# design 1

Design 1, local utilization:
Scale: 2 px per um. 16 x 16 tiles, from white (low) to dark blue (high), 0 to 100% covered.
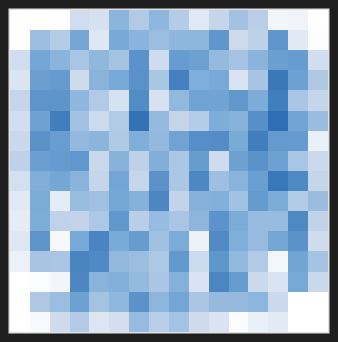
Design 1, metal layers overlaid:
Scale: 3 px per um.
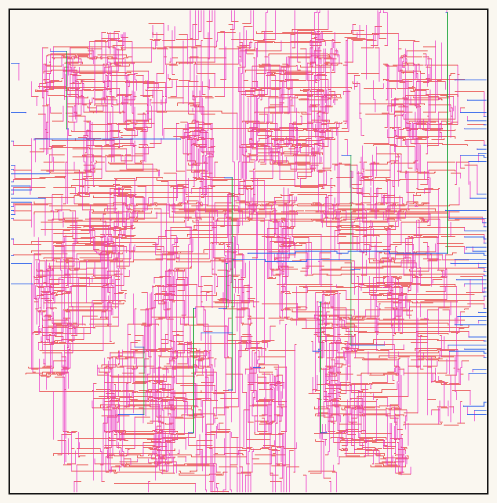
Design 1, sequential cells grouped by signal name:
Scale: 3 px per um. Other sequential cells in the stronger gray, the rest of the logic in the fainter gray.
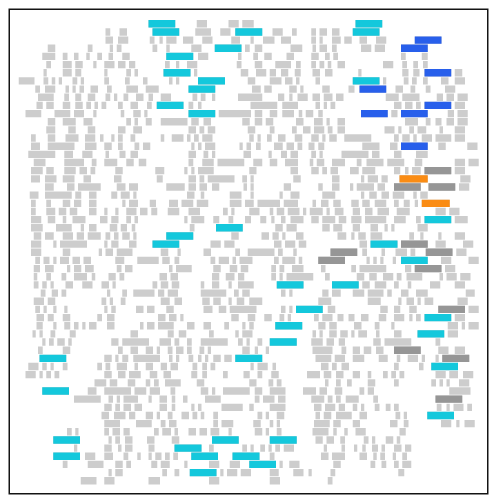
==> config.mk <==
export PLATFORM = sky130hd
export DESIGN_NAME = wrap_dec_8b_10b_flat
export DESIGN_NICKNAME = d
export VERILOG_FILES = /design/src/rtl/wrap_dec_8b_10b.sv /design/src/rtl/wrap_dec_8b_10b_if.sv /design/src/flat_wrapper.sv
export SDC_FILE = /design/constraint.sdc
export NUM_CORES = 1
export LEC_CHECK = 0
export CAP_MARGIN = 20
export CELL_PAD_IN_SITES_DETAIL_PLACEMENT = 1
export CELL_PAD_IN_SITES_GLOBAL_PLACEMENT = 2
export CORE_AREA = 2 2 157 159
export CTS_BUF_LIST = sky130_fd_sc_hd__clkbuf_4 sky130_fd_sc_hd__clkbuf_8 sky130_fd_sc_hd__clkbuf_16
export CTS_CLUSTER_SIZE = 10
export DETAILED_ROUTE_END_ITERATION = 10
export DIE_AREA = 0 0 159 161
export PLACE_DENSITY_LB_ADDON = 0.1
export SLEW_MARGIN = 15
export SYNTH_ARGS = -nofsm -noshare
export SYNTH_HDL_FRONTEND = slang
export SYNTH_SLANG_ARGS = --single-unit
==> constraint.sdc <==
create_clock -name CLK -period 1.9 [get_ports CLK]
set_input_delay 0.38 -clock CLK [delete_from_list [all_inputs] [get_ports CLK]]
set_output_delay 0.38 -clock CLK [all_outputs]
set_load 0.01 [all_outputs]
==> src/rtl/wrap_dec_8b_10b.sv <==
// -----------------------------------------------------------------------------
// wrap_dec_8b_10b
// Receive-side 8b/10b unwrapper. Each accepted flit holds PORTCOUNT 10-bit
// symbols. The flit is classified as a framing comma, a resend/ack comma or a
// data flit. Data lanes are decoded back to bytes. A two-state FSM tracks
// packet framing, and coding and framing errors are flagged and counted.
//
// Symbol bit order: sym[9:4] = abcdei (6b group), sym[3:0] = fghj (4b group).
// Decoded byte = {HGF, EDCBA}.
//
// Ports
//   CLK                       rising-edge clock
//   nRST                      asynchronous active-low reset
//   bus (slave)               valid_in, flit_in, comma_length_sel_in, clr_err
//                             in; valid_out, flit_out, comma_sel_out, meta_out,
//                             pkt_active, code_err, frame_err, err_count out
// -----------------------------------------------------------------------------
package wrap_dec_8b_10b_pkg;

  typedef enum logic [1:0] {
    SELECT_COMMA_1_FLIT = 2'd0,
    SELECT_COMMA_2_FLIT = 2'd1,
    SELECT_COMMA_DATA   = 2'd2
  } comma_length_sel_t;

  typedef enum logic [1:0] {
    START_PACKET_SEL   = 2'd0,
    END_PACKET_SEL     = 2'd1,
    RESEND_PACKET0_SEL = 2'd2,
    DATA_SEL           = 2'd3
  } comma_sel_t;

  // K28.5 and K28.1 in the RD- column. Neither is a legal data code, so a
  // comma can never be mistaken for a data byte.
  localparam logic [9:0] START_COMMA          = 10'b001111_1010;
  localparam logic [9:0] RESEND_PACKET0_COMMA = 10'b001111_1001;

endpackage

module wrap_dec_8b_10b
  import wrap_dec_8b_10b_pkg::*;
#(
  parameter int PORTCOUNT = 5,
  parameter int ERR_CNT_W = 8
) (
  input  logic           CLK,
  input  logic           nRST,
  wrap_dec_8b_10b_if.slave bus
);

  typedef enum logic {IDLE = 1'b0, ACTIVE = 1'b1} state_t;

  localparam logic [ERR_CNT_W-1:0] CNT_ONE = {{(ERR_CNT_W-1){1'b0}}, 1'b1};
  localparam logic [ERR_CNT_W-1:0] CNT_MAX = '1;

  // Returns {err, edcba}. Both running-disparity columns are accepted,
  // because no disparity state is carried across flits.
  function automatic logic [5:0] dec_6b5b(input logic [5:0] c);
    logic [5:0] r;
    case (c)
      6'b100111, 6'b011000: r = {1'b0, 5'd0};
      6'b011101, 6'b100010: r = {1'b0, 5'd1};
      6'b101101, 6'b010010: r = {1'b0, 5'd2};
      6'b110001:            r = {1'b0, 5'd3};
      6'b110101, 6'b001010: r = {1'b0, 5'd4};
      6'b101001:            r = {1'b0, 5'd5};
      6'b011001:            r = {1'b0, 5'd6};
      6'b111000, 6'b000111: r = {1'b0, 5'd7};
      6'b111001, 6'b000110: r = {1'b0, 5'd8};
      6'b100101:            r = {1'b0, 5'd9};
      6'b010101:            r = {1'b0, 5'd10};
      6'b110100:            r = {1'b0, 5'd11};
      6'b001101:            r = {1'b0, 5'd12};
      6'b101100:            r = {1'b0, 5'd13};
      6'b011100:            r = {1'b0, 5'd14};
      6'b010111, 6'b101000: r = {1'b0, 5'd15};
      6'b011011, 6'b100100: r = {1'b0, 5'd16};
      6'b100011:            r = {1'b0, 5'd17};
      6'b010011:            r = {1'b0, 5'd18};
      6'b110010:            r = {1'b0, 5'd19};
      6'b001011:            r = {1'b0, 5'd20};
      6'b101010:            r = {1'b0, 5'd21};
      6'b011010:            r = {1'b0, 5'd22};
      6'b111010, 6'b000101: r = {1'b0, 5'd23};
      6'b110011, 6'b001100: r = {1'b0, 5'd24};
      6'b100110:            r = {1'b0, 5'd25};
      6'b010110:            r = {1'b0, 5'd26};
      6'b110110, 6'b001001: r = {1'b0, 5'd27};
      6'b001110:            r = {1'b0, 5'd28};
      6'b101110, 6'b010001: r = {1'b0, 5'd29};
      6'b011110, 6'b100001: r = {1'b0, 5'd30};
      6'b101011, 6'b010100: r = {1'b0, 5'd31};
      default:              r = {1'b1, 5'd0};
    endcase
    return r;
  endfunction

  // Returns {err, hgf}. Both the primary and the alternate D.x.7 forms are
  // accepted.
  function automatic logic [3:0] dec_4b3b(input logic [3:0] c);
    logic [3:0] r;
    case (c)
      4'b1011, 4'b0100: r = {1'b0, 3'd0};
      4'b1001:          r = {1'b0, 3'd1};
      4'b0101:          r = {1'b0, 3'd2};
      4'b1100, 4'b0011: r = {1'b0, 3'd3};
      4'b1101, 4'b0010: r = {1'b0, 3'd4};
      4'b1010:          r = {1'b0, 3'd5};
      4'b0110:          r = {1'b0, 3'd6};
      4'b1110, 4'b0001,
      4'b0111, 4'b1000: r = {1'b0, 3'd7};
      default:          r = {1'b1, 3'd0};
    endcase
    return r;
  endfunction

  // ---------------------------------------------------------------------------
  // Per-lane combinational decode
  // ---------------------------------------------------------------------------
  logic [PORTCOUNT*8-1:0] dec_flit;
  logic [PORTCOUNT-1:0]   lane_err;

  for (genvar g = 0; g < PORTCOUNT; g++) begin : g_lane
    logic [5:0] r6;
    logic [3:0] r4;
    assign r6 = dec_6b5b(bus.flit_in[g*10+4 +: 6]);
    assign r4 = dec_4b3b(bus.flit_in[g*10 +: 4]);
    assign dec_flit[g*8 +: 8] = {r4[2:0], r6[4:0]};
    assign lane_err[g]        = r6[5] | r4[3];
  end

  // ---------------------------------------------------------------------------
  // Comma pattern recognition
  // ---------------------------------------------------------------------------
  logic [9:0] top_sym;
  logic       is_frame_comma;
  logic       is_resend_comma;

  assign top_sym         = bus.flit_in[PORTCOUNT*10-1 -: 10];
  assign is_frame_comma  = (top_sym == START_COMMA) &&
                           (&bus.flit_in[PORTCOUNT*10-11:0]);
  // The lane below the comma carries the meta byte. Only the lanes under it
  // must be filler.
  assign is_resend_comma = (top_sym == RESEND_PACKET0_COMMA) &&
                           (&bus.flit_in[(PORTCOUNT-2)*10-1:0]);

  // ---------------------------------------------------------------------------
  // FSM and output next-state
  // ---------------------------------------------------------------------------
  state_t            state_q, state_d;
  comma_length_sel_t len_sel;
  logic              valid_d, code_err_d, frame_err_d, ld_flit, ld_meta;
  comma_sel_t        sel_d;

  assign len_sel = comma_length_sel_t'(bus.comma_length_sel_in);

  always_comb begin
    // NOTE: every signal written here gets a default first, so no path can
    // leave it unassigned and infer a latch.
    state_d     = state_q;
    valid_d     = 1'b0;
    code_err_d  = 1'b0;
    frame_err_d = 1'b0;
    ld_flit     = 1'b0;
    ld_meta     = 1'b0;
    sel_d       = DATA_SEL;

    if (bus.valid_in) begin
      case (len_sel)
        SELECT_COMMA_1_FLIT: begin
          if (is_frame_comma) begin
            valid_d = 1'b1;
            if (state_q == IDLE) begin
              sel_d   = START_PACKET_SEL;
              state_d = ACTIVE;
            end else begin
              sel_d   = END_PACKET_SEL;
              state_d = IDLE;
            end
          end else begin
            frame_err_d = 1'b1;
          end
        end
        SELECT_COMMA_2_FLIT: begin
          if (is_resend_comma) begin
            valid_d    = 1'b1;
            sel_d      = RESEND_PACKET0_SEL;
            ld_meta    = 1'b1;
            code_err_d = lane_err[PORTCOUNT-2];
          end else begin
            frame_err_d = 1'b1;
          end
        end
        SELECT_COMMA_DATA: begin
          code_err_d = |lane_err;
          if (state_q == ACTIVE) begin
            valid_d = 1'b1;
            sel_d   = DATA_SEL;
            ld_flit = 1'b1;
          end else begin
            frame_err_d = 1'b1;
          end
        end
        default: frame_err_d = 1'b1;
      endcase
    end
  end

  always_ff @(posedge CLK or negedge nRST) begin
    // NOTE: sequential state is always assigned with <=, so every flop
    // samples the values from before this edge.
    if (!nRST) state_q <= IDLE;
    else       state_q <= state_d;
  end

  // ---------------------------------------------------------------------------
  // Saturating error counter
  // ---------------------------------------------------------------------------
  logic                 any_err;
  logic [ERR_CNT_W-1:0] err_cnt_q, err_cnt_d;

  assign any_err = code_err_d | frame_err_d;

  always_comb begin
    err_cnt_d = err_cnt_q;
    if (bus.clr_err)                           err_cnt_d = any_err ? CNT_ONE : '0;
    else if (any_err && err_cnt_q != CNT_MAX)  err_cnt_d = err_cnt_q + CNT_ONE;
  end

  // ---------------------------------------------------------------------------
  // Output registers
  // ---------------------------------------------------------------------------
  logic                   valid_q, code_err_q, frame_err_q;
  logic [PORTCOUNT*8-1:0] flit_q;
  logic [7:0]             meta_q;
  comma_sel_t             sel_q;

  always_ff @(posedge CLK or negedge nRST) begin
    if (!nRST) begin
      valid_q     <= 1'b0;
      code_err_q  <= 1'b0;
      frame_err_q <= 1'b0;
      flit_q      <= '0;
      meta_q      <= '0;
      sel_q       <= DATA_SEL;
      err_cnt_q   <= '0;
    end else begin
      valid_q     <= valid_d;
      code_err_q  <= code_err_d;
      frame_err_q <= frame_err_d;
      err_cnt_q   <= err_cnt_d;
      if (ld_flit) flit_q <= dec_flit;
      if (ld_meta) meta_q <= dec_flit[(PORTCOUNT-2)*8 +: 8];
      if (valid_d) sel_q  <= sel_d;
    end
  end

  assign bus.valid_out     = valid_q;
  assign bus.flit_out      = flit_q;
  assign bus.comma_sel_out = sel_q;
  assign bus.meta_out      = meta_q;
  assign bus.pkt_active    = (state_q == ACTIVE);
  assign bus.code_err      = code_err_q;
  assign bus.frame_err     = frame_err_q;
  assign bus.err_count     = err_cnt_q;

endmodule

==> src/rtl/wrap_dec_8b_10b_if.sv <==
// -----------------------------------------------------------------------------
// wrap_dec_8b_10b_if
// Flit bus between the PHY deserializer (master) and the 8b/10b unwrapper
// (slave). The 2-bit select fields carry the comma_length_sel_t and
// comma_sel_t encodings from wrap_dec_8b_10b_pkg.
//
// Signals
//   valid_in, flit_in, comma_length_sel_in, clr_err     master -> slave
//   valid_out, flit_out, comma_sel_out, meta_out,
//   pkt_active, code_err, frame_err, err_count          slave  -> master
// -----------------------------------------------------------------------------
interface wrap_dec_8b_10b_if #(
  parameter int PORTCOUNT = 5,
  parameter int ERR_CNT_W = 8
);
  logic                    valid_in;
  logic [PORTCOUNT*10-1:0] flit_in;
  logic [1:0]              comma_length_sel_in;
  logic                    clr_err;

  logic                    valid_out;
  logic [PORTCOUNT*8-1:0]  flit_out;
  logic [1:0]              comma_sel_out;
  logic [7:0]              meta_out;
  logic                    pkt_active;
  logic                    code_err;
  logic                    frame_err;
  logic [ERR_CNT_W-1:0]    err_count;

  modport master (
    output valid_in, flit_in, comma_length_sel_in, clr_err,
    input  valid_out, flit_out, comma_sel_out, meta_out,
           pkt_active, code_err, frame_err, err_count
  );

  modport slave (
    input  valid_in, flit_in, comma_length_sel_in, clr_err,
    output valid_out, flit_out, comma_sel_out, meta_out,
           pkt_active, code_err, frame_err, err_count
  );
endinterface

==> src/flat_wrapper.sv <==
// flat-port wrapper written by rule: the top's interface ports become plain ports
module wrap_dec_8b_10b_flat import wrap_dec_8b_10b_pkg::*;
#(
  parameter int PORTCOUNT = 5,
  parameter int ERR_CNT_W = 8
)
  (CLK, nRST, bus_valid_in, bus_flit_in, bus_comma_length_sel_in, bus_clr_err, bus_valid_out, bus_flit_out, bus_comma_sel_out, bus_meta_out, bus_pkt_active, bus_code_err, bus_frame_err, bus_err_count);
  wrap_dec_8b_10b_if #(.PORTCOUNT(PORTCOUNT), .ERR_CNT_W(ERR_CNT_W)) bus_i ();
  input  logic CLK;
  input  logic nRST;
  input wire logic [$bits(bus_i.valid_in)-1:0] bus_valid_in;
  input wire logic [$bits(bus_i.flit_in)-1:0] bus_flit_in;
  input wire logic [$bits(bus_i.comma_length_sel_in)-1:0] bus_comma_length_sel_in;
  input wire logic [$bits(bus_i.clr_err)-1:0] bus_clr_err;
  output wire logic [$bits(bus_i.valid_out)-1:0] bus_valid_out;
  output wire logic [$bits(bus_i.flit_out)-1:0] bus_flit_out;
  output wire logic [$bits(bus_i.comma_sel_out)-1:0] bus_comma_sel_out;
  output wire logic [$bits(bus_i.meta_out)-1:0] bus_meta_out;
  output wire logic [$bits(bus_i.pkt_active)-1:0] bus_pkt_active;
  output wire logic [$bits(bus_i.code_err)-1:0] bus_code_err;
  output wire logic [$bits(bus_i.frame_err)-1:0] bus_frame_err;
  output wire logic [$bits(bus_i.err_count)-1:0] bus_err_count;
  assign bus_i.valid_in = bus_valid_in;
  assign bus_i.flit_in = bus_flit_in;
  assign bus_i.comma_length_sel_in = bus_comma_length_sel_in;
  assign bus_i.clr_err = bus_clr_err;
  assign bus_valid_out = bus_i.valid_out;
  assign bus_flit_out = bus_i.flit_out;
  assign bus_comma_sel_out = bus_i.comma_sel_out;
  assign bus_meta_out = bus_i.meta_out;
  assign bus_pkt_active = bus_i.pkt_active;
  assign bus_code_err = bus_i.code_err;
  assign bus_frame_err = bus_i.frame_err;
  assign bus_err_count = bus_i.err_count;
  wrap_dec_8b_10b #(.PORTCOUNT(PORTCOUNT), .ERR_CNT_W(ERR_CNT_W)) u_core (.CLK(CLK), .nRST(nRST), .bus(bus_i));
endmodule
==> flow_metrics.tcl <==
# place-and-route summary
set metrics [dict create \
    ys_ff 62 \
    syn_area_um2 6400 \
    drv_slew 0 \
    failed_checks "setup timing" \
    setup_ws_ns -0.611 \
    critPathMostFrequentCell "or4_4" \
    place_ws_ns -1.59 \
    coreArea_um2 24000 \
    r2r_end "u_core.bus.err_count[3]$_DFFE_PN0P_" \
    min-delay-path-class "in2async" \
    synth.logic.top_family "AND-OR/OR-AND gates" \
    postRouteWirelength_um 25400 \
    n_clock_buffer 9 \
    worstSetupPathDepth 11 \
    grt_pass1_wl_um 41000 \
    status "finished, violations left" \
    worstSetupPathType "in2reg" \
    muxShareOfSynthArea_pct 5.75 \
    finalSetupViolations 22 \
    hpwl_um 20100 \
    ys.flop_type "dfrtp_1" \
    numCtsBuffers 9 \
    switching_share_pct 34.0 \
]
About 'local utilization' of design 1:
The mean over all tiles is 38%. 5.5% of the tiles are nearly empty. 0.40% of the tiles are over 75% full. The fullest tile reaches 75%.

About 'metal layers overlaid' of design 1:
Magenta is metal 2, wire length 12800 um. Green is metal 4, wire length 362 um. Blue is metal 3, wire length 565 um. Red is metal 1, wire length 11600 um.

About 'sequential cells grouped by signal name' of design 1:
Blue is `u_core.bus.err_count`, flops 8, where upper right. Orange is `u_core.bus.comma_sel_out`, flops 2. Cyan is `u_core.bus.flit_out`, flops 40.
Another 12 sequential cells are not colored.

-- metrics by stage --
| step | area, um2 | std cells | setup TNS, ns |
|---|---|---|---|
| 2_1_floorplan | 6550 | 870 | -7.22 |
| 3_3_place_gp | 9290 | 1435 | -42.38 |
| 3_5_place_dp | 9290 | 1435 | -45.10 |
| 4_1_cts | 9970 | 1468 | -7.73 |
| 5_1_grt | 10200 | 1477 | -8.42 |
| 6_report | 10200 | 1477 | -7.08 |
-- per-layer routing --
metal	up-vias	global-route usage, %	wire, um
li1	3675	-	-
met5	-	0	0
met2	97	35.7	12800
met4	0	5.74	361
met3	22	2.39	565
met1	3654	24.8	11600
-- power by group through the flow --
stage,Sequential (mW),Clock (mW),Combinational (mW)
finish,1.61,1.66,2.22
detailed placement,1.63,0,2.11
CTS,1.61,1.71,2.18
global placement,1.63,0,2.05
floorplan,1.69,0,0.899
global route,1.63,1.79,2.44
-- flip-flops by register name, summed over array words and instances (netlist names) --
name and cells:
u_core.bus.code_err 1, u_core.bus.comma_sel_out 2, u_core.bus.err_count 8, u_core.bus.flit_out 40, u_core.bus.frame_err 1, u_core.bus.meta_out 8
u_core.bus.pkt_active 1, u_core.bus.valid_out 1

# design 2

Design 2, clock nets:
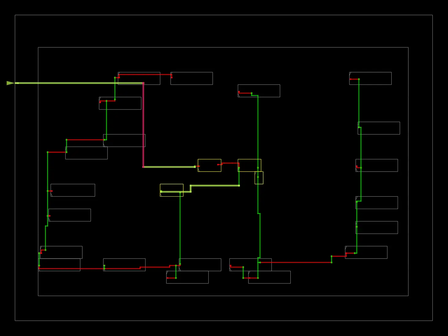
Design 2, sequential cells grouped by signal name:
Scale: 4 px per um. Other sequential cells in the stronger gray, the rest of the logic in the fainter gray.
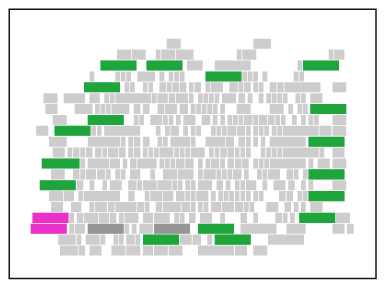
## config.mk

```make
export PLATFORM = sky130hd
export DESIGN_NAME = pc_sequencer
export DESIGN_NICKNAME = d
export VERILOG_FILES = /design/src/rtl/pc_sequencer.sv
export SDC_FILE = /design/constraint.sdc
export NUM_CORES = 1
export LEC_CHECK = 0
export ABC_AREA = 1
export CORE_ASPECT_RATIO = 0.7
export CORE_MARGIN = 5
export CORE_UTILIZATION = 46
export DETAILED_ROUTE_END_ITERATION = 6
export GPL_TIMING_DRIVEN = 0
export PLACE_DENSITY = 0.86
export SLEW_MARGIN = 30
export SYNTH_ARGS = -nofsm -noshare
export SYNTH_HDL_FRONTEND = slang
export SYNTH_SLANG_ARGS = --single-unit
```

## constraint.sdc

```tcl
create_clock -name clk_i -period 1.66 [get_ports clk_i]
set_input_delay 0.332 -clock clk_i [delete_from_list [all_inputs] [get_ports clk_i]]
set_output_delay 0.332 -clock clk_i [all_outputs]
set_load 0.005 [all_outputs]
```

## src/rtl/pc_sequencer.sv

```systemverilog
// rtl/pc_sequencer.sv - program counter with fetch handshake, halt/resume and optional return stack (PC_RAS_EN)
module pc_sequencer #(
    parameter int               WIDTH        = 17,
    parameter logic [WIDTH-1:0] RESET_VECTOR = '0,
    parameter int               RAS_DEPTH    = 4
) (
    input  logic             clk_i,
    input  logic             rst_n_i,
    input  logic [WIDTH-1:0] offset_i,
    input  logic             absolute_i,
    input  logic             advance_i,
    input  logic             halt_i,
    input  logic             resume_i,
    input  logic             call_i,
    input  logic             ret_i,
    input  logic             fetch_ready_i,
    output logic [WIDTH-1:0] pc_o,
    output logic             fetch_valid_o,
    output logic             halted_o,
    output logic             wrapped_o,
    output logic             ras_underflow_o
);

    typedef enum logic [1:0] {
        ST_BOOT   = 2'd0,
        ST_FETCH  = 2'd1,
        ST_EXEC   = 2'd2,
        ST_HALTED = 2'd3
    } state_e;

    state_e           state_q, state_d;
    logic             halt_pending_q, halt_pending_d;
    logic [WIDTH-1:0] pc_q, pc_d;
    logic             wrapped_q, wrapped_d;
    logic             apply;
    logic [WIDTH:0]   sum_ext;
    logic [WIDTH-1:0] pc_inc;

    assign apply   = (state_q == ST_EXEC) && advance_i;
    assign sum_ext = {1'b0, pc_q} + {1'b0, offset_i};
    assign pc_inc  = pc_q + {{(WIDTH-1){1'b0}}, 1'b1};

    always_ff @(posedge clk_i or negedge rst_n_i) begin
        if (!rst_n_i) begin
            state_q        <= ST_BOOT;
            halt_pending_q <= 1'b0;
        end else begin
            state_q        <= state_d;
            halt_pending_q <= halt_pending_d;
        end
    end

    always_comb begin
        state_d        = state_q;
        halt_pending_d = halt_pending_q;
        case (state_q)
            ST_BOOT: state_d = ST_FETCH;
            ST_FETCH: begin
                // A completed handshake beats a concurrent halt; the halt is deferred.
                if (fetch_ready_i) begin
                    state_d = ST_EXEC;
                    if (halt_i) begin
                        halt_pending_d = 1'b1;
                    end
                end else if (halt_i) begin
                    state_d = ST_HALTED;
                end
            end
            ST_EXEC: begin
                if (advance_i) begin
                    if (halt_i || halt_pending_q) begin
                        state_d        = ST_HALTED;
                        halt_pending_d = 1'b0;
                    end else begin
                        state_d = ST_FETCH;
                    end
                end
            end
            ST_HALTED: begin
                if (resume_i && !halt_i) begin
                    state_d = ST_FETCH;
                end
            end
            default: state_d = ST_BOOT;
        endcase
    end

    always_comb begin
        fetch_valid_o = (state_q == ST_FETCH);
        halted_o      = (state_q == ST_HALTED);
    end

`ifdef PC_RAS_EN
    localparam int IDX_W = (RAS_DEPTH > 1) ? $clog2(RAS_DEPTH) : 1;
    localparam int CNT_W = $clog2(RAS_DEPTH + 1);

    logic [WIDTH-1:0] ras_q [RAS_DEPTH];
    logic [IDX_W-1:0] top_q, top_next, top_prev;
    logic [CNT_W-1:0] count_q;
    logic             underflow_q, underflow_d;
    logic             do_pop, do_push;

    assign top_next = (top_q == IDX_W'(RAS_DEPTH - 1)) ? '0 : top_q + 1'b1;
    assign top_prev = (top_q == '0) ? IDX_W'(RAS_DEPTH - 1) : top_q - 1'b1;
    assign do_pop   = apply && ret_i && (count_q != '0);
    assign do_push  = apply && call_i && !ret_i;

    always_comb begin
        pc_d        = pc_q;
        wrapped_d   = wrapped_q;
        underflow_d = 1'b0;
        if (apply) begin
            if (ret_i) begin
                if (count_q != '0) begin
                    pc_d = ras_q[top_q];
                end else begin
                    pc_d        = pc_inc;
                    underflow_d = 1'b1;
                end
            end else if (absolute_i) begin
                pc_d = offset_i;
            end else begin
                pc_d      = sum_ext[WIDTH-1:0];
                wrapped_d = wrapped_q | sum_ext[WIDTH];
            end
        end
    end

    // Circular storage: a push when full lands on the oldest slot.
    always_ff @(posedge clk_i or negedge rst_n_i) begin
        if (!rst_n_i) begin
            top_q   <= '0;
            count_q <= '0;
            for (int i = 0; i < RAS_DEPTH; i++) begin
                ras_q[i] <= '0;
            end
        end else if (do_pop) begin
            top_q   <= top_prev;
            count_q <= count_q - 1'b1;
        end else if (do_push) begin
            top_q           <= top_next;
            ras_q[top_next] <= pc_inc;
            if (count_q != CNT_W'(RAS_DEPTH)) begin
                count_q <= count_q + 1'b1;
            end
        end
    end

    always_ff @(posedge clk_i or negedge rst_n_i) begin
        if (!rst_n_i) begin
            underflow_q <= 1'b0;
        end else begin
            underflow_q <= underflow_d;
        end
    end

    assign ras_underflow_o = underflow_q;
`else
    logic unused_ras;
    assign unused_ras = call_i | ret_i;

    always_comb begin
        pc_d      = pc_q;
        wrapped_d = wrapped_q;
        if (apply) begin
            if (absolute_i) begin
                pc_d = offset_i;
            end else begin
                pc_d      = sum_ext[WIDTH-1:0];
                wrapped_d = wrapped_q | sum_ext[WIDTH];
            end
        end
    end

    assign ras_underflow_o = 1'b0;
`endif

    always_ff @(posedge clk_i or negedge rst_n_i) begin
        if (!rst_n_i) begin
            pc_q      <= RESET_VECTOR;
            wrapped_q <= 1'b0;
        end else begin
            pc_q      <= pc_d;
            wrapped_q <= wrapped_d;
        end
    end

    assign pc_o      = pc_q;
    assign wrapped_o = wrapped_q;

endmodule

```

==> flow_metrics.tcl <==
# place-and-route summary
set metrics [dict create \
    status "finished, violations left" \
    n_clock_buffer 3 \
    chip_area_um2 6110 \
    diodes 0 \
    coreArea_um2 4400 \
    grtUsageMet2_pct 31.8 \
    setup_ws_ns -0.112 \
    failed_checks "setup timing" \
    ys_ff 21 \
    place_area_um2 2630 \
    finalSetupViolations 8 \
    drv_slew 0 \
    critPathMaxStageDelay_ns 0.39 \
    endpoint "pc_o[16]$_DFFE_PN0P_" \
    initCoreUtil_pct 48.4 \
    crit_family "simple AND/OR/NAND/NOR gates" \
]
About 'clock nets' of design 2:
clk sinks: 21
flop count: 21

About 'sequential cells grouped by signal name' of design 2:
Magenta is `state_q`, flops 2. Green is `pc_o`, flops 17, where spread over the die.

-- repair_timing --
item / CTS / global route
pin swaps: 2 / 3
setup buffers: 4 / 3
resized: 41 / 21
setup endpoints to repair: 16 / 19
-- metrics by stage --
step / hold slack, ns / cells / TNS (ns) / worst slack [ns]
after global routing: 0.0493 / 448 / -1.59 / -0.219
after floorplan: 0.0364 / 339 / 0 / 0.0256
after global placement: 0.465 / 437 / -6.34 / -0.542
final: 0.0207 / 448 / -0.530 / -0.112
after CTS: 0.0403 / 445 / -0.505 / -0.110
after detailed placement: 0.332 / 437 / -6.98 / -0.609
-- where the power goes --
| group | switching, mW | internal (mW) |
|---|---|---|
| registers | 0.259 | 0.762 |
| clock network | 0.187 | 0.168 |
| logic | 1.91 | 1.72 |
| total | 2.36 | 2.64 |
-- cells by family after synthesis --
family,count (synthesis),share of synthesized area (%)
other,1,0.176
AND-OR/OR-AND,34,8.93
AND/OR/NAND/NOR,192,38.7
flip-flops,21,24.7
XOR/XNOR,6,2.47
buffers and inverters,64,12.4
adder cells (fa/ha/maj),21,12.7
-- state kept, by name (all words and copies together), names as in the netlist --
signal          count
state_q             2
halt_pending_q      1
wrapped_o           1
pc_o               17

# design 3

**src/rtl/btb_update_ctrl_pkg.sv**
```systemverilog
// Shared types for the BTB update controller: the in-flight prediction entry and the FSM state.
package btb_pkg;

  typedef struct packed {
    logic [31:0] pc;
    logic        pred_taken;
    logic        hit;
    logic [31:0] target;
  } pred_entry_t;

  typedef enum logic {
    RUN     = 1'b0,
    RECOVER = 1'b1
  } state_t;

endpackage

```
**src/rtl/btb_update_ctrl_pred_fifo.sv**
```systemverilog
// In-order queue of fetch-time predictions awaiting resolution; pointers carry an extra wrap bit.
module btb_pred_fifo
  import btb_pkg::*;
#(
  parameter int DEPTH = 4
) (
  input  logic        clk,
  input  logic        rst_n,
  input  logic        clr,
  input  logic        push,
  input  logic        pop,
  input  pred_entry_t din,
  output logic        full,
  output logic        empty,
  output pred_entry_t head
);

  localparam int AW = (DEPTH > 1) ? $clog2(DEPTH) : 1;

  logic [AW:0] wr_ptr_r;
  logic [AW:0] rd_ptr_r;
  pred_entry_t mem_r [DEPTH];

  assign empty = (wr_ptr_r == rd_ptr_r);
  assign full  = (wr_ptr_r[AW] != rd_ptr_r[AW]) && (wr_ptr_r[AW-1:0] == rd_ptr_r[AW-1:0]);
  assign head  = mem_r[rd_ptr_r[AW-1:0]];

  // Pointer update; a clear discards everything in flight, including a same-cycle push.
  always_ff @(posedge clk or negedge rst_n) begin
    if (!rst_n) begin
      wr_ptr_r <= '0;
      rd_ptr_r <= '0;
    end else if (clr) begin
      wr_ptr_r <= '0;
      rd_ptr_r <= '0;
    end else begin
      if (push && !full) begin
        wr_ptr_r <= wr_ptr_r + {{AW{1'b0}}, 1'b1};
      end
      if (pop && !empty) begin
        rd_ptr_r <= rd_ptr_r + {{AW{1'b0}}, 1'b1};
      end
    end
  end

  // Entry storage; contents are only meaningful between the pointers, so no reset.
  always_ff @(posedge clk) begin
    if (push && !full && !clr) begin
      mem_r[wr_ptr_r[AW-1:0]] <= din;
    end
  end

endmodule

```
**src/rtl/btb_update_ctrl.sv**
```systemverilog
// Compares resolved branches against queued predictions, trains the BTB and redirects fetch.
// Optional saturating statistics counters are built when BTB_UPDATE_STATS_EN is defined.
module btb_update_ctrl
  import btb_pkg::*;
#(
  parameter int DEPTH          = 4,
  parameter int RECOVER_CYCLES = 2
) (
  input  logic        clk,
  input  logic        rst_n,
  input  logic        if_push,
  input  logic [31:0] if_pc,
  input  logic        if_hit,
  input  logic        if_taken,
  input  logic [31:0] if_target,
  output logic        if_ready,
  input  logic        ex_valid,
  input  logic [31:0] ex_pc,
  input  logic        ex_taken,
  input  logic [31:0] ex_target,
  output logic        update,
  output logic [31:0] update_pc,
  output logic [31:0] update_target,
  output logic        mispredicted,
  output logic        flush,
  output logic [31:0] redirect_pc,
`ifdef BTB_UPDATE_STATS_EN
  output logic        err,
  output logic [31:0] stat_branches,
  output logic [31:0] stat_mispredicts
`else
  output logic        err
`endif
);

  logic        full_s;
  logic        empty_s;
  logic        push_s;
  logic        pop_s;
  logic        head_ok_s;
  logic        pred_taken_s;
  logic        hit_s;
  logic        wrong_s;
  pred_entry_t din_s;
  pred_entry_t head_s;
  state_t      state_r;
  logic [2:0]  cnt_r;

  assign if_ready = !full_s && (state_r == RUN);
  assign pop_s    = ex_valid && !empty_s;
  assign push_s   = if_push && if_ready && !wrong_s;
  assign din_s    = '{pc: if_pc, pred_taken: if_hit & if_taken, hit: if_hit, target: if_target};

  btb_pred_fifo #(.DEPTH(DEPTH)) u_fifo (
    .clk   (clk),
    .rst_n (rst_n),
    .clr   (wrong_s),
    .push  (push_s),
    .pop   (pop_s),
    .din   (din_s),
    .full  (full_s),
    .empty (empty_s),
    .head  (head_s)
  );

  // Resolution check; a missing or mismatched head counts as a not-taken miss.
  always_comb begin
    head_ok_s    = 1'b0;
    pred_taken_s = 1'b0;
    hit_s        = 1'b0;
    wrong_s      = 1'b0;
    if (!empty_s && (ex_pc == head_s.pc)) begin
      head_ok_s    = 1'b1;
      pred_taken_s = head_s.pred_taken;
      hit_s        = head_s.hit;
    end else begin
      head_ok_s    = 1'b0;
      pred_taken_s = 1'b0;
      hit_s        = 1'b0;
    end
    if (ex_valid) begin
      wrong_s = (ex_taken != pred_taken_s) ||
                (ex_taken && pred_taken_s && (ex_target != head_s.target));
    end else begin
      wrong_s = 1'b0;
    end
  end

  // Recovery FSM plus registered update/redirect outputs, one cycle after resolution.
  always_ff @(posedge clk or negedge rst_n) begin
    if (!rst_n) begin
      state_r       <= RUN;
      cnt_r         <= 3'd0;
      update        <= 1'b0;
      update_pc     <= 32'd0;
      update_target <= 32'd0;
      mispredicted  <= 1'b0;
      flush         <= 1'b0;
      redirect_pc   <= 32'd0;
      err           <= 1'b0;
    end else begin
      update       <= ex_valid && (ex_taken || hit_s);
      mispredicted <= wrong_s;
      flush        <= wrong_s;
      if (ex_valid) begin
        update_pc     <= ex_pc;
        update_target <= ex_target;
        if (!head_ok_s) begin
          err <= 1'b1;
        end
      end
      if (wrong_s) begin
        redirect_pc <= ex_taken ? ex_target : (ex_pc + 32'd4);
      end
      case (state_r)
        RUN: begin
          if (wrong_s) begin
            state_r <= RECOVER;
            cnt_r   <= 3'd0;
          end
        end
        RECOVER: begin
          if (wrong_s) begin
            cnt_r <= 3'd0;
          end else if (cnt_r == 3'(RECOVER_CYCLES - 1)) begin
            state_r <= RUN;
          end else begin
            cnt_r <= cnt_r + 3'd1;
          end
        end
        default: begin
          state_r <= RUN;
          cnt_r   <= 3'd0;
        end
      endcase
    end
  end

`ifdef BTB_UPDATE_STATS_EN
  // Saturating counts of resolved branches and of wrong predictions.
  always_ff @(posedge clk or negedge rst_n) begin
    if (!rst_n) begin
      stat_branches    <= 32'd0;
      stat_mispredicts <= 32'd0;
    end else begin
      if (ex_valid && (stat_branches != 32'hFFFF_FFFF)) begin
        stat_branches <= stat_branches + 32'd1;
      end
      if (wrong_s && (stat_mispredicts != 32'hFFFF_FFFF)) begin
        stat_mispredicts <= stat_mispredicts + 32'd1;
      end
    end
  end
`endif

endmodule

```
**config.mk**
```make
export PLATFORM = sky130hd
export DESIGN_NAME = btb_update_ctrl
export DESIGN_NICKNAME = d
export VERILOG_FILES = /design/src/rtl/btb_update_ctrl_pkg.sv /design/src/rtl/btb_update_ctrl_pred_fifo.sv /design/src/rtl/btb_update_ctrl.sv
export SDC_FILE = /design/constraint.sdc
export NUM_CORES = 1
export LEC_CHECK = 0
export ABC_AREA = 1
export CAP_MARGIN = 20
export CORE_MARGIN = 5
export CORE_UTILIZATION = 54
export CTS_CLUSTER_SIZE = 20
export DETAILED_ROUTE_END_ITERATION = 8
export DONT_BUFFER_PORTS = 1
export GPL_TIMING_DRIVEN = 0
export PLACE_DENSITY = 0.69
export SYNTH_ARGS = -nofsm -noshare
export SYNTH_HDL_FRONTEND = slang
export SYNTH_SLANG_ARGS = --single-unit
```
**constraint.sdc**
```tcl
create_clock -name clk -period 8.6 [get_ports clk]
set_input_delay 1.29 -clock clk [delete_from_list [all_inputs] [get_ports clk]]
set_output_delay 1.29 -clock clk [all_outputs]
set_load 0.02 [all_outputs]
```
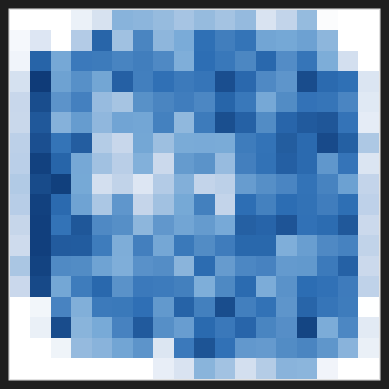
Design 3: local utilization
Scale: 2 px per um. 18 x 18 tiles, from white (low) to dark blue (high), 0 to 100% covered.
The fullest tile reaches 96%. 7.1% of the tiles are nearly empty. The emptiest ninth of the die: lower left. 19% of the tiles are over 75% full.

==> flow_metrics.tcl <==
# place-and-route summary
set metrics [dict create \
    status "completed" \
    grt_pass1_vias 12200 \
    finalInstanceArea_um2 18400 \
    path_max_fanout 26 \
    ant_nets 0 \
    nets 1855 \
    inv_count 87 \
    synth.logic.top_family "simple AND/OR/NAND/NOR gates" \
    min-delay-path-class "in2async" \
    dominant_cells "registers" \
    first_iter_violations 938 \
    cts_resized 0 \
    worst_r2r_path_depth 18 \
    grt_overflow 0 \
    postSynthSeqShare_pct 64.8 \
    nFillCells 2495 \
    coreArea_um2 30300 \
    worstSetupPathType "reg2reg" \
    num_tap_cells 396 \
    layout_top_cell "nand2_1" \
    power_density_nw_per_um2 302 \
    drv_slew 0 \
    cts_tree "yes" \
    postRouteWirelength_um 50100 \
    clock_tree_area_fraction_pct 7.06 \
    netlist.top_cell.by_area "edfxtp_1" \
    use_met3_pct 10.8 \
    comb_power_mw 1.57 \
]
[per-stage QoR]
stage | cells | total power [mW] | util, %
after floorplan | 1662 | 3.34 | -
after global placement | 2058 | 3.82 | 55.8
after detailed placement | 2066 | 3.86 | 56.5
after CTS | 2138 | 5.57 | 60.8
after global routing | 2138 | 5.86 | 60.8
final | 2138 | 5.57 | 60.8
[sequential cells by signal, summed over array words and instances (netlist names)]
register,count
u_fifo.mem_r,264
update_pc,32
cnt_r,3
u_fifo.rd_ptr_r,3
redirect_pc,32
state_r,1
flush,1
update,1
err,1
update_target,32
u_fifo.wr_ptr_r,3
[synth_stat cells]
library cell  instances
a2bb2oi_1             1
buf_2                31
nand4_1              21
clkbuf_2              1
buf_1                 4
o21ai_0              99
edfxtp_1            264
nand2_1             642
nand3_1             189
nand3b_1              6
ha_1                  9
mux2i_1               7
nor4_1                4
xnor2_1               3
buf_4                 6
nor2_1               59
xor2_1               40
o22ai_1               1
nor3_1               22
o21bai_1              1
inv_1                85
clkbuf_1             28
a21oi_1               5
nand2_2               1
o21ai_1              13
buf_6                 5
or2_2                 4
inv_2                 2
dfrtp_1             109

# design 4

### src/rtl/fetch_decode_buffer_pkg.sv
// Shared types and default widths for the fetch/decode instruction queue.
package fetch_pkg;

  localparam int FETCH_DEF_WIDTH       = 8;
  localparam int FETCH_DEF_INSTR_WIDTH = 32;
  localparam int FETCH_DEF_DEPTH       = 4;

  // A redirect wins over any push or pop in the same cycle.
  localparam logic FLUSH_PRIO = 1'b1;

  typedef struct packed {
    logic [FETCH_DEF_INSTR_WIDTH-1:0] instr;
    logic [FETCH_DEF_WIDTH-1:0]       pc;
    logic [FETCH_DEF_WIDTH-1:0]       pc_plus8;
  } fetch_entry_t;

endpackage

### src/rtl/fetch_decode_buffer_if.sv
// Fetch-side and decode-side handshake bundle of the instruction queue.
interface fetch_decode_buffer_if #(
  parameter int WIDTH       = 8,
  parameter int INSTR_WIDTH = 32
);
  logic                   flush;
  logic                   in_valid;
  logic [WIDTH-1:0]       PCF;
  logic [WIDTH-1:0]       PCPlus8F;
  logic [INSTR_WIDTH-1:0] InstrF;
  logic                   in_ready;
  logic                   out_valid;
  logic                   out_ready;
  logic [INSTR_WIDTH-1:0] InstrD;
  logic [WIDTH-1:0]       PCD;
  logic [WIDTH-1:0]       PCPlus8D;

  modport master (
    output flush, in_valid, PCF, PCPlus8F, InstrF, out_ready,
    input  in_ready, out_valid, InstrD, PCD, PCPlus8D
  );

  modport slave (
    input  flush, in_valid, PCF, PCPlus8F, InstrF, out_ready,
    output in_ready, out_valid, InstrD, PCD, PCPlus8D
  );
endinterface

### src/rtl/fetch_decode_buffer_ram.sv
// fetch_buf_ram: DEPTH x entry register array, one synchronous write port,
// one asynchronous read port, cleared on reset.
module fetch_buf_ram
  import fetch_pkg::*;
#(
  parameter int DEPTH   = FETCH_DEF_DEPTH,
  parameter int ENTRY_W = FETCH_DEF_INSTR_WIDTH + 2 * FETCH_DEF_WIDTH,
  localparam int AW     = $clog2(DEPTH)
) (
  input  logic               clk,
  input  logic               reset,
  input  logic               i_we,
  input  logic [AW-1:0]      i_waddr,
  input  logic [ENTRY_W-1:0] i_wdata,
  input  logic [AW-1:0]      i_raddr,
  output logic [ENTRY_W-1:0] o_rdata
);

  logic [ENTRY_W-1:0] r_mem [DEPTH];

  // Entry storage; never cleared by a flush, only by reset.
  always_ff @(posedge clk or negedge reset) begin
    if (!reset) begin
      for (int i = 0; i < DEPTH; i++) begin
        r_mem[i] <= {ENTRY_W{1'b0}};
      end
    end else if (i_we) begin
      r_mem[i_waddr] <= i_wdata;
    end else begin
      r_mem <= r_mem;
    end
  end

  assign o_rdata = r_mem[i_raddr];

endmodule

### src/rtl/fetch_decode_buffer.sv
// Instruction queue between Fetch and Decode with redirect flush.
// Optional same-cycle forwarding when empty: define FETCH_BUF_BYPASS_EN.
module fetch_decode_buffer
  import fetch_pkg::*;
#(
  parameter int WIDTH       = FETCH_DEF_WIDTH,
  parameter int INSTR_WIDTH = FETCH_DEF_INSTR_WIDTH,
  parameter int DEPTH       = FETCH_DEF_DEPTH
) (
  input logic                  clk,
  input logic                  reset,
  fetch_decode_buffer_if.slave bus
);

  localparam int PTR_W   = $clog2(DEPTH);
  localparam int CNT_W   = PTR_W + 1;
  localparam int ENTRY_W = INSTR_WIDTH + 2 * WIDTH;
  localparam logic [CNT_W-1:0] FULL_CNT = CNT_W'(DEPTH);

  logic [PTR_W-1:0]   r_wr_ptr;
  logic [PTR_W-1:0]   r_rd_ptr;
  logic [CNT_W-1:0]   r_count;
  logic               w_in_ready;
  logic               w_empty;
  logic               w_out_valid;
  logic               w_push;
  logic               w_pop;
  logic [ENTRY_W-1:0] w_wdata;
  logic [ENTRY_W-1:0] w_rdata;
  logic [ENTRY_W-1:0] w_head;

  // in_ready depends on registered occupancy only, so a pop from full
  // reopens the input one cycle later.
  assign w_in_ready = (r_count != FULL_CNT);
  assign w_empty    = (r_count == {CNT_W{1'b0}});
  assign w_wdata    = {bus.InstrF, bus.PCF, bus.PCPlus8F};

`ifdef FETCH_BUF_BYPASS_EN
  logic w_byp;
  assign w_byp       = w_empty & bus.in_valid & ~bus.flush;
  assign w_out_valid = (~w_empty | bus.in_valid) & ~bus.flush;
  // A forwarded beat that Decode takes immediately is never written.
  assign w_push      = bus.in_valid & w_in_ready & ~bus.flush & ~(w_byp & bus.out_ready);
  assign w_pop       = ~w_empty & bus.out_ready & ~bus.flush;
  assign w_head      = w_byp ? w_wdata : w_rdata;
`else
  assign w_out_valid = ~w_empty & ~bus.flush;
  assign w_push      = bus.in_valid & w_in_ready & ~bus.flush;
  assign w_pop       = w_out_valid & bus.out_ready;
  assign w_head      = w_rdata;
`endif

  // Pointer and occupancy update; a flush empties the queue at the write pointer.
  always_ff @(posedge clk or negedge reset) begin
    if (!reset) begin
      r_wr_ptr <= {PTR_W{1'b0}};
      r_rd_ptr <= {PTR_W{1'b0}};
      r_count  <= {CNT_W{1'b0}};
    end else if (bus.flush) begin
      r_wr_ptr <= r_wr_ptr;
      r_rd_ptr <= r_wr_ptr;
      r_count  <= {CNT_W{1'b0}};
    end else begin
      r_wr_ptr <= w_push ? r_wr_ptr + PTR_W'(1) : r_wr_ptr;
      r_rd_ptr <= w_pop  ? r_rd_ptr + PTR_W'(1) : r_rd_ptr;
      case ({w_push, w_pop})
        2'b10:   r_count <= r_count + CNT_W'(1);
        2'b01:   r_count <= r_count - CNT_W'(1);
        default: r_count <= r_count;
      endcase
    end
  end

  fetch_buf_ram #(
    .DEPTH   (DEPTH),
    .ENTRY_W (ENTRY_W)
  ) u_ram (
    .clk     (clk),
    .reset   (reset),
    .i_we    (w_push),
    .i_waddr (r_wr_ptr),
    .i_wdata (w_wdata),
    .i_raddr (r_rd_ptr),
    .o_rdata (w_rdata)
  );

  assign bus.in_ready  = w_in_ready;
  assign bus.out_valid = w_out_valid;
  assign bus.InstrD    = w_head[ENTRY_W-1 -: INSTR_WIDTH];
  assign bus.PCD       = w_head[2*WIDTH-1 -: WIDTH];
  assign bus.PCPlus8D  = w_head[WIDTH-1:0];

endmodule

### src/flat_wrapper.sv
// flat-port wrapper written by rule: the top's interface ports become plain ports
module fetch_decode_buffer_flat import fetch_pkg::*;
#(
  parameter int WIDTH       = FETCH_DEF_WIDTH,
  parameter int INSTR_WIDTH = FETCH_DEF_INSTR_WIDTH,
  parameter int DEPTH       = FETCH_DEF_DEPTH
)
  (clk, reset, bus_flush, bus_in_valid, bus_PCF, bus_PCPlus8F, bus_InstrF, bus_out_ready, bus_in_ready, bus_out_valid, bus_InstrD, bus_PCD, bus_PCPlus8D);
  fetch_decode_buffer_if #(.WIDTH(WIDTH), .INSTR_WIDTH(INSTR_WIDTH)) bus_i ();
  input logic clk;
  input logic reset;
  input wire logic [$bits(bus_i.flush)-1:0] bus_flush;
  input wire logic [$bits(bus_i.in_valid)-1:0] bus_in_valid;
  input wire logic [$bits(bus_i.PCF)-1:0] bus_PCF;
  input wire logic [$bits(bus_i.PCPlus8F)-1:0] bus_PCPlus8F;
  input wire logic [$bits(bus_i.InstrF)-1:0] bus_InstrF;
  input wire logic [$bits(bus_i.out_ready)-1:0] bus_out_ready;
  output wire logic [$bits(bus_i.in_ready)-1:0] bus_in_ready;
  output wire logic [$bits(bus_i.out_valid)-1:0] bus_out_valid;
  output wire logic [$bits(bus_i.InstrD)-1:0] bus_InstrD;
  output wire logic [$bits(bus_i.PCD)-1:0] bus_PCD;
  output wire logic [$bits(bus_i.PCPlus8D)-1:0] bus_PCPlus8D;
  assign bus_i.flush = bus_flush;
  assign bus_i.in_valid = bus_in_valid;
  assign bus_i.PCF = bus_PCF;
  assign bus_i.PCPlus8F = bus_PCPlus8F;
  assign bus_i.InstrF = bus_InstrF;
  assign bus_i.out_ready = bus_out_ready;
  assign bus_in_ready = bus_i.in_ready;
  assign bus_out_valid = bus_i.out_valid;
  assign bus_InstrD = bus_i.InstrD;
  assign bus_PCD = bus_i.PCD;
  assign bus_PCPlus8D = bus_i.PCPlus8D;
  fetch_decode_buffer #(.WIDTH(WIDTH), .INSTR_WIDTH(INSTR_WIDTH), .DEPTH(DEPTH)) u_core (.clk(clk), .reset(reset), .bus(bus_i));
endmodule
### config.mk
export PLATFORM = sky130hd
export DESIGN_NAME = fetch_decode_buffer_flat
export DESIGN_NICKNAME = d
export VERILOG_FILES = /design/src/rtl/fetch_decode_buffer_pkg.sv /design/src/rtl/fetch_decode_buffer_if.sv /design/src/rtl/fetch_decode_buffer_ram.sv /design/src/rtl/fetch_decode_buffer.sv /design/src/flat_wrapper.sv
export SDC_FILE = /design/constraint.sdc
export NUM_CORES = 1
export LEC_CHECK = 0
export CAP_MARGIN = 20
export CORE_ASPECT_RATIO = 0.7
export CORE_MARGIN = 2
export CORE_UTILIZATION = 60
export DETAILED_ROUTE_END_ITERATION = 7
export GPL_TIMING_DRIVEN = 0
export PLACE_DENSITY = 0.85
export SKIP_CTS_REPAIR_TIMING = 1
export SLEW_MARGIN = 30
export SYNTH_ARGS = -nofsm -noshare
export SYNTH_HDL_FRONTEND = slang
export SYNTH_HIERARCHICAL = 1
export SYNTH_SLANG_ARGS = --single-unit
### constraint.sdc
create_clock -name clk -period 2.98 [get_ports clk]
set_input_delay 0.745 -clock clk [delete_from_list [all_inputs] [get_ports clk]]
set_output_delay 0.745 -clock clk [all_outputs]
set_load 0.01 [all_outputs]
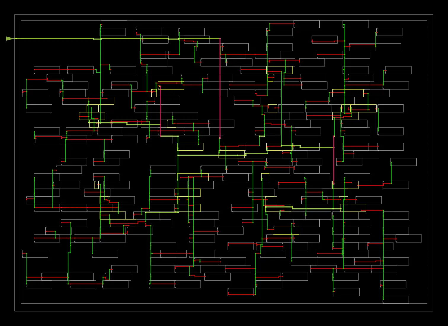
Design 4: clock nets
clock skew: 0.0116 ns
clk sinks: 199
CTS Buf Count: 17
number of clock buffers in the layout: 18

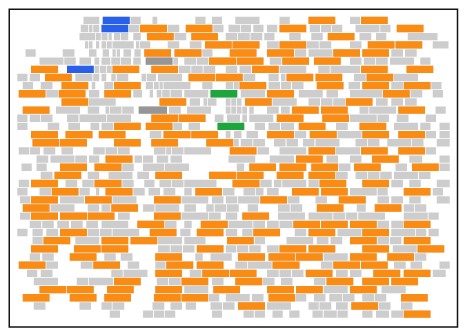
Design 4: sequential cells grouped by signal name
Scale: 3 px per um. Other sequential cells in the stronger gray, the rest of the logic in the fainter gray.
Blue is `u_core/r_count`, flops 3. Orange is `u_core/u_ram/r_mem`, flops 192, where spread over the die. Green is `u_core/r_wr_ptr`, flops 2.
Another 2 sequential cells are not colored.

==> flow_metrics.tcl <==
# place-and-route summary
set metrics [dict create \
    topCellsByArea "dfrtp_1, mux2_2, mux4_2" \
    ant_nets 0 \
    antenna_found_initial 0 \
    first_iter_violations 238 \
    grt_max_degree 78 \
    critical_path_buf_inv_count 2 \
    vias_per_cell 5.84 \
    path_clk_slew_ns 0.07 \
    finalHoldWorstSlack_ns 0.269 \
    status "completed" \
    largest_registers "u_core/u_ram/r_mem (192), u_core/r_count (3)" \
    total_power_mw 12.2 \
    clock_tree_area_fraction_pct 5.46 \
    grt_pass1_vias 5563 \
    ys_ff 199 \
    min-delay-path-class "in2async" \
]
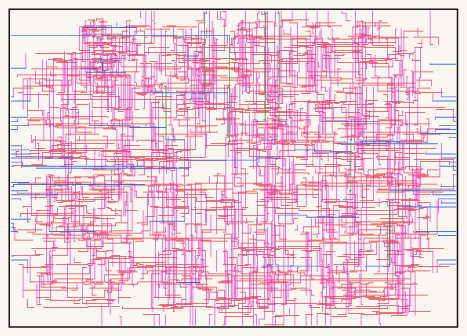
Design 4: metal layers overlaid
Scale: 3 px per um.
Red is metal 1, wire length 7920 um. Green is metal 4, wire length 192 um. Magenta is metal 2, wire length 8880 um. Blue is metal 3, wire length 828 um.

==> where the power goes <==
group          internal, mW  total (mW)  switching, mW
clock                  1.26        2.29           1.03
sequential             4.05        4.77          0.718
combinational          3.22        5.09           1.87
==> path summary, 6_finish.rpt <==
| path | to | depth (start not counted) | start |
|---|---|---|---|
| max in group asynchronous | u_core/u_ram/r_mem[75]$_DFFE_PN0P_ | 2 | reset |
| min reg2reg | u_core/u_ram/r_mem[78]$_DFFE_PN0P_ | 1 | u_core/u_ram/r_mem[78]$_DFFE_PN0P_ |
| max reg2reg | u_core/u_ram/r_mem[181]$_DFFE_PN0P_ | 7 | u_core/r_count[0]$_DFFE_PN0P_ |
| min in group clk | u_core/u_ram/r_mem[78]$_DFFE_PN0P_ | 1 | u_core/u_ram/r_mem[78]$_DFFE_PN0P_ |
| max | bus_PCPlus8D[4] | 3 | u_core/r_rd_ptr[0]$_DFFE_PN0P_ |
| min | u_core/u_ram/r_mem[110]$_DFFE_PN0P_ | 1 | reset |

# design 5

Design 5, clock nets:
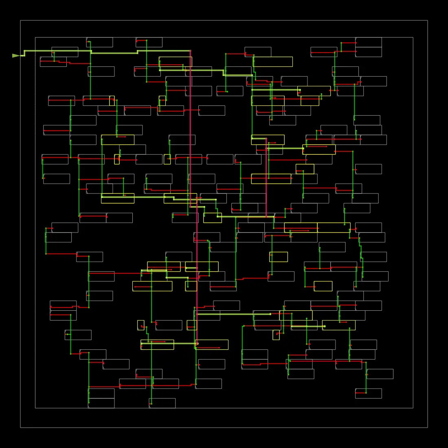
Design 5, sequential cells grouped by signal name:
Scale: 4 px per um. Other sequential cells in the stronger gray, the rest of the logic in the fainter gray.
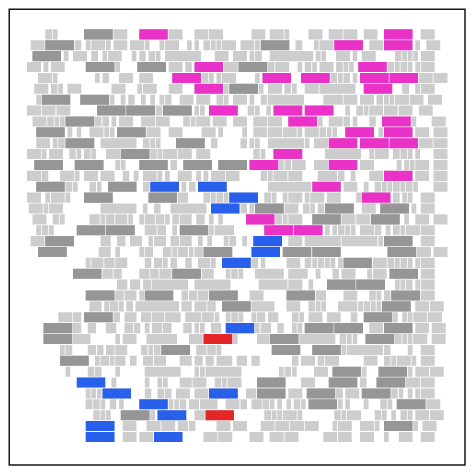
Design 5, M4 wires:
Scale: 4 px per um. Supply wires on this layer in gray. Cells faint in the background.
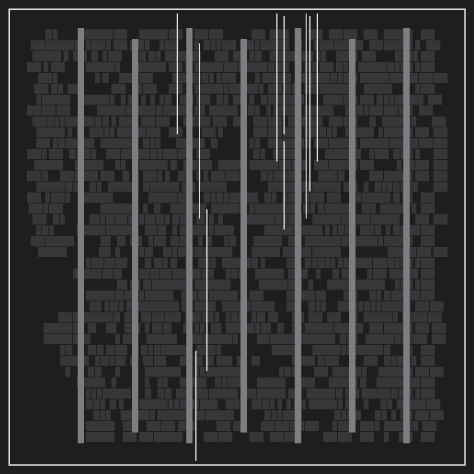
### src/rtl/mips_bus_if.sv
// Variable-latency bus interface between the multi-cycle MIPS core and memory.
// Optional bus timeout is enabled by defining MIPS_BUS_TIMEOUT_EN.
module mips_bus_if #(
  parameter int                 DATA_W   = 32,
  parameter int                 ADDR_W   = 32,
  parameter int                 TIMEOUT  = 64,
  parameter logic [DATA_W-1:0]  ERR_DATA = '1
) (
  input  logic              clk,
  input  logic              rst,
  input  logic              core_read,
  input  logic              core_write,
  input  logic [ADDR_W-1:0] core_addr,
  input  logic [DATA_W-1:0] core_wdata,
  output logic [DATA_W-1:0] core_rdata,
  output logic              core_stall,
  output logic              bus_error,
  output logic [15:0]       wait_cycles,
  output logic [ADDR_W-1:0] address,
  output logic [DATA_W-1:0] mem_out,
  output logic              mem_read,
  output logic              mem_write,
  input  logic [DATA_W-1:0] mem_in,
  input  logic              mem_ready
);

  typedef enum logic [1:0] {S_IDLE, S_BUSY, S_DONE} state_t;

  state_t              r_state;
  state_t              w_next;
  logic                r_is_write;
  logic [15:0]         r_wait_cnt;
  logic [15:0]         r_wait_cycles;
  logic [DATA_W-1:0]   r_core_rdata;
  logic [ADDR_W-1:0]   r_address;
  logic [DATA_W-1:0]   r_mem_out;
  logic                w_req;
  logic                w_expire;

  assign w_req = core_read | core_write;

`ifdef MIPS_BUS_TIMEOUT_EN
  localparam int          TW       = (TIMEOUT > 1) ? $clog2(TIMEOUT) : 1;
  localparam logic [15:0] TMO_WAIT = (TIMEOUT > 65535) ? 16'hFFFF : 16'(TIMEOUT);

  logic [TW-1:0] r_tmo_cnt;
  logic          r_bus_error;

  // Expiry on the TIMEOUT-th silent BUSY cycle; mem_ready in that cycle wins.
  assign w_expire = (r_state == S_BUSY) && !mem_ready && (r_tmo_cnt == TW'(TIMEOUT - 1));

  always_ff @(posedge clk) begin
    if (!rst) begin
      r_tmo_cnt   <= '0;
      r_bus_error <= 1'b0;
    end else begin
      r_bus_error <= w_expire;
      if (r_state == S_IDLE && w_req)
        r_tmo_cnt <= '0;
      else if (r_state == S_BUSY && !mem_ready && !w_expire)
        r_tmo_cnt <= r_tmo_cnt + 1'b1;
    end
  end

  assign bus_error = r_bus_error;
`else
  logic w_unused_cfg;
  assign w_unused_cfg = (^ERR_DATA) ^ (TIMEOUT > 0);
  assign w_expire     = 1'b0;
  assign bus_error    = 1'b0;
`endif

  // State register
  always_ff @(posedge clk) begin
    if (!rst) r_state <= S_IDLE;
    else      r_state <= w_next;
  end

  // Next-state logic
  always_comb begin
    w_next = r_state;
    unique case (r_state)
      S_IDLE:  if (w_req) w_next = S_BUSY;
      S_BUSY:  if (mem_ready || w_expire) w_next = S_DONE;
      S_DONE:  w_next = S_IDLE;
      default: w_next = S_IDLE;
    endcase
  end

  // Output logic
  always_comb begin
    mem_read   = (r_state == S_BUSY) && !r_is_write;
    mem_write  = (r_state == S_BUSY) &&  r_is_write;
    core_stall = 1'b0;
    if (rst) begin
      unique case (r_state)
        S_IDLE:  core_stall = w_req;
        S_BUSY:  core_stall = 1'b1;
        default: core_stall = 1'b0;
      endcase
    end
  end

  always_ff @(posedge clk) begin
    if (!rst) begin
      r_is_write    <= 1'b0;
      r_wait_cnt    <= '0;
      r_wait_cycles <= '0;
      r_core_rdata  <= '0;
      r_address     <= '0;
      r_mem_out     <= '0;
    end else begin
      unique case (r_state)
        S_IDLE: begin
          if (w_req) begin
            r_address  <= core_addr;
            r_mem_out  <= core_wdata;
            r_is_write <= core_write;
            r_wait_cnt <= '0;
          end
        end
        S_BUSY: begin
          if (mem_ready) begin
            if (!r_is_write) r_core_rdata <= mem_in;
            r_wait_cycles <= r_wait_cnt;
          end else if (w_expire) begin
`ifdef MIPS_BUS_TIMEOUT_EN
            if (!r_is_write) r_core_rdata <= ERR_DATA;
            r_wait_cycles <= TMO_WAIT;
`endif
          end else if (r_wait_cnt != '1) begin
            r_wait_cnt <= r_wait_cnt + 16'd1;
          end
        end
        default: ;
      endcase
    end
  end

  assign core_rdata  = r_core_rdata;
  assign wait_cycles = r_wait_cycles;
  assign address     = r_address;
  assign mem_out     = r_mem_out;

endmodule

### config.mk
export PLATFORM = sky130hd
export DESIGN_NAME = mips_bus_if
export DESIGN_NICKNAME = d
export VERILOG_FILES = /design/src/rtl/mips_bus_if.sv
export SDC_FILE = /design/constraint.sdc
export NUM_CORES = 1
export LEC_CHECK = 0
export CORE_MARGIN = 4
export CORE_UTILIZATION = 46
export CTS_CLUSTER_DIAMETER = 30
export CTS_CLUSTER_SIZE = 40
export DETAILED_ROUTE_END_ITERATION = 6
export PLACE_DENSITY_LB_ADDON = 0.1
export SYNTH_ARGS = -nofsm -noshare
export SYNTH_HDL_FRONTEND = slang
export SYNTH_SLANG_ARGS = --single-unit
### constraint.sdc
create_clock -name clk -period 2.8 [get_ports clk]
set_input_delay 0.56 -clock clk [delete_from_list [all_inputs] [get_ports clk]]
set_output_delay 0.56 -clock clk [all_outputs]
set_load 0.02 [all_outputs]
==> flow_metrics.tcl <==
# place-and-route summary
set metrics [dict create \
    nMultiInputCombCells 464 \
    syn_area_um2 5120 \
    critical_path_buf_inv_count 1 \
    worstSetupPathType "reg2out" \
    finalSetupViolations 0 \
    critical_path_arrival_ns 2.12 \
    die_h_um 114 \
    cts_resized 0 \
    power_leakage_nw 2.84 \
    num_tap_cells 140 \
    synth-edff-count 0 \
    clockRootBuffer "clkbuf_8" \
    critPathCaptureType "primary output" \
    aoi_share_pct 17.5 \
    first_iter_violations 545 \
    ys_cells 649 \
    cts_tree "yes" \
    async_flop_share_pct 0 \
    dieWidth_um 114 \
    ys_ff 131 \
    postSynthCellCount 649 \
    grt_max_degree 76 \
    layout_top_cells "nand2_1, clkdlybuf4s50_1, dfxtp_1, a21oi_1, clkbuf_16" \
    crit_chain "nor3_1, nor3_1, clkdlybuf4s50_1" \
    status "completed" \
    critPathMaxStageDelay_ns 0.66 \
    vias_per_cell 5.25 \
    ys.warnings.count 0 \
    muxShareOfSynthArea_pct 0.195 \
    antenna_found_initial 0 \
]
Notes on 'clock nets' of design 5 above:
number of clock buffers in the layout: 23
Latency at later pin: 0.52 ns
Clock net power: 2.23 mW
flop count: 131
CTS Buf Count: 17

Notes on 'sequential cells grouped by signal name' of design 5 above:
Magenta is `address`, flops 32. Blue is `wait_cycles`, flops 16. Red is `r_state`, flops 2.
Another 81 sequential cells are not colored.

Notes on 'M4 wires' of design 5 above:
The longest straight run is 51.0 um. The wires run mostly vertical. 9 nets have wire on it.

## worst paths after layout
| kind | start | endpoint | slack (ns) | cells past startpoint |
|---|---|---|---|---|
| min | address[26]$_SDFFE_PN0P_ | address[26]$_SDFFE_PN0P_ | 0.45 | 2 |
| max reg2reg | r_wait_cnt[0]$_SDFFE_PN0P_ | r_wait_cnt[6]$_SDFFE_PN0P_ | 0.84 | 5 |
| max | r_state[0]$_SDFFE_PN0P_ | core_stall | 0.12 | 3 |
| min reg2reg | address[26]$_SDFFE_PN0P_ | address[26]$_SDFFE_PN0P_ | 0.45 | 2 |
## layer usage
| metal | track usage [%] | vias to the layer above | wire length, um |
|---|---|---|---|
| li1 | - | 2576 | - |
| met4 | 8.01 | 0 | 359 |
| met5 | 0 | - | 0 |
| met3 | 7.27 | 23 | 1130 |
| met1 | 29.1 | 2412 | 6520 |
| met2 | 40.8 | 225 | 7800 |
## where the power goes
part | switching (mW) | internal (mW) | leakage (nW)
Clock | 0.780 | 1.45 | 0.298
Combinational | 0.424 | 0.386 | 1.47
Sequential | 0.0569 | 1.96 | 1.07
Total | 1.26 | 3.80 | 2.84

# design 6

Design 6, local utilization:
Scale: 3 px per um. 9 x 12 tiles, from white (low) to dark blue (high), 0 to 100% covered.
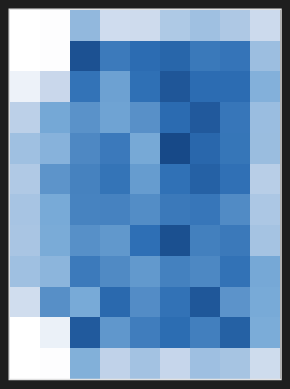
Design 6, metal layers overlaid:
Scale: 4 px per um.
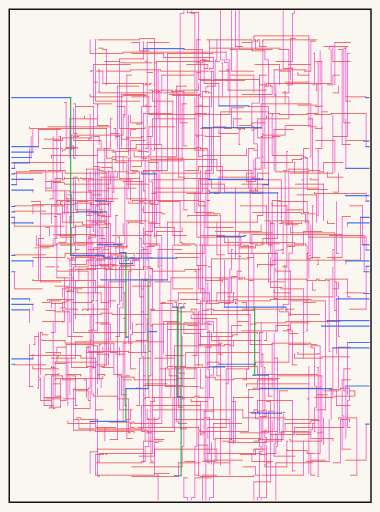
Design 6, M4 wires:
Scale: 4 px per um. Supply wires on this layer in gray. Cells faint in the background.
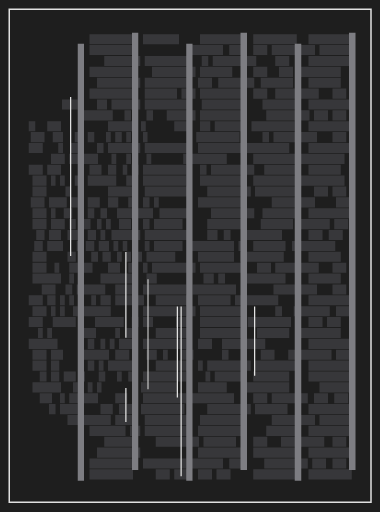
==> config.mk <==
export PLATFORM = sky130hd
export DESIGN_NAME = fetch_unit
export DESIGN_NICKNAME = d
export VERILOG_FILES = /design/src/rtl/fetch_pkg.sv /design/src/rtl/fetch_fifo.sv /design/src/rtl/fetch_unit.sv
export SDC_FILE = /design/constraint.sdc
export NUM_CORES = 1
export LEC_CHECK = 0
export CAP_MARGIN = 15
export CELL_PAD_IN_SITES_DETAIL_PLACEMENT = 1
export CELL_PAD_IN_SITES_GLOBAL_PLACEMENT = 1
export CORE_ASPECT_RATIO = 1.4
export CORE_MARGIN = 4
export CORE_UTILIZATION = 49
export DETAILED_ROUTE_END_ITERATION = 16
export GPL_TIMING_DRIVEN = 0
export PLACE_DENSITY = 0.87
export SLEW_MARGIN = 20
export SYNTH_ARGS = -nofsm -noshare
export SYNTH_HDL_FRONTEND = slang
export SYNTH_SLANG_ARGS = --single-unit
==> constraint.sdc <==
create_clock -name clk -period 4 [get_ports clk]
set_clock_uncertainty 0.1 [all_clocks]
set_input_delay 1.2 -clock clk [delete_from_list [all_inputs] [get_ports clk]]
set_output_delay 1.2 -clock clk [all_outputs]
set_load 0.03 [all_outputs]
==> src/rtl/fetch_pkg.sv <==
// Shared fetch/decode definitions: default widths, the prefetch entry type and
// instruction field positions used by both the fetch and decode/control stages.
package fetch_pkg;

  localparam int FETCH_ADDR_W = 8;
  localparam int FETCH_INST_W = 16;

  localparam int OPC_MSB  = 15;
  localparam int OPC_LSB  = 9;
  localparam int SRCA_MSB = 8;
  localparam int SRCA_LSB = 6;
  localparam int SRCB_MSB = 5;
  localparam int SRCB_LSB = 3;
  localparam int DST_MSB  = 2;
  localparam int DST_LSB  = 0;

  typedef struct packed {
    logic [FETCH_ADDR_W-1:0] pc;
    logic [FETCH_INST_W-1:0] inst;
  } fetch_entry_t;

  function automatic logic [OPC_MSB-OPC_LSB:0] inst_opcode(input logic [FETCH_INST_W-1:0] i);
    return i[OPC_MSB:OPC_LSB];
  endfunction

endpackage

==> src/rtl/fetch_fifo.sv <==
// Prefetch FIFO holding {pc, inst} entries; power-of-two depth, flush clears
// pointers and count in one cycle and takes priority over push/pop.
module fetch_fifo
  import fetch_pkg::*;
#(
  parameter  int DEPTH = 4,
  parameter  int W     = FETCH_ADDR_W + FETCH_INST_W,
  localparam int PTR_W = $clog2(DEPTH),
  localparam int CNT_W = PTR_W + 1
) (
  input  logic             clk,
  input  logic             flush,
  input  logic             push,
  input  logic             pop,
  input  logic [W-1:0]     din,
  output logic [CNT_W-1:0] count,
  output logic [W-1:0]     head
);

  localparam logic [PTR_W-1:0] PTR_MASK = PTR_W'(DEPTH - 1);

  logic [DEPTH-1:0][W-1:0] mem;
  logic [PTR_W-1:0]        wptr, rptr;
  logic                    do_pop;

  assign do_pop = pop && (count != '0);

  always_ff @(posedge clk) begin
    if (flush) begin
      wptr  <= '0;
      rptr  <= '0;
      count <= '0;
    end else begin
      if (push)   wptr <= (wptr + PTR_W'(1)) & PTR_MASK;
      if (do_pop) rptr <= (rptr + PTR_W'(1)) & PTR_MASK;
      case ({push, do_pop})
        2'b10:   count <= count + CNT_W'(1);
        2'b01:   count <= count - CNT_W'(1);
        default: count <= count;
      endcase
    end
  end

  // Storage needs no reset: an entry is only visible once count covers it.
  always_ff @(posedge clk) begin
    if (push && !flush) mem[wptr] <= din;
  end

  assign head = mem[rptr];

endmodule

==> src/rtl/fetch_unit.sv <==
// Instruction fetch stage: owns fetch PC, issues 1-cycle-latency imem reads
// under a FIFO credit, buffers {pc,inst}, hands off to decode via valid/ready.
// Optional stall counter when FETCH_PERF_CNT_EN is defined.
module fetch_unit
  import fetch_pkg::*;
#(
  parameter int               ADDR_W   = FETCH_ADDR_W,
  parameter int               INST_W   = FETCH_INST_W,
  parameter int               DEPTH    = 4,
  parameter logic [ADDR_W-1:0] RESET_PC = '0
) (
  input  logic              clk,
  input  logic              rst,
  output logic              imem_req,
  output logic [ADDR_W-1:0] imem_addr,
  input  logic [INST_W-1:0] imem_rdata,
  input  logic              redirect_valid,
  input  logic [ADDR_W-1:0] redirect_pc,
  output logic              inst_valid,
  output logic [INST_W-1:0] inst,
  output logic [ADDR_W-1:0] inst_pc,
  input  logic              inst_ready
`ifdef FETCH_PERF_CNT_EN
  ,
  output logic [15:0]       perf_starve_cnt
`endif
);

  localparam int CNT_W = $clog2(DEPTH) + 1;

  typedef struct packed {
    logic [ADDR_W-1:0] pc;
    logic [INST_W-1:0] inst;
  } entry_t;

  logic [ADDR_W-1:0] fetch_pc, tag_pc;
  logic              inflight;
  logic              credit;
  logic              push, pop, flush;
  logic [CNT_W-1:0]  count;
  entry_t            push_entry, head_entry;

  // In-flight request reserves a slot; a same-cycle pop is deliberately not credited.
  assign credit    = (int'(count) + int'(inflight)) < DEPTH;
  assign imem_req  = !rst && !redirect_valid && credit;
  assign imem_addr = fetch_pc;

  always_ff @(posedge clk) begin
    if (rst) begin
      fetch_pc <= RESET_PC;
      tag_pc   <= RESET_PC;
      inflight <= 1'b0;
    end else if (redirect_valid) begin
      fetch_pc <= redirect_pc;
      inflight <= 1'b0;
    end else begin
      inflight <= imem_req;
      if (imem_req) begin
        fetch_pc <= fetch_pc + ADDR_W'(1);
        tag_pc   <= fetch_pc;
      end
    end
  end

  assign push  = inflight && !redirect_valid && !rst;
  assign pop   = inst_valid && inst_ready;
  assign flush = rst || redirect_valid;

  assign push_entry.pc   = tag_pc;
  assign push_entry.inst = imem_rdata;

  fetch_fifo #(
    .DEPTH (DEPTH),
    .W     ($bits(entry_t))
  ) u_fifo (
    .clk   (clk),
    .flush (flush),
    .push  (push),
    .pop   (pop),
    .din   (push_entry),
    .count (count),
    .head  (head_entry)
  );

  assign inst_valid = (count != '0);
  assign inst       = head_entry.inst;
  assign inst_pc    = head_entry.pc;

`ifdef FETCH_PERF_CNT_EN
  always_ff @(posedge clk) begin
    if (rst)
      perf_starve_cnt <= '0;
    else if (inst_ready && !inst_valid && (perf_starve_cnt != 16'hFFFF))
      perf_starve_cnt <= perf_starve_cnt + 16'd1;
  end
`endif

endmodule

==> flow_metrics.tcl <==
# place-and-route summary
set metrics [dict create \
    largest-register "u_fifo.mem" \
    slowest_stage "clkdlybuf4s50_1" \
    buffers 75 \
    nets 384 \
    initCoreUtil_pct 50.6 \
    use_met3_pct 5.60 \
    clockRootBuffer "clkbuf_16" \
    finalSetupViolations 0 \
    num_tap_cells 107 \
    finalInstanceArea_um2 5970 \
    ys.flop_type "edfxtp_1" \
    crit_chain "clkdlybuf4s50_1, nor3_4, nand2_2, inv_2, buf_4, buf_2" \
    yosys.cell_count.top_type "edfxtp_1" \
    largest_reg_flops 96 \
    yosys-stat-area_um2 4620 \
    route.met2.wl_um 5720 \
    vias_per_cell 5.71 \
    comb_area_um2 1170 \
    netlist.top_cell.by_area "edfxtp_1" \
    nMultiInputCombCells 126 \
    required_ns 2.70 \
    status "completed" \
    wl_met1_um 4260 \
    hold_path.startpoint "tag_pc[1]$_SDFFE_PP0P_" \
    place_area_um2 5370 \
    numPortBuffers 61 \
    period_minus_slack_ns 3.89 \
]
About 'local utilization' of design 6:
The mean over all tiles is 53%. 6.5% of the tiles are nearly empty. The fullest tile reaches 90%. The emptiest ninth of the die: upper left. The densest ninth of the die: center.

About 'metal layers overlaid' of design 6:
Red is metal 1, wire length 4260 um. Blue is metal 3, wire length 387 um. Magenta is metal 2, wire length 5720 um. Green is metal 4, wire length 178 um.

About 'M4 wires' of design 6:
The longest straight run is 42.2 um. The wires run mostly vertical. The layer holds 1.7% of the routed length. 5 nets have wire on it.

worst max-delay path by stage:
| stage | from | end | slack (ns) |
|---|---|---|---|
| after global placement | redirect_valid | imem_req | -0.48 |
| final | redirect_valid | imem_req | 0.11 |
| after global routing | redirect_valid | imem_req | 0.003 |
| after CTS | u_fifo.rptr[0]$_SDFFE_PP0P_ | inst[10] | 0.03 |
| after detailed placement | redirect_valid | imem_req | -0.48 |
| after floorplan | redirect_valid | imem_req | 0.82 |
logic make-up after synthesis:
group                    Yosys count  synth area share [%]
AND-OR/OR-AND                     25                  3.22
XOR/XNOR                           5                 0.948
adder cells (fa/ha/maj)            7                  2.06
buffers and inverters             22                  1.95
flip-flops                       120                  72.8
multiplexers                      28                  12.6
AND/OR/NAND/NOR                   61                  6.39
worst max-delay path: cells and delay by family:
kind	cells	cell delay (ns)
simple gates	2	0.40
buf+inv	4	1.00
stage by stage:
stage	hold slack, ns	util, %	total power [mW]
finish	0.402	65.3	3.00
global route	0.432	65.3	3.09
global placement	0.372	58.8	1.51
CTS	0.411	65.2	3.02
detailed placement	0.387	58.8	1.52
floorplan	0.360	-	1.45

# design 7

Design 7, sequential cells grouped by signal name:
Scale: 2 px per um. Other sequential cells in the stronger gray, the rest of the logic in the fainter gray.
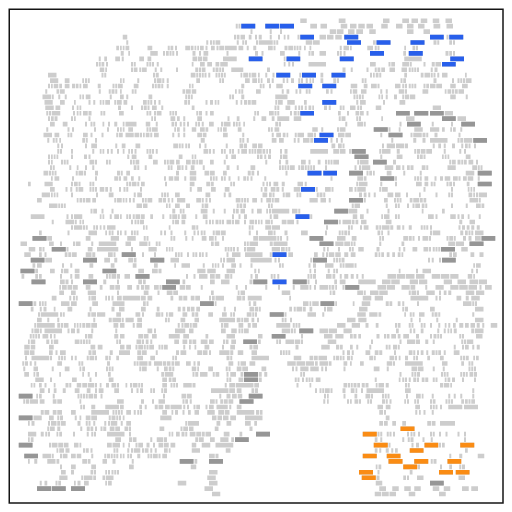
Design 7, metal layers overlaid:
Scale: 2 px per um.
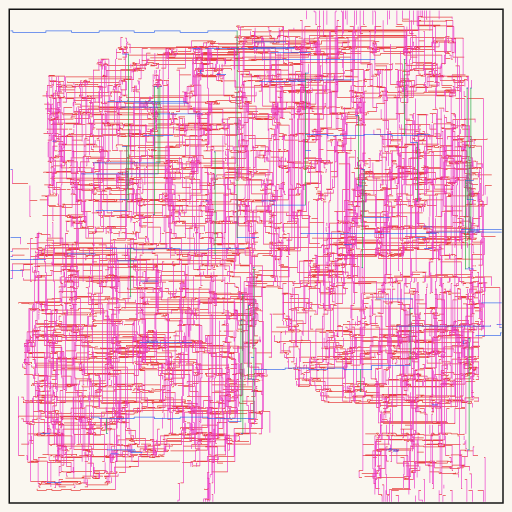
## src/rtl/msk_timing_pkg.sv

```systemverilog
// msk_timing_pkg: shared constants, types and helpers for the MSK symbol-timing loop.
//   nom_inc(wacc, osf) : nominal phase increment, floor(2^wacc / osf)
//   vmax(wacc, osf)    : loop-filter output clamp, nom_inc / 4
//   sat_s(x, lim)      : symmetric signed saturation of x to +/-lim
//   acc_t / v_t        : default-width accumulator (unsigned) and filter (signed) words
package msk_timing_pkg;

  localparam int WACC_DEF = 32;

  typedef logic        [WACC_DEF-1:0] acc_t;
  typedef logic signed [WACC_DEF-1:0] v_t;

  function automatic logic [63:0] nom_inc(input int wacc, input int osf);
    return (64'd1 << wacc) / 64'(osf);
  endfunction

  function automatic logic [63:0] vmax(input int wacc, input int osf);
    return nom_inc(wacc, osf) / 64'd4;
  endfunction

  function automatic logic signed [63:0] sat_s(input logic signed [63:0] x,
                                               input logic signed [63:0] lim);
    if (x > lim) begin
      return lim;
    end else if (x < -lim) begin
      return -lim;
    end else begin
      return x;
    end
  endfunction

endpackage

```

## src/rtl/timing_pi_filter.sv

```systemverilog
// timing_pi_filter: proportional-integral loop filter for the symbol-timing loop.
//   clk, reset_n : sample clock, synchronous active-low reset
//   loop_en_i    : 1 = update on e_valid_i, 0 = clear integrator and output
//   e_in         : signed timing error, e_valid_i qualifies it
//   v            : registered, saturated filter output (signed, WACC bits)
module timing_pi_filter
  import msk_timing_pkg::*;
#(
  parameter int     WERR    = 18,
  parameter int     WACC    = 32,
  parameter int     KP_SH   = 4,
  parameter int     KI_SH   = 10,
  parameter longint INT_LIM = 64'sd16777216,
  parameter longint VMAX    = 64'sd53687091
) (
  input  logic                   clk,
  input  logic                   reset_n,
  input  logic                   loop_en_i,
  input  logic signed [WERR-1:0] e_in,
  input  logic                   e_valid_i,
  output logic signed [WACC-1:0] v
);

  // Two guard bits so neither sum can wrap before it is saturated.
  localparam int XW = WACC + 2;

  logic signed [WACC-1:0] integ_r;
  logic signed [WERR-1:0] e_kp_s;
  logic signed [WERR-1:0] e_ki_s;
  logic signed [XW-1:0]   p_s;
  logic signed [XW-1:0]   ki_s;
  logic signed [XW-1:0]   i_sum_s;
  logic signed [WACC-1:0] integ_n_s;
  logic signed [XW-1:0]   v_sum_s;
  logic signed [WACC-1:0] v_n_s;

  // Next integrator and output values from the current error.
  always_comb begin
    e_kp_s    = e_in >>> KP_SH;
    e_ki_s    = e_in >>> KI_SH;
    p_s       = {{(XW-WERR){e_kp_s[WERR-1]}}, e_kp_s};
    ki_s      = {{(XW-WERR){e_ki_s[WERR-1]}}, e_ki_s};
    i_sum_s   = {{2{integ_r[WACC-1]}}, integ_r} + ki_s;
    integ_n_s = WACC'(sat_s({{(64-XW){i_sum_s[XW-1]}}, i_sum_s}, INT_LIM));
    v_sum_s   = p_s + {{2{integ_n_s[WACC-1]}}, integ_n_s};
    v_n_s     = WACC'(sat_s({{(64-XW){v_sum_s[XW-1]}}, v_sum_s}, VMAX));
  end

  // Filter state: cleared when the loop is open, updated only on a valid error.
  always_ff @(posedge clk) begin
    if (!reset_n) begin
      integ_r <= '0;
      v       <= '0;
    end else if (!loop_en_i) begin
      integ_r <= '0;
      v       <= '0;
    end else if (e_valid_i) begin
      integ_r <= integ_n_s;
      v       <= v_n_s;
    end else begin
      integ_r <= integ_r;
      v       <= v;
    end
  end

endmodule

```

## src/rtl/timing_loop_nco.sv

```systemverilog
// timing_loop_nco: symbol-timing PI loop filter plus phase-accumulator NCO.
//   clk, reset_n : 200 MHz sample clock, synchronous active-low reset
//   loop_en_i    : 1 = loop closed, 0 = free-run at the nominal rate
//   e_in         : signed Gardner timing error, qualified by e_valid_i
//   sym_valid_o  : one-cycle symbol strobe (accumulator carry, registered)
//   mu_o         : fractional interval captured at each strobe
//   v_o          : current loop-filter output, for debug
module timing_loop_nco
  import msk_timing_pkg::*;
#(
  parameter int     OSF     = 20,
  parameter int     WERR    = 18,
  parameter int     WACC    = 32,
  parameter int     WMU     = 16,
  parameter int     KP_SH   = 4,
  parameter int     KI_SH   = 10,
  parameter longint INT_LIM = 64'sd16777216
) (
  input  logic                   clk,
  input  logic                   reset_n,
  input  logic                   loop_en_i,
  input  logic signed [WERR-1:0] e_in,
  input  logic                   e_valid_i,
  output logic                   sym_valid_o,
  output logic [WMU-1:0]         mu_o,
  output logic signed [WACC-1:0] v_o
);

  localparam logic [63:0] NOM_INC = nom_inc(WACC, OSF);
  localparam longint      VMAX    = longint'(vmax(WACC, OSF));
  localparam logic [63:0] MU_MAX  = (64'd1 << WMU) - 64'd1;

  logic [WACC-1:0] acc_r;
  logic [WACC-1:0] inc_s;
  logic [WACC:0]   acc_sum_s;
  logic [63:0]     mu_wide_s;
  logic [WMU-1:0]  mu_n_s;

  timing_pi_filter #(
    .WERR    (WERR),
    .WACC    (WACC),
    .KP_SH   (KP_SH),
    .KI_SH   (KI_SH),
    .INT_LIM (INT_LIM),
    .VMAX    (VMAX)
  ) u_filter (
    .clk       (clk),
    .reset_n   (reset_n),
    .loop_en_i (loop_en_i),
    .e_in      (e_in),
    .e_valid_i (e_valid_i),
    .v         (v_o)
  );

  // Accumulator step and mu candidate; v_o is the pre-update filter value,
  // and |v| <= NOM_INC/4 keeps the increment positive.
  always_comb begin
    inc_s     = NOM_INC[WACC-1:0] + v_o;
    acc_sum_s = {1'b0, acc_r} + {1'b0, inc_s};
    // Wrapped residue scaled by OSF, kept to the top WMU fraction bits.
    mu_wide_s = (64'(acc_sum_s[WACC-1:0]) * 64'(OSF)) >> (WACC - WMU);
    if (mu_wide_s > MU_MAX) begin
      mu_n_s = MU_MAX[WMU-1:0];
    end else begin
      mu_n_s = mu_wide_s[WMU-1:0];
    end
  end

  // Phase accumulator, symbol strobe and mu capture on carry.
  always_ff @(posedge clk) begin
    if (!reset_n) begin
      acc_r       <= '0;
      sym_valid_o <= 1'b0;
      mu_o        <= '0;
    end else begin
      acc_r       <= acc_sum_s[WACC-1:0];
      sym_valid_o <= acc_sum_s[WACC];
      if (acc_sum_s[WACC]) begin
        mu_o <= mu_n_s;
      end else begin
        mu_o <= mu_o;
      end
    end
  end

endmodule

```

## config.mk

```make
export PLATFORM = sky130hd
export DESIGN_NAME = timing_loop_nco
export DESIGN_NICKNAME = d
export VERILOG_FILES = /design/src/rtl/msk_timing_pkg.sv /design/src/rtl/timing_pi_filter.sv /design/src/rtl/timing_loop_nco.sv
export SDC_FILE = /design/constraint.sdc
export NUM_CORES = 1
export LEC_CHECK = 0
export ABC_AREA = 1
export CELL_PAD_IN_SITES_DETAIL_PLACEMENT = 0
export CELL_PAD_IN_SITES_GLOBAL_PLACEMENT = 1
export CORE_MARGIN = 2
export CORE_UTILIZATION = 25
export DETAILED_ROUTE_END_ITERATION = 12
export GPL_ROUTABILITY_DRIVEN = 0
export PLACE_DENSITY_LB_ADDON = 0.1
export SLEW_MARGIN = 20
export SYNTH_ARGS = -nofsm -noshare
export SYNTH_HDL_FRONTEND = slang
export SYNTH_HIERARCHICAL = 1
export SYNTH_SLANG_ARGS = --single-unit
```

## constraint.sdc

```tcl
create_clock -name clk -period 6.9 [get_ports clk]
set_clock_uncertainty 0.2 [all_clocks]
set_input_delay 1.38 -clock clk [delete_from_list [all_inputs] [get_ports clk]]
set_output_delay 1.38 -clock clk [all_outputs]
set_load 0.02 [all_outputs]
```

==> flow_metrics.tcl <==
# place-and-route summary
set metrics [dict create \
    max_freq_mhz 156 \
    yosys.cell_count.top_type "nand2_1" \
    chip_area_um2 60600 \
    row_count 88 \
    diodes 1 \
    tightest_slew_ns 0.999 \
    comb_power_share_pct 79.9 \
    cts_max_path_buffers 2 \
    dominant_cells "multi-input combinational cells" \
    syn_area_um2 14700 \
    grt_overflow 0 \
    postSynthAreaPerCell_um2 5.86 \
    status "completed" \
    place_inst 3597 \
    clk_latency_ns 0.49 \
    worstSetupPathType "in2reg" \
    fin_crit_sh_pct 92.9 \
    tool_warnings 30 \
    dieWidth_um 246 \
    first_iter_violations 721 \
    layout.cells.non_filler 3635 \
    ys_ff 113 \
    numCtsBuffers 17 \
]
About 'sequential cells grouped by signal name' of design 7:
Blue is `u_filter/v`, flops 32. Orange is `mu_o`, flops 16, where lower right.

About 'metal layers overlaid' of design 7:
Blue is metal 3, wire length 1340 um. Green is metal 4, wire length 1230 um. Red is metal 1, wire length 24.3 mm. Magenta is metal 2, wire length 28.5 mm.

## critical path: cells and delay by family
kind	cells	cell delay [ns]
and+or+nand+nor	26	2.92
AOI/OAI and AO/OA	4	0.58
adders and majority gates	2	0.64
buffers and inverters	8	0.98
## layout by cell type, fill, tap and decap left out, types with 32 or more instances in the layout
cell and count:
clkdlybuf4s50_1 57, ha_1 145, nand2_2 57, a21oi_1 160
buf_4 298, nand3_1 118, dfxtp_1 113, xor2_1 52
nor2_1 315, nand2_1 706, inv_1 387, nand4_1 32
o21ai_0 100
## state kept, by name (all words and copies together) (netlist names)
name,count
acc_r,32
mu_o,16
sym_valid_o,1
u_filter/integ_r,32
u_filter/v,32
## path summary, 6_finish.rpt
check	to	slack [ns]	cells after the start
max	u_filter/v[6]$_SDFFE_PN0P_	0.49	40
min	u_filter/integ_r[25]$_SDFFE_PN0P_	0.32	2
max reg2reg	mu_o[8]$_SDFFE_PN0P_	0.74	37
min reg2reg	u_filter/integ_r[25]$_SDFFE_PN0P_	0.32	2
## metrics by stage
stage	hold slack [ns]	setup slack, ns
after detailed placement	0.303	-0.639
after floorplan	0.283	0.847
after CTS	0.319	0.0177
after global routing	0.346	-0.00325
after global placement	0.294	-0.672
final	0.315	0.489

# design 8

Design 8, clock nets:
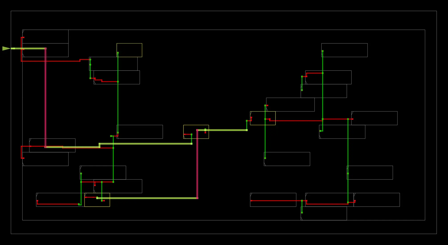
Design 8, M4 wires:
Scale: 10 px per um. Supply wires on this layer in gray. Cells faint in the background.
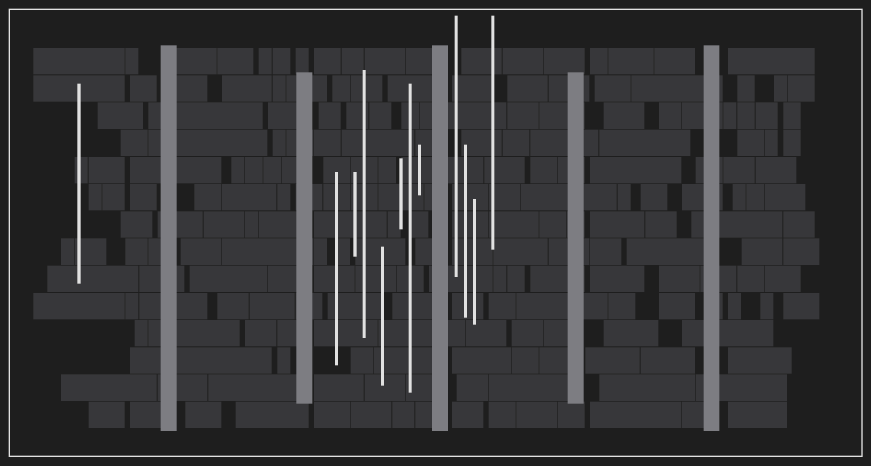
$ cat src/rtl/multicycle_controller.sv
// Multicycle CPU control unit: FETCH/DECODE/EXEC/MEM/WB sequencing with a TRAP
// state for illegal instructions and memory wait timeouts.
module multicycle_controller #(
  parameter int ALUOP_W     = 4,
  parameter int MEM_TIMEOUT = 16
) (
  input  logic               clk,
  input  logic               rst_n,
  input  logic [5:0]         opcode,
  input  logic [5:0]         func,
  input  logic               zero,
  input  logic               mem_ready,
  output logic [ALUOP_W-1:0] aluop,
  output logic               alusrc,
  output logic               regdst,
  output logic               regwrite,
  output logic               writemem,
  output logic               readmem,
  output logic               memtoreg,
  output logic               iord,
  output logic               ir_write,
  output logic               pc_write,
  output logic               instr_done,
  output logic               illegal,
  output logic               timeout,
  output logic [1:0]         pc_src,
  output logic [2:0]         state
);

  typedef enum logic [2:0] {
    S_FETCH  = 3'd0,
    S_DECODE = 3'd1,
    S_EXEC   = 3'd2,
    S_MEM    = 3'd3,
    S_WB     = 3'd4,
    S_TRAP   = 3'd5
  } state_t;

  localparam logic [5:0] OP_RTYPE = 6'b000000;
  localparam logic [5:0] OP_LW    = 6'b100011;
  localparam logic [5:0] OP_SW    = 6'b101011;
  localparam logic [5:0] OP_BEQ   = 6'b000100;
  localparam logic [5:0] OP_ADDI  = 6'b001000;
  localparam logic [5:0] OP_J     = 6'b000010;

  localparam logic [5:0] FN_ADD = 6'b100000;
  localparam logic [5:0] FN_SUB = 6'b100010;
  localparam logic [5:0] FN_AND = 6'b100100;
  localparam logic [5:0] FN_OR  = 6'b100101;
  localparam logic [5:0] FN_SLT = 6'b101010;

  localparam logic [ALUOP_W-1:0] ALU_ADD = ALUOP_W'(0);
  localparam logic [ALUOP_W-1:0] ALU_SUB = ALUOP_W'(1);
  localparam logic [ALUOP_W-1:0] ALU_AND = ALUOP_W'(2);
  localparam logic [ALUOP_W-1:0] ALU_OR  = ALUOP_W'(3);
  localparam logic [ALUOP_W-1:0] ALU_SLT = ALUOP_W'(4);

  localparam logic [1:0] PC_SEQ    = 2'd0;
  localparam logic [1:0] PC_BRANCH = 2'd1;
  localparam logic [1:0] PC_JUMP   = 2'd2;

  localparam int               CNT_W   = (MEM_TIMEOUT > 0) ? $clog2(MEM_TIMEOUT + 1) : 1;
  localparam logic [CNT_W-1:0] CNT_MAX = CNT_W'(MEM_TIMEOUT);

  state_t           r_state;
  state_t           w_next_state;
  logic [5:0]       r_opcode;
  logic [5:0]       r_func;
  logic [CNT_W-1:0] r_wait;
  logic             r_illegal;
  logic             r_timeout;
  logic             w_legal;
  logic             w_mem_wait;
  logic             w_wait_expired;

  function automatic logic is_legal(input logic [5:0] op, input logic [5:0] fn);
    case (op)
      OP_RTYPE: is_legal = fn inside {FN_ADD, FN_SUB, FN_AND, FN_OR, FN_SLT};
      OP_LW, OP_SW, OP_BEQ, OP_ADDI, OP_J: is_legal = 1'b1;
      default: is_legal = 1'b0;
    endcase
  endfunction

  function automatic logic [ALUOP_W-1:0] func_to_aluop(input logic [5:0] fn);
    case (fn)
      FN_SUB:  func_to_aluop = ALU_SUB;
      FN_AND:  func_to_aluop = ALU_AND;
      FN_OR:   func_to_aluop = ALU_OR;
      FN_SLT:  func_to_aluop = ALU_SLT;
      default: func_to_aluop = ALU_ADD;
    endcase
  endfunction

  // Legality is judged on the live IR fields because DECODE is the capture cycle.
  assign w_legal        = is_legal(opcode, func);
  assign w_mem_wait     = ((r_state == S_FETCH) || (r_state == S_MEM)) && !mem_ready;
  assign w_wait_expired = (MEM_TIMEOUT > 0) && w_mem_wait && (r_wait == CNT_MAX);

  always_ff @(posedge clk or negedge rst_n) begin
    if (!rst_n) begin
      r_state <= S_FETCH;
    end else begin
      r_state <= w_next_state;
    end
  end

  always_ff @(posedge clk or negedge rst_n) begin
    if (!rst_n) begin
      r_opcode <= '0;
      r_func   <= '0;
    end else if (r_state == S_DECODE) begin
      r_opcode <= opcode;
      r_func   <= func;
    end
  end

  // Saturates at CNT_MAX so a disabled timeout never wraps.
  always_ff @(posedge clk or negedge rst_n) begin
    if (!rst_n) begin
      r_wait <= '0;
    end else if (w_next_state != r_state) begin
      r_wait <= '0;
    end else if (w_mem_wait && (r_wait != CNT_MAX)) begin
      r_wait <= r_wait + CNT_W'(1);
    end
  end

  always_ff @(posedge clk or negedge rst_n) begin
    if (!rst_n) begin
      r_illegal <= 1'b0;
      r_timeout <= 1'b0;
    end else begin
      if ((r_state == S_DECODE) && !w_legal) r_illegal <= 1'b1;
      if (w_wait_expired)                     r_timeout <= 1'b1;
    end
  end

  always_comb begin
    w_next_state = r_state;
    aluop        = ALU_ADD;
    alusrc       = 1'b0;
    regdst       = 1'b0;
    regwrite     = 1'b0;
    writemem     = 1'b0;
    readmem      = 1'b0;
    memtoreg     = 1'b0;
    iord         = 1'b0;
    ir_write     = 1'b0;
    pc_write     = 1'b0;
    instr_done   = 1'b0;
    pc_src       = PC_SEQ;

    case (r_state)
      S_FETCH: begin
        readmem = 1'b1;
        if (mem_ready) begin
          ir_write     = 1'b1;
          pc_write     = 1'b1;
          w_next_state = S_DECODE;
        end else if (w_wait_expired) begin
          w_next_state = S_TRAP;
        end
      end

      S_DECODE: begin
        if (!w_legal) begin
          w_next_state = S_TRAP;
        end else if (opcode == OP_J) begin
          pc_write     = 1'b1;
          pc_src       = PC_JUMP;
          instr_done   = 1'b1;
          w_next_state = S_FETCH;
        end else begin
          w_next_state = S_EXEC;
        end
      end

      S_EXEC: begin
        case (r_opcode)
          OP_RTYPE: begin
            aluop        = func_to_aluop(r_func);
            w_next_state = S_WB;
          end
          OP_ADDI: begin
            alusrc       = 1'b1;
            w_next_state = S_WB;
          end
          OP_LW, OP_SW: begin
            alusrc       = 1'b1;
            w_next_state = S_MEM;
          end
          OP_BEQ: begin
            aluop        = ALU_SUB;
            pc_write     = zero;
            pc_src       = PC_BRANCH;
            instr_done   = 1'b1;
            w_next_state = S_FETCH;
          end
          default: w_next_state = S_FETCH;
        endcase
      end

      S_MEM: begin
        iord = 1'b1;
        if (r_opcode == OP_LW) readmem  = 1'b1;
        else                   writemem = 1'b1;
        if (mem_ready) begin
          if (r_opcode == OP_LW) begin
            w_next_state = S_WB;
          end else begin
            instr_done   = 1'b1;
            w_next_state = S_FETCH;
          end
        end else if (w_wait_expired) begin
          w_next_state = S_TRAP;
        end
      end

      S_WB: begin
        regwrite     = 1'b1;
        regdst       = (r_opcode == OP_RTYPE);
        memtoreg     = (r_opcode == OP_LW);
        instr_done   = 1'b1;
        w_next_state = S_FETCH;
      end

      S_TRAP: w_next_state = S_TRAP;

      default: w_next_state = S_FETCH;
    endcase

    // Reset parks the FSM in FETCH; suppress the fetch-complete strobes meanwhile.
    if (!rst_n) begin
      ir_write = 1'b0;
      pc_write = 1'b0;
    end
  end

  assign illegal = r_illegal;
  assign timeout = r_timeout;
  assign state   = r_state;

endmodule

$ cat config.mk
export PLATFORM = sky130hd
export DESIGN_NAME = multicycle_controller
export DESIGN_NICKNAME = d
export VERILOG_FILES = /design/src/rtl/multicycle_controller.sv
export SDC_FILE = /design/constraint.sdc
export NUM_CORES = 1
export LEC_CHECK = 0
export CORE_ASPECT_RATIO = 0.5
export CORE_MARGIN = 2
export CORE_UTILIZATION = 43
export CTS_CLUSTER_DIAMETER = 120
export DETAILED_ROUTE_END_ITERATION = 16
export GPL_TIMING_DRIVEN = 0
export PLACE_DENSITY = 0.75
export SKIP_LAST_GASP = 1
export SLEW_MARGIN = 20
export SYNTH_ARGS = -nofsm -noshare
export SYNTH_HDL_FRONTEND = slang
export SYNTH_SLANG_ARGS = --single-unit
$ cat constraint.sdc
create_clock -name clk -period 1.5 [get_ports clk]
set_input_delay 0.3 -clock clk [delete_from_list [all_inputs] [get_ports clk]]
set_output_delay 0.3 -clock clk [all_outputs]
set_load 0.01 [all_outputs]
==> flow_metrics.tcl <==
# place-and-route summary
set metrics [dict create \
    status "finished, violations left" \
    failed_checks "setup timing" \
    grt_overflow 0 \
    row_count 14 \
    nMultiInputCombCells 110 \
    netlist.top_cell.by_area "dfrtp_1" \
    topCellsByArea "dfrtp_1, mux2_2, nor2_1" \
    required_ns 1.20 \
    grt_max_degree 24 \
    fin_crit_sh_pct 144 \
    setup_ws_ns -0.662 \
    coreArea_um2 3070 \
    syn_nets 166 \
    place_ws_ns -1.27 \
    first_iter_violations 119 \
    nFillCells 166 \
    finalSetupViolations 36 \
    tool_warnings 30 \
    fa_ha_area_share_pct 1.77 \
    cts_max_path_buffers 2 \
    ys_ff 22 \
]
## Picture notes: 'clock nets' of design 8
Latency at later pin: 0.27 ns
flop count: 22
CTS Buf Count: 3
number of clock buffers in the layout: 4

## Picture notes: 'M4 wires' of design 8
The wires run mostly vertical. The longest straight run is 30.6 um.

sequential cells by signal, indices dropped and copies added (netlist names):
signal,flops
illegal,1
r_func,6
r_opcode,6
r_wait,5
state,3
timeout,1
where the power goes:
| part | internal [mW] | total, mW | switching [mW] | leakage [nW] |
|---|---|---|---|---|
| combinational | 1.05 | 1.93 | 0.882 | 0.876 |
| clock | 0.235 | 0.435 | 0.200 | 0.0288 |
| sequential | 0.799 | 1.09 | 0.291 | 0.266 |
| total | 2.08 | 3.46 | 1.37 | 1.17 |
stage by stage:
step / power [mW] / std cells / setup TNS (ns)
global route: 3.62 / 273 / -12.46
finish: 3.46 / 273 / -10.98
floorplan: 1.69 / 148 / -0.303
CTS: 2.77 / 252 / -7.40
detailed placement: 2.04 / 222 / -14.73
global placement: 2.01 / 222 / -13.63
cells by family (layout without fill, tap and decap cells):
group,count (synthesis),after routing
xor gates and xnor gates,6,6
DFF,22,22
adders and majority gates,2,2
and+or+nand+nor,62,62
other,1,1
muxes,13,13
buffers and inverters,16,101
AOI/OAI and AO/OA,26,26
what timing repair did:
action / CTS / global route
buffers inserted: 26 / 25
hold endpoints to repair: 0 / 0
pin swaps: 21 / 18
setup endpoints to repair: 24 / 37
resized: 115 / 57

# design 9

===== config.mk =====
export PLATFORM = sky130hd
export DESIGN_NAME = dmem_arbiter_flat
export DESIGN_NICKNAME = d
export VERILOG_FILES = /design/src/rtl/dmem_arbiter_if.sv /design/src/rtl/dmem_arbiter.sv /design/src/flat_wrapper.sv
export SDC_FILE = /design/constraint.sdc
export NUM_CORES = 1
export LEC_CHECK = 0
export CORE_AREA = 2 2 318 320
export DETAILED_ROUTE_END_ITERATION = 8
export DIE_AREA = 0 0 320 322
export GPL_ROUTABILITY_DRIVEN = 0
export PLACE_DENSITY = 0.38
export SKIP_CTS_REPAIR_TIMING = 1
export SYNTH_ARGS = -nofsm -noshare
export SYNTH_HDL_FRONTEND = slang
export SYNTH_SLANG_ARGS = --single-unit

===== constraint.sdc =====
create_clock -name clk_i -period 2.02 [get_ports clk_i]
set_input_delay 0.404 -clock clk_i [delete_from_list [all_inputs] [get_ports clk_i]]
set_output_delay 0.404 -clock clk_i [all_outputs]
set_load 0.03 [all_outputs]

===== src/rtl/dmem_arbiter_if.sv =====
// rtl/dmem_arbiter_if.sv - request, response and memory-side bundle for dmem_arbiter
interface dmem_arbiter_if #(
   parameter int NUM_REQ = 2
);
   logic [NUM_REQ-1:0]     req_valid_i;
   logic [NUM_REQ-1:0]     req_ready_o;
   logic [NUM_REQ*32-1:0]  req_addr_i;
   logic [NUM_REQ-1:0]     req_we_i;
   logic [NUM_REQ*128-1:0] req_data_i;
   logic [NUM_REQ-1:0]     rsp_valid_o;
   logic [NUM_REQ-1:0]     rsp_ready_i;
   logic [31:0]            rsp_addr_o;
   logic [127:0]           rsp_data_o;
   logic                   mem_req_valid_o;
   logic                   mem_req_ready_i;
   logic [31:0]            mem_addr_o;
   logic                   mem_we_o;
   logic [127:0]           mem_data_wr_o;
   logic                   mem_rsp_valid_i;
   logic                   mem_rsp_ready_o;
   logic [31:0]            mem_rsp_addr_i;
   logic [127:0]           mem_rsp_data_i;

   // slave: the arbiter itself; master: the caches plus the memory model around it
   modport slave (
      input  req_valid_i, req_addr_i, req_we_i, req_data_i, rsp_ready_i,
      input  mem_req_ready_i, mem_rsp_valid_i, mem_rsp_addr_i, mem_rsp_data_i,
      output req_ready_o, rsp_valid_o, rsp_addr_o, rsp_data_o,
      output mem_req_valid_o, mem_addr_o, mem_we_o, mem_data_wr_o, mem_rsp_ready_o
   );

   modport master (
      output req_valid_i, req_addr_i, req_we_i, req_data_i, rsp_ready_i,
      output mem_req_ready_i, mem_rsp_valid_i, mem_rsp_addr_i, mem_rsp_data_i,
      input  req_ready_o, rsp_valid_o, rsp_addr_o, rsp_data_o,
      input  mem_req_valid_o, mem_addr_o, mem_we_o, mem_data_wr_o, mem_rsp_ready_o
   );
endinterface


===== src/rtl/dmem_arbiter.sv =====
// rtl/dmem_arbiter.sv - round-robin arbiter sharing one single-outstanding memory line port
module dmem_arbiter #(
   parameter int  NUM_REQ     = 2,
   parameter int  TIMEOUT_CYC = 64,
   localparam int GW          = $clog2(NUM_REQ),
   localparam int CW          = $clog2(TIMEOUT_CYC + 1)
) (
   input  logic          clk_i,
   input  logic          rst_i,
   dmem_arbiter_if.slave bus,
   output logic          busy_o,
   output logic [GW-1:0] grant_id_o,
   output logic [1:0]    err_o
);
   typedef enum logic [1:0] {ST_IDLE, ST_ISSUE, ST_WAIT} state_e;

   state_e        state_q, state_d;
   logic [GW-1:0] rr_ptr_q, rr_ptr_d;
   logic [GW-1:0] owner_q, owner_d;
   logic [31:0]   addr_q, addr_d;
   logic          we_q, we_d;
   logic [127:0]  data_q, data_d;
   logic [CW-1:0] cnt_q, cnt_d;
   logic [1:0]    err_q, err_d;
   logic          mem_req_valid_q, mem_req_valid_d;
   logic          busy_q, busy_d;

   logic          sel_found;
   logic [GW-1:0] sel_idx;
   logic [GW-1:0] cand;
   logic          rsp_hs;

   // Round-robin search starting at rr_ptr_q
   always_comb begin
      sel_found = 1'b0;
      sel_idx   = '0;
      cand      = '0;
      for (int k = 0; k < NUM_REQ; k++) begin
         cand = GW'((int'(rr_ptr_q) + k) % NUM_REQ);
         if (!sel_found && bus.req_valid_i[cand]) begin
            sel_found = 1'b1;
            sel_idx   = cand;
         end
      end
   end

   always_comb begin
      bus.req_ready_o = '0;
      if (state_q == ST_IDLE && sel_found) begin
         bus.req_ready_o[sel_idx] = 1'b1;
      end
      bus.rsp_valid_o = '0;
      if (state_q == ST_WAIT) begin
         bus.rsp_valid_o[owner_q] = bus.mem_rsp_valid_i;
      end
      case (state_q)
         ST_IDLE: bus.mem_rsp_ready_o = 1'b1;
         ST_WAIT: bus.mem_rsp_ready_o = bus.rsp_ready_i[owner_q];
         default: bus.mem_rsp_ready_o = 1'b0;
      endcase
   end

   assign rsp_hs          = (state_q == ST_WAIT) && bus.mem_rsp_valid_i && bus.mem_rsp_ready_o;
   assign bus.rsp_addr_o  = bus.mem_rsp_addr_i;
   assign bus.rsp_data_o  = bus.mem_rsp_data_i;
   assign bus.mem_req_valid_o = mem_req_valid_q;
   assign bus.mem_addr_o      = addr_q;
   assign bus.mem_we_o        = we_q;
   assign bus.mem_data_wr_o   = data_q;
   assign busy_o          = busy_q;
   assign grant_id_o      = owner_q;
   assign err_o           = err_q;

   always_comb begin
      state_d  = state_q;
      rr_ptr_d = rr_ptr_q;
      owner_d  = owner_q;
      addr_d   = addr_q;
      we_d     = we_q;
      data_d   = data_q;
      cnt_d    = cnt_q;
      err_d    = err_q;
      case (state_q)
         ST_IDLE: begin
            // Memory never has a legitimate response pending while idle
            if (bus.mem_rsp_valid_i) begin
               err_d[1] = 1'b1;
            end
            if (sel_found) begin
               owner_d = sel_idx;
               addr_d  = bus.req_addr_i[32*sel_idx +: 32];
               we_d    = bus.req_we_i[sel_idx];
               data_d  = bus.req_data_i[128*sel_idx +: 128];
               state_d = ST_ISSUE;
            end
         end
         ST_ISSUE: begin
            if (bus.mem_req_ready_i) begin
               cnt_d   = '0;
               state_d = ST_WAIT;
            end
         end
         ST_WAIT: begin
            if (rsp_hs) begin
               rr_ptr_d = GW'((int'(owner_q) + 1) % NUM_REQ);
               state_d  = ST_IDLE;
            end else if (cnt_q != CW'(TIMEOUT_CYC)) begin
               cnt_d = cnt_q + 1'b1;
               if (cnt_q + 1'b1 == CW'(TIMEOUT_CYC)) begin
                  err_d[0] = 1'b1;
               end
            end
         end
         default: state_d = ST_IDLE;
      endcase
      mem_req_valid_d = (state_d == ST_ISSUE);
      busy_d          = (state_d != ST_IDLE);
   end

   always_ff @(posedge clk_i) begin
      if (rst_i) begin
         state_q         <= ST_IDLE;
         rr_ptr_q        <= '0;
         owner_q         <= '0;
         addr_q          <= '0;
         we_q            <= 1'b0;
         data_q          <= '0;
         cnt_q           <= '0;
         err_q           <= '0;
         mem_req_valid_q <= 1'b0;
         busy_q          <= 1'b0;
      end else begin
         state_q         <= state_d;
         rr_ptr_q        <= rr_ptr_d;
         owner_q         <= owner_d;
         addr_q          <= addr_d;
         we_q            <= we_d;
         data_q          <= data_d;
         cnt_q           <= cnt_d;
         err_q           <= err_d;
         mem_req_valid_q <= mem_req_valid_d;
         busy_q          <= busy_d;
      end
   end
endmodule

===== src/flat_wrapper.sv =====
// flat-port wrapper written by rule: the top's interface ports become plain ports
module dmem_arbiter_flat 
#(
   parameter int  NUM_REQ     = 2,
   parameter int  TIMEOUT_CYC = 64,
   localparam int GW          = $clog2(NUM_REQ),
   localparam int CW          = $clog2(TIMEOUT_CYC + 1)
)
  (clk_i, rst_i, busy_o, grant_id_o, err_o, bus_req_valid_i, bus_req_addr_i, bus_req_we_i, bus_req_data_i, bus_rsp_ready_i, bus_mem_req_ready_i, bus_mem_rsp_valid_i, bus_mem_rsp_addr_i, bus_mem_rsp_data_i, bus_req_ready_o, bus_rsp_valid_o, bus_rsp_addr_o, bus_rsp_data_o, bus_mem_req_valid_o, bus_mem_addr_o, bus_mem_we_o, bus_mem_data_wr_o, bus_mem_rsp_ready_o);
  dmem_arbiter_if #(.NUM_REQ(NUM_REQ)) bus_i ();
  input  logic clk_i;
  input  logic rst_i;
  output logic busy_o;
  output logic [GW-1:0] grant_id_o;
  output logic [1:0] err_o;
  input wire logic [$bits(bus_i.req_valid_i)-1:0] bus_req_valid_i;
  input wire logic [$bits(bus_i.req_addr_i)-1:0] bus_req_addr_i;
  input wire logic [$bits(bus_i.req_we_i)-1:0] bus_req_we_i;
  input wire logic [$bits(bus_i.req_data_i)-1:0] bus_req_data_i;
  input wire logic [$bits(bus_i.rsp_ready_i)-1:0] bus_rsp_ready_i;
  input wire logic [$bits(bus_i.mem_req_ready_i)-1:0] bus_mem_req_ready_i;
  input wire logic [$bits(bus_i.mem_rsp_valid_i)-1:0] bus_mem_rsp_valid_i;
  input wire logic [$bits(bus_i.mem_rsp_addr_i)-1:0] bus_mem_rsp_addr_i;
  input wire logic [$bits(bus_i.mem_rsp_data_i)-1:0] bus_mem_rsp_data_i;
  output wire logic [$bits(bus_i.req_ready_o)-1:0] bus_req_ready_o;
  output wire logic [$bits(bus_i.rsp_valid_o)-1:0] bus_rsp_valid_o;
  output wire logic [$bits(bus_i.rsp_addr_o)-1:0] bus_rsp_addr_o;
  output wire logic [$bits(bus_i.rsp_data_o)-1:0] bus_rsp_data_o;
  output wire logic [$bits(bus_i.mem_req_valid_o)-1:0] bus_mem_req_valid_o;
  output wire logic [$bits(bus_i.mem_addr_o)-1:0] bus_mem_addr_o;
  output wire logic [$bits(bus_i.mem_we_o)-1:0] bus_mem_we_o;
  output wire logic [$bits(bus_i.mem_data_wr_o)-1:0] bus_mem_data_wr_o;
  output wire logic [$bits(bus_i.mem_rsp_ready_o)-1:0] bus_mem_rsp_ready_o;
  assign bus_i.req_valid_i = bus_req_valid_i;
  assign bus_i.req_addr_i = bus_req_addr_i;
  assign bus_i.req_we_i = bus_req_we_i;
  assign bus_i.req_data_i = bus_req_data_i;
  assign bus_i.rsp_ready_i = bus_rsp_ready_i;
  assign bus_i.mem_req_ready_i = bus_mem_req_ready_i;
  assign bus_i.mem_rsp_valid_i = bus_mem_rsp_valid_i;
  assign bus_i.mem_rsp_addr_i = bus_mem_rsp_addr_i;
  assign bus_i.mem_rsp_data_i = bus_mem_rsp_data_i;
  assign bus_req_ready_o = bus_i.req_ready_o;
  assign bus_rsp_valid_o = bus_i.rsp_valid_o;
  assign bus_rsp_addr_o = bus_i.rsp_addr_o;
  assign bus_rsp_data_o = bus_i.rsp_data_o;
  assign bus_mem_req_valid_o = bus_i.mem_req_valid_o;
  assign bus_mem_addr_o = bus_i.mem_addr_o;
  assign bus_mem_we_o = bus_i.mem_we_o;
  assign bus_mem_data_wr_o = bus_i.mem_data_wr_o;
  assign bus_mem_rsp_ready_o = bus_i.mem_rsp_ready_o;
  dmem_arbiter #(.NUM_REQ(NUM_REQ), .TIMEOUT_CYC(TIMEOUT_CYC)) u_core (.clk_i(clk_i), .rst_i(rst_i), .bus(bus_i), .busy_o(busy_o), .grant_id_o(grant_id_o), .err_o(err_o));
endmodule

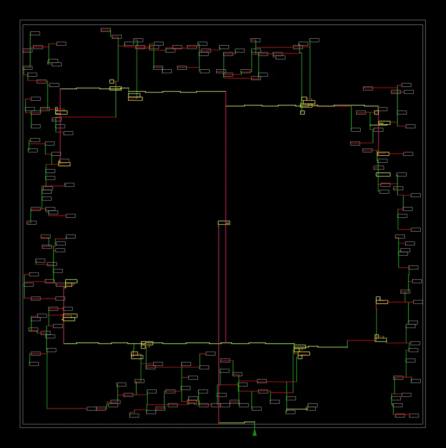
Design 9: clock nets
CTS Buf Count: 17
number of clock buffers in the layout: 20
Clock net power: 3.83 mW

==> flow_metrics.tcl <==
# place-and-route summary
set metrics [dict create \
    status "finished, violations left" \
    failed_checks "setup timing" \
    first_pass_iters 8 \
    power_leakage_nw 6.19 \
    syn_nets 1308 \
    power_density_nw_per_um2 769 \
    period_minus_slack_ns 2.21 \
    skew_ns 0.0115 \
    cts.htree.levels 4 \
    critPathCaptureType "primary output" \
    r2r_start "u_core.state_q[0]$_SDFF_PP0_" \
    worstSetupPathType "reg2out" \
    yosys-stat-area_um2 7790 \
    crit_start "u_core.state_q[0]$_SDFF_PP0_" \
    postRouteWirelength_um 41100 \
    grt_max_degree 74 \
    topCellsByArea "dfxtp_1, a222oi_1, buf_4" \
    place_ws_ns -0.540 \
    postSynthAreaPerCell_um2 9.56 \
    setup_ws_ns -0.193 \
    finalSetupViolations 2 \
]
## metal layers
layer / track usage, % / vias to the layer above / part of all wire, %
met5: 0 / - / 0
met4: 4.82 / 0 / 4.5
met3: 3.24 / 121 / 10
met2: 12.1 / 498 / 48
met1: 7.29 / 3859 / 37
li1: - / 3661 / -
## report_power, final
part,switching [mW],internal [mW]
logic,1.69,1.61
clock network,1.78,2.05
registers,0.187,3.78
## critical path: stages (launching register included)
cell and delay [ns]:
dfxtp_2 0.33, buf_6 0.12, a2111oi_4 0.40, clkbuf_16 0.28, buf_8 0.14
## kinds of logic after synthesis
group	synth area share, %
muxes	0.128
DFF	45.2
AOI/OAI and AO/OA	23.9
xor gates and xnor gates	0.225
buffers and inverters	19.7
and+or+nand+nor	10.3
adders and majority gates	0.482
## final cells by class
type | instances | area [um2]
fillers | 11200 | 85100
repair buffers | 563 | 5850
flip-flops and latches | 176 | 3530
multi-input cells | 398 | 2790
well taps | 1298 | 1620
clock buffers | 20 | 457
clock inverters | 12 | 173
inverters | 6 | 22.5

# design 10

$ cat config.mk
export PLATFORM = sky130hd
export DESIGN_NAME = instr_encoder
export DESIGN_NICKNAME = d
export VERILOG_FILES = /design/src/rtl/instr_encoder.sv
export SDC_FILE = /design/constraint.sdc
export NUM_CORES = 1
export LEC_CHECK = 0
export CAP_MARGIN = 20
export CORE_MARGIN = 8
export CORE_UTILIZATION = 30
export DETAILED_ROUTE_END_ITERATION = 10
export REMOVE_ABC_BUFFERS = 1
export SYNTH_ARGS = -nofsm -noshare
export SYNTH_HDL_FRONTEND = slang
export SYNTH_SLANG_ARGS = --single-unit
$ cat constraint.sdc
create_clock -name i_clk -period 2.25 [get_ports i_clk]
set_clock_uncertainty 0.05 [all_clocks]
set_input_delay 0.45 -clock i_clk [delete_from_list [all_inputs] [get_ports i_clk]]
set_output_delay 0.45 -clock i_clk [all_outputs]
set_load 0.05 [all_outputs]
$ cat src/rtl/instr_encoder.sv
// instr_encoder: packs RV32I instruction descriptors (opcode, registers,
// funct fields, immediate) into 32-bit words and streams them into
// instruction memory at sequential, wrapping word addresses.
//
// Optional feature macro: INSTR_ENCODER_IMM_CHECK_EN
//   defined   -> immediates are range/alignment checked per format and
//                out-of-range descriptors are dropped with o_err raised.
//   undefined -> immediates are silently truncated to the format's fields.
module instr_encoder #(
    parameter int ADDR_W    = 32,
    parameter int CNT_W     = 16,
    parameter int MEM_BYTES = 4096
) (
    input  logic              i_clk,
    input  logic              i_rst_n,
    input  logic              i_start,
    input  logic [ADDR_W-1:0] i_base_addr,
    input  logic [CNT_W-1:0]  i_count,
    input  logic              i_valid,
    output logic              o_ready,
    input  logic [6:0]        i_opcode,
    input  logic [4:0]        i_rd,
    input  logic [4:0]        i_rs1,
    input  logic [4:0]        i_rs2,
    input  logic [2:0]        i_funct3,
    input  logic [6:0]        i_funct7,
    input  logic [31:0]       i_imm,
    output logic              o_mem_we,
    input  logic              i_mem_ready,
    output logic [ADDR_W-1:0] o_mem_addr,
    output logic [31:0]       o_mem_wdata,
    output logic              o_busy,
    output logic              o_done,
    output logic              o_err,
    output logic [CNT_W-1:0]  o_err_idx
);

    localparam logic [1:0] S_IDLE = 2'd0;
    localparam logic [1:0] S_RUN  = 2'd1;
    localparam logic [1:0] S_DONE = 2'd2;

    localparam logic [6:0] OP_R      = 7'b0110011;
    localparam logic [6:0] OP_LOAD   = 7'b0000011;
    localparam logic [6:0] OP_IMM    = 7'b0010011;
    localparam logic [6:0] OP_JALR   = 7'b1100111;
    localparam logic [6:0] OP_STORE  = 7'b0100011;
    localparam logic [6:0] OP_BRANCH = 7'b1100011;
    localparam logic [6:0] OP_LUI    = 7'b0110111;
    localparam logic [6:0] OP_AUIPC  = 7'b0010111;
    localparam logic [6:0] OP_JAL    = 7'b1101111;

    // Addresses live inside a power-of-two imem window and are word aligned.
    localparam logic [ADDR_W-1:0] ADDR_MASK = ADDR_W'(MEM_BYTES - 1);
    localparam logic [ADDR_W-1:0] WORD_MASK = ~ADDR_W'(3);

    logic [1:0]        state_q, state_d;
    logic [ADDR_W-1:0] addr_q, addr_d;
    logic [CNT_W-1:0]  rem_q, rem_d;
    logic [CNT_W-1:0]  idx_q, idx_d;
    logic              we_q, we_d;
    logic [31:0]       wdata_q, wdata_d;
    logic              err_q, err_d;
    logic [CNT_W-1:0]  err_idx_q, err_idx_d;

    logic [31:0] enc_word;
    logic        enc_valid;
    logic        imm_ok;
    logic        accept;
    logic        wr_hs;
    logic        load;
    logic        drop;

`ifdef INSTR_ENCODER_IMM_CHECK_EN
    // An immediate fits N signed bits when all bits above N-1 equal the sign.
    logic fits_12;
    logic fits_13;
    logic fits_21;
    assign fits_12 = (&i_imm[31:11]) | ~(|i_imm[31:11]);
    assign fits_13 = (&i_imm[31:12]) | ~(|i_imm[31:12]);
    assign fits_21 = (&i_imm[31:20]) | ~(|i_imm[31:20]);
`endif

    // Format selection and bit packing for the descriptor currently presented.
    always_comb begin
        // NOTE: every always_comb output gets a default first so no path leaves it unassigned (no latch).
        enc_word  = 32'd0;
        enc_valid = 1'b0;
        imm_ok    = 1'b1;
        case (i_opcode)
            OP_R: begin
                enc_word  = {i_funct7, i_rs2, i_rs1, i_funct3, i_rd, i_opcode};
                enc_valid = 1'b1;
            end
            OP_LOAD, OP_IMM, OP_JALR: begin
                enc_word  = {i_imm[11:0], i_rs1, i_funct3, i_rd, i_opcode};
                enc_valid = 1'b1;
`ifdef INSTR_ENCODER_IMM_CHECK_EN
                imm_ok    = fits_12;
`endif
            end
            OP_STORE: begin
                enc_word  = {i_imm[11:5], i_rs2, i_rs1, i_funct3, i_imm[4:0], i_opcode};
                enc_valid = 1'b1;
`ifdef INSTR_ENCODER_IMM_CHECK_EN
                imm_ok    = fits_12;
`endif
            end
            OP_BRANCH: begin
                enc_word  = {i_imm[12], i_imm[10:5], i_rs2, i_rs1, i_funct3,
                             i_imm[4:1], i_imm[11], i_opcode};
                enc_valid = 1'b1;
`ifdef INSTR_ENCODER_IMM_CHECK_EN
                imm_ok    = fits_13 & ~i_imm[0];
`endif
            end
            OP_LUI, OP_AUIPC: begin
                enc_word  = {i_imm[31:12], i_rd, i_opcode};
                enc_valid = 1'b1;
`ifdef INSTR_ENCODER_IMM_CHECK_EN
                imm_ok    = ~(|i_imm[11:0]);
`endif
            end
            OP_JAL: begin
                enc_word  = {i_imm[20], i_imm[10:1], i_imm[11], i_imm[19:12], i_rd, i_opcode};
                enc_valid = 1'b1;
`ifdef INSTR_ENCODER_IMM_CHECK_EN
                imm_ok    = fits_21 & ~i_imm[0];
`endif
            end
            default: begin
                enc_word  = 32'd0;
                enc_valid = 1'b0;
            end
        endcase
    end

    // A new descriptor may enter when the single output register is free or draining this cycle.
    assign o_ready = (state_q == S_RUN) && (rem_q != '0) && (!we_q || i_mem_ready);
    assign accept  = i_valid & o_ready;
    assign wr_hs   = we_q & i_mem_ready;
    assign load    = accept & enc_valid & imm_ok;
    assign drop    = accept & ~(enc_valid & imm_ok);

    // Batch sequencing, output register update and error bookkeeping.
    always_comb begin
        state_d   = state_q;
        addr_d    = addr_q;
        rem_d     = rem_q;
        idx_d     = idx_q;
        we_d      = we_q;
        wdata_d   = wdata_q;
        err_d     = err_q;
        err_idx_d = err_idx_q;
        case (state_q)
            S_IDLE: begin
                if (i_start) begin
                    err_d     = 1'b0;
                    err_idx_d = '0;
                    idx_d     = '0;
                    if (i_count != '0) begin
                        state_d = S_RUN;
                        addr_d  = i_base_addr & ADDR_MASK & WORD_MASK;
                        rem_d   = i_count;
                    end else begin
                        state_d = S_DONE;
                    end
                end
            end
            S_RUN: begin
                if (wr_hs) begin
                    we_d   = 1'b0;
                    addr_d = (addr_q + ADDR_W'(4)) & ADDR_MASK;
                end
                // A load in the same cycle as a handshake refills the register with no bubble.
                if (load) begin
                    we_d    = 1'b1;
                    wdata_d = enc_word;
                end
                if (accept) begin
                    rem_d = rem_q - CNT_W'(1);
                    idx_d = idx_q + CNT_W'(1);
                end
                if (drop) begin
                    err_d = 1'b1;
                    if (!err_q) begin
                        err_idx_d = idx_q;
                    end
                end
                if ((rem_d == '0) && !we_d) begin
                    state_d = S_DONE;
                end
            end
            S_DONE: begin
                state_d = S_IDLE;
            end
            default: begin
                state_d = S_IDLE;
            end
        endcase
    end

    // State registers; reset aborts any batch in flight.
    always_ff @(posedge i_clk or negedge i_rst_n) begin
        if (!i_rst_n) begin
            state_q   <= S_IDLE;
            addr_q    <= '0;
            rem_q     <= '0;
            idx_q     <= '0;
            we_q      <= 1'b0;
            wdata_q   <= 32'd0;
            err_q     <= 1'b0;
            err_idx_q <= '0;
        end else begin
            // NOTE: sequential state uses non-blocking assignment so all registers update together.
            state_q   <= state_d;
            addr_q    <= addr_d;
            rem_q     <= rem_d;
            idx_q     <= idx_d;
            we_q      <= we_d;
            wdata_q   <= wdata_d;
            err_q     <= err_d;
            err_idx_q <= err_idx_d;
        end
    end

    assign o_mem_we    = we_q;
    assign o_mem_addr  = addr_q;
    assign o_mem_wdata = wdata_q;
    assign o_busy      = (state_q != S_IDLE);
    assign o_done      = (state_q == S_DONE);
    assign o_err       = err_q;
    assign o_err_idx   = err_idx_q;

endmodule

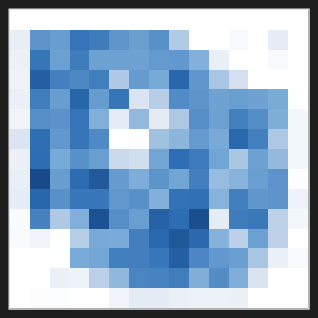
Design 10: local utilization
Scale: 2 px per um. 15 x 15 tiles, from white (low) to dark blue (high), 0 to 100% covered.
20% of the tiles are nearly empty. The mean over all tiles is 38%. 7.6% of the tiles are over 75% full. The emptiest ninth of the die: upper right.

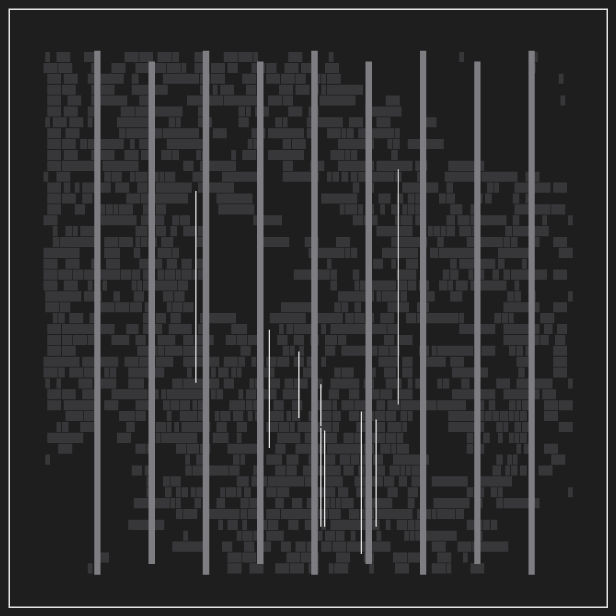
Design 10: M4 wires
Scale: 4 px per um. Supply wires on this layer in gray. Cells faint in the background.
8 nets have wire on it. The wires run mostly vertical. The layer carries 272 um of wire.

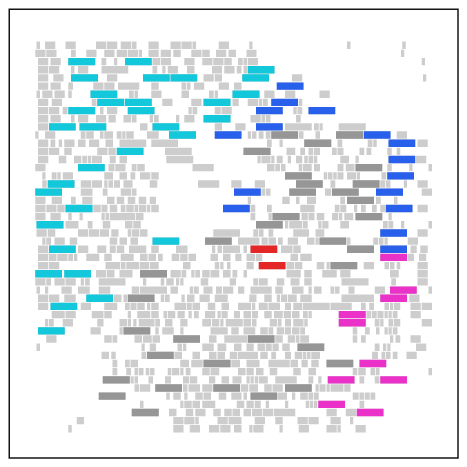
Design 10: sequential cells grouped by signal name
Scale: 3 px per um. Other sequential cells in the stronger gray, the rest of the logic in the fainter gray.
Cyan is `o_mem_wdata`, flops 32. Red is `state_q`, flops 2. Magenta is `o_mem_addr`, flops 10, where lower right. Blue is `o_err_idx`, flops 16.
Another 34 sequential cells are not colored.

==> flow_metrics.tcl <==
# place-and-route summary
set metrics [dict create \
    critical_path_buf_inv_count 2 \
    place_ws_ns -0.437 \
    status "finished, violations left" \
    setup_ws_ns -0.233 \
    grt_max_degree 38 \
    fin_setup_tns_ns -2.47 \
    place_area_um2 8000 \
    wl_per_cell_um 16.5 \
    xor_share_pct 1.98 \
    failed_checks "setup timing" \
    coreArea_um2 17300 \
    topCellsByArea "dfrtp_1, a21oi_1, nor2_1" \
    boundaryPins 202 \
    synth-simple-area-share_pct 22.2 \
    first_pass_iters 5 \
    worstSetupPathType "reg2reg" \
    slew_headroom_pct 62.4 \
    tool_warnings 50 \
    hpwl_um 13900 \
    finalSetupViolations 25 \
]
==> power breakdown <==
group	switching, mW	total [mW]	internal (mW)
registers	0.407	2.56	2.15
logic	2.34	3.86	1.52
clock network	0.741	1.63	0.888
total	3.48	8.05	4.56
==> final timing paths <==
| check | endpoint | slack, ns |
|---|---|---|
| max reg2reg | state_q[0]$_DFFE_PN0P_ | -0.23 |
| min reg2reg | o_mem_wdata[1]$_DFFE_PN0P_ | 0.41 |
| min | rem_q[8]$_DFFE_PN0P_ | 0.02 |
| min in group i_clk | o_mem_wdata[1]$_DFFE_PN0P_ | 0.41 |
| max in group asynchronous | idx_q[15]$_DFFE_PN0P_ | 1.55 |
| max | state_q[0]$_DFFE_PN0P_ | -0.23 |
==> synth_stat cells (9+ instances only) <==
cell type  number
buf_2          16
a22oi_1        14
o21ai_0        39
xor2_1          9
nor4_1          9
dfrtp_1        94
clkbuf_1       21
inv_1          26
nor2_1         77
and3_1          9
a222oi_1       10
buf_4          22
nand4_1        13
a21oi_1        72
nand3_1        34
nand2_1        43
==> state kept, by name, indices dropped and copies added (netlist names) <==
signal	flops
idx_q	16
o_mem_addr	10
o_mem_wdata	32
o_err	1
state_q	2
rem_q	16
o_err_idx	16
o_mem_we	1

# design 11

Design 11, metal layers overlaid:
Scale: 2 px per um.
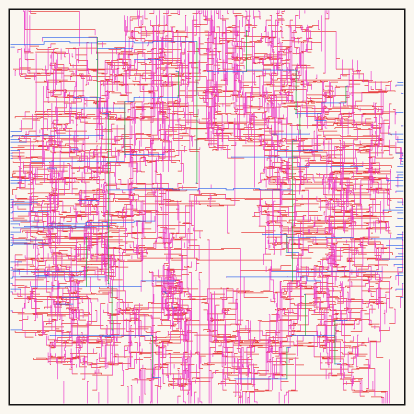
File: src/rtl/vector_loader_spi_pkg.sv
// vector_loader_spi_pkg: shared fixed-point widths and the frame layout for the vector loader.
package vector_loader_spi_pkg;
    localparam int FBITS = 24;
    localparam int NVEC = 6;
    localparam int FRAME_BITS = NVEC * FBITS;
    localparam int CNT_W = $clog2(FRAME_BITS + 2);
    typedef logic [FBITS-1:0] fix_t;
    // Field order matches wire order, so the shift register casts directly (playerX MSB first).
    typedef struct packed {
        fix_t px;
        fix_t py;
        fix_t fx;
        fix_t fy;
        fix_t vx;
        fix_t vy;
    } vec_t;
endpackage

File: src/rtl/vector_loader_spi_if.sv
// vector_loader_spi_if: SPI pins, frame tick and the raybox-facing vector outputs.
interface vector_loader_spi_if;
    logic sclk;
    logic mosi;
    logic csb;
    logic tick;
    logic write_new_position;
    logic [vector_loader_spi_pkg::FBITS-1:0] new_playerX, new_playerY, new_facingX;
    logic [vector_loader_spi_pkg::FBITS-1:0] new_facingY, new_vplaneX, new_vplaneY;
    logic busy;
    logic [3:0] err_count;
    modport master (
        output sclk, mosi, csb, tick,
        input write_new_position, new_playerX, new_playerY, new_facingX,
        input new_facingY, new_vplaneX, new_vplaneY, busy, err_count
    );
    modport slave (
        input sclk, mosi, csb, tick,
        output write_new_position, new_playerX, new_playerY, new_facingX,
        output new_facingY, new_vplaneX, new_vplaneY, busy, err_count
    );
endinterface

File: src/rtl/vector_loader_spi_sync_edge.sv
// vector_loader_spi_sync_edge: multi-flop synchroniser with registered edge pulses aligned to the synced level.
module vector_loader_spi_sync_edge #(
    parameter int STAGES = 2,
    parameter logic RST_VAL = 1'b0
) (
    input  logic clk,
    input  logic rst_n,
    input  logic d_i,
    output logic q_o,
    output logic rise_o,
    output logic fall_o
);
    logic [STAGES-1:0] sync_q;
    logic rise_q, fall_q;
    // Edges are taken from the last two stages so each pulse coincides with the new synced level.
    always_ff @(posedge clk or negedge rst_n) begin
        if (!rst_n) begin
            sync_q <= {STAGES{RST_VAL}};
            rise_q <= 1'b0;
            fall_q <= 1'b0;
        end else begin
            sync_q <= {sync_q[STAGES-2:0], d_i};
            rise_q <= sync_q[STAGES-2] & ~sync_q[STAGES-1];
            fall_q <= ~sync_q[STAGES-2] & sync_q[STAGES-1];
        end
    end
    assign q_o = sync_q[STAGES-1];
    assign rise_o = rise_q;
    assign fall_o = fall_q;
endmodule

File: src/rtl/vector_loader_spi.sv
// vector_loader_spi: SPI receiver for a six-value player/camera set, handed to raybox
// through a shadow register so new_* only change off the frame tick.
module vector_loader_spi
    import vector_loader_spi_pkg::*;
#(
    parameter int SYNC_STAGES = 2
) (
    input logic clk,
    input logic reset_n,
    vector_loader_spi_if.slave bus
);
    localparam logic [CNT_W-1:0] CNT_FULL = CNT_W'(FRAME_BITS);
    localparam logic [CNT_W-1:0] CNT_OVR = CNT_W'(FRAME_BITS + 1);
    logic sclk_rise, mosi_s, csb_s, csb_rise, csb_fall;
    logic sclk_s_unused, sclk_fall_unused, mosi_rise_unused, mosi_fall_unused;
    logic [FRAME_BITS-1:0] sh_q, sh_d;
    logic [CNT_W-1:0] cnt_q, cnt_d;
    vec_t shadow_q, shadow_d, out_q, out_d;
    logic pend_q, pend_d, wnp_q, wnp_d;
    logic [3:0] err_q, err_d;
    logic done, bad, xfer, sample;
    vector_loader_spi_sync_edge #(.STAGES(SYNC_STAGES), .RST_VAL(1'b0)) u_sclk (
        .clk(clk), .rst_n(reset_n), .d_i(bus.sclk),
        .q_o(sclk_s_unused), .rise_o(sclk_rise), .fall_o(sclk_fall_unused)
    );
    vector_loader_spi_sync_edge #(.STAGES(SYNC_STAGES), .RST_VAL(1'b0)) u_mosi (
        .clk(clk), .rst_n(reset_n), .d_i(bus.mosi),
        .q_o(mosi_s), .rise_o(mosi_rise_unused), .fall_o(mosi_fall_unused)
    );
    vector_loader_spi_sync_edge #(.STAGES(SYNC_STAGES), .RST_VAL(1'b1)) u_csb (
        .clk(clk), .rst_n(reset_n), .d_i(bus.csb),
        .q_o(csb_s), .rise_o(csb_rise), .fall_o(csb_fall)
    );
    always_comb begin
        sample = sclk_rise && !csb_s;
        done = csb_rise && cnt_q == CNT_FULL;
        bad = csb_rise && cnt_q != CNT_FULL;
        xfer = pend_q && !bus.tick;
        sh_d = sample ? {sh_q[FRAME_BITS-2:0], mosi_s} : sh_q;
        cnt_d = csb_fall ? '0 : (sample && cnt_q != CNT_OVR) ? cnt_q + CNT_W'(1) : cnt_q;
        shadow_d = done ? vec_t'(sh_q) : shadow_q;
        // A completion in the same cycle as a transfer re-arms pend for the newer shadow.
        pend_d = done || (pend_q && !xfer);
        out_d = xfer ? shadow_q : out_q;
        wnp_d = xfer || (wnp_q && !bus.tick);
        err_d = (bad && err_q != 4'hF) ? err_q + 4'd1 : err_q;
    end
    always_ff @(posedge clk or negedge reset_n) begin
        if (!reset_n) begin
            sh_q <= '0;
            cnt_q <= '0;
            shadow_q <= '0;
            out_q <= '0;
            pend_q <= 1'b0;
            wnp_q <= 1'b0;
            err_q <= '0;
        end else begin
            sh_q <= sh_d;
            cnt_q <= cnt_d;
            shadow_q <= shadow_d;
            out_q <= out_d;
            pend_q <= pend_d;
            wnp_q <= wnp_d;
            err_q <= err_d;
        end
    end
    assign bus.new_playerX = out_q.px;
    assign bus.new_playerY = out_q.py;
    assign bus.new_facingX = out_q.fx;
    assign bus.new_facingY = out_q.fy;
    assign bus.new_vplaneX = out_q.vx;
    assign bus.new_vplaneY = out_q.vy;
    assign bus.write_new_position = wnp_q;
    assign bus.busy = !csb_s;
    assign bus.err_count = err_q;
endmodule

File: src/flat_wrapper.sv
// flat-port wrapper written by rule: the top's interface ports become plain ports
module vector_loader_spi_flat import vector_loader_spi_pkg::*;
#(
    parameter int SYNC_STAGES = 2
)
  (clk, reset_n, bus_sclk, bus_mosi, bus_csb, bus_tick, bus_write_new_position, bus_new_playerX, bus_new_playerY, bus_new_facingX, bus_new_facingY, bus_new_vplaneX, bus_new_vplaneY, bus_busy, bus_err_count);
  vector_loader_spi_if bus_i ();
  input logic clk;
  input logic reset_n;
  input wire logic [$bits(bus_i.sclk)-1:0] bus_sclk;
  input wire logic [$bits(bus_i.mosi)-1:0] bus_mosi;
  input wire logic [$bits(bus_i.csb)-1:0] bus_csb;
  input wire logic [$bits(bus_i.tick)-1:0] bus_tick;
  output wire logic [$bits(bus_i.write_new_position)-1:0] bus_write_new_position;
  output wire logic [$bits(bus_i.new_playerX)-1:0] bus_new_playerX;
  output wire logic [$bits(bus_i.new_playerY)-1:0] bus_new_playerY;
  output wire logic [$bits(bus_i.new_facingX)-1:0] bus_new_facingX;
  output wire logic [$bits(bus_i.new_facingY)-1:0] bus_new_facingY;
  output wire logic [$bits(bus_i.new_vplaneX)-1:0] bus_new_vplaneX;
  output wire logic [$bits(bus_i.new_vplaneY)-1:0] bus_new_vplaneY;
  output wire logic [$bits(bus_i.busy)-1:0] bus_busy;
  output wire logic [$bits(bus_i.err_count)-1:0] bus_err_count;
  assign bus_i.sclk = bus_sclk;
  assign bus_i.mosi = bus_mosi;
  assign bus_i.csb = bus_csb;
  assign bus_i.tick = bus_tick;
  assign bus_write_new_position = bus_i.write_new_position;
  assign bus_new_playerX = bus_i.new_playerX;
  assign bus_new_playerY = bus_i.new_playerY;
  assign bus_new_facingX = bus_i.new_facingX;
  assign bus_new_facingY = bus_i.new_facingY;
  assign bus_new_vplaneX = bus_i.new_vplaneX;
  assign bus_new_vplaneY = bus_i.new_vplaneY;
  assign bus_busy = bus_i.busy;
  assign bus_err_count = bus_i.err_count;
  vector_loader_spi #(.SYNC_STAGES(SYNC_STAGES)) u_core (.clk(clk), .reset_n(reset_n), .bus(bus_i));
endmodule
File: config.mk
export PLATFORM = sky130hd
export DESIGN_NAME = vector_loader_spi_flat
export DESIGN_NICKNAME = d
export VERILOG_FILES = /design/src/rtl/vector_loader_spi_pkg.sv /design/src/rtl/vector_loader_spi_if.sv /design/src/rtl/vector_loader_spi_sync_edge.sv /design/src/rtl/vector_loader_spi.sv /design/src/flat_wrapper.sv
export SDC_FILE = /design/constraint.sdc
export NUM_CORES = 1
export LEC_CHECK = 0
export CORE_UTILIZATION = 45
export CTS_CLUSTER_DIAMETER = 120
export DETAILED_ROUTE_END_ITERATION = 7
export HOLD_SLACK_MARGIN = 0.06
export PLACE_DENSITY = 0.68
export SYNTH_ARGS = -nofsm -noshare
export SYNTH_HDL_FRONTEND = slang
export SYNTH_SLANG_ARGS = --single-unit
File: constraint.sdc
create_clock -name clk -period 2.7 [get_ports clk]
set_input_delay 0.27 -clock clk [delete_from_list [all_inputs] [get_ports clk]]
set_output_delay 0.27 -clock clk [all_outputs]
set_load 0.005 [all_outputs]
==> flow_metrics.tcl <==
# place-and-route summary
set metrics [dict create \
    period_minus_slack_ns 2.37 \
    numCtsBuffers 48 \
    status "completed" \
    buffers 181 \
    fin_setup_tns_ns 0 \
    max_freq_mhz 422 \
    grt_max_degree 86 \
    tool_warnings 28 \
    yosys.cell_count.top_type "dfrtp_1" \
    critPathCaptureType "flop" \
    seqCellArea_um2 11400 \
    cts_setup_buffers 0 \
    die_h_um 197 \
    power_leakage_nw 11.0 \
    min_to "u_core.u_csb.sync_q[0]$_DFF_PN1_" \
    ant_nets 0 \
    row_count 71 \
    r2r_end "u_core.shadow_q[42]$_DFFE_PN0P_" \
    postSynthCellCount 1298 \
    n_clock_buffer 71 \
    drv_slew 0 \
]
Notes on 'metal layers overlaid' of design 11 above:
Magenta is metal 2, wire length 14800 um. Blue is metal 3, wire length 1570 um. Red is metal 1, wire length 14600 um. Green is metal 4, wire length 495 um.

## per-stage QoR
stage                     worst slack [ns]  hold WS [ns]  cell area, um2  cells
after floorplan                      0.814       -0.0256           17100   1298
after global placement               0.370         0.271           19400   1925
after detailed placement             0.345         0.266           19400   1925
after CTS                            0.318        0.0901           21000   2014
after global routing                 0.248        0.0983           21000   2014
final                                0.331         0.126           21000   2014
## cells by family (layout without fill, tap and decap cells)
group | count (synthesis) | after routing | synth area share (%)
AND-OR/OR-AND | 5 | 5 | 0.175
XOR/XNOR | 9 | 9 | 0.461
adder cells (fa/ha/maj) | 4 | 4 | 0.292
buffers and inverters | 68 | 273 | 1.86
flip-flops | 455 | 455 | 66.5
multiplexers | 290 | 290 | 20.1
AND/OR/NAND/NOR | 467 | 467 | 10.5
## worst register-to-register path: cells and delay by family, from the launching register on
kind,cells,cell delay (ns)
simple gates,3,1.14
flops,1,0.41
mux,1,0.38
buf+inv,1,0.32
## where the power goes
part / internal (mW) / total [mW] / switching, mW
Combinational: 0.148 / 0.404 / 0.255
Sequential: 6.89 / 6.96 / 0.0688
Clock: 4.02 / 6.66 / 2.64

# design 12

Design 12, local utilization:
Scale: 1 px per um. 32 x 32 tiles, from white (low) to dark blue (high), 0 to 100% covered.
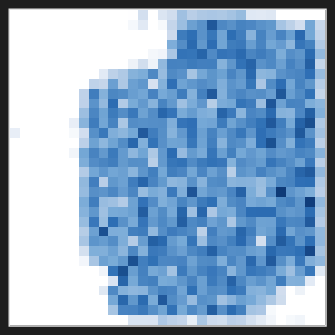
Design 12, sequential cells grouped by signal name:
Scale: 1.5 px per um. Other sequential cells in the stronger gray, the rest of the logic in the fainter gray.
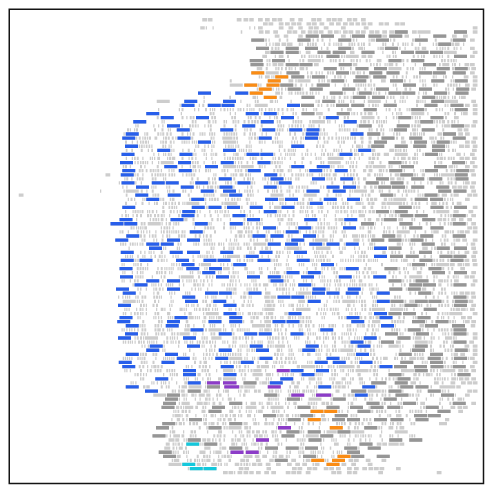
Design 12, M4 wires:
Scale: 2 px per um. Supply wires on this layer in gray. Cells faint in the background.
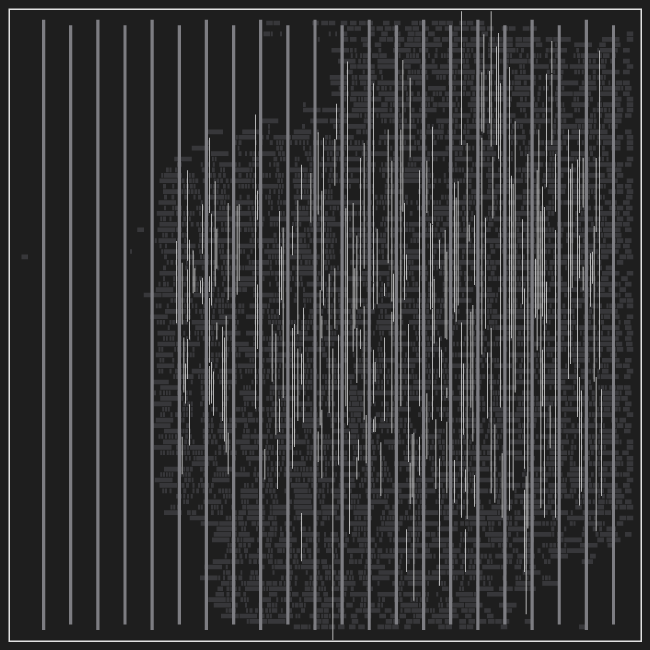
===== config.mk =====
export PLATFORM = sky130hd
export DESIGN_NAME = avmm_fir_coef_bank_flat
export DESIGN_NICKNAME = d
export VERILOG_FILES = /design/src/rtl/avmm_fir_coef_bank_if.sv /design/src/rtl/avmm_fir_coef_bank.sv /design/src/flat_wrapper.sv
export SDC_FILE = /design/constraint.sdc
export NUM_CORES = 2
export LEC_CHECK = 0
export ABC_AREA = 1
export CAP_MARGIN = 20
export CORE_MARGIN = 3
export CORE_UTILIZATION = 35
export DETAILED_ROUTE_END_ITERATION = 8
export MAX_ROUTING_LAYER = met4
export PLACE_DENSITY = 0.66
export SLEW_MARGIN = 40
export SYNTH_ARGS = -nofsm -noshare
export SYNTH_HDL_FRONTEND = slang
export SYNTH_SLANG_ARGS = --single-unit

===== constraint.sdc =====
create_clock -name clk_clk -period 51.5 [get_ports clk_clk]
set_input_delay 7.725 -clock clk_clk [delete_from_list [all_inputs] [get_ports clk_clk]]
set_output_delay 7.725 -clock clk_clk [all_outputs]
set_load 0.05 [all_outputs]

===== src/rtl/avmm_fir_coef_bank_if.sv =====
// Avalon-MM bus bundle between the Nios mm_bridge master and the FIR
// coefficient bank.
//   master modport: drives address/read/write/writedata/byteenable/burstcount,
//                   receives readdata/readdatavalid/waitrequest.
//   slave modport : the mirror image, used by avmm_fir_coef_bank.
interface avmm_fir_coef_bank_if #(
  parameter int ADDR_W  = 10,
  parameter int DATA_W  = 32,
  parameter int BURST_W = 4
);
  logic [ADDR_W-1:0]   address;
  logic                read;
  logic                write;
  logic [DATA_W-1:0]   writedata;
  logic [DATA_W/8-1:0] byteenable;
  logic [BURST_W-1:0]  burstcount;
  logic [DATA_W-1:0]   readdata;
  logic                readdatavalid;
  logic                waitrequest;

  modport master (
    output address, read, write, writedata, byteenable, burstcount,
    input  readdata, readdatavalid, waitrequest
  );

  modport slave (
    input  address, read, write, writedata, byteenable, burstcount,
    output readdata, readdatavalid, waitrequest
  );
endinterface


===== src/rtl/avmm_fir_coef_bank.sv =====
// FIR coefficient bank and GPIO register block on an Avalon-MM slave.
// The CPU writes shadow coefficients; a commit copies shadow->active one tap
// per cycle while the FIR datapath consumes the active set.
// Ports:
//   clk_clk      sole clock
//   reset_reset  asynchronous, active-high reset
//   s0           Avalon-MM slave (pipelined reads, latency 2, bursts)
//   pio_export   GPIO outputs
//   coef_active  active coefs, tap i at [i*COEF_W +: COEF_W]
//   coef_busy    high while a commit copy runs
//   coef_update  one-cycle pulse after a commit copy completes
//
// Commit FSM
//   state | meaning
//   IDLE  | no copy in progress
//   COPY  | copying tap copy_idx_q shadow->active, bus stalled
//   DONE  | copy finished, coef_update pulses; a new commit may start here
module avmm_fir_coef_bank #(
  parameter int N_TAPS    = 16,
  parameter int COEF_W    = 16,
  parameter int DATA_W    = 32,
  parameter int ADDR_W    = 10,
  parameter int BURST_W   = 4,
  parameter int MAX_BURST = 8,
  parameter int N_PIO     = 8
) (
  input  logic                     clk_clk,
  input  logic                     reset_reset,
  avmm_fir_coef_bank_if.slave      s0,
  output logic [N_PIO-1:0]         pio_export,
  output logic [N_TAPS*COEF_W-1:0] coef_active,
  output logic                     coef_busy,
  output logic                     coef_update
);

  localparam int BE_W  = DATA_W / 8;
  // One extra address bit so burst addresses run past the top of the map
  // instead of wrapping back onto CTRL/STATUS.
  localparam int AW1   = ADDR_W + 1;
  localparam int IDX_W = (N_TAPS > 1) ? $clog2(N_TAPS) : 1;

  localparam logic [AW1-1:0] A_CTRL   = AW1'(0);
  localparam logic [AW1-1:0] A_STATUS = AW1'(1);
  localparam logic [AW1-1:0] A_PIO    = AW1'(2);
  localparam logic [AW1-1:0] A_SET    = AW1'(3);
  localparam logic [AW1-1:0] A_CLR    = AW1'(4);
  localparam logic [AW1-1:0] A_SH_LO  = AW1'(256);
  localparam logic [AW1-1:0] A_SH_HI  = AW1'(256 + N_TAPS);
  localparam logic [AW1-1:0] A_AC_LO  = AW1'(512);
  localparam logic [AW1-1:0] A_AC_HI  = AW1'(512 + N_TAPS);

  typedef enum logic [1:0] {IDLE, COPY, DONE} state_t;

  state_t             state_q, state_d;
  logic [COEF_W-1:0]  shadow_q [N_TAPS];
  logic [COEF_W-1:0]  active_q [N_TAPS];
  logic [N_PIO-1:0]   pio_q;
  logic               burst_err_q;
  logic               commit_pend_q;
  logic [IDX_W-1:0]   copy_idx_q;
  logic [BURST_W-1:0] rd_rem_q, wr_rem_q;
  logic [AW1-1:0]     rd_addr_q, wr_addr_q;
  logic               rd1_valid_q;
  logic [AW1-1:0]     rd1_addr_q;
  logic [DATA_W-1:0]  readdata_q;
  logic               readdatavalid_q;

  logic               wr_open, waitreq, rd_acc, wr_first, wr_beat, we;
  logic               wr_open_nxt, bc_bad, commit_hit, start_copy, commit_pend_d;
  logic               copy_last, w_sh, r_sh, r_ac, status_clr;
  logic [BURST_W-1:0] bc_rem;
  logic [AW1-1:0]     waddr;
  logic [DATA_W-1:0]  be_mask, rd_data;
  logic [IDX_W-1:0]   w_idx, r_sh_idx, r_ac_idx;
  logic [COEF_W-1:0]  coef_wr;
  logic [N_PIO-1:0]   pio_wd;

  always_comb begin
    wr_open  = (wr_rem_q != '0);
    // A read arriving inside an open write burst is held off; write beats
    // of that burst never see waitrequest.
    waitreq  = (state_q == COPY) | (rd_rem_q != '0) | (wr_open & s0.read & !s0.write);
    rd_acc   = s0.read & !s0.write & !waitreq & !wr_open;
    wr_first = s0.write & !waitreq & !wr_open;
    wr_beat  = s0.write & !waitreq & wr_open;
    we       = wr_first | wr_beat;
    waddr    = wr_first ? {1'b0, s0.address} : wr_addr_q;

    bc_bad   = (s0.burstcount == '0) || (s0.burstcount > BURST_W'(MAX_BURST));
    bc_rem   = bc_bad ? '0 : s0.burstcount - BURST_W'(1);

    if (wr_first)     wr_open_nxt = (bc_rem != '0);
    else if (wr_beat) wr_open_nxt = (wr_rem_q != BURST_W'(1));
    else              wr_open_nxt = wr_open;

    for (int b = 0; b < BE_W; b++) be_mask[8*b +: 8] = {8{s0.byteenable[b]}};

    w_sh    = (waddr >= A_SH_LO) && (waddr < A_SH_HI);
    w_idx   = IDX_W'(waddr - A_SH_LO);
    coef_wr = COEF_W'((DATA_W'(shadow_q[w_idx]) & ~be_mask) | (s0.writedata & be_mask));
    pio_wd  = s0.writedata[N_PIO-1:0] & be_mask[N_PIO-1:0];

    commit_hit    = we && (waddr == A_CTRL) && s0.byteenable[0] && s0.writedata[0];
    status_clr    = we && (waddr == A_STATUS) && s0.byteenable[0] && s0.writedata[1];
    // A commit inside an open write burst is parked until the burst ends.
    start_copy    = (commit_hit | commit_pend_q) & !wr_open_nxt & (state_q != COPY);
    commit_pend_d = (commit_hit | commit_pend_q) & !start_copy;
    copy_last     = (copy_idx_q == IDX_W'(N_TAPS - 1));
  end

  always_comb begin
    rd_data  = '0;
    r_sh     = (rd1_addr_q >= A_SH_LO) && (rd1_addr_q < A_SH_HI);
    r_ac     = (rd1_addr_q >= A_AC_LO) && (rd1_addr_q < A_AC_HI);
    r_sh_idx = IDX_W'(rd1_addr_q - A_SH_LO);
    r_ac_idx = IDX_W'(rd1_addr_q - A_AC_LO);
    if (rd1_addr_q == A_STATUS) rd_data = DATA_W'({burst_err_q, state_q == COPY});
    else if (rd1_addr_q == A_PIO) rd_data = DATA_W'(pio_q);
    else if (r_sh) rd_data = DATA_W'($signed(shadow_q[r_sh_idx]));
    else if (r_ac) rd_data = DATA_W'($signed(active_q[r_ac_idx]));
  end

  always_ff @(posedge clk_clk or posedge reset_reset) begin
    if (reset_reset) state_q <= IDLE;
    else             state_q <= state_d;
  end

  always_comb begin
    state_d     = state_q;
    coef_busy   = 1'b0;
    coef_update = 1'b0;
    case (state_q)
      IDLE: if (start_copy) state_d = COPY;
      COPY: begin
        coef_busy = 1'b1;
        if (copy_last) state_d = DONE;
      end
      DONE: begin
        coef_update = 1'b1;
        state_d     = start_copy ? COPY : IDLE;
      end
      default: state_d = IDLE;
    endcase
  end

  always_ff @(posedge clk_clk or posedge reset_reset) begin
    if (reset_reset) begin
      for (int i = 0; i < N_TAPS; i++) begin
        shadow_q[i] <= '0;
        active_q[i] <= '0;
      end
      pio_q           <= '0;
      burst_err_q     <= 1'b0;
      commit_pend_q   <= 1'b0;
      copy_idx_q      <= '0;
      rd_rem_q        <= '0;
      wr_rem_q        <= '0;
      rd_addr_q       <= '0;
      wr_addr_q       <= '0;
      rd1_valid_q     <= 1'b0;
      rd1_addr_q      <= '0;
      readdata_q      <= '0;
      readdatavalid_q <= 1'b0;
    end else begin
      // Read issue: beat 0 on the accept cycle, further burst beats follow
      // back to back while waitrequest holds off new commands.
      rd1_valid_q <= rd_acc | (rd_rem_q != '0);
      if (rd_acc) begin
        rd1_addr_q <= {1'b0, s0.address};
        rd_addr_q  <= {1'b0, s0.address} + AW1'(1);
        rd_rem_q   <= bc_rem;
      end else if (rd_rem_q != '0) begin
        rd1_addr_q <= rd_addr_q;
        rd_addr_q  <= rd_addr_q + AW1'(1);
        rd_rem_q   <= rd_rem_q - BURST_W'(1);
      end
      readdatavalid_q <= rd1_valid_q;
      if (rd1_valid_q) readdata_q <= rd_data;

      if (wr_first) begin
        wr_rem_q  <= bc_rem;
        wr_addr_q <= {1'b0, s0.address} + AW1'(1);
      end else if (wr_beat) begin
        wr_rem_q  <= wr_rem_q - BURST_W'(1);
        wr_addr_q <= wr_addr_q + AW1'(1);
      end

      if (we) begin
        if (waddr == A_PIO)      pio_q <= (pio_q & ~be_mask[N_PIO-1:0]) | pio_wd;
        else if (waddr == A_SET) pio_q <= pio_q | pio_wd;
        else if (waddr == A_CLR) pio_q <= pio_q & ~pio_wd;
        else if (w_sh)           shadow_q[w_idx] <= coef_wr;
      end

      if (status_clr) burst_err_q <= 1'b0;
      if ((rd_acc | wr_first) & bc_bad) burst_err_q <= 1'b1;

      commit_pend_q <= commit_pend_d;

      if (state_q == COPY) begin
        active_q[copy_idx_q] <= shadow_q[copy_idx_q];
        copy_idx_q           <= copy_last ? '0 : copy_idx_q + IDX_W'(1);
      end else begin
        copy_idx_q <= '0;
      end
    end
  end

  assign s0.readdata      = readdata_q;
  assign s0.readdatavalid = readdatavalid_q;
  assign s0.waitrequest   = waitreq;
  assign pio_export       = pio_q;

  for (genvar i = 0; i < N_TAPS; i++) begin : g_coef
    assign coef_active[i*COEF_W +: COEF_W] = active_q[i];
  end

endmodule


===== src/flat_wrapper.sv =====
// flat-port wrapper written by rule: the top's interface ports become plain ports
module avmm_fir_coef_bank_flat 
#(
  parameter int N_TAPS    = 16,
  parameter int COEF_W    = 16,
  parameter int DATA_W    = 32,
  parameter int ADDR_W    = 10,
  parameter int BURST_W   = 4,
  parameter int MAX_BURST = 8,
  parameter int N_PIO     = 8
)
  (clk_clk, reset_reset, pio_export, coef_active, coef_busy, coef_update, s0_address, s0_read, s0_write, s0_writedata, s0_byteenable, s0_burstcount, s0_readdata, s0_readdatavalid, s0_waitrequest);
  avmm_fir_coef_bank_if #(.ADDR_W(ADDR_W), .DATA_W(DATA_W), .BURST_W(BURST_W)) s0_i ();
  input  logic clk_clk;
  input  logic reset_reset;
  output logic [N_PIO-1:0] pio_export;
  output logic [N_TAPS*COEF_W-1:0] coef_active;
  output logic coef_busy;
  output logic coef_update;
  input wire logic [$bits(s0_i.address)-1:0] s0_address;
  input wire logic [$bits(s0_i.read)-1:0] s0_read;
  input wire logic [$bits(s0_i.write)-1:0] s0_write;
  input wire logic [$bits(s0_i.writedata)-1:0] s0_writedata;
  input wire logic [$bits(s0_i.byteenable)-1:0] s0_byteenable;
  input wire logic [$bits(s0_i.burstcount)-1:0] s0_burstcount;
  output wire logic [$bits(s0_i.readdata)-1:0] s0_readdata;
  output wire logic [$bits(s0_i.readdatavalid)-1:0] s0_readdatavalid;
  output wire logic [$bits(s0_i.waitrequest)-1:0] s0_waitrequest;
  assign s0_i.address = s0_address;
  assign s0_i.read = s0_read;
  assign s0_i.write = s0_write;
  assign s0_i.writedata = s0_writedata;
  assign s0_i.byteenable = s0_byteenable;
  assign s0_i.burstcount = s0_burstcount;
  assign s0_readdata = s0_i.readdata;
  assign s0_readdatavalid = s0_i.readdatavalid;
  assign s0_waitrequest = s0_i.waitrequest;
  avmm_fir_coef_bank #(.N_TAPS(N_TAPS), .COEF_W(COEF_W), .DATA_W(DATA_W), .ADDR_W(ADDR_W), .BURST_W(BURST_W), .MAX_BURST(MAX_BURST), .N_PIO(N_PIO)) u_core (.clk_clk(clk_clk), .reset_reset(reset_reset), .s0(s0_i), .pio_export(pio_export), .coef_active(coef_active), .coef_busy(coef_busy), .coef_update(coef_update));
endmodule

==> flow_metrics.tcl <==
# place-and-route summary
set metrics [dict create \
    critPathMostFrequentCell "clkdlybuf4s50_1" \
    postSynthSeqShare_pct 43.9 \
    async_flop_share_pct 100 \
    die_h_um 315 \
    status "completed" \
    first_pass_iters 8 \
    nets 5009 \
    common_cells "nand2_1, o21ai_0, dfrtp_1" \
    hpwl_um 88300 \
    finalSetupViolations 0 \
    num_vias 35200 \
    slowest_stage "clkdlybuf4s50_1" \
    wl_met1_um 53800 \
    chip_area_um2 99400 \
    final-nonclk-buf-share_pct 10.3 \
    initCoreUtil_pct 35.6 \
    layout.cells.non_filler 6247 \
    cts_tree "yes" \
    sh_seq_area_pct 36.7 \
    max_freq_mhz 58.1 \
    ys_ff 587 \
    netlist.top_cell.by_area "dfrtp_1" \
]
About 'local utilization' of design 12:
6.4% of the tiles are over 75% full. 30% of the tiles are nearly empty. The fullest tile reaches 96%. The emptiest ninth of the die: upper left. The mean over all tiles is 39%.

About 'sequential cells grouped by signal name' of design 12:
Purple is `u_core.rd1_addr_q`, flops 11, where bottom center. Blue is `u_core.shadow_q`, flops 256. Orange is `u_core.s0.readdata`, flops 16. Cyan is `u_core.rd_rem_q`, flops 4, where bottom center.

About 'M4 wires' of design 12:
The layer carries 9620 um of wire. 121 nets have wire on it. The longest straight run is 222 um. The layer holds 6.8% of the routed length. The wires run mostly vertical.

[how the worst max path moves through the flow]
| stage | to |
|---|---|
| final | s0_waitrequest |
| after global routing | s0_waitrequest |
| after floorplan | async pin |
| after global placement | s0_waitrequest |
| after CTS | s0_waitrequest |
| after detailed placement | s0_waitrequest |
[worst max-delay path, delay by kind of cell]
family | cells | cell delay, ns
and+or+nand+nor | 1 | 0.05
AOI/OAI and AO/OA | 1 | 0.16
buffers and inverters | 3 | 1.55
[kinds of logic after synthesis]
family	Yosys count	share of synthesized area [%]
simple gates	2317	28.3
mux	10	0.336
compound gates	1184	18.6
flops	587	43.9
xor+xnor	15	0.393
fa+ha+maj	13	0.486
buf+inv	670	8.09
[cell usage in the layout, fill, tap and decap left out, drive strengths merged, types with 2 or more instances in the layout]
cell and count:
a211oi 6, a21oi 423, a22oi 2, a31o 2, a31oi 19, buf 83, bufinv 4, clkbuf 92
clkdlybuf4s50 334, clkinv 30, clkinvlp 2, dfrtp 587, diode 2, ha 13, inv 320, mux2 10
nand2 1555, nand3 319, nand4 33, nor2 388, nor3 14, o211ai 28, o21ai 665, o221ai 16
o22ai 4, o311a 2, o311ai 7, o31ai 6, or2 4, xnor2 3, xor2 12

# design 13

Design 13, clock nets:
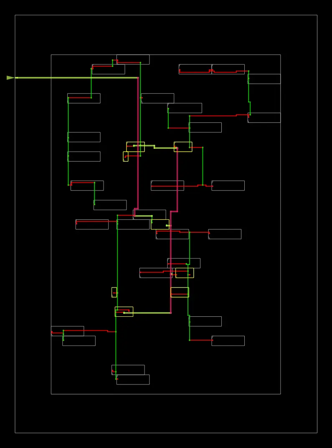
Design 13, metal layers overlaid:
Scale: 4 px per um.
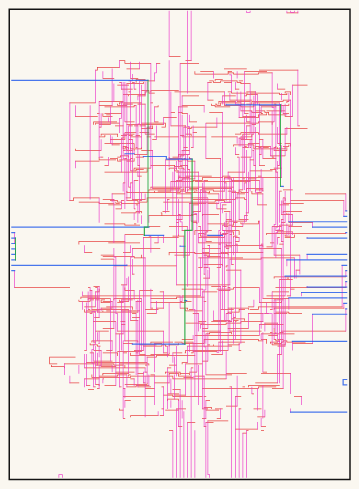
[config.mk]
export PLATFORM = sky130hd
export DESIGN_NAME = blaster_port_arbiter
export DESIGN_NICKNAME = d
export VERILOG_FILES = /design/src/rtl/blaster_port_arbiter.sv
export SDC_FILE = /design/constraint.sdc
export NUM_CORES = 1
export LEC_CHECK = 0
export CORE_ASPECT_RATIO = 1.5
export CORE_MARGIN = 10
export CORE_UTILIZATION = 35
export CTS_BUF_LIST = sky130_fd_sc_hd__clkbuf_8
export DETAILED_ROUTE_END_ITERATION = 7
export PLACE_DENSITY_LB_ADDON = 0.12
export RECOVER_POWER = 100
export SKIP_LAST_GASP = 1
export SYNTH_ARGS = -nofsm -noshare
export SYNTH_HDL_FRONTEND = slang
export SYNTH_SLANG_ARGS = --single-unit
[constraint.sdc]
create_clock -name CLK -period 3.15 [get_ports CLK]
set_input_delay 0.63 -clock CLK [delete_from_list [all_inputs] [get_ports CLK]]
set_output_delay 0.63 -clock CLK [all_outputs]
set_load 0.01 [all_outputs]
[src/rtl/blaster_port_arbiter.sv]
// Two-host arbiter for a shared JTAG bit-bang/shift engine.
// Owner switches only at command boundaries with no replies outstanding.
module blaster_port_arbiter #(
    parameter int HOLD_CMDS = 16
) (
    input  logic       CLK,
    input  logic       nRST,
    input  logic       R0_RX_EMPTY,
    input  logic       R1_RX_EMPTY,
    input  logic [7:0] R0_D_IN,
    input  logic [7:0] R1_D_IN,
    output logic       R0_RX_RD_REQ,
    output logic       R1_RX_RD_REQ,
    input  logic       R0_TX_FULL,
    input  logic       R1_TX_FULL,
    output logic       R0_TX_WR_REQ,
    output logic       R1_TX_WR_REQ,
    output logic [7:0] TX_D_OUT,
    output logic       J_RX_EMPTY,
    output logic [7:0] J_D_IN,
    input  logic       J_RX_RD_REQ,
    output logic       J_TX_FULL,
    input  logic       J_TX_WR_REQ,
    input  logic [7:0] J_D_OUT,
    output logic [1:0] GRANT,
    output logic       ERR
);

    localparam logic [7:0] HOLD_C = 8'(HOLD_CMDS);

    typedef enum logic [1:0] {
        IDLE = 2'd0,
        CMD  = 2'd1,
        DATA = 2'd2
    } state_t;

    state_t      state_q;
    logic [1:0]  grant_q;
    logic        last_q;
    logic [6:0]  pend_q;
    logic [6:0]  pend_d;
    logic [5:0]  rem_q;
    logic        rd_flag_q;
    logic [7:0]  cmd_cnt_q;
    logic        rd_d_q;
    logic        err_q;

    logic        own0;
    logic        own1;
    logic        owned;
    logic        own_empty;
    logic        oth_nempty;
    logic        wr_ok;
    logic        wr_err;
    logic        pend_inc;
    logic        release_ok;

    assign own0  = grant_q[0];
    assign own1  = grant_q[1];
    assign owned = own0 | own1;

    assign own_empty  = own0 ? R0_RX_EMPTY : R1_RX_EMPTY;
    assign oth_nempty = own0 ? ~R1_RX_EMPTY : ~R0_RX_EMPTY;

    assign J_RX_EMPTY = own0 ? R0_RX_EMPTY :
                        own1 ? R1_RX_EMPTY : 1'b1;
    assign J_D_IN     = own0 ? R0_D_IN :
                        own1 ? R1_D_IN : 8'h00;
    assign J_TX_FULL  = own0 ? R0_TX_FULL :
                        own1 ? R1_TX_FULL : 1'b1;

    assign R0_RX_RD_REQ = own0 & J_RX_RD_REQ;
    assign R1_RX_RD_REQ = own1 & J_RX_RD_REQ;

    // A reply write is legal only against an outstanding read request.
    assign wr_ok  = J_TX_WR_REQ & owned & (pend_q != 7'd0);
    assign wr_err = J_TX_WR_REQ & ~wr_ok;

    assign R0_TX_WR_REQ = own0 & wr_ok;
    assign R1_TX_WR_REQ = own1 & wr_ok;
    assign TX_D_OUT     = J_D_OUT;

    assign GRANT = grant_q;
    assign ERR   = err_q;

    assign pend_inc = rd_d_q & (
        ((state_q == CMD) & ~J_D_IN[7] & J_D_IN[6]) |
        ((state_q == DATA) & rd_flag_q));

    assign release_ok = (pend_q == 7'd0) & ~rd_d_q & ~J_RX_RD_REQ &
        (own_empty | (oth_nempty & (cmd_cnt_q == HOLD_C)));

    // Outstanding-reply counter: increment and decrement together cancel.
    always_comb begin
        pend_d = pend_q;
        if (pend_inc && !wr_ok && pend_q != 7'h7f) begin
            pend_d = pend_q + 7'd1;
        end else if (wr_ok && !pend_inc) begin
            pend_d = pend_q - 7'd1;
        end
    end

    // Read-in-flight flag, reply counter and sticky error.
    always_ff @(posedge CLK or negedge nRST) begin
        if (!nRST) begin
            rd_d_q <= 1'b0;
            pend_q <= 7'd0;
            err_q  <= 1'b0;
        end else begin
            rd_d_q <= J_RX_RD_REQ & owned;
            pend_q <= pend_d;
            if (wr_err) begin
                err_q <= 1'b1;
            end
        end
    end

    // Ownership and command-parse state machine.
    always_ff @(posedge CLK or negedge nRST) begin
        if (!nRST) begin
            state_q   <= IDLE;
            grant_q   <= 2'b00;
            last_q    <= 1'b1;
            rem_q     <= 6'd0;
            rd_flag_q <= 1'b0;
            cmd_cnt_q <= 8'd0;
        end else begin
            unique case (state_q)
                IDLE: begin
                    if (!R0_RX_EMPTY && (R1_RX_EMPTY || last_q)) begin
                        grant_q   <= 2'b01;
                        last_q    <= 1'b0;
                        state_q   <= CMD;
                        cmd_cnt_q <= 8'd0;
                        rem_q     <= 6'd0;
                    end else if (!R1_RX_EMPTY) begin
                        grant_q   <= 2'b10;
                        last_q    <= 1'b1;
                        state_q   <= CMD;
                        cmd_cnt_q <= 8'd0;
                        rem_q     <= 6'd0;
                    end
                end
                CMD: begin
                    if (rd_d_q) begin
                        if (cmd_cnt_q != HOLD_C) begin
                            cmd_cnt_q <= cmd_cnt_q + 8'd1;
                        end
                        if (J_D_IN[7]) begin
                            rem_q     <= J_D_IN[5:0];
                            rd_flag_q <= J_D_IN[6];
                            if (J_D_IN[5:0] != 6'd0) begin
                                state_q <= DATA;
                            end
                        end
                    end else if (release_ok) begin
                        state_q <= IDLE;
                        grant_q <= 2'b00;
                    end
                end
                DATA: begin
                    if (rd_d_q) begin
                        rem_q <= rem_q - 6'd1;
                        if (rem_q == 6'd1) begin
                            state_q <= CMD;
                        end
                    end
                end
                default: begin
                    state_q <= IDLE;
                    grant_q <= 2'b00;
                end
            endcase
        end
    end

endmodule

==> flow_metrics.tcl <==
# place-and-route summary
set metrics [dict create \
    hold_path.startpoint "ERR$_DFFE_PN0P_" \
    hpwl_um 4720 \
    largest_registers "cmd_cnt_q (8), pend_q (7), rem_q (6)" \
    diodes 0 \
    grt_pass1_vias 2004 \
    dieWidth_um 84.8 \
    ys_types 51 \
    r2r_start "pend_q[2]$_DFFE_PN0P_" \
    failed_checks "capacitance limit, slew limit" \
    drv_slew 30 \
    crit_start "pend_q[2]$_DFFE_PN0P_" \
    worst_r2r_path_depth 10 \
    maxCapViolations 1 \
    path_max_fanout 4 \
    syn_area_um2 2200 \
    status "finished, violations left" \
    postSynthSeqShare_pct 33.0 \
    cts_tree "yes" \
    area_growth_pct 25.9 \
    postSynthCellCount 245 \
    synth.logic.top_family "AND-OR/OR-AND gates" \
]
## Picture notes: 'clock nets' of design 13
Latency at later pin: 0.28 ns
Clock net power: 0.323 mW

## Picture notes: 'metal layers overlaid' of design 13
Red is metal 1, wire length 2470 um. Magenta is metal 2, wire length 3170 um. Blue is metal 3, wire length 308 um. Green is metal 4, wire length 114 um.

## layer usage
| layer | vias to the layer above | GRT usage, % | share of wire [%] |
|---|---|---|---|
| li1 | 988 | - | - |
| met4 | 0 | 4.96 | 1.9 |
| met1 | 957 | 13.8 | 41 |
| met5 | - | 0 | 0 |
| met3 | 10 | 3.53 | 5.1 |
| met2 | 37 | 22.0 | 52 |
## synth_stat cells (all sizes together), types with 6 or more instances
| cell | count | area share, % |
|---|---|---|
| a21oi | 8 | 1.8 |
| a22o | 9 | 3.6 |
| buf | 8 | 2.7 |
| clkbuf | 8 | 1.4 |
| dfrtp | 28 | 32 |
| ha | 14 | 7.9 |
| inv | 14 | 2.4 |
| mux2 | 7 | 3.7 |
| nand2 | 20 | 3.4 |
| nor2 | 9 | 1.5 |
| nor2b | 6 | 1.7 |
| nor3 | 7 | 1.6 |
| o21ai | 20 | 4.5 |
| xor2 | 7 | 2.8 |
## power groups by stage
stage	Sequential [mW]	Clock [mW]	Combinational (mW)
2_1_floorplan	0.589	0	0.944
3_3_place_gp	0.657	0	1.38
3_5_place_dp	0.660	0	1.39
4_1_cts	0.653	0.333	1.39
5_1_grt	0.676	0.351	1.46
6_report	0.650	0.323	1.31

# design 14

Design 14, floorplan with the power grid:
Scale: 6 px per um. Pins as bars on the die edge. Tap cells in gray.
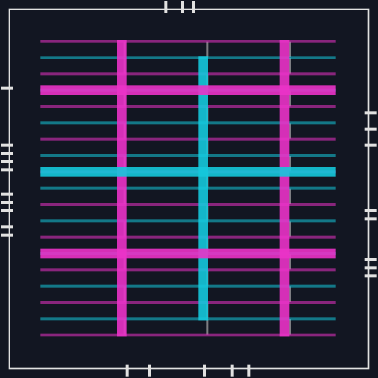
Design 14, sequential cells grouped by signal name:
Scale: 8 px per um. Other sequential cells in the stronger gray, the rest of the logic in the fainter gray.
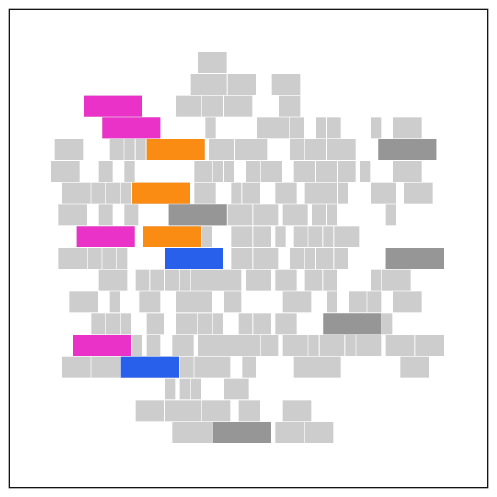
Design 14, local utilization:
Scale: 6 px per um. 12 x 12 tiles, from white (low) to dark blue (high), 0 to 100% covered.
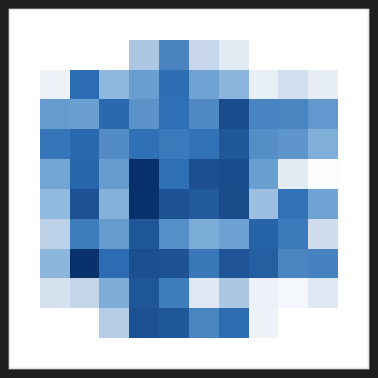
### src/rtl/jk_seq_ctrl.sv
// ---------------------------------------------------------------------------
// jk_seq_ctrl
//   Command-driven sequencer for a W-bit register made of JK flip-flop cells.
//   Host commands (NOP, CLEAR, LOAD, TOGGLE, STEP_UP/DN, RUN_UP/DN) are
//   decoded into per-bit J/K. The register itself lives here as an array of
//   JK cells, and the same J/K are exported so an external JK bank can
//   shadow it.
//
// Ports
//   i_clk        system clock, all state changes on posedge
//   i_rst        synchronous active-high reset
//   i_cmd_valid  command present
//   o_cmd_ready  command can be accepted (not busy)
//   i_cmd_op     3'b000 NOP, 001 CLEAR, 010 LOAD, 011 TOGGLE,
//                100 RUN_UP, 101 RUN_DN, 110 STEP_UP, 111 STEP_DN
//   i_cmd_data   LOAD value / TOGGLE mask / RUN target
//   i_abort      ends a RUN_UP/RUN_DN early (ignored in other states)
//   o_j, o_k     per-bit J/K applied this cycle
//   o_q          register state
//   o_busy       sequencer not idle
//   o_done       one-cycle pulse after a command completes
// ---------------------------------------------------------------------------

// Single register bit: JK=00 hold, 01 clear, 10 set, 11 toggle.
module jk_seq_cell (
    input  logic i_clk,
    input  logic i_rst,
    input  logic i_j,
    input  logic i_k,
    output logic o_q
);
    logic r_q;

    always_ff @(posedge i_clk) begin
        if (i_rst) begin
            r_q <= 1'b0;
        end else begin
            case ({i_j, i_k})
                2'b01:   r_q <= 1'b0;
                2'b10:   r_q <= 1'b1;
                2'b11:   r_q <= ~r_q;
                default: r_q <= r_q;
            endcase
        end
    end

    assign o_q = r_q;
endmodule

module jk_seq_ctrl #(
    parameter int W = 4
) (
    input  logic         i_clk,
    input  logic         i_rst,
    input  logic         i_cmd_valid,
    output logic         o_cmd_ready,
    input  logic [2:0]   i_cmd_op,
    input  logic [W-1:0] i_cmd_data,
    input  logic         i_abort,
    output logic [W-1:0] o_j,
    output logic [W-1:0] o_k,
    output logic [W-1:0] o_q,
    output logic         o_busy,
    output logic         o_done
);
    localparam logic [1:0] ST_IDLE = 2'd0;
    localparam logic [1:0] ST_EXEC = 2'd1;
    localparam logic [1:0] ST_RUN  = 2'd2;

    localparam logic [2:0] OP_NOP     = 3'b000;
    localparam logic [2:0] OP_CLEAR   = 3'b001;
    localparam logic [2:0] OP_LOAD    = 3'b010;
    localparam logic [2:0] OP_TOGGLE  = 3'b011;
    localparam logic [2:0] OP_RUN_UP  = 3'b100;
    localparam logic [2:0] OP_RUN_DN  = 3'b101;
    localparam logic [2:0] OP_STEP_UP = 3'b110;
    localparam logic [2:0] OP_STEP_DN = 3'b111;

    logic [1:0]   r_state;
    logic [2:0]   r_op;
    logic [W-1:0] r_data;
    logic         r_done;

    logic [W-1:0] w_q;
    logic [W-1:0] w_j;
    logic [W-1:0] w_k;
    logic [W-1:0] w_up;
    logic [W-1:0] w_dn;
    logic         w_match;
    logic         w_accept;
    logic         w_is_run;

    // Counter toggle masks: bit i flips when all lower bits are 1 (up)
    // or all lower bits are 0 (down). Bit 0 always flips.
    assign w_up[0] = 1'b1;
    assign w_dn[0] = 1'b1;
    for (genvar gi = 1; gi < W; gi++) begin : g_carry
        assign w_up[gi] = w_up[gi-1] &  w_q[gi-1];
        assign w_dn[gi] = w_dn[gi-1] & ~w_q[gi-1];
    end

    assign w_match  = (w_q == r_data);
    assign w_accept = i_cmd_valid && (r_state == ST_IDLE);
    // RUN_UP / RUN_DN are the only 10x opcodes.
    assign w_is_run = i_cmd_op[2] && !i_cmd_op[1];

    always_comb begin
        w_j = '0;
        w_k = '0;
        case (r_state)
            ST_EXEC: begin
                case (r_op)
                    OP_CLEAR: begin
                        w_j = '0;
                        w_k = '1;
                    end
                    OP_LOAD: begin
                        w_j = r_data;
                        w_k = ~r_data;
                    end
                    OP_TOGGLE: begin
                        w_j = r_data;
                        w_k = r_data;
                    end
                    OP_STEP_UP: begin
                        w_j = w_up;
                        w_k = w_up;
                    end
                    OP_STEP_DN: begin
                        w_j = w_dn;
                        w_k = w_dn;
                    end
                    default: begin
                        w_j = '0;
                        w_k = '0;
                    end
                endcase
            end
            ST_RUN: begin
                // Abort wins over the target check; both leave q untouched.
                if (!i_abort && !w_match) begin
                    w_j = (r_op == OP_RUN_DN) ? w_dn : w_up;
                    w_k = (r_op == OP_RUN_DN) ? w_dn : w_up;
                end
            end
            default: begin
                w_j = '0;
                w_k = '0;
            end
        endcase
    end

    always_ff @(posedge i_clk) begin
        if (i_rst) begin
            r_state <= ST_IDLE;
            r_op    <= OP_NOP;
            r_data  <= '0;
            r_done  <= 1'b0;
        end else begin
            r_done <= 1'b0;
            case (r_state)
                ST_IDLE: begin
                    if (w_accept) begin
                        r_op    <= i_cmd_op;
                        r_data  <= i_cmd_data;
                        r_state <= w_is_run ? ST_RUN : ST_EXEC;
                    end
                end
                ST_EXEC: begin
                    r_state <= ST_IDLE;
                    r_done  <= 1'b1;
                end
                ST_RUN: begin
                    if (i_abort) begin
                        r_state <= ST_IDLE;
                    end else if (w_match) begin
                        r_state <= ST_IDLE;
                        r_done  <= 1'b1;
                    end
                end
                default: r_state <= ST_IDLE;
            endcase
        end
    end

    for (genvar gb = 0; gb < W; gb++) begin : g_bit
        jk_seq_cell u_cell (
            .i_clk (i_clk),
            .i_rst (i_rst),
            .i_j   (w_j[gb]),
            .i_k   (w_k[gb]),
            .o_q   (w_q[gb])
        );
    end

    assign o_j         = w_j;
    assign o_k         = w_k;
    assign o_q         = w_q;
    assign o_busy      = (r_state != ST_IDLE);
    assign o_cmd_ready = (r_state == ST_IDLE);
    assign o_done      = r_done;
endmodule

### config.mk
export PLATFORM = sky130hd
export DESIGN_NAME = jk_seq_ctrl
export DESIGN_NICKNAME = d
export VERILOG_FILES = /design/src/rtl/jk_seq_ctrl.sv
export SDC_FILE = /design/constraint.sdc
export NUM_CORES = 1
export LEC_CHECK = 0
export CORE_MARGIN = 5
export CORE_UTILIZATION = 46
export CTS_CLUSTER_SIZE = 28
export DETAILED_ROUTE_END_ITERATION = 10
export PLACE_DENSITY = 0.74
export SLEW_MARGIN = 20
export SYNTH_ARGS = -nofsm -noshare
export SYNTH_HDL_FRONTEND = slang
export SYNTH_SLANG_ARGS = --single-unit
### constraint.sdc
create_clock -name i_clk -period 3.75 [get_ports i_clk]
set_clock_uncertainty 0.1 [all_clocks]
set_input_delay 0.5625 -clock i_clk [delete_from_list [all_inputs] [get_ports i_clk]]
set_output_delay 0.5625 -clock i_clk [all_outputs]
set_load 0.01 [all_outputs]
==> flow_metrics.tcl <==
# place-and-route summary
set metrics [dict create \
    r2r_end "g_bit[3].u_cell.o_q$_SDFFE_PP0P_" \
    ff_count 14 \
    final-nonclk-buf-share_pct 19.0 \
    coreArea_um2 2410 \
    maxCapViolations 0 \
    cts_tree "yes" \
    dieWidth_um 59.6 \
    grt_pass1_wl_um 4220 \
    num_vias 1046 \
    ys_ff 14 \
    use_met3_pct 3.49 \
    crit_start "g_bit[0].u_cell.o_q$_SDFFE_PP0P_" \
    hold_viol 0 \
    postSynthCellCount 146 \
    critical_path_arrival_ns 2.59 \
    power_clock_mw 0.115 \
    aoi_share_pct 24.8 \
    ys.warnings.count 0 \
    start_kind "flop" \
    max_freq_mhz 308 \
    min-delay-path-class "reg2reg" \
    fin_util_pct 54.7 \
    cts_max_path_buffers 2 \
    dominant_cells "multi-input combinational cells" \
    yosys-stat-area_um2 1130 \
    place_ws_ns 0.825 \
    status "completed" \
    clockRootBuffer "clkbuf_4" \
    cts_resized 0 \
]
About 'floorplan with the power grid' of design 14:
Magenta is VSS. Cyan is VDD.
30 tap cells. 26 signal pins sit on the boundary. 3 straps on met4. 3 straps on met5. The core has 18 rows.

About 'sequential cells grouped by signal name' of design 14:
Magenta is `r_data`, flops 4. Orange is `r_op`, flops 3. Blue is `r_state`, flops 2.
Another 5 sequential cells are not colored.

About 'local utilization' of design 14:
The densest ninth of the die: center. The mean over all tiles is 36%. 18% of the tiles are over 75% full. 38% of the tiles are nearly empty. The fullest tile reaches 100%.

==> cell families (layout without fill, tap and decap cells) <==
group           count (synthesis)  in the layout
fa+ha+maj                       3              3
flops                          14             14
xor+xnor                        7              7
buf+inv                        28             36
simple gates                   55             55
compound gates                 37             37
mux                             2              2
==> cell usage in the layout, fill, tap and decap left out, drive strengths merged, types with 3 or more instances in the layout <==
cell / instances
xnor2: 3
ha: 3
o211ai: 4
clkdlybuf4s50: 25
nand3: 12
o21ai: 3
inv: 7
clkbuf: 4
dfxtp: 14
xor2: 4
nor2: 9
a21oi: 12
nand2: 16
nor2b: 5
==> layer usage <==
metal / share of wire [%] / vias up
li1: - / 518
met1: 43 / 478
met2: 49 / 46
met3: 7.2 / 4
met4: 0.91 / 0
met5: 0 / -
==> flip-flops by register name, summed over array words and instances (netlist names) <==
signal	count
g_bit.u_cell.o_q	4
r_data	4
r_op	3
r_state	2
o_done	1
==> critical path, cell delays in order (launching register included) <==
cell	delay, ns
dfxtp_1	0.68
xor2_1	0.18
o41a_4	0.54
and3_4	0.21
a31o_4	0.21
clkdlybuf4s50_1	0.47

# design 15

Design 15, local utilization:
Scale: 2 px per um. 19 x 19 tiles, from white (low) to dark blue (high), 0 to 100% covered.
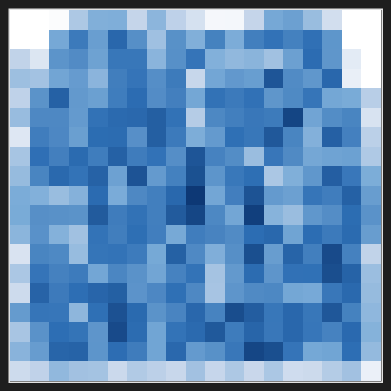
[src/rtl/mdu_if.sv]
// Handshake and result bundle between the MIPS datapath and the multiply/divide unit.
interface mdu_if #(
  parameter int WIDTH = 32
);
  logic             start;
  logic [2:0]       op;
  logic [WIDTH-1:0] a;
  logic [WIDTH-1:0] b;
  logic             busy;
  logic             done;
  logic [WIDTH-1:0] hi;
  logic [WIDTH-1:0] lo;

  modport master (output start, op, a, b, input busy, done, hi, lo);
  modport slave  (input start, op, a, b, output busy, done, hi, lo);
endinterface

[src/rtl/mdu.sv]
// Multi-cycle MULT/MULTU/DIV/DIVU plus MTHI/MTLO into HI/LO; only WIDTH=32 is supported.
// Define MDU_FAST_MUL_EN to compute MULT/MULTU with a single-cycle multiplier.
//
// state  | meaning
// S_IDLE | waiting for start; MTHI/MTLO applied here
// S_CALC | 32 shift-add / restoring shift-subtract iterations
// S_FIX  | sign correction, HI/LO write, done pulse next cycle
module mdu #(
  parameter int WIDTH = 32
) (
  input  logic clk,
  input  logic rst_n,
  mdu_if.slave bus
);

  typedef enum logic [1:0] {S_IDLE, S_CALC, S_FIX} state_t;

  localparam logic [4:0] LAST_ITER = 5'(WIDTH - 1);

  state_t           state, state_nxt;
  logic [4:0]       cnt;
  logic [WIDTH-1:0] acc_hi, acc_lo;
  logic [WIDTH-1:0] opnd;
  logic [WIDTH-1:0] a_raw;
  logic             is_div_r, neg_lo_r, neg_hi_r, div_zero_r;
  logic [WIDTH-1:0] hi_r, lo_r;
  logic             done_r;

  logic             idle, launch, do_mthi, do_mtlo;
  logic             a_neg, b_neg;
  logic [WIDTH-1:0] mag_a, mag_b;
  logic [WIDTH:0]   mul_sum;
  logic [WIDTH:0]   div_shift, div_diff;
  logic             div_ok;
  logic [2*WIDTH-1:0] prod, prod_fix;
  logic [WIDTH-1:0] quo_fix, rem_fix;

  assign idle    = (state == S_IDLE);
  assign launch  = idle && bus.start && !bus.op[2];
  assign do_mthi = idle && bus.start && (bus.op == 3'b100);
  assign do_mtlo = idle && bus.start && (bus.op == 3'b101);

  // op[0]=0 selects the signed variant of both MULT and DIV
  assign a_neg = !bus.op[0] && bus.a[WIDTH-1];
  assign b_neg = !bus.op[0] && bus.b[WIDTH-1];
  assign mag_a = a_neg ? -bus.a : bus.a;
  assign mag_b = b_neg ? -bus.b : bus.b;

  assign mul_sum   = {1'b0, acc_hi} + (acc_lo[0] ? {1'b0, opnd} : '0);
  assign div_shift = {acc_hi, acc_lo[WIDTH-1]};
  assign div_diff  = div_shift - {1'b0, opnd};
  assign div_ok    = !div_diff[WIDTH];

  assign prod     = {acc_hi, acc_lo};
  assign prod_fix = neg_lo_r ? -prod : prod;
  assign quo_fix  = neg_lo_r ? -acc_lo : acc_lo;
  assign rem_fix  = neg_hi_r ? -acc_hi : acc_hi;

`ifdef MDU_FAST_MUL_EN
  logic [2*WIDTH-1:0] fast_prod;
  assign fast_prod = {{WIDTH{1'b0}}, mag_a} * {{WIDTH{1'b0}}, mag_b};
`endif

  always_ff @(posedge clk or negedge rst_n) begin
    if (!rst_n) state <= S_IDLE;
    else        state <= state_nxt;
  end

  always_comb begin
    state_nxt = state;
    case (state)
      S_IDLE: begin
        if (launch) begin
`ifdef MDU_FAST_MUL_EN
          state_nxt = bus.op[1] ? S_CALC : S_FIX;
`else
          state_nxt = S_CALC;
`endif
        end
      end
      S_CALC:  if (cnt == LAST_ITER) state_nxt = S_FIX;
      S_FIX:   state_nxt = S_IDLE;
      default: state_nxt = S_IDLE;
    endcase
  end

  always_ff @(posedge clk or negedge rst_n) begin
    if (!rst_n) begin
      cnt        <= '0;
      acc_hi     <= '0;
      acc_lo     <= '0;
      opnd       <= '0;
      a_raw      <= '0;
      is_div_r   <= 1'b0;
      neg_lo_r   <= 1'b0;
      neg_hi_r   <= 1'b0;
      div_zero_r <= 1'b0;
    end else if (launch) begin
      cnt        <= '0;
      acc_hi     <= '0;
      a_raw      <= bus.a;
      is_div_r   <= bus.op[1];
      neg_lo_r   <= a_neg ^ b_neg;
      div_zero_r <= (bus.b == '0);
      if (bus.op[1]) begin
        acc_lo   <= mag_a;
        opnd     <= mag_b;
        neg_hi_r <= a_neg;
      end else begin
        acc_lo   <= mag_b;
        opnd     <= mag_a;
        neg_hi_r <= 1'b0;
`ifdef MDU_FAST_MUL_EN
        {acc_hi, acc_lo} <= fast_prod;
`endif
      end
    end else if (state == S_CALC) begin
      cnt <= cnt + 5'd1;
      if (is_div_r) begin
        acc_hi <= div_ok ? div_diff[WIDTH-1:0] : div_shift[WIDTH-1:0];
        acc_lo <= {acc_lo[WIDTH-2:0], div_ok};
      end else begin
        acc_hi <= mul_sum[WIDTH:1];
        acc_lo <= {mul_sum[0], acc_lo[WIDTH-1:1]};
      end
    end
  end

  // Divide by zero bypasses sign correction: the raw dividend goes to HI
  always_ff @(posedge clk or negedge rst_n) begin
    if (!rst_n) begin
      hi_r   <= '0;
      lo_r   <= '0;
      done_r <= 1'b0;
    end else begin
      done_r <= (state == S_FIX);
      if (state == S_FIX) begin
        if (!is_div_r) begin
          {hi_r, lo_r} <= prod_fix;
        end else if (div_zero_r) begin
          hi_r <= a_raw;
          lo_r <= '1;
        end else begin
          hi_r <= rem_fix;
          lo_r <= quo_fix;
        end
      end else if (do_mthi) begin
        hi_r <= bus.a;
      end else if (do_mtlo) begin
        lo_r <= bus.a;
      end
    end
  end

  assign bus.busy = !idle;
  assign bus.done = done_r;
  assign bus.hi   = hi_r;
  assign bus.lo   = lo_r;

endmodule
[src/flat_wrapper.sv]
// flat-port wrapper written by rule: the top's interface ports become plain ports
module mdu_flat 
#(
  parameter int WIDTH = 32
)
  (clk, rst_n, bus_start, bus_op, bus_a, bus_b, bus_busy, bus_done, bus_hi, bus_lo);
  mdu_if #(.WIDTH(WIDTH)) bus_i ();
  input  logic clk;
  input  logic rst_n;
  input wire logic [$bits(bus_i.start)-1:0] bus_start;
  input wire logic [$bits(bus_i.op)-1:0] bus_op;
  input wire logic [$bits(bus_i.a)-1:0] bus_a;
  input wire logic [$bits(bus_i.b)-1:0] bus_b;
  output wire logic [$bits(bus_i.busy)-1:0] bus_busy;
  output wire logic [$bits(bus_i.done)-1:0] bus_done;
  output wire logic [$bits(bus_i.hi)-1:0] bus_hi;
  output wire logic [$bits(bus_i.lo)-1:0] bus_lo;
  assign bus_i.start = bus_start;
  assign bus_i.op = bus_op;
  assign bus_i.a = bus_a;
  assign bus_i.b = bus_b;
  assign bus_busy = bus_i.busy;
  assign bus_done = bus_i.done;
  assign bus_hi = bus_i.hi;
  assign bus_lo = bus_i.lo;
  mdu #(.WIDTH(WIDTH)) u_core (.clk(clk), .rst_n(rst_n), .bus(bus_i));
endmodule
[config.mk]
export PLATFORM = sky130hd
export DESIGN_NAME = mdu_flat
export DESIGN_NICKNAME = d
export VERILOG_FILES = /design/src/rtl/mdu_if.sv /design/src/rtl/mdu.sv /design/src/flat_wrapper.sv
export SDC_FILE = /design/constraint.sdc
export NUM_CORES = 1
export LEC_CHECK = 0
export CAP_MARGIN = 20
export CORE_MARGIN = 3
export CORE_UTILIZATION = 52
export CTS_CLUSTER_DIAMETER = 40
export CTS_CLUSTER_SIZE = 10
export DETAILED_ROUTE_END_ITERATION = 12
export PLACE_DENSITY = 0.7
export SLEW_MARGIN = 5
export SYNTH_ARGS = -nofsm -noshare
export SYNTH_HDL_FRONTEND = slang
export SYNTH_SLANG_ARGS = --single-unit
export TNS_END_PERCENT = 50
[constraint.sdc]
create_clock -name clk -period 3.7 [get_ports clk]
set_clock_uncertainty 0.05 [all_clocks]
set_input_delay 0.555 -clock clk [delete_from_list [all_inputs] [get_ports clk]]
set_output_delay 0.555 -clock clk [all_outputs]
set_load 0.01 [all_outputs]
==> flow_metrics.tcl <==
# place-and-route summary
set metrics [dict create \
    seqCellArea_um2 5110 \
    synth.logic.top_family "AND-OR/OR-AND gates" \
    worst_r2r_path_depth 14 \
    slowest_stage "dfrtp_1" \
    nFillCells 2783 \
    start_kind "flop" \
    failed_checks "hold timing" \
    diodes 0 \
    path_max_fanout 4 \
    async_flop_share_pct 100 \
    clock_tree_area_fraction_pct 6.44 \
    status "finished, violations left" \
    max_freq_mhz 283 \
    finalSetupViolations 0 \
    maxCapViolations 0 \
    yosys-stat-area_um2 16800 \
    hold_viol 1 \
    p_clk_share_pct 16.7 \
    finalHoldWorstSlack_ns -0.000295 \
    syn_area_um2 16800 \
    reg2reg_slack_ns 0.16 \
]
## Picture notes: 'local utilization' of design 15
The mean over all tiles is 58%. 19% of the tiles are over 75% full. The densest ninth of the die: center. 3.0% of the tiles are nearly empty. The fullest tile reaches 97%.

==> layer usage <==
metal | track usage [%] | vias up | routed length (um)
met4 | 17.9 | 0 | 3750
met1 | 53.2 | 8436 | 27200
met2 | 57.3 | 1083 | 28400
met5 | 0 | - | 0
met3 | 7.56 | 217 | 7170
li1 | - | 7903 | -
==> timing repair <==
item                       in CTS  in global routing
setup endpoints to repair       0                 27
resized                         0                  7
hold buffers                    0                  0
==> synthesized netlist by cell type, types with 36 or more instances <==
| master | n |
|---|---|
| nand2_1 | 321 |
| dfrtp_1 | 204 |
| o21ai_0 | 173 |
| a21oi_1 | 157 |
| nor2_1 | 147 |
| clkbuf_1 | 133 |
| xnor2_1 | 113 |
| xor2_1 | 92 |
| ha_1 | 70 |
| mux2i_1 | 68 |
| inv_1 | 64 |
| nand3_1 | 44 |
| o221ai_1 | 37 |
| o22ai_1 | 36 |
==> power groups by stage <==
stage	combinational, mW	sequential, mW	clock, mW
2_1_floorplan	9.07	4.22	0
3_3_place_gp	12.9	4.60	0
3_5_place_dp	13.0	4.64	0
4_1_cts	13.1	4.62	3.64
5_1_grt	14.6	4.75	3.75
6_report	13.4	4.68	3.62

# design 16

Design 16, local utilization:
Scale: 3 px per um. 13 x 9 tiles, from white (low) to dark blue (high), 0 to 100% covered.
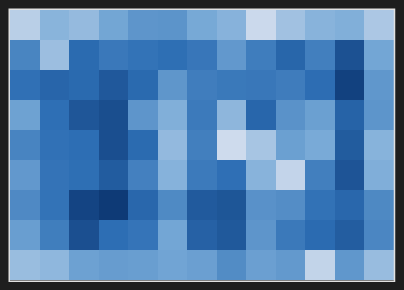
Design 16, clock nets:
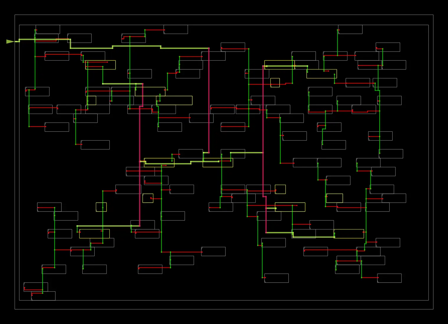
Design 16, sequential cells grouped by signal name:
Scale: 4 px per um. Other sequential cells in the stronger gray, the rest of the logic in the fainter gray.
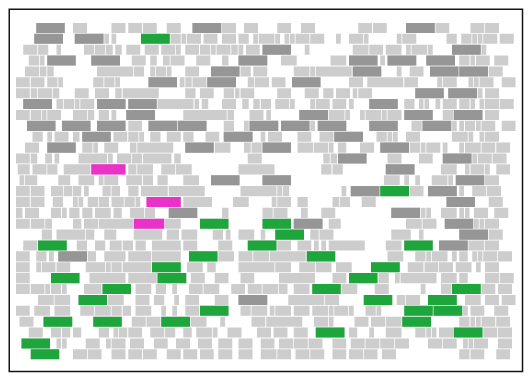
File: src/rtl/inst_fetch.sv
// Instruction-fetch stage: one SRAM-like read per PC, holds the word for decode
// and stalls the PC register until that word has been accepted.
module inst_fetch (
    input  logic        clk,
    input  logic        rst,
    input  logic [31:0] pc_i,
    input  logic [31:0] pc_exc_i,
    input  logic        flush_i,
    input  logic        stall_i,
    output logic        inst_req,
    output logic [31:0] inst_addr,
    input  logic        inst_addr_ok,
    input  logic        inst_data_ok,
    input  logic [31:0] inst_rdata,
    output logic [31:0] inst_o,
    output logic [31:0] pc_o,
    output logic [31:0] exc_o,
    output logic        valid_o,
    output logic        stall_req_o
);

    typedef enum logic [2:0] {
        IDLE,
        REQ,
        WAIT,
        HOLD,
        DROP
    } state_t;

    state_t      state_q, state_d;
    logic [31:0] inst_q, inst_d;
    logic [31:0] pc_q, pc_d;
    logic [31:0] exc_q, exc_d;
    logic        misaligned;

    assign misaligned = pc_exc_i[31];

    always_ff @(posedge clk) begin
        if (!rst) begin
            state_q <= IDLE;
            inst_q  <= 32'h0;
            pc_q    <= 32'h0;
            exc_q   <= 32'h0;
        end else begin
            state_q <= state_d;
            inst_q  <= inst_d;
            pc_q    <= pc_d;
            exc_q   <= exc_d;
        end
    end

    always_comb begin
        state_d     = state_q;
        inst_d      = inst_q;
        pc_d        = pc_q;
        exc_d       = exc_q;
        inst_req    = 1'b0;
        inst_addr   = pc_i;
        valid_o     = 1'b0;
        stall_req_o = 1'b1;

        case (state_q)
            IDLE: begin
                state_d = REQ;
            end
            REQ: begin
                inst_req = !misaligned;
                // A flushed request that was still accepted leaves a response to drain.
                if (flush_i) begin
                    if (!misaligned && inst_addr_ok) begin
                        state_d = DROP;
                    end
                end else if (misaligned) begin
                    state_d = HOLD;
                    inst_d  = 32'h0;
                    pc_d    = pc_i;
                    exc_d   = pc_exc_i;
                end else if (inst_addr_ok) begin
                    state_d = WAIT;
                    pc_d    = pc_i;
                    exc_d   = pc_exc_i;
                end
            end
            WAIT: begin
                if (flush_i) begin
                    state_d = inst_data_ok ? REQ : DROP;
                end else if (inst_data_ok) begin
                    state_d = HOLD;
                    inst_d  = inst_rdata;
                end
            end
            HOLD: begin
                valid_o     = 1'b1;
                stall_req_o = 1'b0;
                if (flush_i || !stall_i) begin
                    state_d = REQ;
                end
            end
            DROP: begin
                if (inst_data_ok) begin
                    state_d = REQ;
                end
            end
            default: begin
                state_d = IDLE;
            end
        endcase
    end

    assign inst_o = inst_q;
    assign pc_o   = pc_q;
    assign exc_o  = exc_q;

endmodule
File: config.mk
export PLATFORM = sky130hd
export DESIGN_NAME = inst_fetch
export DESIGN_NICKNAME = d
export VERILOG_FILES = /design/src/rtl/inst_fetch.sv
export SDC_FILE = /design/constraint.sdc
export NUM_CORES = 1
export LEC_CHECK = 0
export ABC_CLOCK_PERIOD_IN_PS = 1500
export CAP_MARGIN = 10
export CORE_ASPECT_RATIO = 0.7
export CORE_UTILIZATION = 39
export CTS_CLUSTER_SIZE = 25
export DETAILED_ROUTE_END_ITERATION = 7
export PLACE_DENSITY_LB_ADDON = 0.12
export SYNTH_ARGS = -nofsm -noshare
export SYNTH_HDL_FRONTEND = slang
export SYNTH_SLANG_ARGS = --single-unit
File: constraint.sdc
create_clock -name clk -period 1.5 [get_ports clk]
set_input_delay 0.15 -clock clk [delete_from_list [all_inputs] [get_ports clk]]
set_output_delay 0.15 -clock clk [all_outputs]
set_load 0.005 [all_outputs]
==> flow_metrics.tcl <==
# place-and-route summary
set metrics [dict create \
    status "finished, violations left" \
    failed_checks "setup timing" \
    min_to "state_q[2]$_SDFFE_PN0P_" \
    hold_viol 0 \
    hold_depth 4 \
    drc_errors 0 \
    ys_ff 99 \
    cts_resized 13 \
    finalHoldWorstSlack_ns 0.227 \
    setup_ws_ns -0.0525 \
    layout_top_cells "clkdlybuf4s50_1, nand2_1, dfxtp_1, a21boi_1, a21boi_2" \
    crit_start "state_q[1]$_SDFFE_PN0P_" \
    internal-power_mw 4.98 \
    top_usage_layer "met2" \
    tightest_slew_ns 0.431 \
    layout_top_cell "clkdlybuf4s50_1" \
    grtUsageMet2_pct 34.6 \
    worstSetupPathType "reg2reg" \
    finalSetupViolations 78 \
    nFillCells 823 \
    path_clk_slew_ns 0.07 \
    start_kind "flop" \
    r2r_end "pc_o[14]$_SDFFE_PN0P_" \
]
About 'local utilization' of design 16:
The mean over all tiles is 63%. The densest ninth of the die: middle left. 25% of the tiles are over 75% full. The fullest tile reaches 96%.

About 'clock nets' of design 16:
CTS Buf Count: 9
number of clock buffers in the layout: 10
Latency at later pin: 0.35 ns

About 'sequential cells grouped by signal name' of design 16:
Magenta is `state_q`, flops 3. Green is `pc_o`, flops 32.
Another 64 sequential cells are not colored.

[layout make-up]
class	instances	area, um2	share of cell area (%)
Tap cell	148	185	2.48
Clock buffer	10	239	3.20
Multi-Input combinational cell	324	2130	28.5
Inverter	1	3.75	0.0502
Clock inverter	6	71.3	0.954
Sequential cell	99	1990	26.6
Timing Repair Buffer	268	2850	38.2
[worst min-delay path, delay by kind of cell]
family	cells	cell delay [ns]
simple gates	1	0.07
compound gates	1	0.12
mux	1	0.06
buf+inv	1	0.13
[cell families after synthesis]
group	after synthesis	synth area share, %
buf+inv	69	11.3
mux	2	0.462
simple gates	216	21.3
flops	99	45.8
compound gates	106	21.1
[synth_stat cells (all sizes together)]
library cell	count	area share, %
a211o	2	0.40
a21boi	97	20
a22oi	1	0.17
a41oi	1	0.20
buf	49	9.1
clkbuf	19	2.1
dfxtp	99	46
inv	1	0.087
mux2i	2	0.46
nand2	166	14
nand2b	1	0.14
nand3	33	3.8
nand3b	2	0.43
nand4	1	0.14
nor2	3	0.26
nor2b	4	0.58
nor3	1	0.12
nor3b	2	0.46
nor4b	1	0.55
o2111ai	1	0.20
o21a	1	0.17
o21ai	2	0.32
o21bai	1	0.17
or2	1	0.14
or4	1	0.26

# design 17

File: src/rtl/eth_pkg.sv
// Shared Ethernet receive constants and the framer FSM state type.
// The CRC constants are also used by the transmit FCS generator.
package eth_pkg;
  localparam logic [7:0]  ETH_PREAMBLE  = 8'h55;
  localparam logic [7:0]  ETH_SFD       = 8'hD5;
  localparam logic [31:0] CRC32_POLY    = 32'hEDB88320;
  localparam logic [31:0] CRC32_INIT    = 32'hFFFFFFFF;
  localparam logic [31:0] CRC32_RESIDUE = 32'hDEBB20E3;
  localparam int          LINE_DEPTH    = 5;
  localparam int          LEN_W         = 11;

  typedef enum logic [1:0] {
    IDLE,
    PRE,
    DATA,
    DROP
  } rx_state_e;
endpackage

File: src/rtl/gmii_rx_framer_if.sv
// GMII receive byte stream in, payload stream with per-frame status out.
// The framer uses master; the stream source/consumer side uses slave.
interface gmii_rx_framer_if;
  import eth_pkg::*;

  logic [7:0]       gmii_rxd;
  logic             gmii_rx_dv;
  logic             gmii_rx_er;
  logic [7:0]       m_tdata;
  logic             m_tvalid;
  logic             m_tlast;
  logic             m_tuser;
  logic [LEN_W-1:0] frame_len;

  modport master (
    input  gmii_rxd, gmii_rx_dv, gmii_rx_er,
    output m_tdata, m_tvalid, m_tlast, m_tuser, frame_len
  );

  modport slave (
    output gmii_rxd, gmii_rx_dv, gmii_rx_er,
    input  m_tdata, m_tvalid, m_tlast, m_tuser, frame_len
  );
endinterface

File: src/rtl/crc32_d8.sv
// Combinational one-byte step of the reflected Ethernet CRC-32.
// Data bits are consumed LSB first, as they appear on the wire.
module crc32_d8
  import eth_pkg::*;
(
  input  logic [7:0]  data,
  input  logic [31:0] crc_in,
  output logic [31:0] crc_out
);

  always_comb begin
    logic [31:0] c;
    c = crc_in;
    for (int i = 0; i < 8; i++) begin
      c = (c >> 1) ^ (((c[0] ^ data[i]) == 1'b1) ? CRC32_POLY : 32'h0);
    end
    crc_out = c;
  end

endmodule

File: src/rtl/gmii_rx_framer.sv
// GMII receive framer: strips preamble/SFD, checks and removes the FCS,
// and delivers payload bytes with per-frame length/status and statistics.
module gmii_rx_framer
  import eth_pkg::*;
#(
  parameter int MAX_FRAME = 1518,
  parameter int MIN_FRAME = 64,
  parameter int CNT_W     = 32
) (
  input  logic             rx_clk,
  input  logic             rx_reset_n,
  gmii_rx_framer_if.master rx,
  output logic [CNT_W-1:0] good_frames,
  output logic [CNT_W-1:0] bad_frames,
  output logic [CNT_W-1:0] dropped_frames
);

  rx_state_e        state_q, state_d;
  logic [4:0][7:0]  line_q;
  logic [2:0]       fill_q;
  logic [LEN_W-1:0] len_q, len_inc;
  logic [31:0]      crc_q, crc_nxt;
  logic             er_q;
  logic             silent_drop_q;

  logic             line_full, frame_bad;
  logic             clear_frame, shift;
  logic             emit, emit_last, emit_bad;
  logic [LEN_W-1:0] emit_len;
  logic             cnt_good, cnt_bad, cnt_drop, enter_silent;

  crc32_d8 u_crc (
    .data    (rx.gmii_rxd),
    .crc_in  (crc_q),
    .crc_out (crc_nxt)
  );

  assign line_full = (fill_q == 3'(LINE_DEPTH));
  assign len_inc   = (len_q == '1) ? len_q : len_q + 11'd1;
  assign frame_bad = (crc_q != CRC32_RESIDUE) || er_q || (len_q < LEN_W'(MIN_FRAME));

  always_ff @(posedge rx_clk) begin
    if (!rx_reset_n) begin
      state_q <= IDLE;
    end else begin
      state_q <= state_d;
    end
  end

  always_comb begin
    state_d      = state_q;
    clear_frame  = 1'b0;
    shift        = 1'b0;
    emit         = 1'b0;
    emit_last    = 1'b0;
    emit_bad     = 1'b0;
    emit_len     = '0;
    cnt_good     = 1'b0;
    cnt_bad      = 1'b0;
    cnt_drop     = 1'b0;
    enter_silent = 1'b0;
    unique case (state_q)
      IDLE: begin
        if (rx.gmii_rx_dv) begin
          if (rx.gmii_rxd == ETH_PREAMBLE) begin
            state_d = PRE;
          end else if (rx.gmii_rxd == ETH_SFD) begin
            state_d     = DATA;
            clear_frame = 1'b1;
          end else begin
            state_d = DROP;
          end
        end
      end
      PRE: begin
        if (!rx.gmii_rx_dv) begin
          state_d  = IDLE;
          cnt_drop = 1'b1;
        end else if (rx.gmii_rxd == ETH_SFD) begin
          state_d     = DATA;
          clear_frame = 1'b1;
        end else if (rx.gmii_rxd != ETH_PREAMBLE) begin
          state_d = DROP;
        end
      end
      DATA: begin
        if (rx.gmii_rx_dv) begin
          shift = 1'b1;
          emit  = line_full;
          // Oversize: cut the frame here and discard the rest of the burst.
          if (len_q == LEN_W'(MAX_FRAME)) begin
            emit_last    = 1'b1;
            emit_bad     = 1'b1;
            emit_len     = LEN_W'(MAX_FRAME + 1);
            cnt_bad      = 1'b1;
            enter_silent = 1'b1;
            state_d      = DROP;
          end
        end else begin
          state_d = IDLE;
          if (!line_full) begin
            cnt_drop = 1'b1;
          end else begin
            emit      = 1'b1;
            emit_last = 1'b1;
            emit_bad  = frame_bad;
            emit_len  = len_q;
            cnt_good  = !frame_bad;
            cnt_bad   = frame_bad;
          end
        end
      end
      DROP: begin
        if (!rx.gmii_rx_dv) begin
          state_d  = IDLE;
          cnt_drop = !silent_drop_q;
        end
      end
      default: state_d = IDLE;
    endcase
  end

  // Frame datapath: delay line, CRC and length accumulate after the SFD.
  always_ff @(posedge rx_clk) begin
    if (shift) begin
      line_q <= {line_q[3:0], rx.gmii_rxd};
    end
    if (clear_frame) begin
      crc_q <= CRC32_INIT;
      len_q <= '0;
    end else if (shift) begin
      crc_q <= crc_nxt;
      len_q <= len_inc;
    end
  end

  always_ff @(posedge rx_clk) begin
    if (!rx_reset_n) begin
      fill_q        <= '0;
      er_q          <= 1'b0;
      silent_drop_q <= 1'b0;
    end else begin
      if (clear_frame) begin
        fill_q <= '0;
        er_q   <= 1'b0;
      end else if (shift) begin
        if (!line_full) fill_q <= fill_q + 3'd1;
        er_q <= er_q | rx.gmii_rx_er;
      end
      if (state_d == DROP && state_q != DROP) begin
        silent_drop_q <= enter_silent;
      end
    end
  end

  // Output register stage and statistics.
  always_ff @(posedge rx_clk) begin
    if (!rx_reset_n) begin
      rx.m_tdata     <= '0;
      rx.m_tvalid    <= 1'b0;
      rx.m_tlast     <= 1'b0;
      rx.m_tuser     <= 1'b0;
      rx.frame_len   <= '0;
      good_frames    <= '0;
      bad_frames     <= '0;
      dropped_frames <= '0;
    end else begin
      rx.m_tvalid  <= emit;
      rx.m_tlast   <= emit_last;
      rx.m_tuser   <= emit_bad;
      rx.frame_len <= emit_len;
      if (emit) rx.m_tdata <= line_q[4];
      if (cnt_good) good_frames    <= good_frames + CNT_W'(1);
      if (cnt_bad)  bad_frames     <= bad_frames + CNT_W'(1);
      if (cnt_drop) dropped_frames <= dropped_frames + CNT_W'(1);
    end
  end

endmodule

File: src/flat_wrapper.sv
// flat-port wrapper written by rule: the top's interface ports become plain ports
module gmii_rx_framer_flat import eth_pkg::*;
#(
  parameter int MAX_FRAME = 1518,
  parameter int MIN_FRAME = 64,
  parameter int CNT_W     = 32
)
  (rx_clk, rx_reset_n, good_frames, bad_frames, dropped_frames, rx_gmii_rxd, rx_gmii_rx_dv, rx_gmii_rx_er, rx_m_tdata, rx_m_tvalid, rx_m_tlast, rx_m_tuser, rx_frame_len);
  gmii_rx_framer_if rx_i ();
  input  logic rx_clk;
  input  logic rx_reset_n;
  output logic [CNT_W-1:0] good_frames;
  output logic [CNT_W-1:0] bad_frames;
  output logic [CNT_W-1:0] dropped_frames;
  input wire logic [$bits(rx_i.gmii_rxd)-1:0] rx_gmii_rxd;
  input wire logic [$bits(rx_i.gmii_rx_dv)-1:0] rx_gmii_rx_dv;
  input wire logic [$bits(rx_i.gmii_rx_er)-1:0] rx_gmii_rx_er;
  output wire logic [$bits(rx_i.m_tdata)-1:0] rx_m_tdata;
  output wire logic [$bits(rx_i.m_tvalid)-1:0] rx_m_tvalid;
  output wire logic [$bits(rx_i.m_tlast)-1:0] rx_m_tlast;
  output wire logic [$bits(rx_i.m_tuser)-1:0] rx_m_tuser;
  output wire logic [$bits(rx_i.frame_len)-1:0] rx_frame_len;
  assign rx_i.gmii_rxd = rx_gmii_rxd;
  assign rx_i.gmii_rx_dv = rx_gmii_rx_dv;
  assign rx_i.gmii_rx_er = rx_gmii_rx_er;
  assign rx_m_tdata = rx_i.m_tdata;
  assign rx_m_tvalid = rx_i.m_tvalid;
  assign rx_m_tlast = rx_i.m_tlast;
  assign rx_m_tuser = rx_i.m_tuser;
  assign rx_frame_len = rx_i.frame_len;
  gmii_rx_framer #(.MAX_FRAME(MAX_FRAME), .MIN_FRAME(MIN_FRAME), .CNT_W(CNT_W)) u_core (.rx_clk(rx_clk), .rx_reset_n(rx_reset_n), .rx(rx_i), .good_frames(good_frames), .bad_frames(bad_frames), .dropped_frames(dropped_frames));
endmodule
File: config.mk
export PLATFORM = sky130hd
export DESIGN_NAME = gmii_rx_framer_flat
export DESIGN_NICKNAME = d
export VERILOG_FILES = /design/src/rtl/eth_pkg.sv /design/src/rtl/gmii_rx_framer_if.sv /design/src/rtl/crc32_d8.sv /design/src/rtl/gmii_rx_framer.sv /design/src/flat_wrapper.sv
export SDC_FILE = /design/constraint.sdc
export NUM_CORES = 1
export LEC_CHECK = 0
export CAP_MARGIN = 20
export CORE_MARGIN = 5
export CORE_UTILIZATION = 51
export CTS_BUF_LIST = sky130_fd_sc_hd__clkbuf_2
export DETAILED_ROUTE_END_ITERATION = 7
export GPL_TIMING_DRIVEN = 0
export PLACE_DENSITY_LB_ADDON = 0.25
export SETUP_SLACK_MARGIN = 0.05
export SLEW_MARGIN = 20
export SYNTH_ARGS = -nofsm -noshare
export SYNTH_HDL_FRONTEND = slang
export SYNTH_SLANG_ARGS = --single-unit
File: constraint.sdc
create_clock -name rx_clk -period 4.33 [get_ports rx_clk]
set_clock_uncertainty 0.1 [all_clocks]
set_input_delay 0.6495 -clock rx_clk [delete_from_list [all_inputs] [get_ports rx_clk]]
set_output_delay 0.6495 -clock rx_clk [all_outputs]
set_load 0.03 [all_outputs]
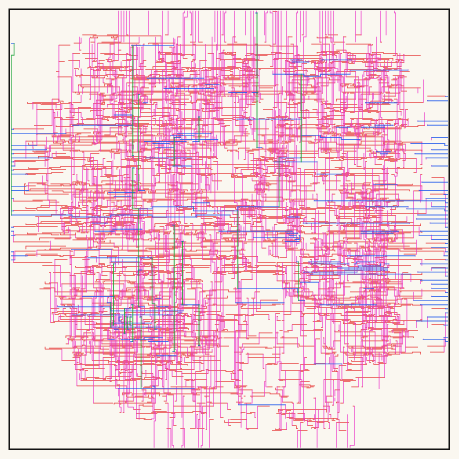
Design 17: metal layers overlaid
Scale: 3 px per um.
Green is metal 4, wire length 503 um. Magenta is metal 2, wire length 11500 um. Red is metal 1, wire length 11100 um. Blue is metal 3, wire length 1540 um.

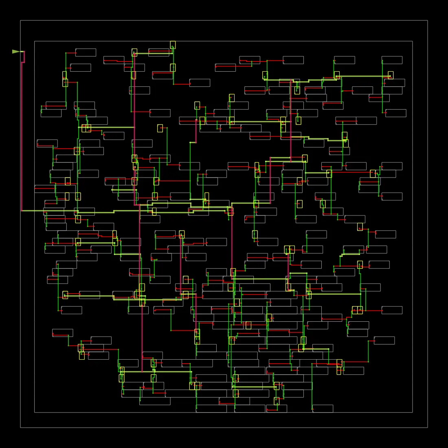
Design 17: clock nets
number of clock buffers in the layout: 74
flop count: 208

==> flow_metrics.tcl <==
# place-and-route summary
set metrics [dict create \
    status "completed" \
    path_max_fanout 10 \
    worst_r2r_path_depth 6 \
    finalSetupViolations 0 \
    ys_ff 208 \
    yosys-stat-area_um2 9460 \
    netlist.top_cell.by_area "dfxtp_1" \
    worstSetupPathType "reg2reg" \
    max_freq_mhz 342 \
    grt_pass1_wl_um 40000 \
    hpwl_um 17400 \
    ys.warnings.count 0 \
    numPortBuffers 128 \
    grt_overflow 0 \
    vias_per_cell 5.82 \
    layout.cells.non_filler 1452 \
    yosys.cell_count.top_type "dfxtp_1" \
    tool_warnings 28 \
    place_area_um2 11100 \
    aoi_share_pct 13.9 \
    ant_nets 0 \
    cts_hold_buf 0 \
    rsz0062_at_grt "false" \
    synth-edff-count 40 \
    nets 1205 \
    maxCapViolations 0 \
    crit_start "u_core.crc_q[23]$_SDFFE_PP1P_" \
    wl_per_cell_um 17.0 \
    cts.htree.levels 2 \
    hold_depth 3 \
]
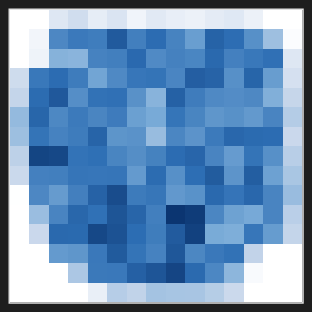
Design 17: local utilization
Scale: 2 px per um. 15 x 15 tiles, from white (low) to dark blue (high), 0 to 100% covered.
The mean over all tiles is 52%. 21% of the tiles are over 75% full. 12% of the tiles are nearly empty. The fullest tile reaches 98%. The densest ninth of the die: bottom center.

[critical path, cell delays in order, from the launching register on]
cell      delay, ns
dfxtp_1        0.39
nor4bb_1       0.46
nand4_1        0.34
nor4_2         0.68
clkbuf_1       0.48
o311ai_0       0.24
o41ai_1        0.10
[flip-flops by register name, summed over array words and instances, names as in the netlist]
signal                 flops
u_core.line_q             40
u_core.bad_frames         32
u_core.crc_q              32
u_core.dropped_frames     32
u_core.good_frames        32
u_core.len_q              11
u_core.rx.frame_len       11
u_core.rx.m_tdata          8
u_core.fill_q              3
u_core.state_q             2
u_core.er_q                1
u_core.rx.m_tlast          1
u_core.rx.m_tuser          1
u_core.rx.m_tvalid         1
u_core.silent_drop_q       1
[area by class of cell]
class                           instances  area (um2)
Sequential cell                       208        4560
Multi-Input combinational cell        722        4610
Clock buffer                           74         370
Fill cell                            1519        6600
Buffer                                 49         195
Timing Repair Buffer                  129        1310
Antenna cell                            2        5.00
Clock inverter                         15        61.3
Inverter                               24        90.1
Tap cell                              229         287
[layer usage]
metal / vias up / GRT usage [%]
li1: 4102 / -
met1: 4021 / 30.2
met2: 285 / 35.9
met3: 48 / 4.40
met4: 0 / 7.76
met5: - / 0

# design 18

Design 18, clock nets:
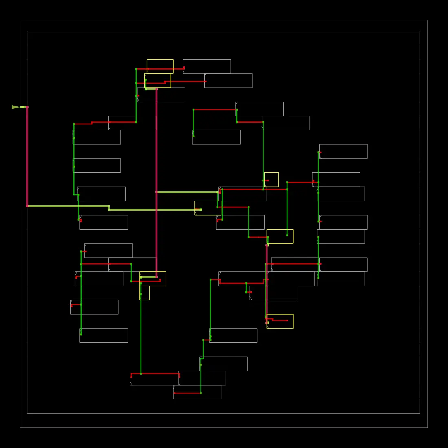
## config.mk

```make
export PLATFORM = sky130hd
export DESIGN_NAME = buf_alloc_ctrl
export DESIGN_NICKNAME = d
export VERILOG_FILES = /design/src/rtl/buf_alloc_ctrl.sv
export SDC_FILE = /design/constraint.sdc
export NUM_CORES = 1
export LEC_CHECK = 0
export CORE_MARGIN = 1
export CORE_UTILIZATION = 28
export CTS_BUF_LIST = sky130_fd_sc_hd__clkbuf_4 sky130_fd_sc_hd__clkbuf_8
export CTS_CLUSTER_SIZE = 16
export DETAILED_ROUTE_END_ITERATION = 7
export SKIP_CTS_REPAIR_TIMING = 1
export SYNTH_ARGS = -nofsm -noshare
export SYNTH_HDL_FRONTEND = slang
export SYNTH_SLANG_ARGS = --single-unit
```

## constraint.sdc

```tcl
create_clock -name clk -period 4.1 [get_ports clk]
set_input_delay 1.23 -clock clk [delete_from_list [all_inputs] [get_ports clk]]
set_output_delay 1.23 -clock clk [all_outputs]
set_load 0.1 [all_outputs]
```

## src/rtl/buf_alloc_ctrl.sv

```systemverilog
// Allocation controller in front of the 4-entry LFU replacement finder: round-robin
// request arbitration, victim lookup, dirty-victim write-back and one-cycle grant.
module buf_alloc_ctrl #(
  parameter int NUM_REQ    = 4,
  parameter int LFU_LAT    = 1,
  parameter int WB_TIMEOUT = 15
) (
  input  logic               clk,
  input  logic               rst_n,
  input  logic [NUM_REQ-1:0] req,
  output logic [NUM_REQ-1:0] gnt,
  output logic [1:0]         gnt_buf,
  output logic               busy,
  output logic               new_buf_req,
  input  logic [1:0]         buf_num_replc,
  input  logic [1:0]         host_ref_buf,
  output logic [1:0]         ref_buf_numbr,
  input  logic               mark_dirty,
  input  logic [1:0]         mark_buf,
  output logic               wb_req,
  output logic [1:0]         wb_buf,
  input  logic               wb_ack,
  output logic               err_wb_to
);

  localparam int         PTR_W    = (NUM_REQ > 1) ? $clog2(NUM_REQ) : 1;
  localparam logic [1:0] LAT_INIT = 2'(LFU_LAT);
  localparam logic [7:0] WB_LAST  = 8'(WB_TIMEOUT - 1);

  generate
    if ((NUM_REQ < 2) || (NUM_REQ > 8)) begin : g_bad_num_req
      $fatal(1, "buf_alloc_ctrl: NUM_REQ must be within 2..8");
    end
    if ((LFU_LAT < 1) || (LFU_LAT > 3)) begin : g_bad_lfu_lat
      $fatal(1, "buf_alloc_ctrl: LFU_LAT must be within 1..3");
    end
  endgenerate

  typedef enum logic [1:0] {
    ST_IDLE   = 2'd0,
    ST_LOOKUP = 2'd1,
    ST_WB     = 2'd2,
    ST_GRANT  = 2'd3
  } state_t;

  state_t             state_r;
  state_t             state_nxt_s;
  logic [PTR_W-1:0]   rr_ptr_r;
  logic [PTR_W-1:0]   winner_r;
  logic [PTR_W-1:0]   pick_idx_s;
  logic [PTR_W-1:0]   rr_nxt_s;
  logic               pick_valid_s;
  logic [1:0]         lat_cnt_r;
  logic [1:0]         victim_r;
  logic [7:0]         wb_cnt_r;
  logic [3:0]         dirty_r;
  logic [3:0]         dirty_nxt_s;
  logic [3:0]         clr_s;
  logic               capture_s;
  logic               decide_s;
  logic               wb_timeout_s;
  logic [NUM_REQ-1:0] gnt_nxt_s;
  logic [1:0]         gnt_buf_nxt_s;
  logic               busy_nxt_s;
  logic               new_buf_req_nxt_s;
  logic               wb_req_nxt_s;
  logic [1:0]         wb_buf_nxt_s;
  logic               err_wb_to_nxt_s;

  // First set request bit at or above ptr, wrapping; returns {found, index}.
  function automatic logic [PTR_W:0] rr_pick(input logic [NUM_REQ-1:0] r,
                                             input logic [PTR_W-1:0]   ptr);
    logic             found;
    logic [PTR_W-1:0] idx;
    logic [PTR_W-1:0] c;
    int               cand;
    found = 1'b0;
    idx   = ptr;
    for (int i = 0; i < NUM_REQ; i++) begin
      cand = int'(ptr) + i;
      if (cand >= NUM_REQ) begin
        cand = cand - NUM_REQ;
      end else begin
        cand = cand;
      end
      c = PTR_W'(cand);
      if (!found && r[c]) begin
        found = 1'b1;
        idx   = c;
      end else begin
        found = found;
      end
    end
    return {found, idx};
  endfunction

  // Arbitration result for the current request vector.
  always_comb begin
    {pick_valid_s, pick_idx_s} = rr_pick(req, rr_ptr_r);
  end

  // Victim is sampled on the last new_buf_req cycle; the following cycle decides WB vs GRANT.
  assign capture_s    = (state_r == ST_LOOKUP) && (lat_cnt_r == 2'd1);
  assign decide_s     = (state_r == ST_LOOKUP) && (lat_cnt_r == 2'd0);
  assign wb_timeout_s = (state_r == ST_WB) && !wb_ack && (wb_cnt_r == WB_LAST);

  // State register.
  always_ff @(posedge clk or negedge rst_n) begin
    if (!rst_n) begin
      state_r <= ST_IDLE;
    end else begin
      state_r <= state_nxt_s;
    end
  end

  // Next-state logic.
  always_comb begin
    state_nxt_s = state_r;
    case (state_r)
      ST_IDLE: begin
        if (pick_valid_s) begin
          state_nxt_s = ST_LOOKUP;
        end else begin
          state_nxt_s = ST_IDLE;
        end
      end
      ST_LOOKUP: begin
        if (decide_s) begin
          state_nxt_s = dirty_r[victim_r] ? ST_WB : ST_GRANT;
        end else begin
          state_nxt_s = ST_LOOKUP;
        end
      end
      ST_WB: begin
        if (wb_ack) begin
          state_nxt_s = ST_GRANT;
        end else if (wb_timeout_s) begin
          state_nxt_s = ST_IDLE;
        end else begin
          state_nxt_s = ST_WB;
        end
      end
      ST_GRANT: state_nxt_s = ST_IDLE;
      default:  state_nxt_s = ST_IDLE;
    endcase
  end

  // Next values of the registered outputs, keyed on the state being entered.
  always_comb begin
    for (int i = 0; i < NUM_REQ; i++) begin
      gnt_nxt_s[i] = (state_nxt_s == ST_GRANT) && (winner_r == PTR_W'(i));
    end
    gnt_buf_nxt_s = (state_nxt_s == ST_GRANT) ? victim_r : 2'd0;
    busy_nxt_s    = (state_nxt_s != ST_IDLE);
    if ((state_r == ST_IDLE) && pick_valid_s) begin
      new_buf_req_nxt_s = 1'b1;
    end else if ((state_r == ST_LOOKUP) && (lat_cnt_r > 2'd1)) begin
      new_buf_req_nxt_s = 1'b1;
    end else begin
      new_buf_req_nxt_s = 1'b0;
    end
    wb_req_nxt_s    = (state_nxt_s == ST_WB);
    wb_buf_nxt_s    = (state_nxt_s == ST_WB) ? victim_r : 2'd0;
    err_wb_to_nxt_s = wb_timeout_s;
  end

  // Output registers.
  always_ff @(posedge clk or negedge rst_n) begin
    if (!rst_n) begin
      gnt         <= {NUM_REQ{1'b0}};
      gnt_buf     <= 2'd0;
      busy        <= 1'b0;
      new_buf_req <= 1'b0;
      wb_req      <= 1'b0;
      wb_buf      <= 2'd0;
      err_wb_to   <= 1'b0;
    end else begin
      gnt         <= gnt_nxt_s;
      gnt_buf     <= gnt_buf_nxt_s;
      busy        <= busy_nxt_s;
      new_buf_req <= new_buf_req_nxt_s;
      wb_req      <= wb_req_nxt_s;
      wb_buf      <= wb_buf_nxt_s;
      err_wb_to   <= err_wb_to_nxt_s;
    end
  end

  // Only the grant cycle redirects the finder's reference to the filled buffer.
  always_comb begin
    if (state_r == ST_GRANT) begin
      ref_buf_numbr = gnt_buf;
    end else begin
      ref_buf_numbr = host_ref_buf;
    end
  end

  // Pointer advance past the winner, with wrap.
  always_comb begin
    if (winner_r == PTR_W'(NUM_REQ - 1)) begin
      rr_nxt_s = {PTR_W{1'b0}};
    end else begin
      rr_nxt_s = winner_r + PTR_W'(1);
    end
  end

  // Dirty bits: a mark in the same cycle beats a grant or write-back clear.
  always_comb begin
    for (int b = 0; b < 4; b++) begin
      clr_s[b]       = ((state_r == ST_GRANT) || ((state_r == ST_WB) && wb_ack)) &&
                       (victim_r == 2'(b));
      dirty_nxt_s[b] = (mark_dirty && (mark_buf == 2'(b))) || (dirty_r[b] && !clr_s[b]);
    end
  end

  // Sequencing datapath: winner, pointer, latency and wait counters, victim, dirty bits.
  always_ff @(posedge clk or negedge rst_n) begin
    if (!rst_n) begin
      rr_ptr_r  <= {PTR_W{1'b0}};
      winner_r  <= {PTR_W{1'b0}};
      lat_cnt_r <= 2'd0;
      victim_r  <= 2'd0;
      wb_cnt_r  <= 8'd0;
      dirty_r   <= 4'd0;
    end else begin
      dirty_r <= dirty_nxt_s;
      if ((state_r == ST_IDLE) && pick_valid_s) begin
        winner_r  <= pick_idx_s;
        lat_cnt_r <= LAT_INIT;
      end else if ((state_r == ST_LOOKUP) && (lat_cnt_r != 2'd0)) begin
        lat_cnt_r <= lat_cnt_r - 2'd1;
      end else begin
        lat_cnt_r <= lat_cnt_r;
      end
      if (capture_s) begin
        victim_r <= buf_num_replc;
      end else begin
        victim_r <= victim_r;
      end
      if ((state_r == ST_WB) && (state_nxt_s == ST_WB)) begin
        wb_cnt_r <= wb_cnt_r + 8'd1;
      end else begin
        wb_cnt_r <= 8'd0;
      end
      if (state_r == ST_GRANT) begin
        rr_ptr_r <= rr_nxt_s;
      end else begin
        rr_ptr_r <= rr_ptr_r;
      end
    end
  end

endmodule

```

==> flow_metrics.tcl <==
# place-and-route summary
set metrics [dict create \
    aoi_share_pct 12.0 \
    layout_top_cell "dfrtp_1" \
    worstSetupPathDepth 3 \
    yosys-stat-area_um2 1630 \
    num_vias 1144 \
    wl_per_cell_um 11.6 \
    ff_count 34 \
    status "completed" \
    grt_overflow 0 \
    tightest_slew_ns 0.974 \
    clock_tree_area_fraction_pct 4.51 \
    finalInstanceArea_um2 2110 \
    hold_depth 1 \
    async_flop_share_pct 100 \
    wl_met1_um 1320 \
]
## Picture notes: 'clock nets' of design 18
CTS Buf Count: 5
clock skew: 0.00705 ns
Latency at later pin: 0.28 ns
Clock net power: 0.256 mW

==> Yosys cell counts, types with 3 or more instances <==
cell type	instances
nor3b_1	3
o31ai_1	5
ha_1	8
dfrtp_1	34
nor2_1	11
mux2_2	6
o22ai_1	3
nor2b_1	3
xor2_1	5
o21ai_0	7
nand4_1	3
inv_1	14
nand2_1	13
==> registers in the layout, indices dropped and copies added (netlist names), 2 cells and up <==
name / cells
dirty_r: 4
gnt: 4
gnt_buf: 2
lat_cnt_r: 2
rr_ptr_r: 2
state_r: 2
victim_r: 2
wb_buf: 2
wb_cnt_r: 8
winner_r: 2
==> worst reg2reg max path, delay by kind of cell (launching register included) <==
kind               cells  cell delay [ns]
AOI/OAI and AO/OA      1             0.35
DFF                    1             0.47
muxes                  1             0.32
and+or+nand+nor        2             0.43
==> power by group through the flow <==
stage | Sequential [mW] | Clock, mW | Combinational [mW]
finish | 0.516 | 0.256 | 0.780
global route | 0.535 | 0.277 | 0.849
CTS | 0.517 | 0.268 | 0.792
detailed placement | 0.524 | 0 | 0.787
global placement | 0.519 | 0 | 0.782
floorplan | 0.715 | 0 | 0.391

# design 19

### src/rtl/sub_seq_pkg.sv
// Shared types and constants for the nibble-serial subtract sequencer.
// The slice width and step count live here so the slice and the controller agree.
package sub_seq_pkg;

    localparam int SLICE  = 4;
    localparam int NSTEP  = 16 / SLICE;
    localparam int STEP_W = $clog2(NSTEP);

    typedef enum logic [1:0] {
        OP_SUB = 2'b00,
        OP_SBB = 2'b01,
        OP_CMP = 2'b10,
        OP_RSV = 2'b11
    } op_t;

    typedef enum logic [1:0] {
        ST_IDLE = 2'b00,
        ST_CALC = 2'b01,
        ST_DONE = 2'b10
    } state_t;

endpackage

### src/rtl/sub_slice4.sv
// Combinational borrow-ripple subtractor slice: d = a - b - bin, bout = borrow out of the top bit.
module sub_slice4
    import sub_seq_pkg::*;
#(
    parameter int W = SLICE
) (
    input  logic [W-1:0] a,
    input  logic [W-1:0] b,
    input  logic         bin,
    output logic [W-1:0] d,
    output logic         bout
);

    logic [W:0] brw;

    always_comb begin
        brw    = '0;
        d      = '0;
        brw[0] = bin;
        for (int i = 0; i < W; i++) begin
            d[i]     = a[i] ^ b[i] ^ brw[i];
            brw[i+1] = (~a[i] & b[i]) | (~(a[i] ^ b[i]) & brw[i]);
        end
    end

    assign bout = brw[W];

endmodule

### src/rtl/sub_seq_ctrl.sv
// 16-bit subtract/compare sequencer that time-shares one narrow subtractor slice,
// LSB slice first, with valid/ready handshakes toward issue and writeback.
module sub_seq_ctrl
    import sub_seq_pkg::*;
#(
    parameter int WIDTH = 16,
    parameter int SLICE = 4
) (
    input  logic             clk,
    input  logic             rst_n,
    input  logic             req_valid,
    output logic             req_ready,
    input  logic [WIDTH-1:0] req_a,
    input  logic [WIDTH-1:0] req_b,
    input  logic             req_bin,
    input  logic [1:0]       req_op,
    output logic             rsp_valid,
    input  logic             rsp_ready,
    output logic [WIDTH-1:0] rsp_diff,
    output logic             rsp_borrow,
    output logic             rsp_zero,
    output logic             rsp_neg,
    output logic             rsp_ovf,
    output logic             busy
);

    localparam int NSTEPS    = WIDTH / SLICE;
    localparam int STEP_BITS = (NSTEPS > 1) ? $clog2(NSTEPS) : 1;
    localparam logic [STEP_BITS-1:0] LAST_STEP = STEP_BITS'(NSTEPS - 1);

    // Handshake: a transfer happens on a rising edge where valid and ready are both high;
    // req_ready is high only in IDLE, rsp_valid only in DONE, and DONE holds until rsp_ready.
    state_t               state;
    op_t                  op_q;
    logic [WIDTH-1:0]     a_q;
    logic [WIDTH-1:0]     b_q;
    logic [WIDTH-1:0]     diff_q;
    logic [STEP_BITS-1:0] step;
    logic                 borrow_q;

    logic [SLICE-1:0]     slice_a;
    logic [SLICE-1:0]     slice_b;
    logic [SLICE-1:0]     slice_d;
    logic                 slice_bout;
    logic [WIDTH-1:0]     d_full;

    assign slice_a = a_q[step*SLICE +: SLICE];
    assign slice_b = b_q[step*SLICE +: SLICE];

    sub_slice4 #(.W(SLICE)) u_slice (
        .a    (slice_a),
        .b    (slice_b),
        .bin  (borrow_q),
        .d    (slice_d),
        .bout (slice_bout)
    );

    // Full difference including the nibble being produced this cycle; used for the flags on the last step.
    always_comb begin
        d_full = diff_q;
        d_full[step*SLICE +: SLICE] = slice_d;
    end

    assign req_ready = (state == ST_IDLE);
    assign rsp_valid = (state == ST_DONE);
    assign busy      = (state != ST_IDLE);

    always_ff @(posedge clk or negedge rst_n) begin
        if (!rst_n) begin
            state      <= ST_IDLE;
            op_q       <= OP_SUB;
            a_q        <= '0;
            b_q        <= '0;
            diff_q     <= '0;
            step       <= '0;
            borrow_q   <= 1'b0;
            rsp_diff   <= '0;
            rsp_borrow <= 1'b0;
            rsp_zero   <= 1'b0;
            rsp_neg    <= 1'b0;
            rsp_ovf    <= 1'b0;
        end else begin
            case (state)
                ST_IDLE: begin
                    if (req_valid) begin
                        a_q      <= req_a;
                        b_q      <= req_b;
                        op_q     <= op_t'(req_op);
                        diff_q   <= '0;
                        step     <= '0;
                        borrow_q <= (op_t'(req_op) == OP_SBB) ? req_bin : 1'b0;
                        state    <= ST_CALC;
                    end
                end
                ST_CALC: begin
                    diff_q[step*SLICE +: SLICE] <= slice_d;
                    borrow_q <= slice_bout;
                    step     <= step + 1'b1;
                    if (step == LAST_STEP) begin
                        // CMP still reports flags from the true difference, only the value is suppressed.
                        rsp_diff   <= (op_q == OP_CMP) ? '0 : d_full;
                        rsp_borrow <= slice_bout;
                        rsp_zero   <= (d_full == '0);
                        rsp_neg    <= d_full[WIDTH-1];
                        rsp_ovf    <= (a_q[WIDTH-1] != b_q[WIDTH-1]) &&
                                      (d_full[WIDTH-1] != a_q[WIDTH-1]);
                        state      <= ST_DONE;
                    end
                end
                ST_DONE: begin
                    if (rsp_ready) begin
                        state <= ST_IDLE;
                    end
                end
                default: state <= ST_IDLE;
            endcase
        end
    end

endmodule

### config.mk
export PLATFORM = sky130hd
export DESIGN_NAME = sub_seq_ctrl
export DESIGN_NICKNAME = d
export VERILOG_FILES = /design/src/rtl/sub_seq_pkg.sv /design/src/rtl/sub_slice4.sv /design/src/rtl/sub_seq_ctrl.sv
export SDC_FILE = /design/constraint.sdc
export NUM_CORES = 1
export LEC_CHECK = 0
export CELL_PAD_IN_SITES_DETAIL_PLACEMENT = 1
export CELL_PAD_IN_SITES_GLOBAL_PLACEMENT = 2
export CORE_UTILIZATION = 39
export DETAILED_ROUTE_END_ITERATION = 6
export DONT_BUFFER_PORTS = 1
export GPL_ROUTABILITY_DRIVEN = 0
export PLACE_DENSITY_LB_ADDON = 0.2
export SYNTH_ARGS = -nofsm -noshare
export SYNTH_HDL_FRONTEND = slang
export SYNTH_HIERARCHICAL = 1
export SYNTH_SLANG_ARGS = --single-unit
### constraint.sdc
create_clock -name clk -period 4.6 [get_ports clk]
set_clock_uncertainty 0.05 [all_clocks]
set_input_delay 0.92 -clock clk [delete_from_list [all_inputs] [get_ports clk]]
set_output_delay 0.92 -clock clk [all_outputs]
set_load 0.005 [all_outputs]
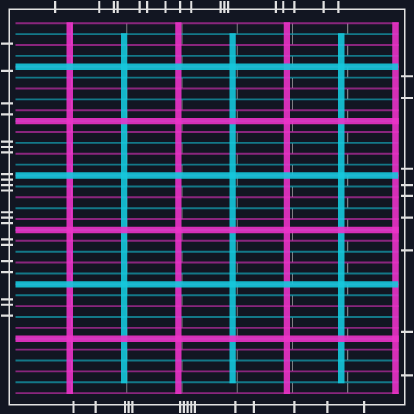
Design 19: floorplan with the power grid
Scale: 4 px per um. Pins as bars on the die edge. Tap cells in gray.
Magenta is VSS. Cyan is VDD.
7 straps on met4. 108 tap cells.

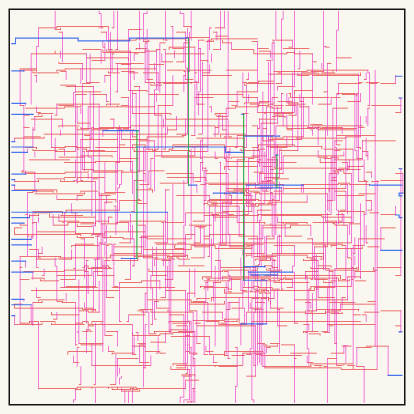
Design 19: metal layers overlaid
Scale: 4 px per um.
Red is metal 1, wire length 3910 um. Magenta is metal 2, wire length 4220 um. Blue is metal 3, wire length 293 um. Green is metal 4, wire length 118 um.

==> flow_metrics.tcl <==
# place-and-route summary
set metrics [dict create \
    die_h_um 98.5 \
    num_vias 2620 \
    synth-edff-count 0 \
    cts_resized 0 \
    clk_latency_ns 0.36 \
    coreArea_um2 8850 \
    hold_viol 0 \
    finalSetupViolations 0 \
    worst_r2r_path_depth 12 \
    num_tap_cells 108 \
    drv_slew 0 \
    place_ws_ns 0.923 \
    power_leakage_nw 1.81 \
    vdd_ir_drop_max_mv 0.479 \
    fin_setup_tns_ns 0 \
    cts_max_path_buffers 2 \
    grt_max_degree 76 \
    cts_hold_buf 0 \
    drc_errors 2 \
    path_max_fanout 12 \
    postSynthCellCount 381 \
    failed_checks "DRC" \
    worstSetupPathType "reg2reg" \
    fa_ha_area_share_pct 4.27 \
    power_density_nw_per_um2 852 \
    status "finished, violations left" \
    place_inst 471 \
    cts.htree.levels 3 \
]
-- power by group --
group | internal [mW] | switching, mW | leakage (nW) | total (mW)
registers | 0.953 | 0.227 | 0.977 | 1.18
logic | 0.573 | 1.03 | 0.737 | 1.60
clock network | 0.276 | 0.252 | 0.0974 | 0.528
total | 1.80 | 1.50 | 1.81 | 3.31
-- worst max-delay path, stage by stage (launching register included) --
cell and delay (ns):
dfrtp_1 0.65, mux4_2 0.37, inv_1 0.10, fa_1 0.17, inv_1 0.06, fa_1 0.38, fa_1 0.38, inv_1 0.08
fa_1 0.54, o21ai_0 0.19, o21ai_0 0.14, a221oi_2 0.31, a41o_1 0.20
-- final timing paths --
kind,from,endpoint,slack (ns)
max reg2reg,step[1]$_DFFE_PN0P_,rsp_zero$_DFFE_PN0P_,0.91
max in group asynchronous,rst_n,b_q[4]$_DFFE_PN0P_,4.17
min reg2reg,a_q[8]$_DFFE_PN0P_,a_q[8]$_DFFE_PN0P_,0.42
min,rst_n,rsp_diff[6]$_DFFE_PN0P_,0.20
max,step[1]$_DFFE_PN0P_,rsp_zero$_DFFE_PN0P_,0.91
min in group clk,a_q[8]$_DFFE_PN0P_,a_q[8]$_DFFE_PN0P_,0.42

# design 20

Design 20, clock nets:
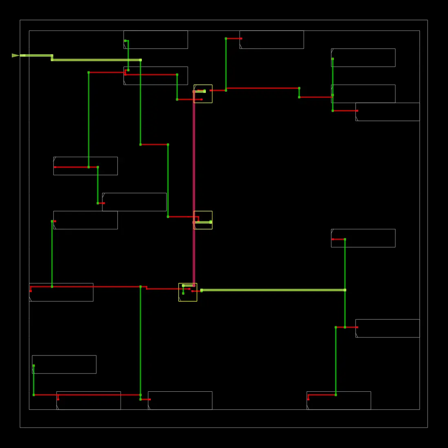
Design 20, local utilization:
Scale: 6 px per um. 6 x 6 tiles, from white (low) to dark blue (high), 0 to 100% covered.
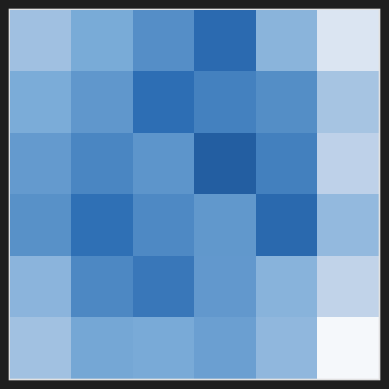
Design 20, sizing map:
Scale: 6 px per um.
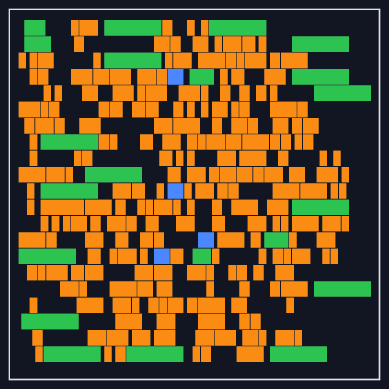
<file path="config.mk">
export PLATFORM = sky130hd
export DESIGN_NAME = fetch
export DESIGN_NICKNAME = d
export VERILOG_FILES = /design/src/rtl/fetch_pkg.sv /design/src/rtl/fetch.sv
export SDC_FILE = /design/constraint.sdc
export NUM_CORES = 1
export LEC_CHECK = 0
export CORE_UTILIZATION = 60
export DETAILED_ROUTE_END_ITERATION = 16
export DONT_BUFFER_PORTS = 1
export GPL_TIMING_DRIVEN = 1
export PLACE_DENSITY_LB_ADDON = 0.15
export SYNTH_ARGS = -nofsm -noshare
export SYNTH_HDL_FRONTEND = slang
export SYNTH_SLANG_ARGS = --single-unit
</file>
<file path="constraint.sdc">
create_clock -name clk -period 7.7 [get_ports clk]
set_input_delay 0.77 -clock clk [delete_from_list [all_inputs] [get_ports clk]]
set_output_delay 0.77 -clock clk [all_outputs]
set_load 0.1 [all_outputs]
</file>
<file path="src/rtl/fetch_pkg.sv">
// Shared LC-3 definitions: word width and the control-flow opcodes
// that steer the program counter.
package fetch_pkg;

    localparam int WORD_W = 16;

    localparam logic [3:0] OP_BR  = 4'b0000;
    localparam logic [3:0] OP_JSR = 4'b0100;
    localparam logic [3:0] OP_JMP = 4'b1100;

    function automatic logic [WORD_W-1:0] sext9(input logic [8:0] v);
        return {{(WORD_W-9){v[8]}}, v};
    endfunction

endpackage

</file>
<file path="src/rtl/fetch.sv">
// LC-3 fetch unit: program counter register plus next-PC selection
// for sequential flow, conditional branch, JMP/RET and JSR/JSRR.
module fetch
    import fetch_pkg::*;
#(
    parameter logic [WORD_W-1:0] RESET_PC = 16'h0000
) (
    input  logic              clk,
    input  logic              rst_n,
    input  logic              fetch_start,
    input  logic [3:0]        opCode_in,
    input  logic [8:0]        offset_in,
    input  logic [WORD_W-1:0] reg_in,
    input  logic [2:0]        br_nzp,
    input  logic [2:0]        result_nzp,
    output logic [WORD_W-1:0] addr_out,
    output logic              wea_out,
    output logic [WORD_W-1:0] pc
);

    logic [WORD_W-1:0] pc_q;
    logic [WORD_W-1:0] pc_d;
    logic [WORD_W-1:0] pc_inc;
    logic [WORD_W-1:0] next_pc;
    logic              br_taken;

    always_comb begin
        pc_inc   = pc_q + 16'd1;
        br_taken = |(br_nzp & result_nzp);
        next_pc  = pc_inc;
        case (opCode_in)
            OP_BR:   next_pc = br_taken ? pc_inc + sext9(offset_in) : pc_inc;
            OP_JMP:  next_pc = reg_in;
            OP_JSR:  next_pc = reg_in;
            default: next_pc = pc_inc;
        endcase
        pc_d = fetch_start ? next_pc : pc_q;
    end

    always_ff @(posedge clk or negedge rst_n) begin
        if (!rst_n) begin
            pc_q <= RESET_PC;
        end else begin
            pc_q <= pc_d;
        end
    end

    assign pc       = pc_q;
    assign addr_out = pc_q;
    assign wea_out  = 1'b0;

endmodule

</file>
==> flow_metrics.tcl <==
# place-and-route summary
set metrics [dict create \
    cts_setup_buffers 0 \
    crit_chain "ha_1, nand4_1, nor2_1, xor2_1, ha_1, a21oi_1, o21ai_0, nor3_1, a21oi_1, mux2i_1, mux2i_1, o211ai_1" \
    clockRootBuffer "clkbuf_4" \
    power_density_nw_per_um2 505 \
    cts_tree "yes" \
    place_ws_ns 3.83 \
    min-delay-path-class "in2async" \
    slew_headroom_pct 24.1 \
    finalHoldWorstSlack_ns 0.133 \
    seq_power_mw 0.573 \
    drv_slew 0 \
    chip_area_um2 3780 \
    vdd_ir_drop_max_mv 0.370 \
    postSynthSeqShare_pct 18.9 \
    grt_pass1_wl_um 8070 \
    grt_max_degree 37 \
    place_inst 297 \
    fin_crit_sh_pct 51.0 \
    boundaryPins 71 \
    xor_share_pct 9.09 \
    endpoint "addr_out[15]$_DFFE_PN0P_" \
    status "completed" \
    maxCapViolations 0 \
]
About 'clock nets' of design 20:
Clock net power: 0.0508 mW
clk sinks: 16
Latency at later pin: 0.31 ns

About 'local utilization' of design 20:
The fullest tile reaches 82%. 11% of the tiles are over 75% full. The mean over all tiles is 53%. The emptiest ninth of the die: lower right.

About 'sizing map' of design 20:
Green is _2 cells, cells 21. Orange is _0 and _1 cells, cells 229. Blue is _3 and _4 cells, cells 4.

[through the flow]
stage,cell area [um2],power (mW)
after floorplan,2120,0.944
after global placement,2040,0.981
after detailed placement,2040,0.986
after CTS,2070,1.04
after global routing,2070,1.11
final,2070,1.04
[per-layer routing]
metal / share of wire, % / up-vias / GRT usage (%)
li1: - / 942 / -
met1: 45 / 915 / 39.2
met2: 46 / 85 / 46.1
met3: 7.5 / 9 / 4.62
met4: 1.7 / 0 / 13.0
met5: 0 / - / 0
[worst max-delay path, delay by kind of cell, from the launching register on]
| kind | cells | cell delay, ns |
|---|---|---|
| DFF | 1 | 1.05 |
| adders and majority gates | 2 | 0.80 |
| AOI/OAI and AO/OA | 4 | 0.70 |
| and+or+nand+nor | 3 | 0.60 |
| muxes | 2 | 0.53 |
| xor gates and xnor gates | 1 | 0.12 |
[area by class of cell]
| class | count | area [um2] | share of cell area [%] |
|---|---|---|---|
| multi-input combinational | 226 | 1530 | 74.0 |
| sequential | 16 | 420 | 20.4 |
| tap | 46 | 57.6 | 2.79 |
| inverter | 8 | 30.0 | 1.45 |
| clock buffer | 3 | 22.5 | 1.09 |
| timing repair buffer | 1 | 7.51 | 0.363 |

# design 21

Design 21, sequential cells grouped by signal name:
Scale: 3 px per um. Other sequential cells in the stronger gray, the rest of the logic in the fainter gray.
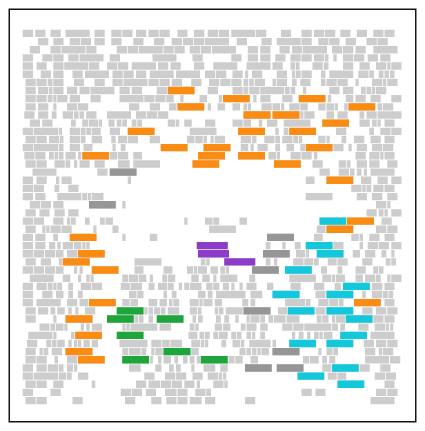
Design 21, clock nets:
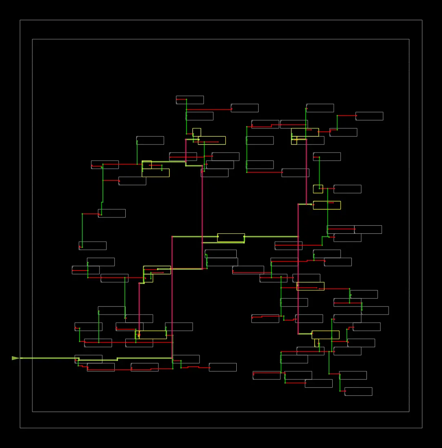
Design 21, metal layers overlaid:
Scale: 3 px per um.
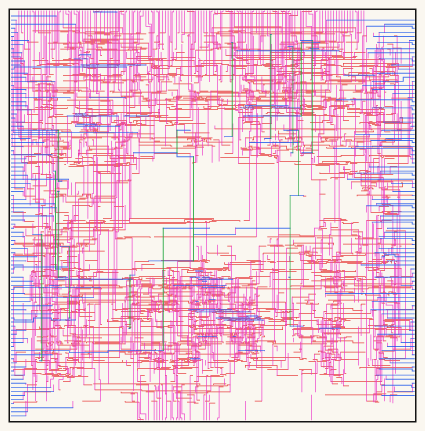
--- config.mk ---
export PLATFORM = sky130hd
export DESIGN_NAME = i2s_frame_scheduler
export DESIGN_NICKNAME = d
export VERILOG_FILES = /design/src/rtl/i2s_frame_scheduler.sv
export SDC_FILE = /design/constraint.sdc
export NUM_CORES = 1
export LEC_CHECK = 0
export CORE_AREA = 4 4 131 133
export DETAILED_ROUTE_END_ITERATION = 12
export DIE_AREA = 0 0 135 137
export PLACE_DENSITY = 0.75
export SKIP_CTS_REPAIR_TIMING = 1
export SYNTH_ARGS = -nofsm -noshare
export SYNTH_HDL_FRONTEND = slang
export SYNTH_SLANG_ARGS = --single-unit
--- constraint.sdc ---
create_clock -name aud_mclk -period 4.19 [get_ports aud_mclk]
set_input_delay 0.838 -clock aud_mclk [delete_from_list [all_inputs] [get_ports aud_mclk]]
set_output_delay 0.838 -clock aud_mclk [all_outputs]
set_load 0.02 [all_outputs]
--- src/rtl/i2s_frame_scheduler.sv ---
// ---------------------------------------------------------------------------
// i2s_frame_scheduler
//
// Per-frame channel scheduler ahead of the AXIS-to-I2S datapath. Once per
// audio frame it collects one 32-bit sample from every enabled channel
// source, in ascending channel order, and forwards them on one AXI-Stream
// with the channel index on tid. Channels still missing when the next frame
// tick arrives are replaced by zero samples so slot alignment is preserved.
//
// Ports:
//   aud_mclk, aud_mrst        clock, asynchronous active-high reset
//   enable                    scheduler enable
//   ch_mask[NUM_CH]           channel enable mask, latched at frame start
//   frame_tick                one-cycle frame-start strobe
//   s_ch_tvalid/tdata/tready  per-channel sources (channel i at [32i+:32])
//   m_axis_aud_*              scheduled output stream (single register stage)
//   underrun_pulse            one-cycle strobe per underrun
//   underrun_cnt[CNT_W]       saturating underrun count
//   busy                      frame in progress or output pending
// ---------------------------------------------------------------------------
module i2s_frame_scheduler #(
   parameter int unsigned NUM_CH = 8,
   parameter int unsigned CH_W   = 3,
   parameter int unsigned CNT_W  = 16
) (
   input  logic                  aud_mclk,
   input  logic                  aud_mrst,
   input  logic                  enable,
   input  logic [NUM_CH-1:0]     ch_mask,
   input  logic                  frame_tick,
   input  logic [NUM_CH-1:0]     s_ch_tvalid,
   input  logic [NUM_CH*32-1:0]  s_ch_tdata,
   output logic [NUM_CH-1:0]     s_ch_tready,
   output logic [31:0]           m_axis_aud_tdata,
   output logic [CH_W-1:0]       m_axis_aud_tid,
   output logic                  m_axis_aud_tvalid,
   input  logic                  m_axis_aud_tready,
   output logic                  m_axis_aud_tlast,
   output logic                  underrun_pulse,
   output logic [CNT_W-1:0]      underrun_cnt,
   output logic                  busy
);

   typedef enum logic [1:0] {
      S_IDLE = 2'd0,
      S_ARM  = 2'd1,
      S_WAIT = 2'd2,
      S_FILL = 2'd3
   } state_t;

   state_t              r_state;
   logic [NUM_CH-1:0]   r_mask;
   logic [CH_W-1:0]     r_cur;
   logic                r_pend;
   logic [31:0]         r_tdata;
   logic [CH_W-1:0]     r_tid;
   logic                r_tvalid;
   logic                r_tlast;
   logic                r_pulse;
   logic [CNT_W-1:0]    r_cnt;

   logic                w_slot_free;
   logic                w_cur_valid;
   logic [31:0]         w_cur_data;
   logic                w_cur_last;
   logic [CH_W-1:0]     w_next;
   logic                w_acc;
   logic                w_fill_emit;
   logic                w_load;
   logic [CH_W-1:0]     w_new_first;

   // lowest set bit of m (0 when m is empty; callers check |m separately)
   function automatic logic [CH_W-1:0] f_lowest(input logic [NUM_CH-1:0] m);
      f_lowest = '0;
      for (int unsigned i = NUM_CH; i > 0; i--)
         if (m[i-1]) f_lowest = CH_W'(i-1);
   endfunction

   // lowest set bit strictly above c (returns c if none)
   function automatic logic [CH_W-1:0] f_next(input logic [NUM_CH-1:0] m,
                                              input logic [CH_W-1:0]   c);
      f_next = c;
      for (int unsigned i = NUM_CH; i > 0; i--)
         if (m[i-1] && ((i-1) > 32'(c))) f_next = CH_W'(i-1);
   endfunction

   function automatic logic f_has_above(input logic [NUM_CH-1:0] m,
                                        input logic [CH_W-1:0]   c);
      f_has_above = 1'b0;
      for (int unsigned i = 0; i < NUM_CH; i++)
         if (m[i] && (i > 32'(c))) f_has_above = 1'b1;
   endfunction

   assign w_slot_free = !r_tvalid || m_axis_aud_tready;
   assign w_cur_last  = !f_has_above(r_mask, r_cur);
   assign w_next      = f_next(r_mask, r_cur);
   assign w_new_first = f_lowest(ch_mask);

   always_comb begin
      w_cur_valid = 1'b0;
      w_cur_data  = '0;
      for (int unsigned i = 0; i < NUM_CH; i++) begin
         if (CH_W'(i) == r_cur) begin
            w_cur_valid = s_ch_tvalid[i];
            w_cur_data  = s_ch_tdata[32*i +: 32];
         end
      end
   end

   // Ready follows the output slot combinationally and drops with enable.
   always_comb begin
      s_ch_tready = '0;
      if (r_state == S_WAIT && enable && w_slot_free) begin
         for (int unsigned i = 0; i < NUM_CH; i++)
            if (CH_W'(i) == r_cur) s_ch_tready[i] = 1'b1;
      end
   end

   assign w_acc       = (r_state == S_WAIT) && enable && w_slot_free && w_cur_valid;
   assign w_fill_emit = (r_state == S_FILL) && enable && w_slot_free;
   assign w_load      = w_acc || w_fill_emit;

   always_ff @(posedge aud_mclk or posedge aud_mrst) begin
      if (aud_mrst) begin
         r_state  <= S_IDLE;
         r_mask   <= '0;
         r_cur    <= '0;
         r_pend   <= 1'b0;
         r_tdata  <= '0;
         r_tid    <= '0;
         r_tvalid <= 1'b0;
         r_tlast  <= 1'b0;
         r_pulse  <= 1'b0;
         r_cnt    <= '0;
      end else begin
         r_pulse <= 1'b0;

         // output register: drop when consumed, reload on accept or fill
         if (w_slot_free) r_tvalid <= 1'b0;
         if (w_load) begin
            r_tvalid <= 1'b1;
            r_tdata  <= (r_state == S_WAIT) ? w_cur_data : '0;
            r_tid    <= r_cur;
            r_tlast  <= w_cur_last;
         end

         if (!enable && r_state != S_IDLE) begin
            // abandon the frame; leave only once the held output is taken
            r_pend <= 1'b0;
            if (w_slot_free) r_state <= S_IDLE;
         end else begin
            case (r_state)
               S_IDLE: begin
                  if (enable) r_state <= S_ARM;
               end
               S_ARM: begin
                  if (frame_tick) begin
                     r_mask <= ch_mask;
                     if (|ch_mask) begin
                        r_cur   <= w_new_first;
                        r_state <= S_WAIT;
                     end
                  end
               end
               S_WAIT: begin
                  if (frame_tick && !(w_acc && w_cur_last)) begin
                     // underrun; a same-cycle accept moves fill past it
                     r_pulse <= 1'b1;
                     if (r_cnt != '1) r_cnt <= r_cnt + 1'b1;
                     r_pend  <= 1'b1;
                     r_state <= S_FILL;
                     if (w_acc) r_cur <= w_next;
                  end else if (w_acc) begin
                     if (w_cur_last) begin
                        // a tick coinciding with the last accept opens a new frame
                        if (frame_tick) begin
                           r_mask <= ch_mask;
                           if (|ch_mask) r_cur <= w_new_first;
                           else          r_state <= S_ARM;
                        end else begin
                           r_state <= S_ARM;
                        end
                     end else begin
                        r_cur <= w_next;
                     end
                  end
               end
               S_FILL: begin
                  if (w_fill_emit) begin
                     if (w_cur_last) begin
                        if (r_pend) begin
                           r_pend <= 1'b0;
                           r_mask <= ch_mask;
                           if (|ch_mask) begin
                              r_cur   <= w_new_first;
                              r_state <= S_WAIT;
                           end else begin
                              r_state <= S_ARM;
                           end
                        end else begin
                           r_state <= S_ARM;
                        end
                     end else begin
                        r_cur <= w_next;
                     end
                  end
               end
               default: r_state <= S_IDLE;
            endcase
         end
      end
   end

   assign m_axis_aud_tdata  = r_tdata;
   assign m_axis_aud_tid    = r_tid;
   assign m_axis_aud_tvalid = r_tvalid;
   assign m_axis_aud_tlast  = r_tlast;
   assign underrun_pulse    = r_pulse;
   assign underrun_cnt      = r_cnt;
   assign busy              = (r_state == S_WAIT) || (r_state == S_FILL) || r_tvalid;

endmodule

==> flow_metrics.tcl <==
# place-and-route summary
set metrics [dict create \
    comb_power_share_pct 59.8 \
    switching_share_pct 44.0 \
    crit_family "buffers and inverters" \
    row_count 46 \
    dieWidth_um 135 \
    critical_path_arrival_ns 2.84 \
    place_congestion 0.859 \
    rsz0062_at_grt "false" \
    place_ws_ns 0.569 \
    fin_util_pct 58.2 \
    grt_overflow 0 \
    worst_r2r_path_depth 7 \
    place_area_um2 8940 \
    aoi_share_pct 20.5 \
    layout_top_cells "clkdlybuf4s50_1, nand2_1, dfrtp_1, a21oi_1, nor2_1" \
    num_tap_cells 216 \
    status "completed" \
    sh_seq_area_pct 18.3 \
    route.met2.wl_um 11500 \
    seq_power_mw 1.26 \
    yosys-stat-area_um2 5380 \
    layout_top_cell "clkdlybuf4s50_1" \
    clock_tree_area_fraction_pct 2.95 \
]
Notes on 'sequential cells grouped by signal name' of design 21 above:
Cyan is `underrun_cnt`, flops 16. Green is `r_mask`, flops 7. Orange is `m_axis_aud_tdata`, flops 32. Purple is `r_cur`, flops 3.
Another 9 sequential cells are not colored.

Notes on 'clock nets' of design 21 above:
Clock net power: 0.695 mW
number of clock buffers in the layout: 11
Latency at later pin: 0.34 ns

Notes on 'metal layers overlaid' of design 21 above:
Green is metal 4, wire length 473 um. Red is metal 1, wire length 8620 um. Magenta is metal 2, wire length 11500 um. Blue is metal 3, wire length 2210 um.

[cell usage after synthesis, drive strengths merged, types with 9 or more instances]
master and count:
a21oi 58, buf 21, clkbuf 30, dfrtp 67, mux2 13, mux2i 35, mux4 37, nand2 79
nand2b 9, nand3 15, nor2 51, o21ai 46, o31ai 23, xnor2 12
[worst min-delay path by stage]
stage / end / slack, ns / start
floorplan: r_pend$_DFFE_PP0P_ / 0.49 / r_pend$_DFFE_PP0P_
global placement: m_axis_aud_tdata[6]$_DFFE_PP0P_ / 0.45 / m_axis_aud_tdata[6]$_DFFE_PP0P_
detailed placement: m_axis_aud_tdata[1]$_DFFE_PP0P_ / 0.46 / m_axis_aud_tdata[1]$_DFFE_PP0P_
CTS: m_axis_aud_tdata[26]$_DFFE_PP0P_ / 0.48 / m_axis_aud_tdata[26]$_DFFE_PP0P_
global route: m_axis_aud_tdata[26]$_DFFE_PP0P_ / 0.50 / m_axis_aud_tdata[26]$_DFFE_PP0P_
finish: m_axis_aud_tdata[26]$_DFFE_PP0P_ / 0.47 / m_axis_aud_tdata[26]$_DFFE_PP0P_

# design 22

Design 22, sequential cells grouped by signal name:
Scale: 3 px per um. Other sequential cells in the stronger gray, the rest of the logic in the fainter gray.
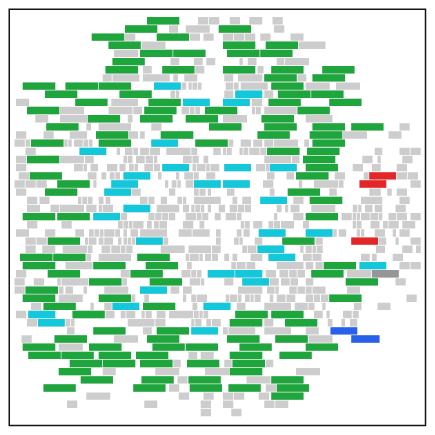
Design 22, metal layers overlaid:
Scale: 3 px per um.
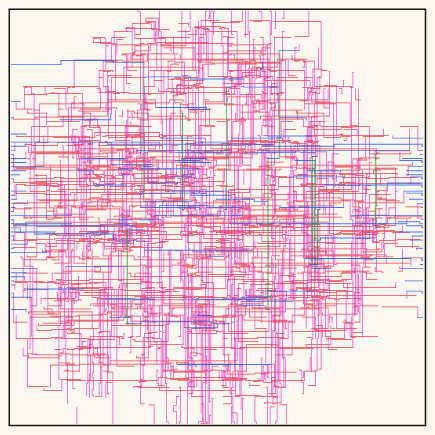
Design 22, local utilization:
Scale: 3 px per um. 14 x 14 tiles, from white (low) to dark blue (high), 0 to 100% covered.
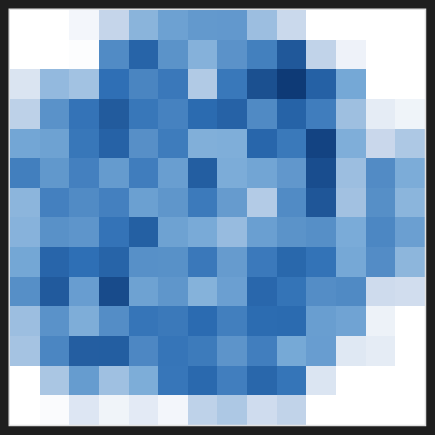
## src/rtl/pc_seq_unit.sv

```systemverilog
// Program-counter sequencer for the fetch stage: reset vector, stall, redirect and a return-address stack.
// Optional target alignment check and misalign pulse are enabled by defining PC_ALIGN_CHECK_EN.
module pc_seq_unit #(
  parameter int            AW        = 32,
  parameter int            STEP      = 4,
  parameter logic [AW-1:0] RESET_VEC = '0,
  parameter int            RAS_DEPTH = 4
) (
  input  logic                         clk,
  input  logic                         rst_n,
  input  logic                         stall,
  input  logic                         redirect_valid,
  input  logic [AW-1:0]                redirect_target,
  input  logic                         call,
  input  logic                         ret,
  output logic [AW-1:0]                pc_out,
  output logic [AW-1:0]                pc_seq,
  output logic [$clog2(RAS_DEPTH):0]   ras_count,
  output logic                         ras_full,
  output logic                         ras_empty,
`ifdef PC_ALIGN_CHECK_EN
  output logic                         misalign,
`endif
  output logic                         ras_underflow
);

  localparam int            PW     = $clog2(RAS_DEPTH);
  localparam int            CW     = PW + 1;
  localparam logic [AW-1:0] STEP_V = AW'(STEP);

  logic [AW-1:0] ras [RAS_DEPTH];
  logic [PW-1:0] ptr;
  logic [AW-1:0] redir_pc;
  logic [AW-1:0] redir_load;
  logic [AW-1:0] pop_load;
  logic          redir_mis;
  logic          pop_mis;
  logic          push_en;

  assign pc_seq    = pc_out + STEP_V;
  assign ras_full  = (ras_count == CW'(RAS_DEPTH));
  assign ras_empty = (ras_count == '0);
  assign push_en   = !stall && redirect_valid && call;

  // An undriven redirect target in simulation falls back to the reset vector.
  always_comb begin
    redir_pc = redirect_target;
`ifndef SYNTHESIS
    if ($isunknown(redirect_target)) redir_pc = RESET_VEC;
`endif
  end

  always_comb begin
    redir_load = redir_pc;
    pop_load   = ras[ptr - PW'(1)];
    redir_mis  = 1'b0;
    pop_mis    = 1'b0;
`ifdef PC_ALIGN_CHECK_EN
    redir_mis  = (redir_pc[1:0] != 2'b00);
    pop_mis    = (pop_load[1:0] != 2'b00);
    redir_load = {redir_pc[AW-1:2], 2'b00};
    pop_load   = {pop_load[AW-1:2], 2'b00};
`endif
  end

  // Return-address storage needs no reset; a full stack simply overwrites its oldest slot.
  always_ff @(posedge clk) begin
    if (push_en) ras[ptr] <= pc_seq;
  end

  always_ff @(posedge clk or negedge rst_n) begin
    if (!rst_n) begin
      pc_out        <= RESET_VEC;
      ptr           <= '0;
      ras_count     <= '0;
      ras_underflow <= 1'b0;
`ifdef PC_ALIGN_CHECK_EN
      misalign      <= 1'b0;
`endif
    end else begin
      ras_underflow <= 1'b0;
`ifdef PC_ALIGN_CHECK_EN
      misalign      <= 1'b0;
`endif
      if (!stall) begin
        if (redirect_valid) begin
          pc_out <= redir_load;
`ifdef PC_ALIGN_CHECK_EN
          misalign <= redir_mis;
`endif
          if (call) begin
            ptr <= ptr + PW'(1);
            if (!ras_full) ras_count <= ras_count + CW'(1);
          end
        end else if (ret) begin
          if (!ras_empty) begin
            pc_out    <= pop_load;
            ptr       <= ptr - PW'(1);
            ras_count <= ras_count - CW'(1);
`ifdef PC_ALIGN_CHECK_EN
            misalign  <= pop_mis;
`endif
          end else begin
            pc_out        <= RESET_VEC;
            ras_underflow <= 1'b1;
          end
        end else begin
          pc_out <= pc_seq;
        end
      end
    end
  end

endmodule

```

## config.mk

```make
export PLATFORM = sky130hd
export DESIGN_NAME = pc_seq_unit
export DESIGN_NICKNAME = d
export VERILOG_FILES = /design/src/rtl/pc_seq_unit.sv
export SDC_FILE = /design/constraint.sdc
export NUM_CORES = 1
export LEC_CHECK = 0
export ABC_AREA = 0
export CORE_MARGIN = 1
export CORE_UTILIZATION = 41
export DETAILED_ROUTE_END_ITERATION = 10
export PLACE_DENSITY = 0.64
export SLEW_MARGIN = 10
export SYNTH_ARGS = -nofsm -noshare
export SYNTH_HDL_FRONTEND = slang
export SYNTH_SLANG_ARGS = --single-unit
export TNS_END_PERCENT = 10
```

## constraint.sdc

```tcl
create_clock -name clk -period 4 [get_ports clk]
set_clock_uncertainty 0.05 [all_clocks]
set_input_delay 0.6 -clock clk [delete_from_list [all_inputs] [get_ports clk]]
set_output_delay 0.6 -clock clk [all_outputs]
set_load 0.05 [all_outputs]
```

==> flow_metrics.tcl <==
# place-and-route summary
set metrics [dict create \
    status "finished, violations left" \
    failed_checks "DRC" \
    fin_crit_sh_pct 95.8 \
    fin_util_pct 53.1 \
    finalSetupViolations 0 \
    path_clk_slew_ns 0.07 \
    syn_nets 583 \
    clk_latency_ns 0.43 \
    synth-edff-count 128 \
    required_ns 3.35 \
    drc_errors 14 \
    hpwl_um 13400 \
    crit_family "simple AND/OR/NAND/NOR gates" \
    topCellsByArea "edfxtp_1, dfrtp_1, mux4_2" \
    slew_headroom_pct 34.4 \
    critical_path_buf_inv_count 1 \
    yosys.cell_count.top_type "edfxtp_1" \
    grt_overflow 0 \
    chip_area_um2 19100 \
    inv_count 14 \
    rsz0062_at_grt "false" \
    place_congestion 0.905 \
    period_minus_slack_ns 3.83 \
    worst_r2r_path_depth 6 \
    critPathMaxStageDelay_ns 0.90 \
    layout.cells.non_filler 889 \
    boundaryPins 108 \
    cts_hold_buf 0 \
    initCoreUtil_pct 42.1 \
]
About 'sequential cells grouped by signal name' of design 22:
Blue is `ptr`, flops 2. Green is `ras`, flops 128, where spread over the die. Red is `ras_count`, flops 3. Cyan is `pc_out`, flops 32.

About 'metal layers overlaid' of design 22:
Green is metal 4, wire length 343 um. Red is metal 1, wire length 8760 um. Blue is metal 3, wire length 1700 um. Magenta is metal 2, wire length 9500 um.

About 'local utilization' of design 22:
15% of the tiles are over 75% full. 12% of the tiles are nearly empty. The mean over all tiles is 49%. The emptiest ninth of the die: lower right.

## kinds of logic (layout without fill, tap and decap cells)
family	count (synthesis)	count (layout)	synth area share (%)
buffers and inverters	53	174	2.88
AND-OR/OR-AND	123	123	10.9
adder cells (fa/ha/maj)	6	6	1.09
flip-flops	166	166	63.0
AND/OR/NAND/NOR	124	124	8.60
XOR/XNOR	32	32	3.68
multiplexers	35	35	9.88
## stage by stage
| stage | hold slack, ns | instance area [um2] |
|---|---|---|
| finish | 0.280 | 9600 |
| detailed placement | 0.499 | 8950 |
| CTS | 0.295 | 9560 |
| global placement | 0.478 | 8950 |
| global route | 0.336 | 9600 |
| floorplan | 0.254 | 7610 |
## power by group through the flow
stage | logic, mW | registers, mW | clock network [mW]
3_3_place_gp | 2.56 | 2.37 | 0
6_report | 2.57 | 2.36 | 1.70
3_5_place_dp | 2.58 | 2.39 | 0
4_1_cts | 2.59 | 2.35 | 1.73
5_1_grt | 2.71 | 2.38 | 1.80
2_1_floorplan | 1.49 | 2.64 | 0
## registers in the layout, indices dropped and copies added, names as in the netlist
name	cells
ras	128
pc_out	32
ras_underflow	1
ptr	2
ras_count	3


==> screenshots <==
Floorplan with the power grid.
picture 1
Scale: 4 px per um. Pins as bars on the die edge. Tap cells in gray.
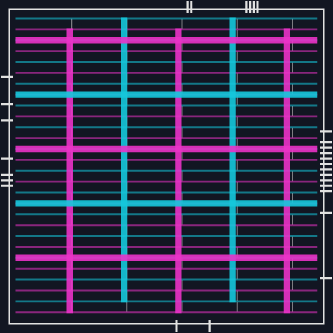
picture 2
Scale: 6 px per um. Pins as bars on the die edge. Tap cells in gray.
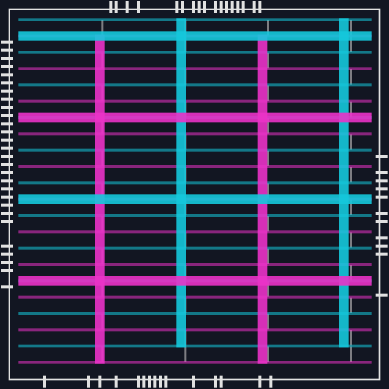
picture 3
Scale: 6 px per um. Pins as bars on the die edge. Tap cells in gray.
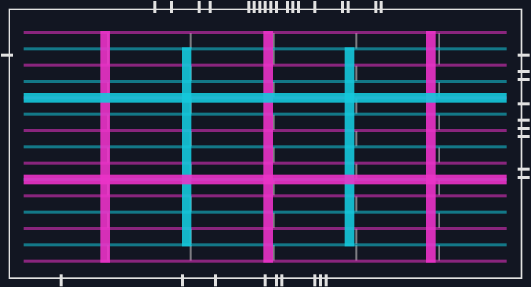
picture 4
Scale: 2 px per um. Pins as bars on the die edge. Tap cells in gray.
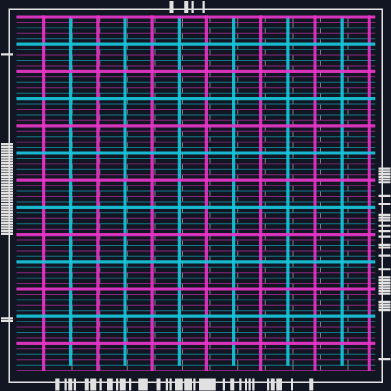
picture 5
Scale: 4 px per um. Pins as bars on the die edge. Tap cells in gray.
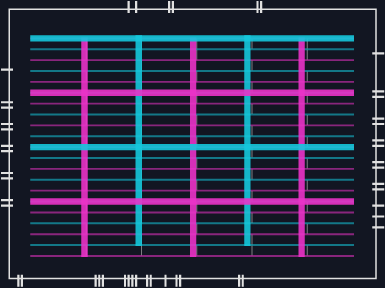
picture 3 -> design 8
picture 5 -> design 2
picture 1 -> design 18
picture 4 -> design 15
picture 2 -> design 20
The one with the fewest pins is picture 1.


==> layout pictures side by side <==
M4 wires.
Plate I
Scale: 3 px per um. Supply wires on this layer in gray. Cells faint in the background.
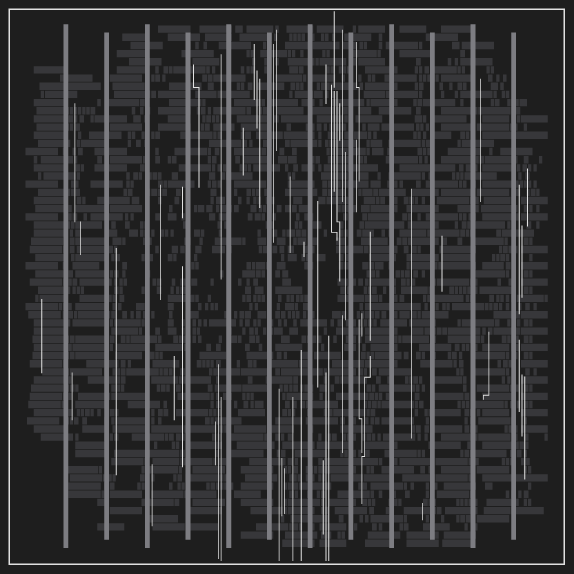
Plate II
Scale: 4 px per um. Supply wires on this layer in gray. Cells faint in the background.
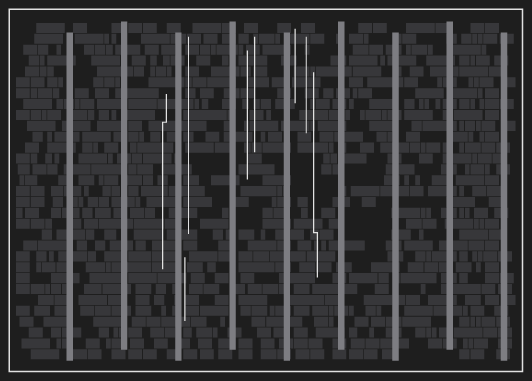
Plate III
Scale: 2 px per um. Supply wires on this layer in gray. Cells faint in the background.
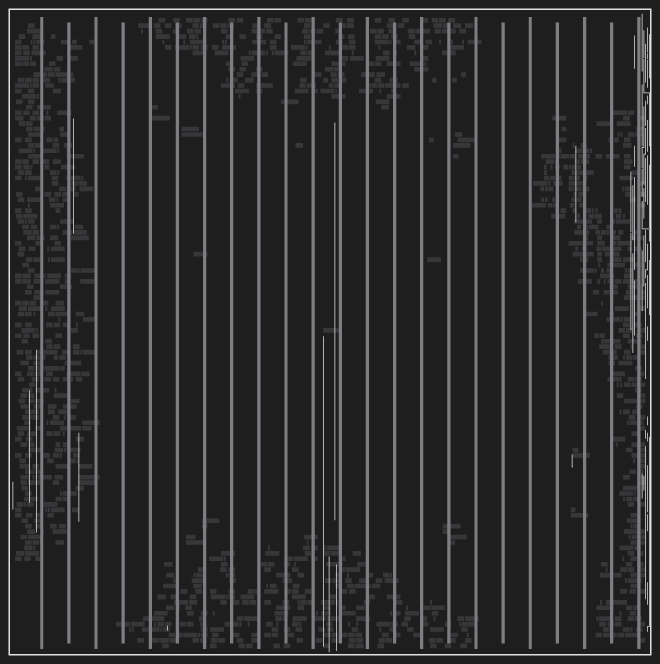
Plate IV
Scale: 4 px per um. Supply wires on this layer in gray. Cells faint in the background.
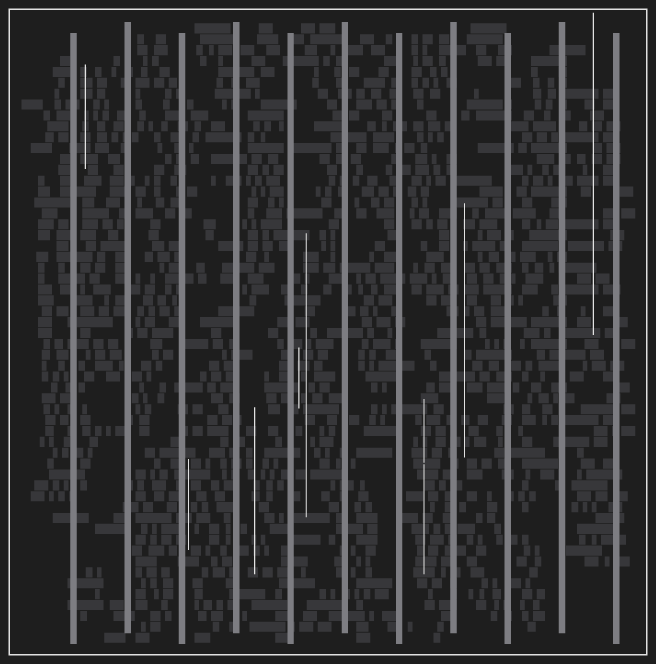
Plate V
Scale: 6 px per um. Supply wires on this layer in gray. Cells faint in the background.
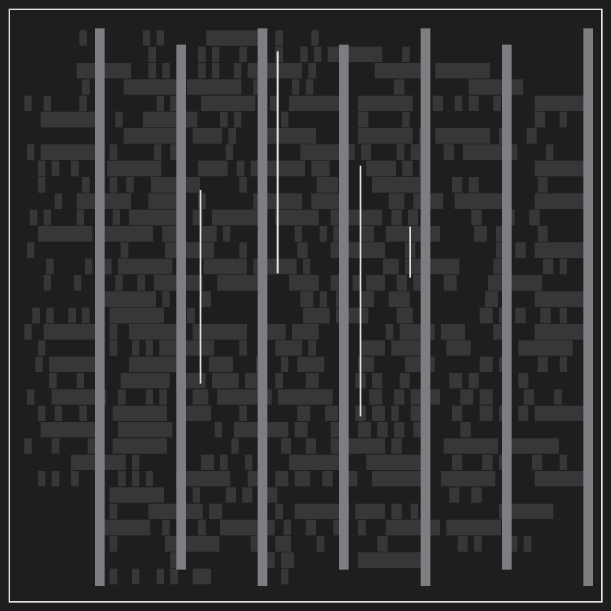
Plate VI
Scale: 4 px per um. Supply wires on this layer in gray. Cells faint in the background.
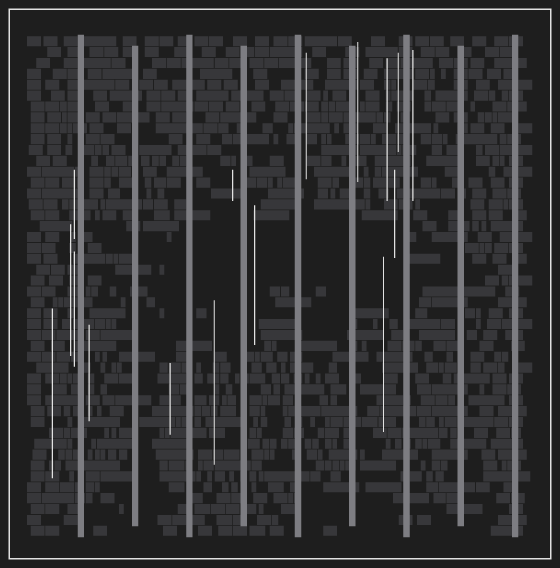
- design 3 = Plate I
- design 16 = Plate II
- design 19 = Plate V
- design 9 = Plate III
- design 21 = Plate VI
- design 1 = Plate IV
The one with the largest die is Plate III.

Power and IR drop assume default switching activity.
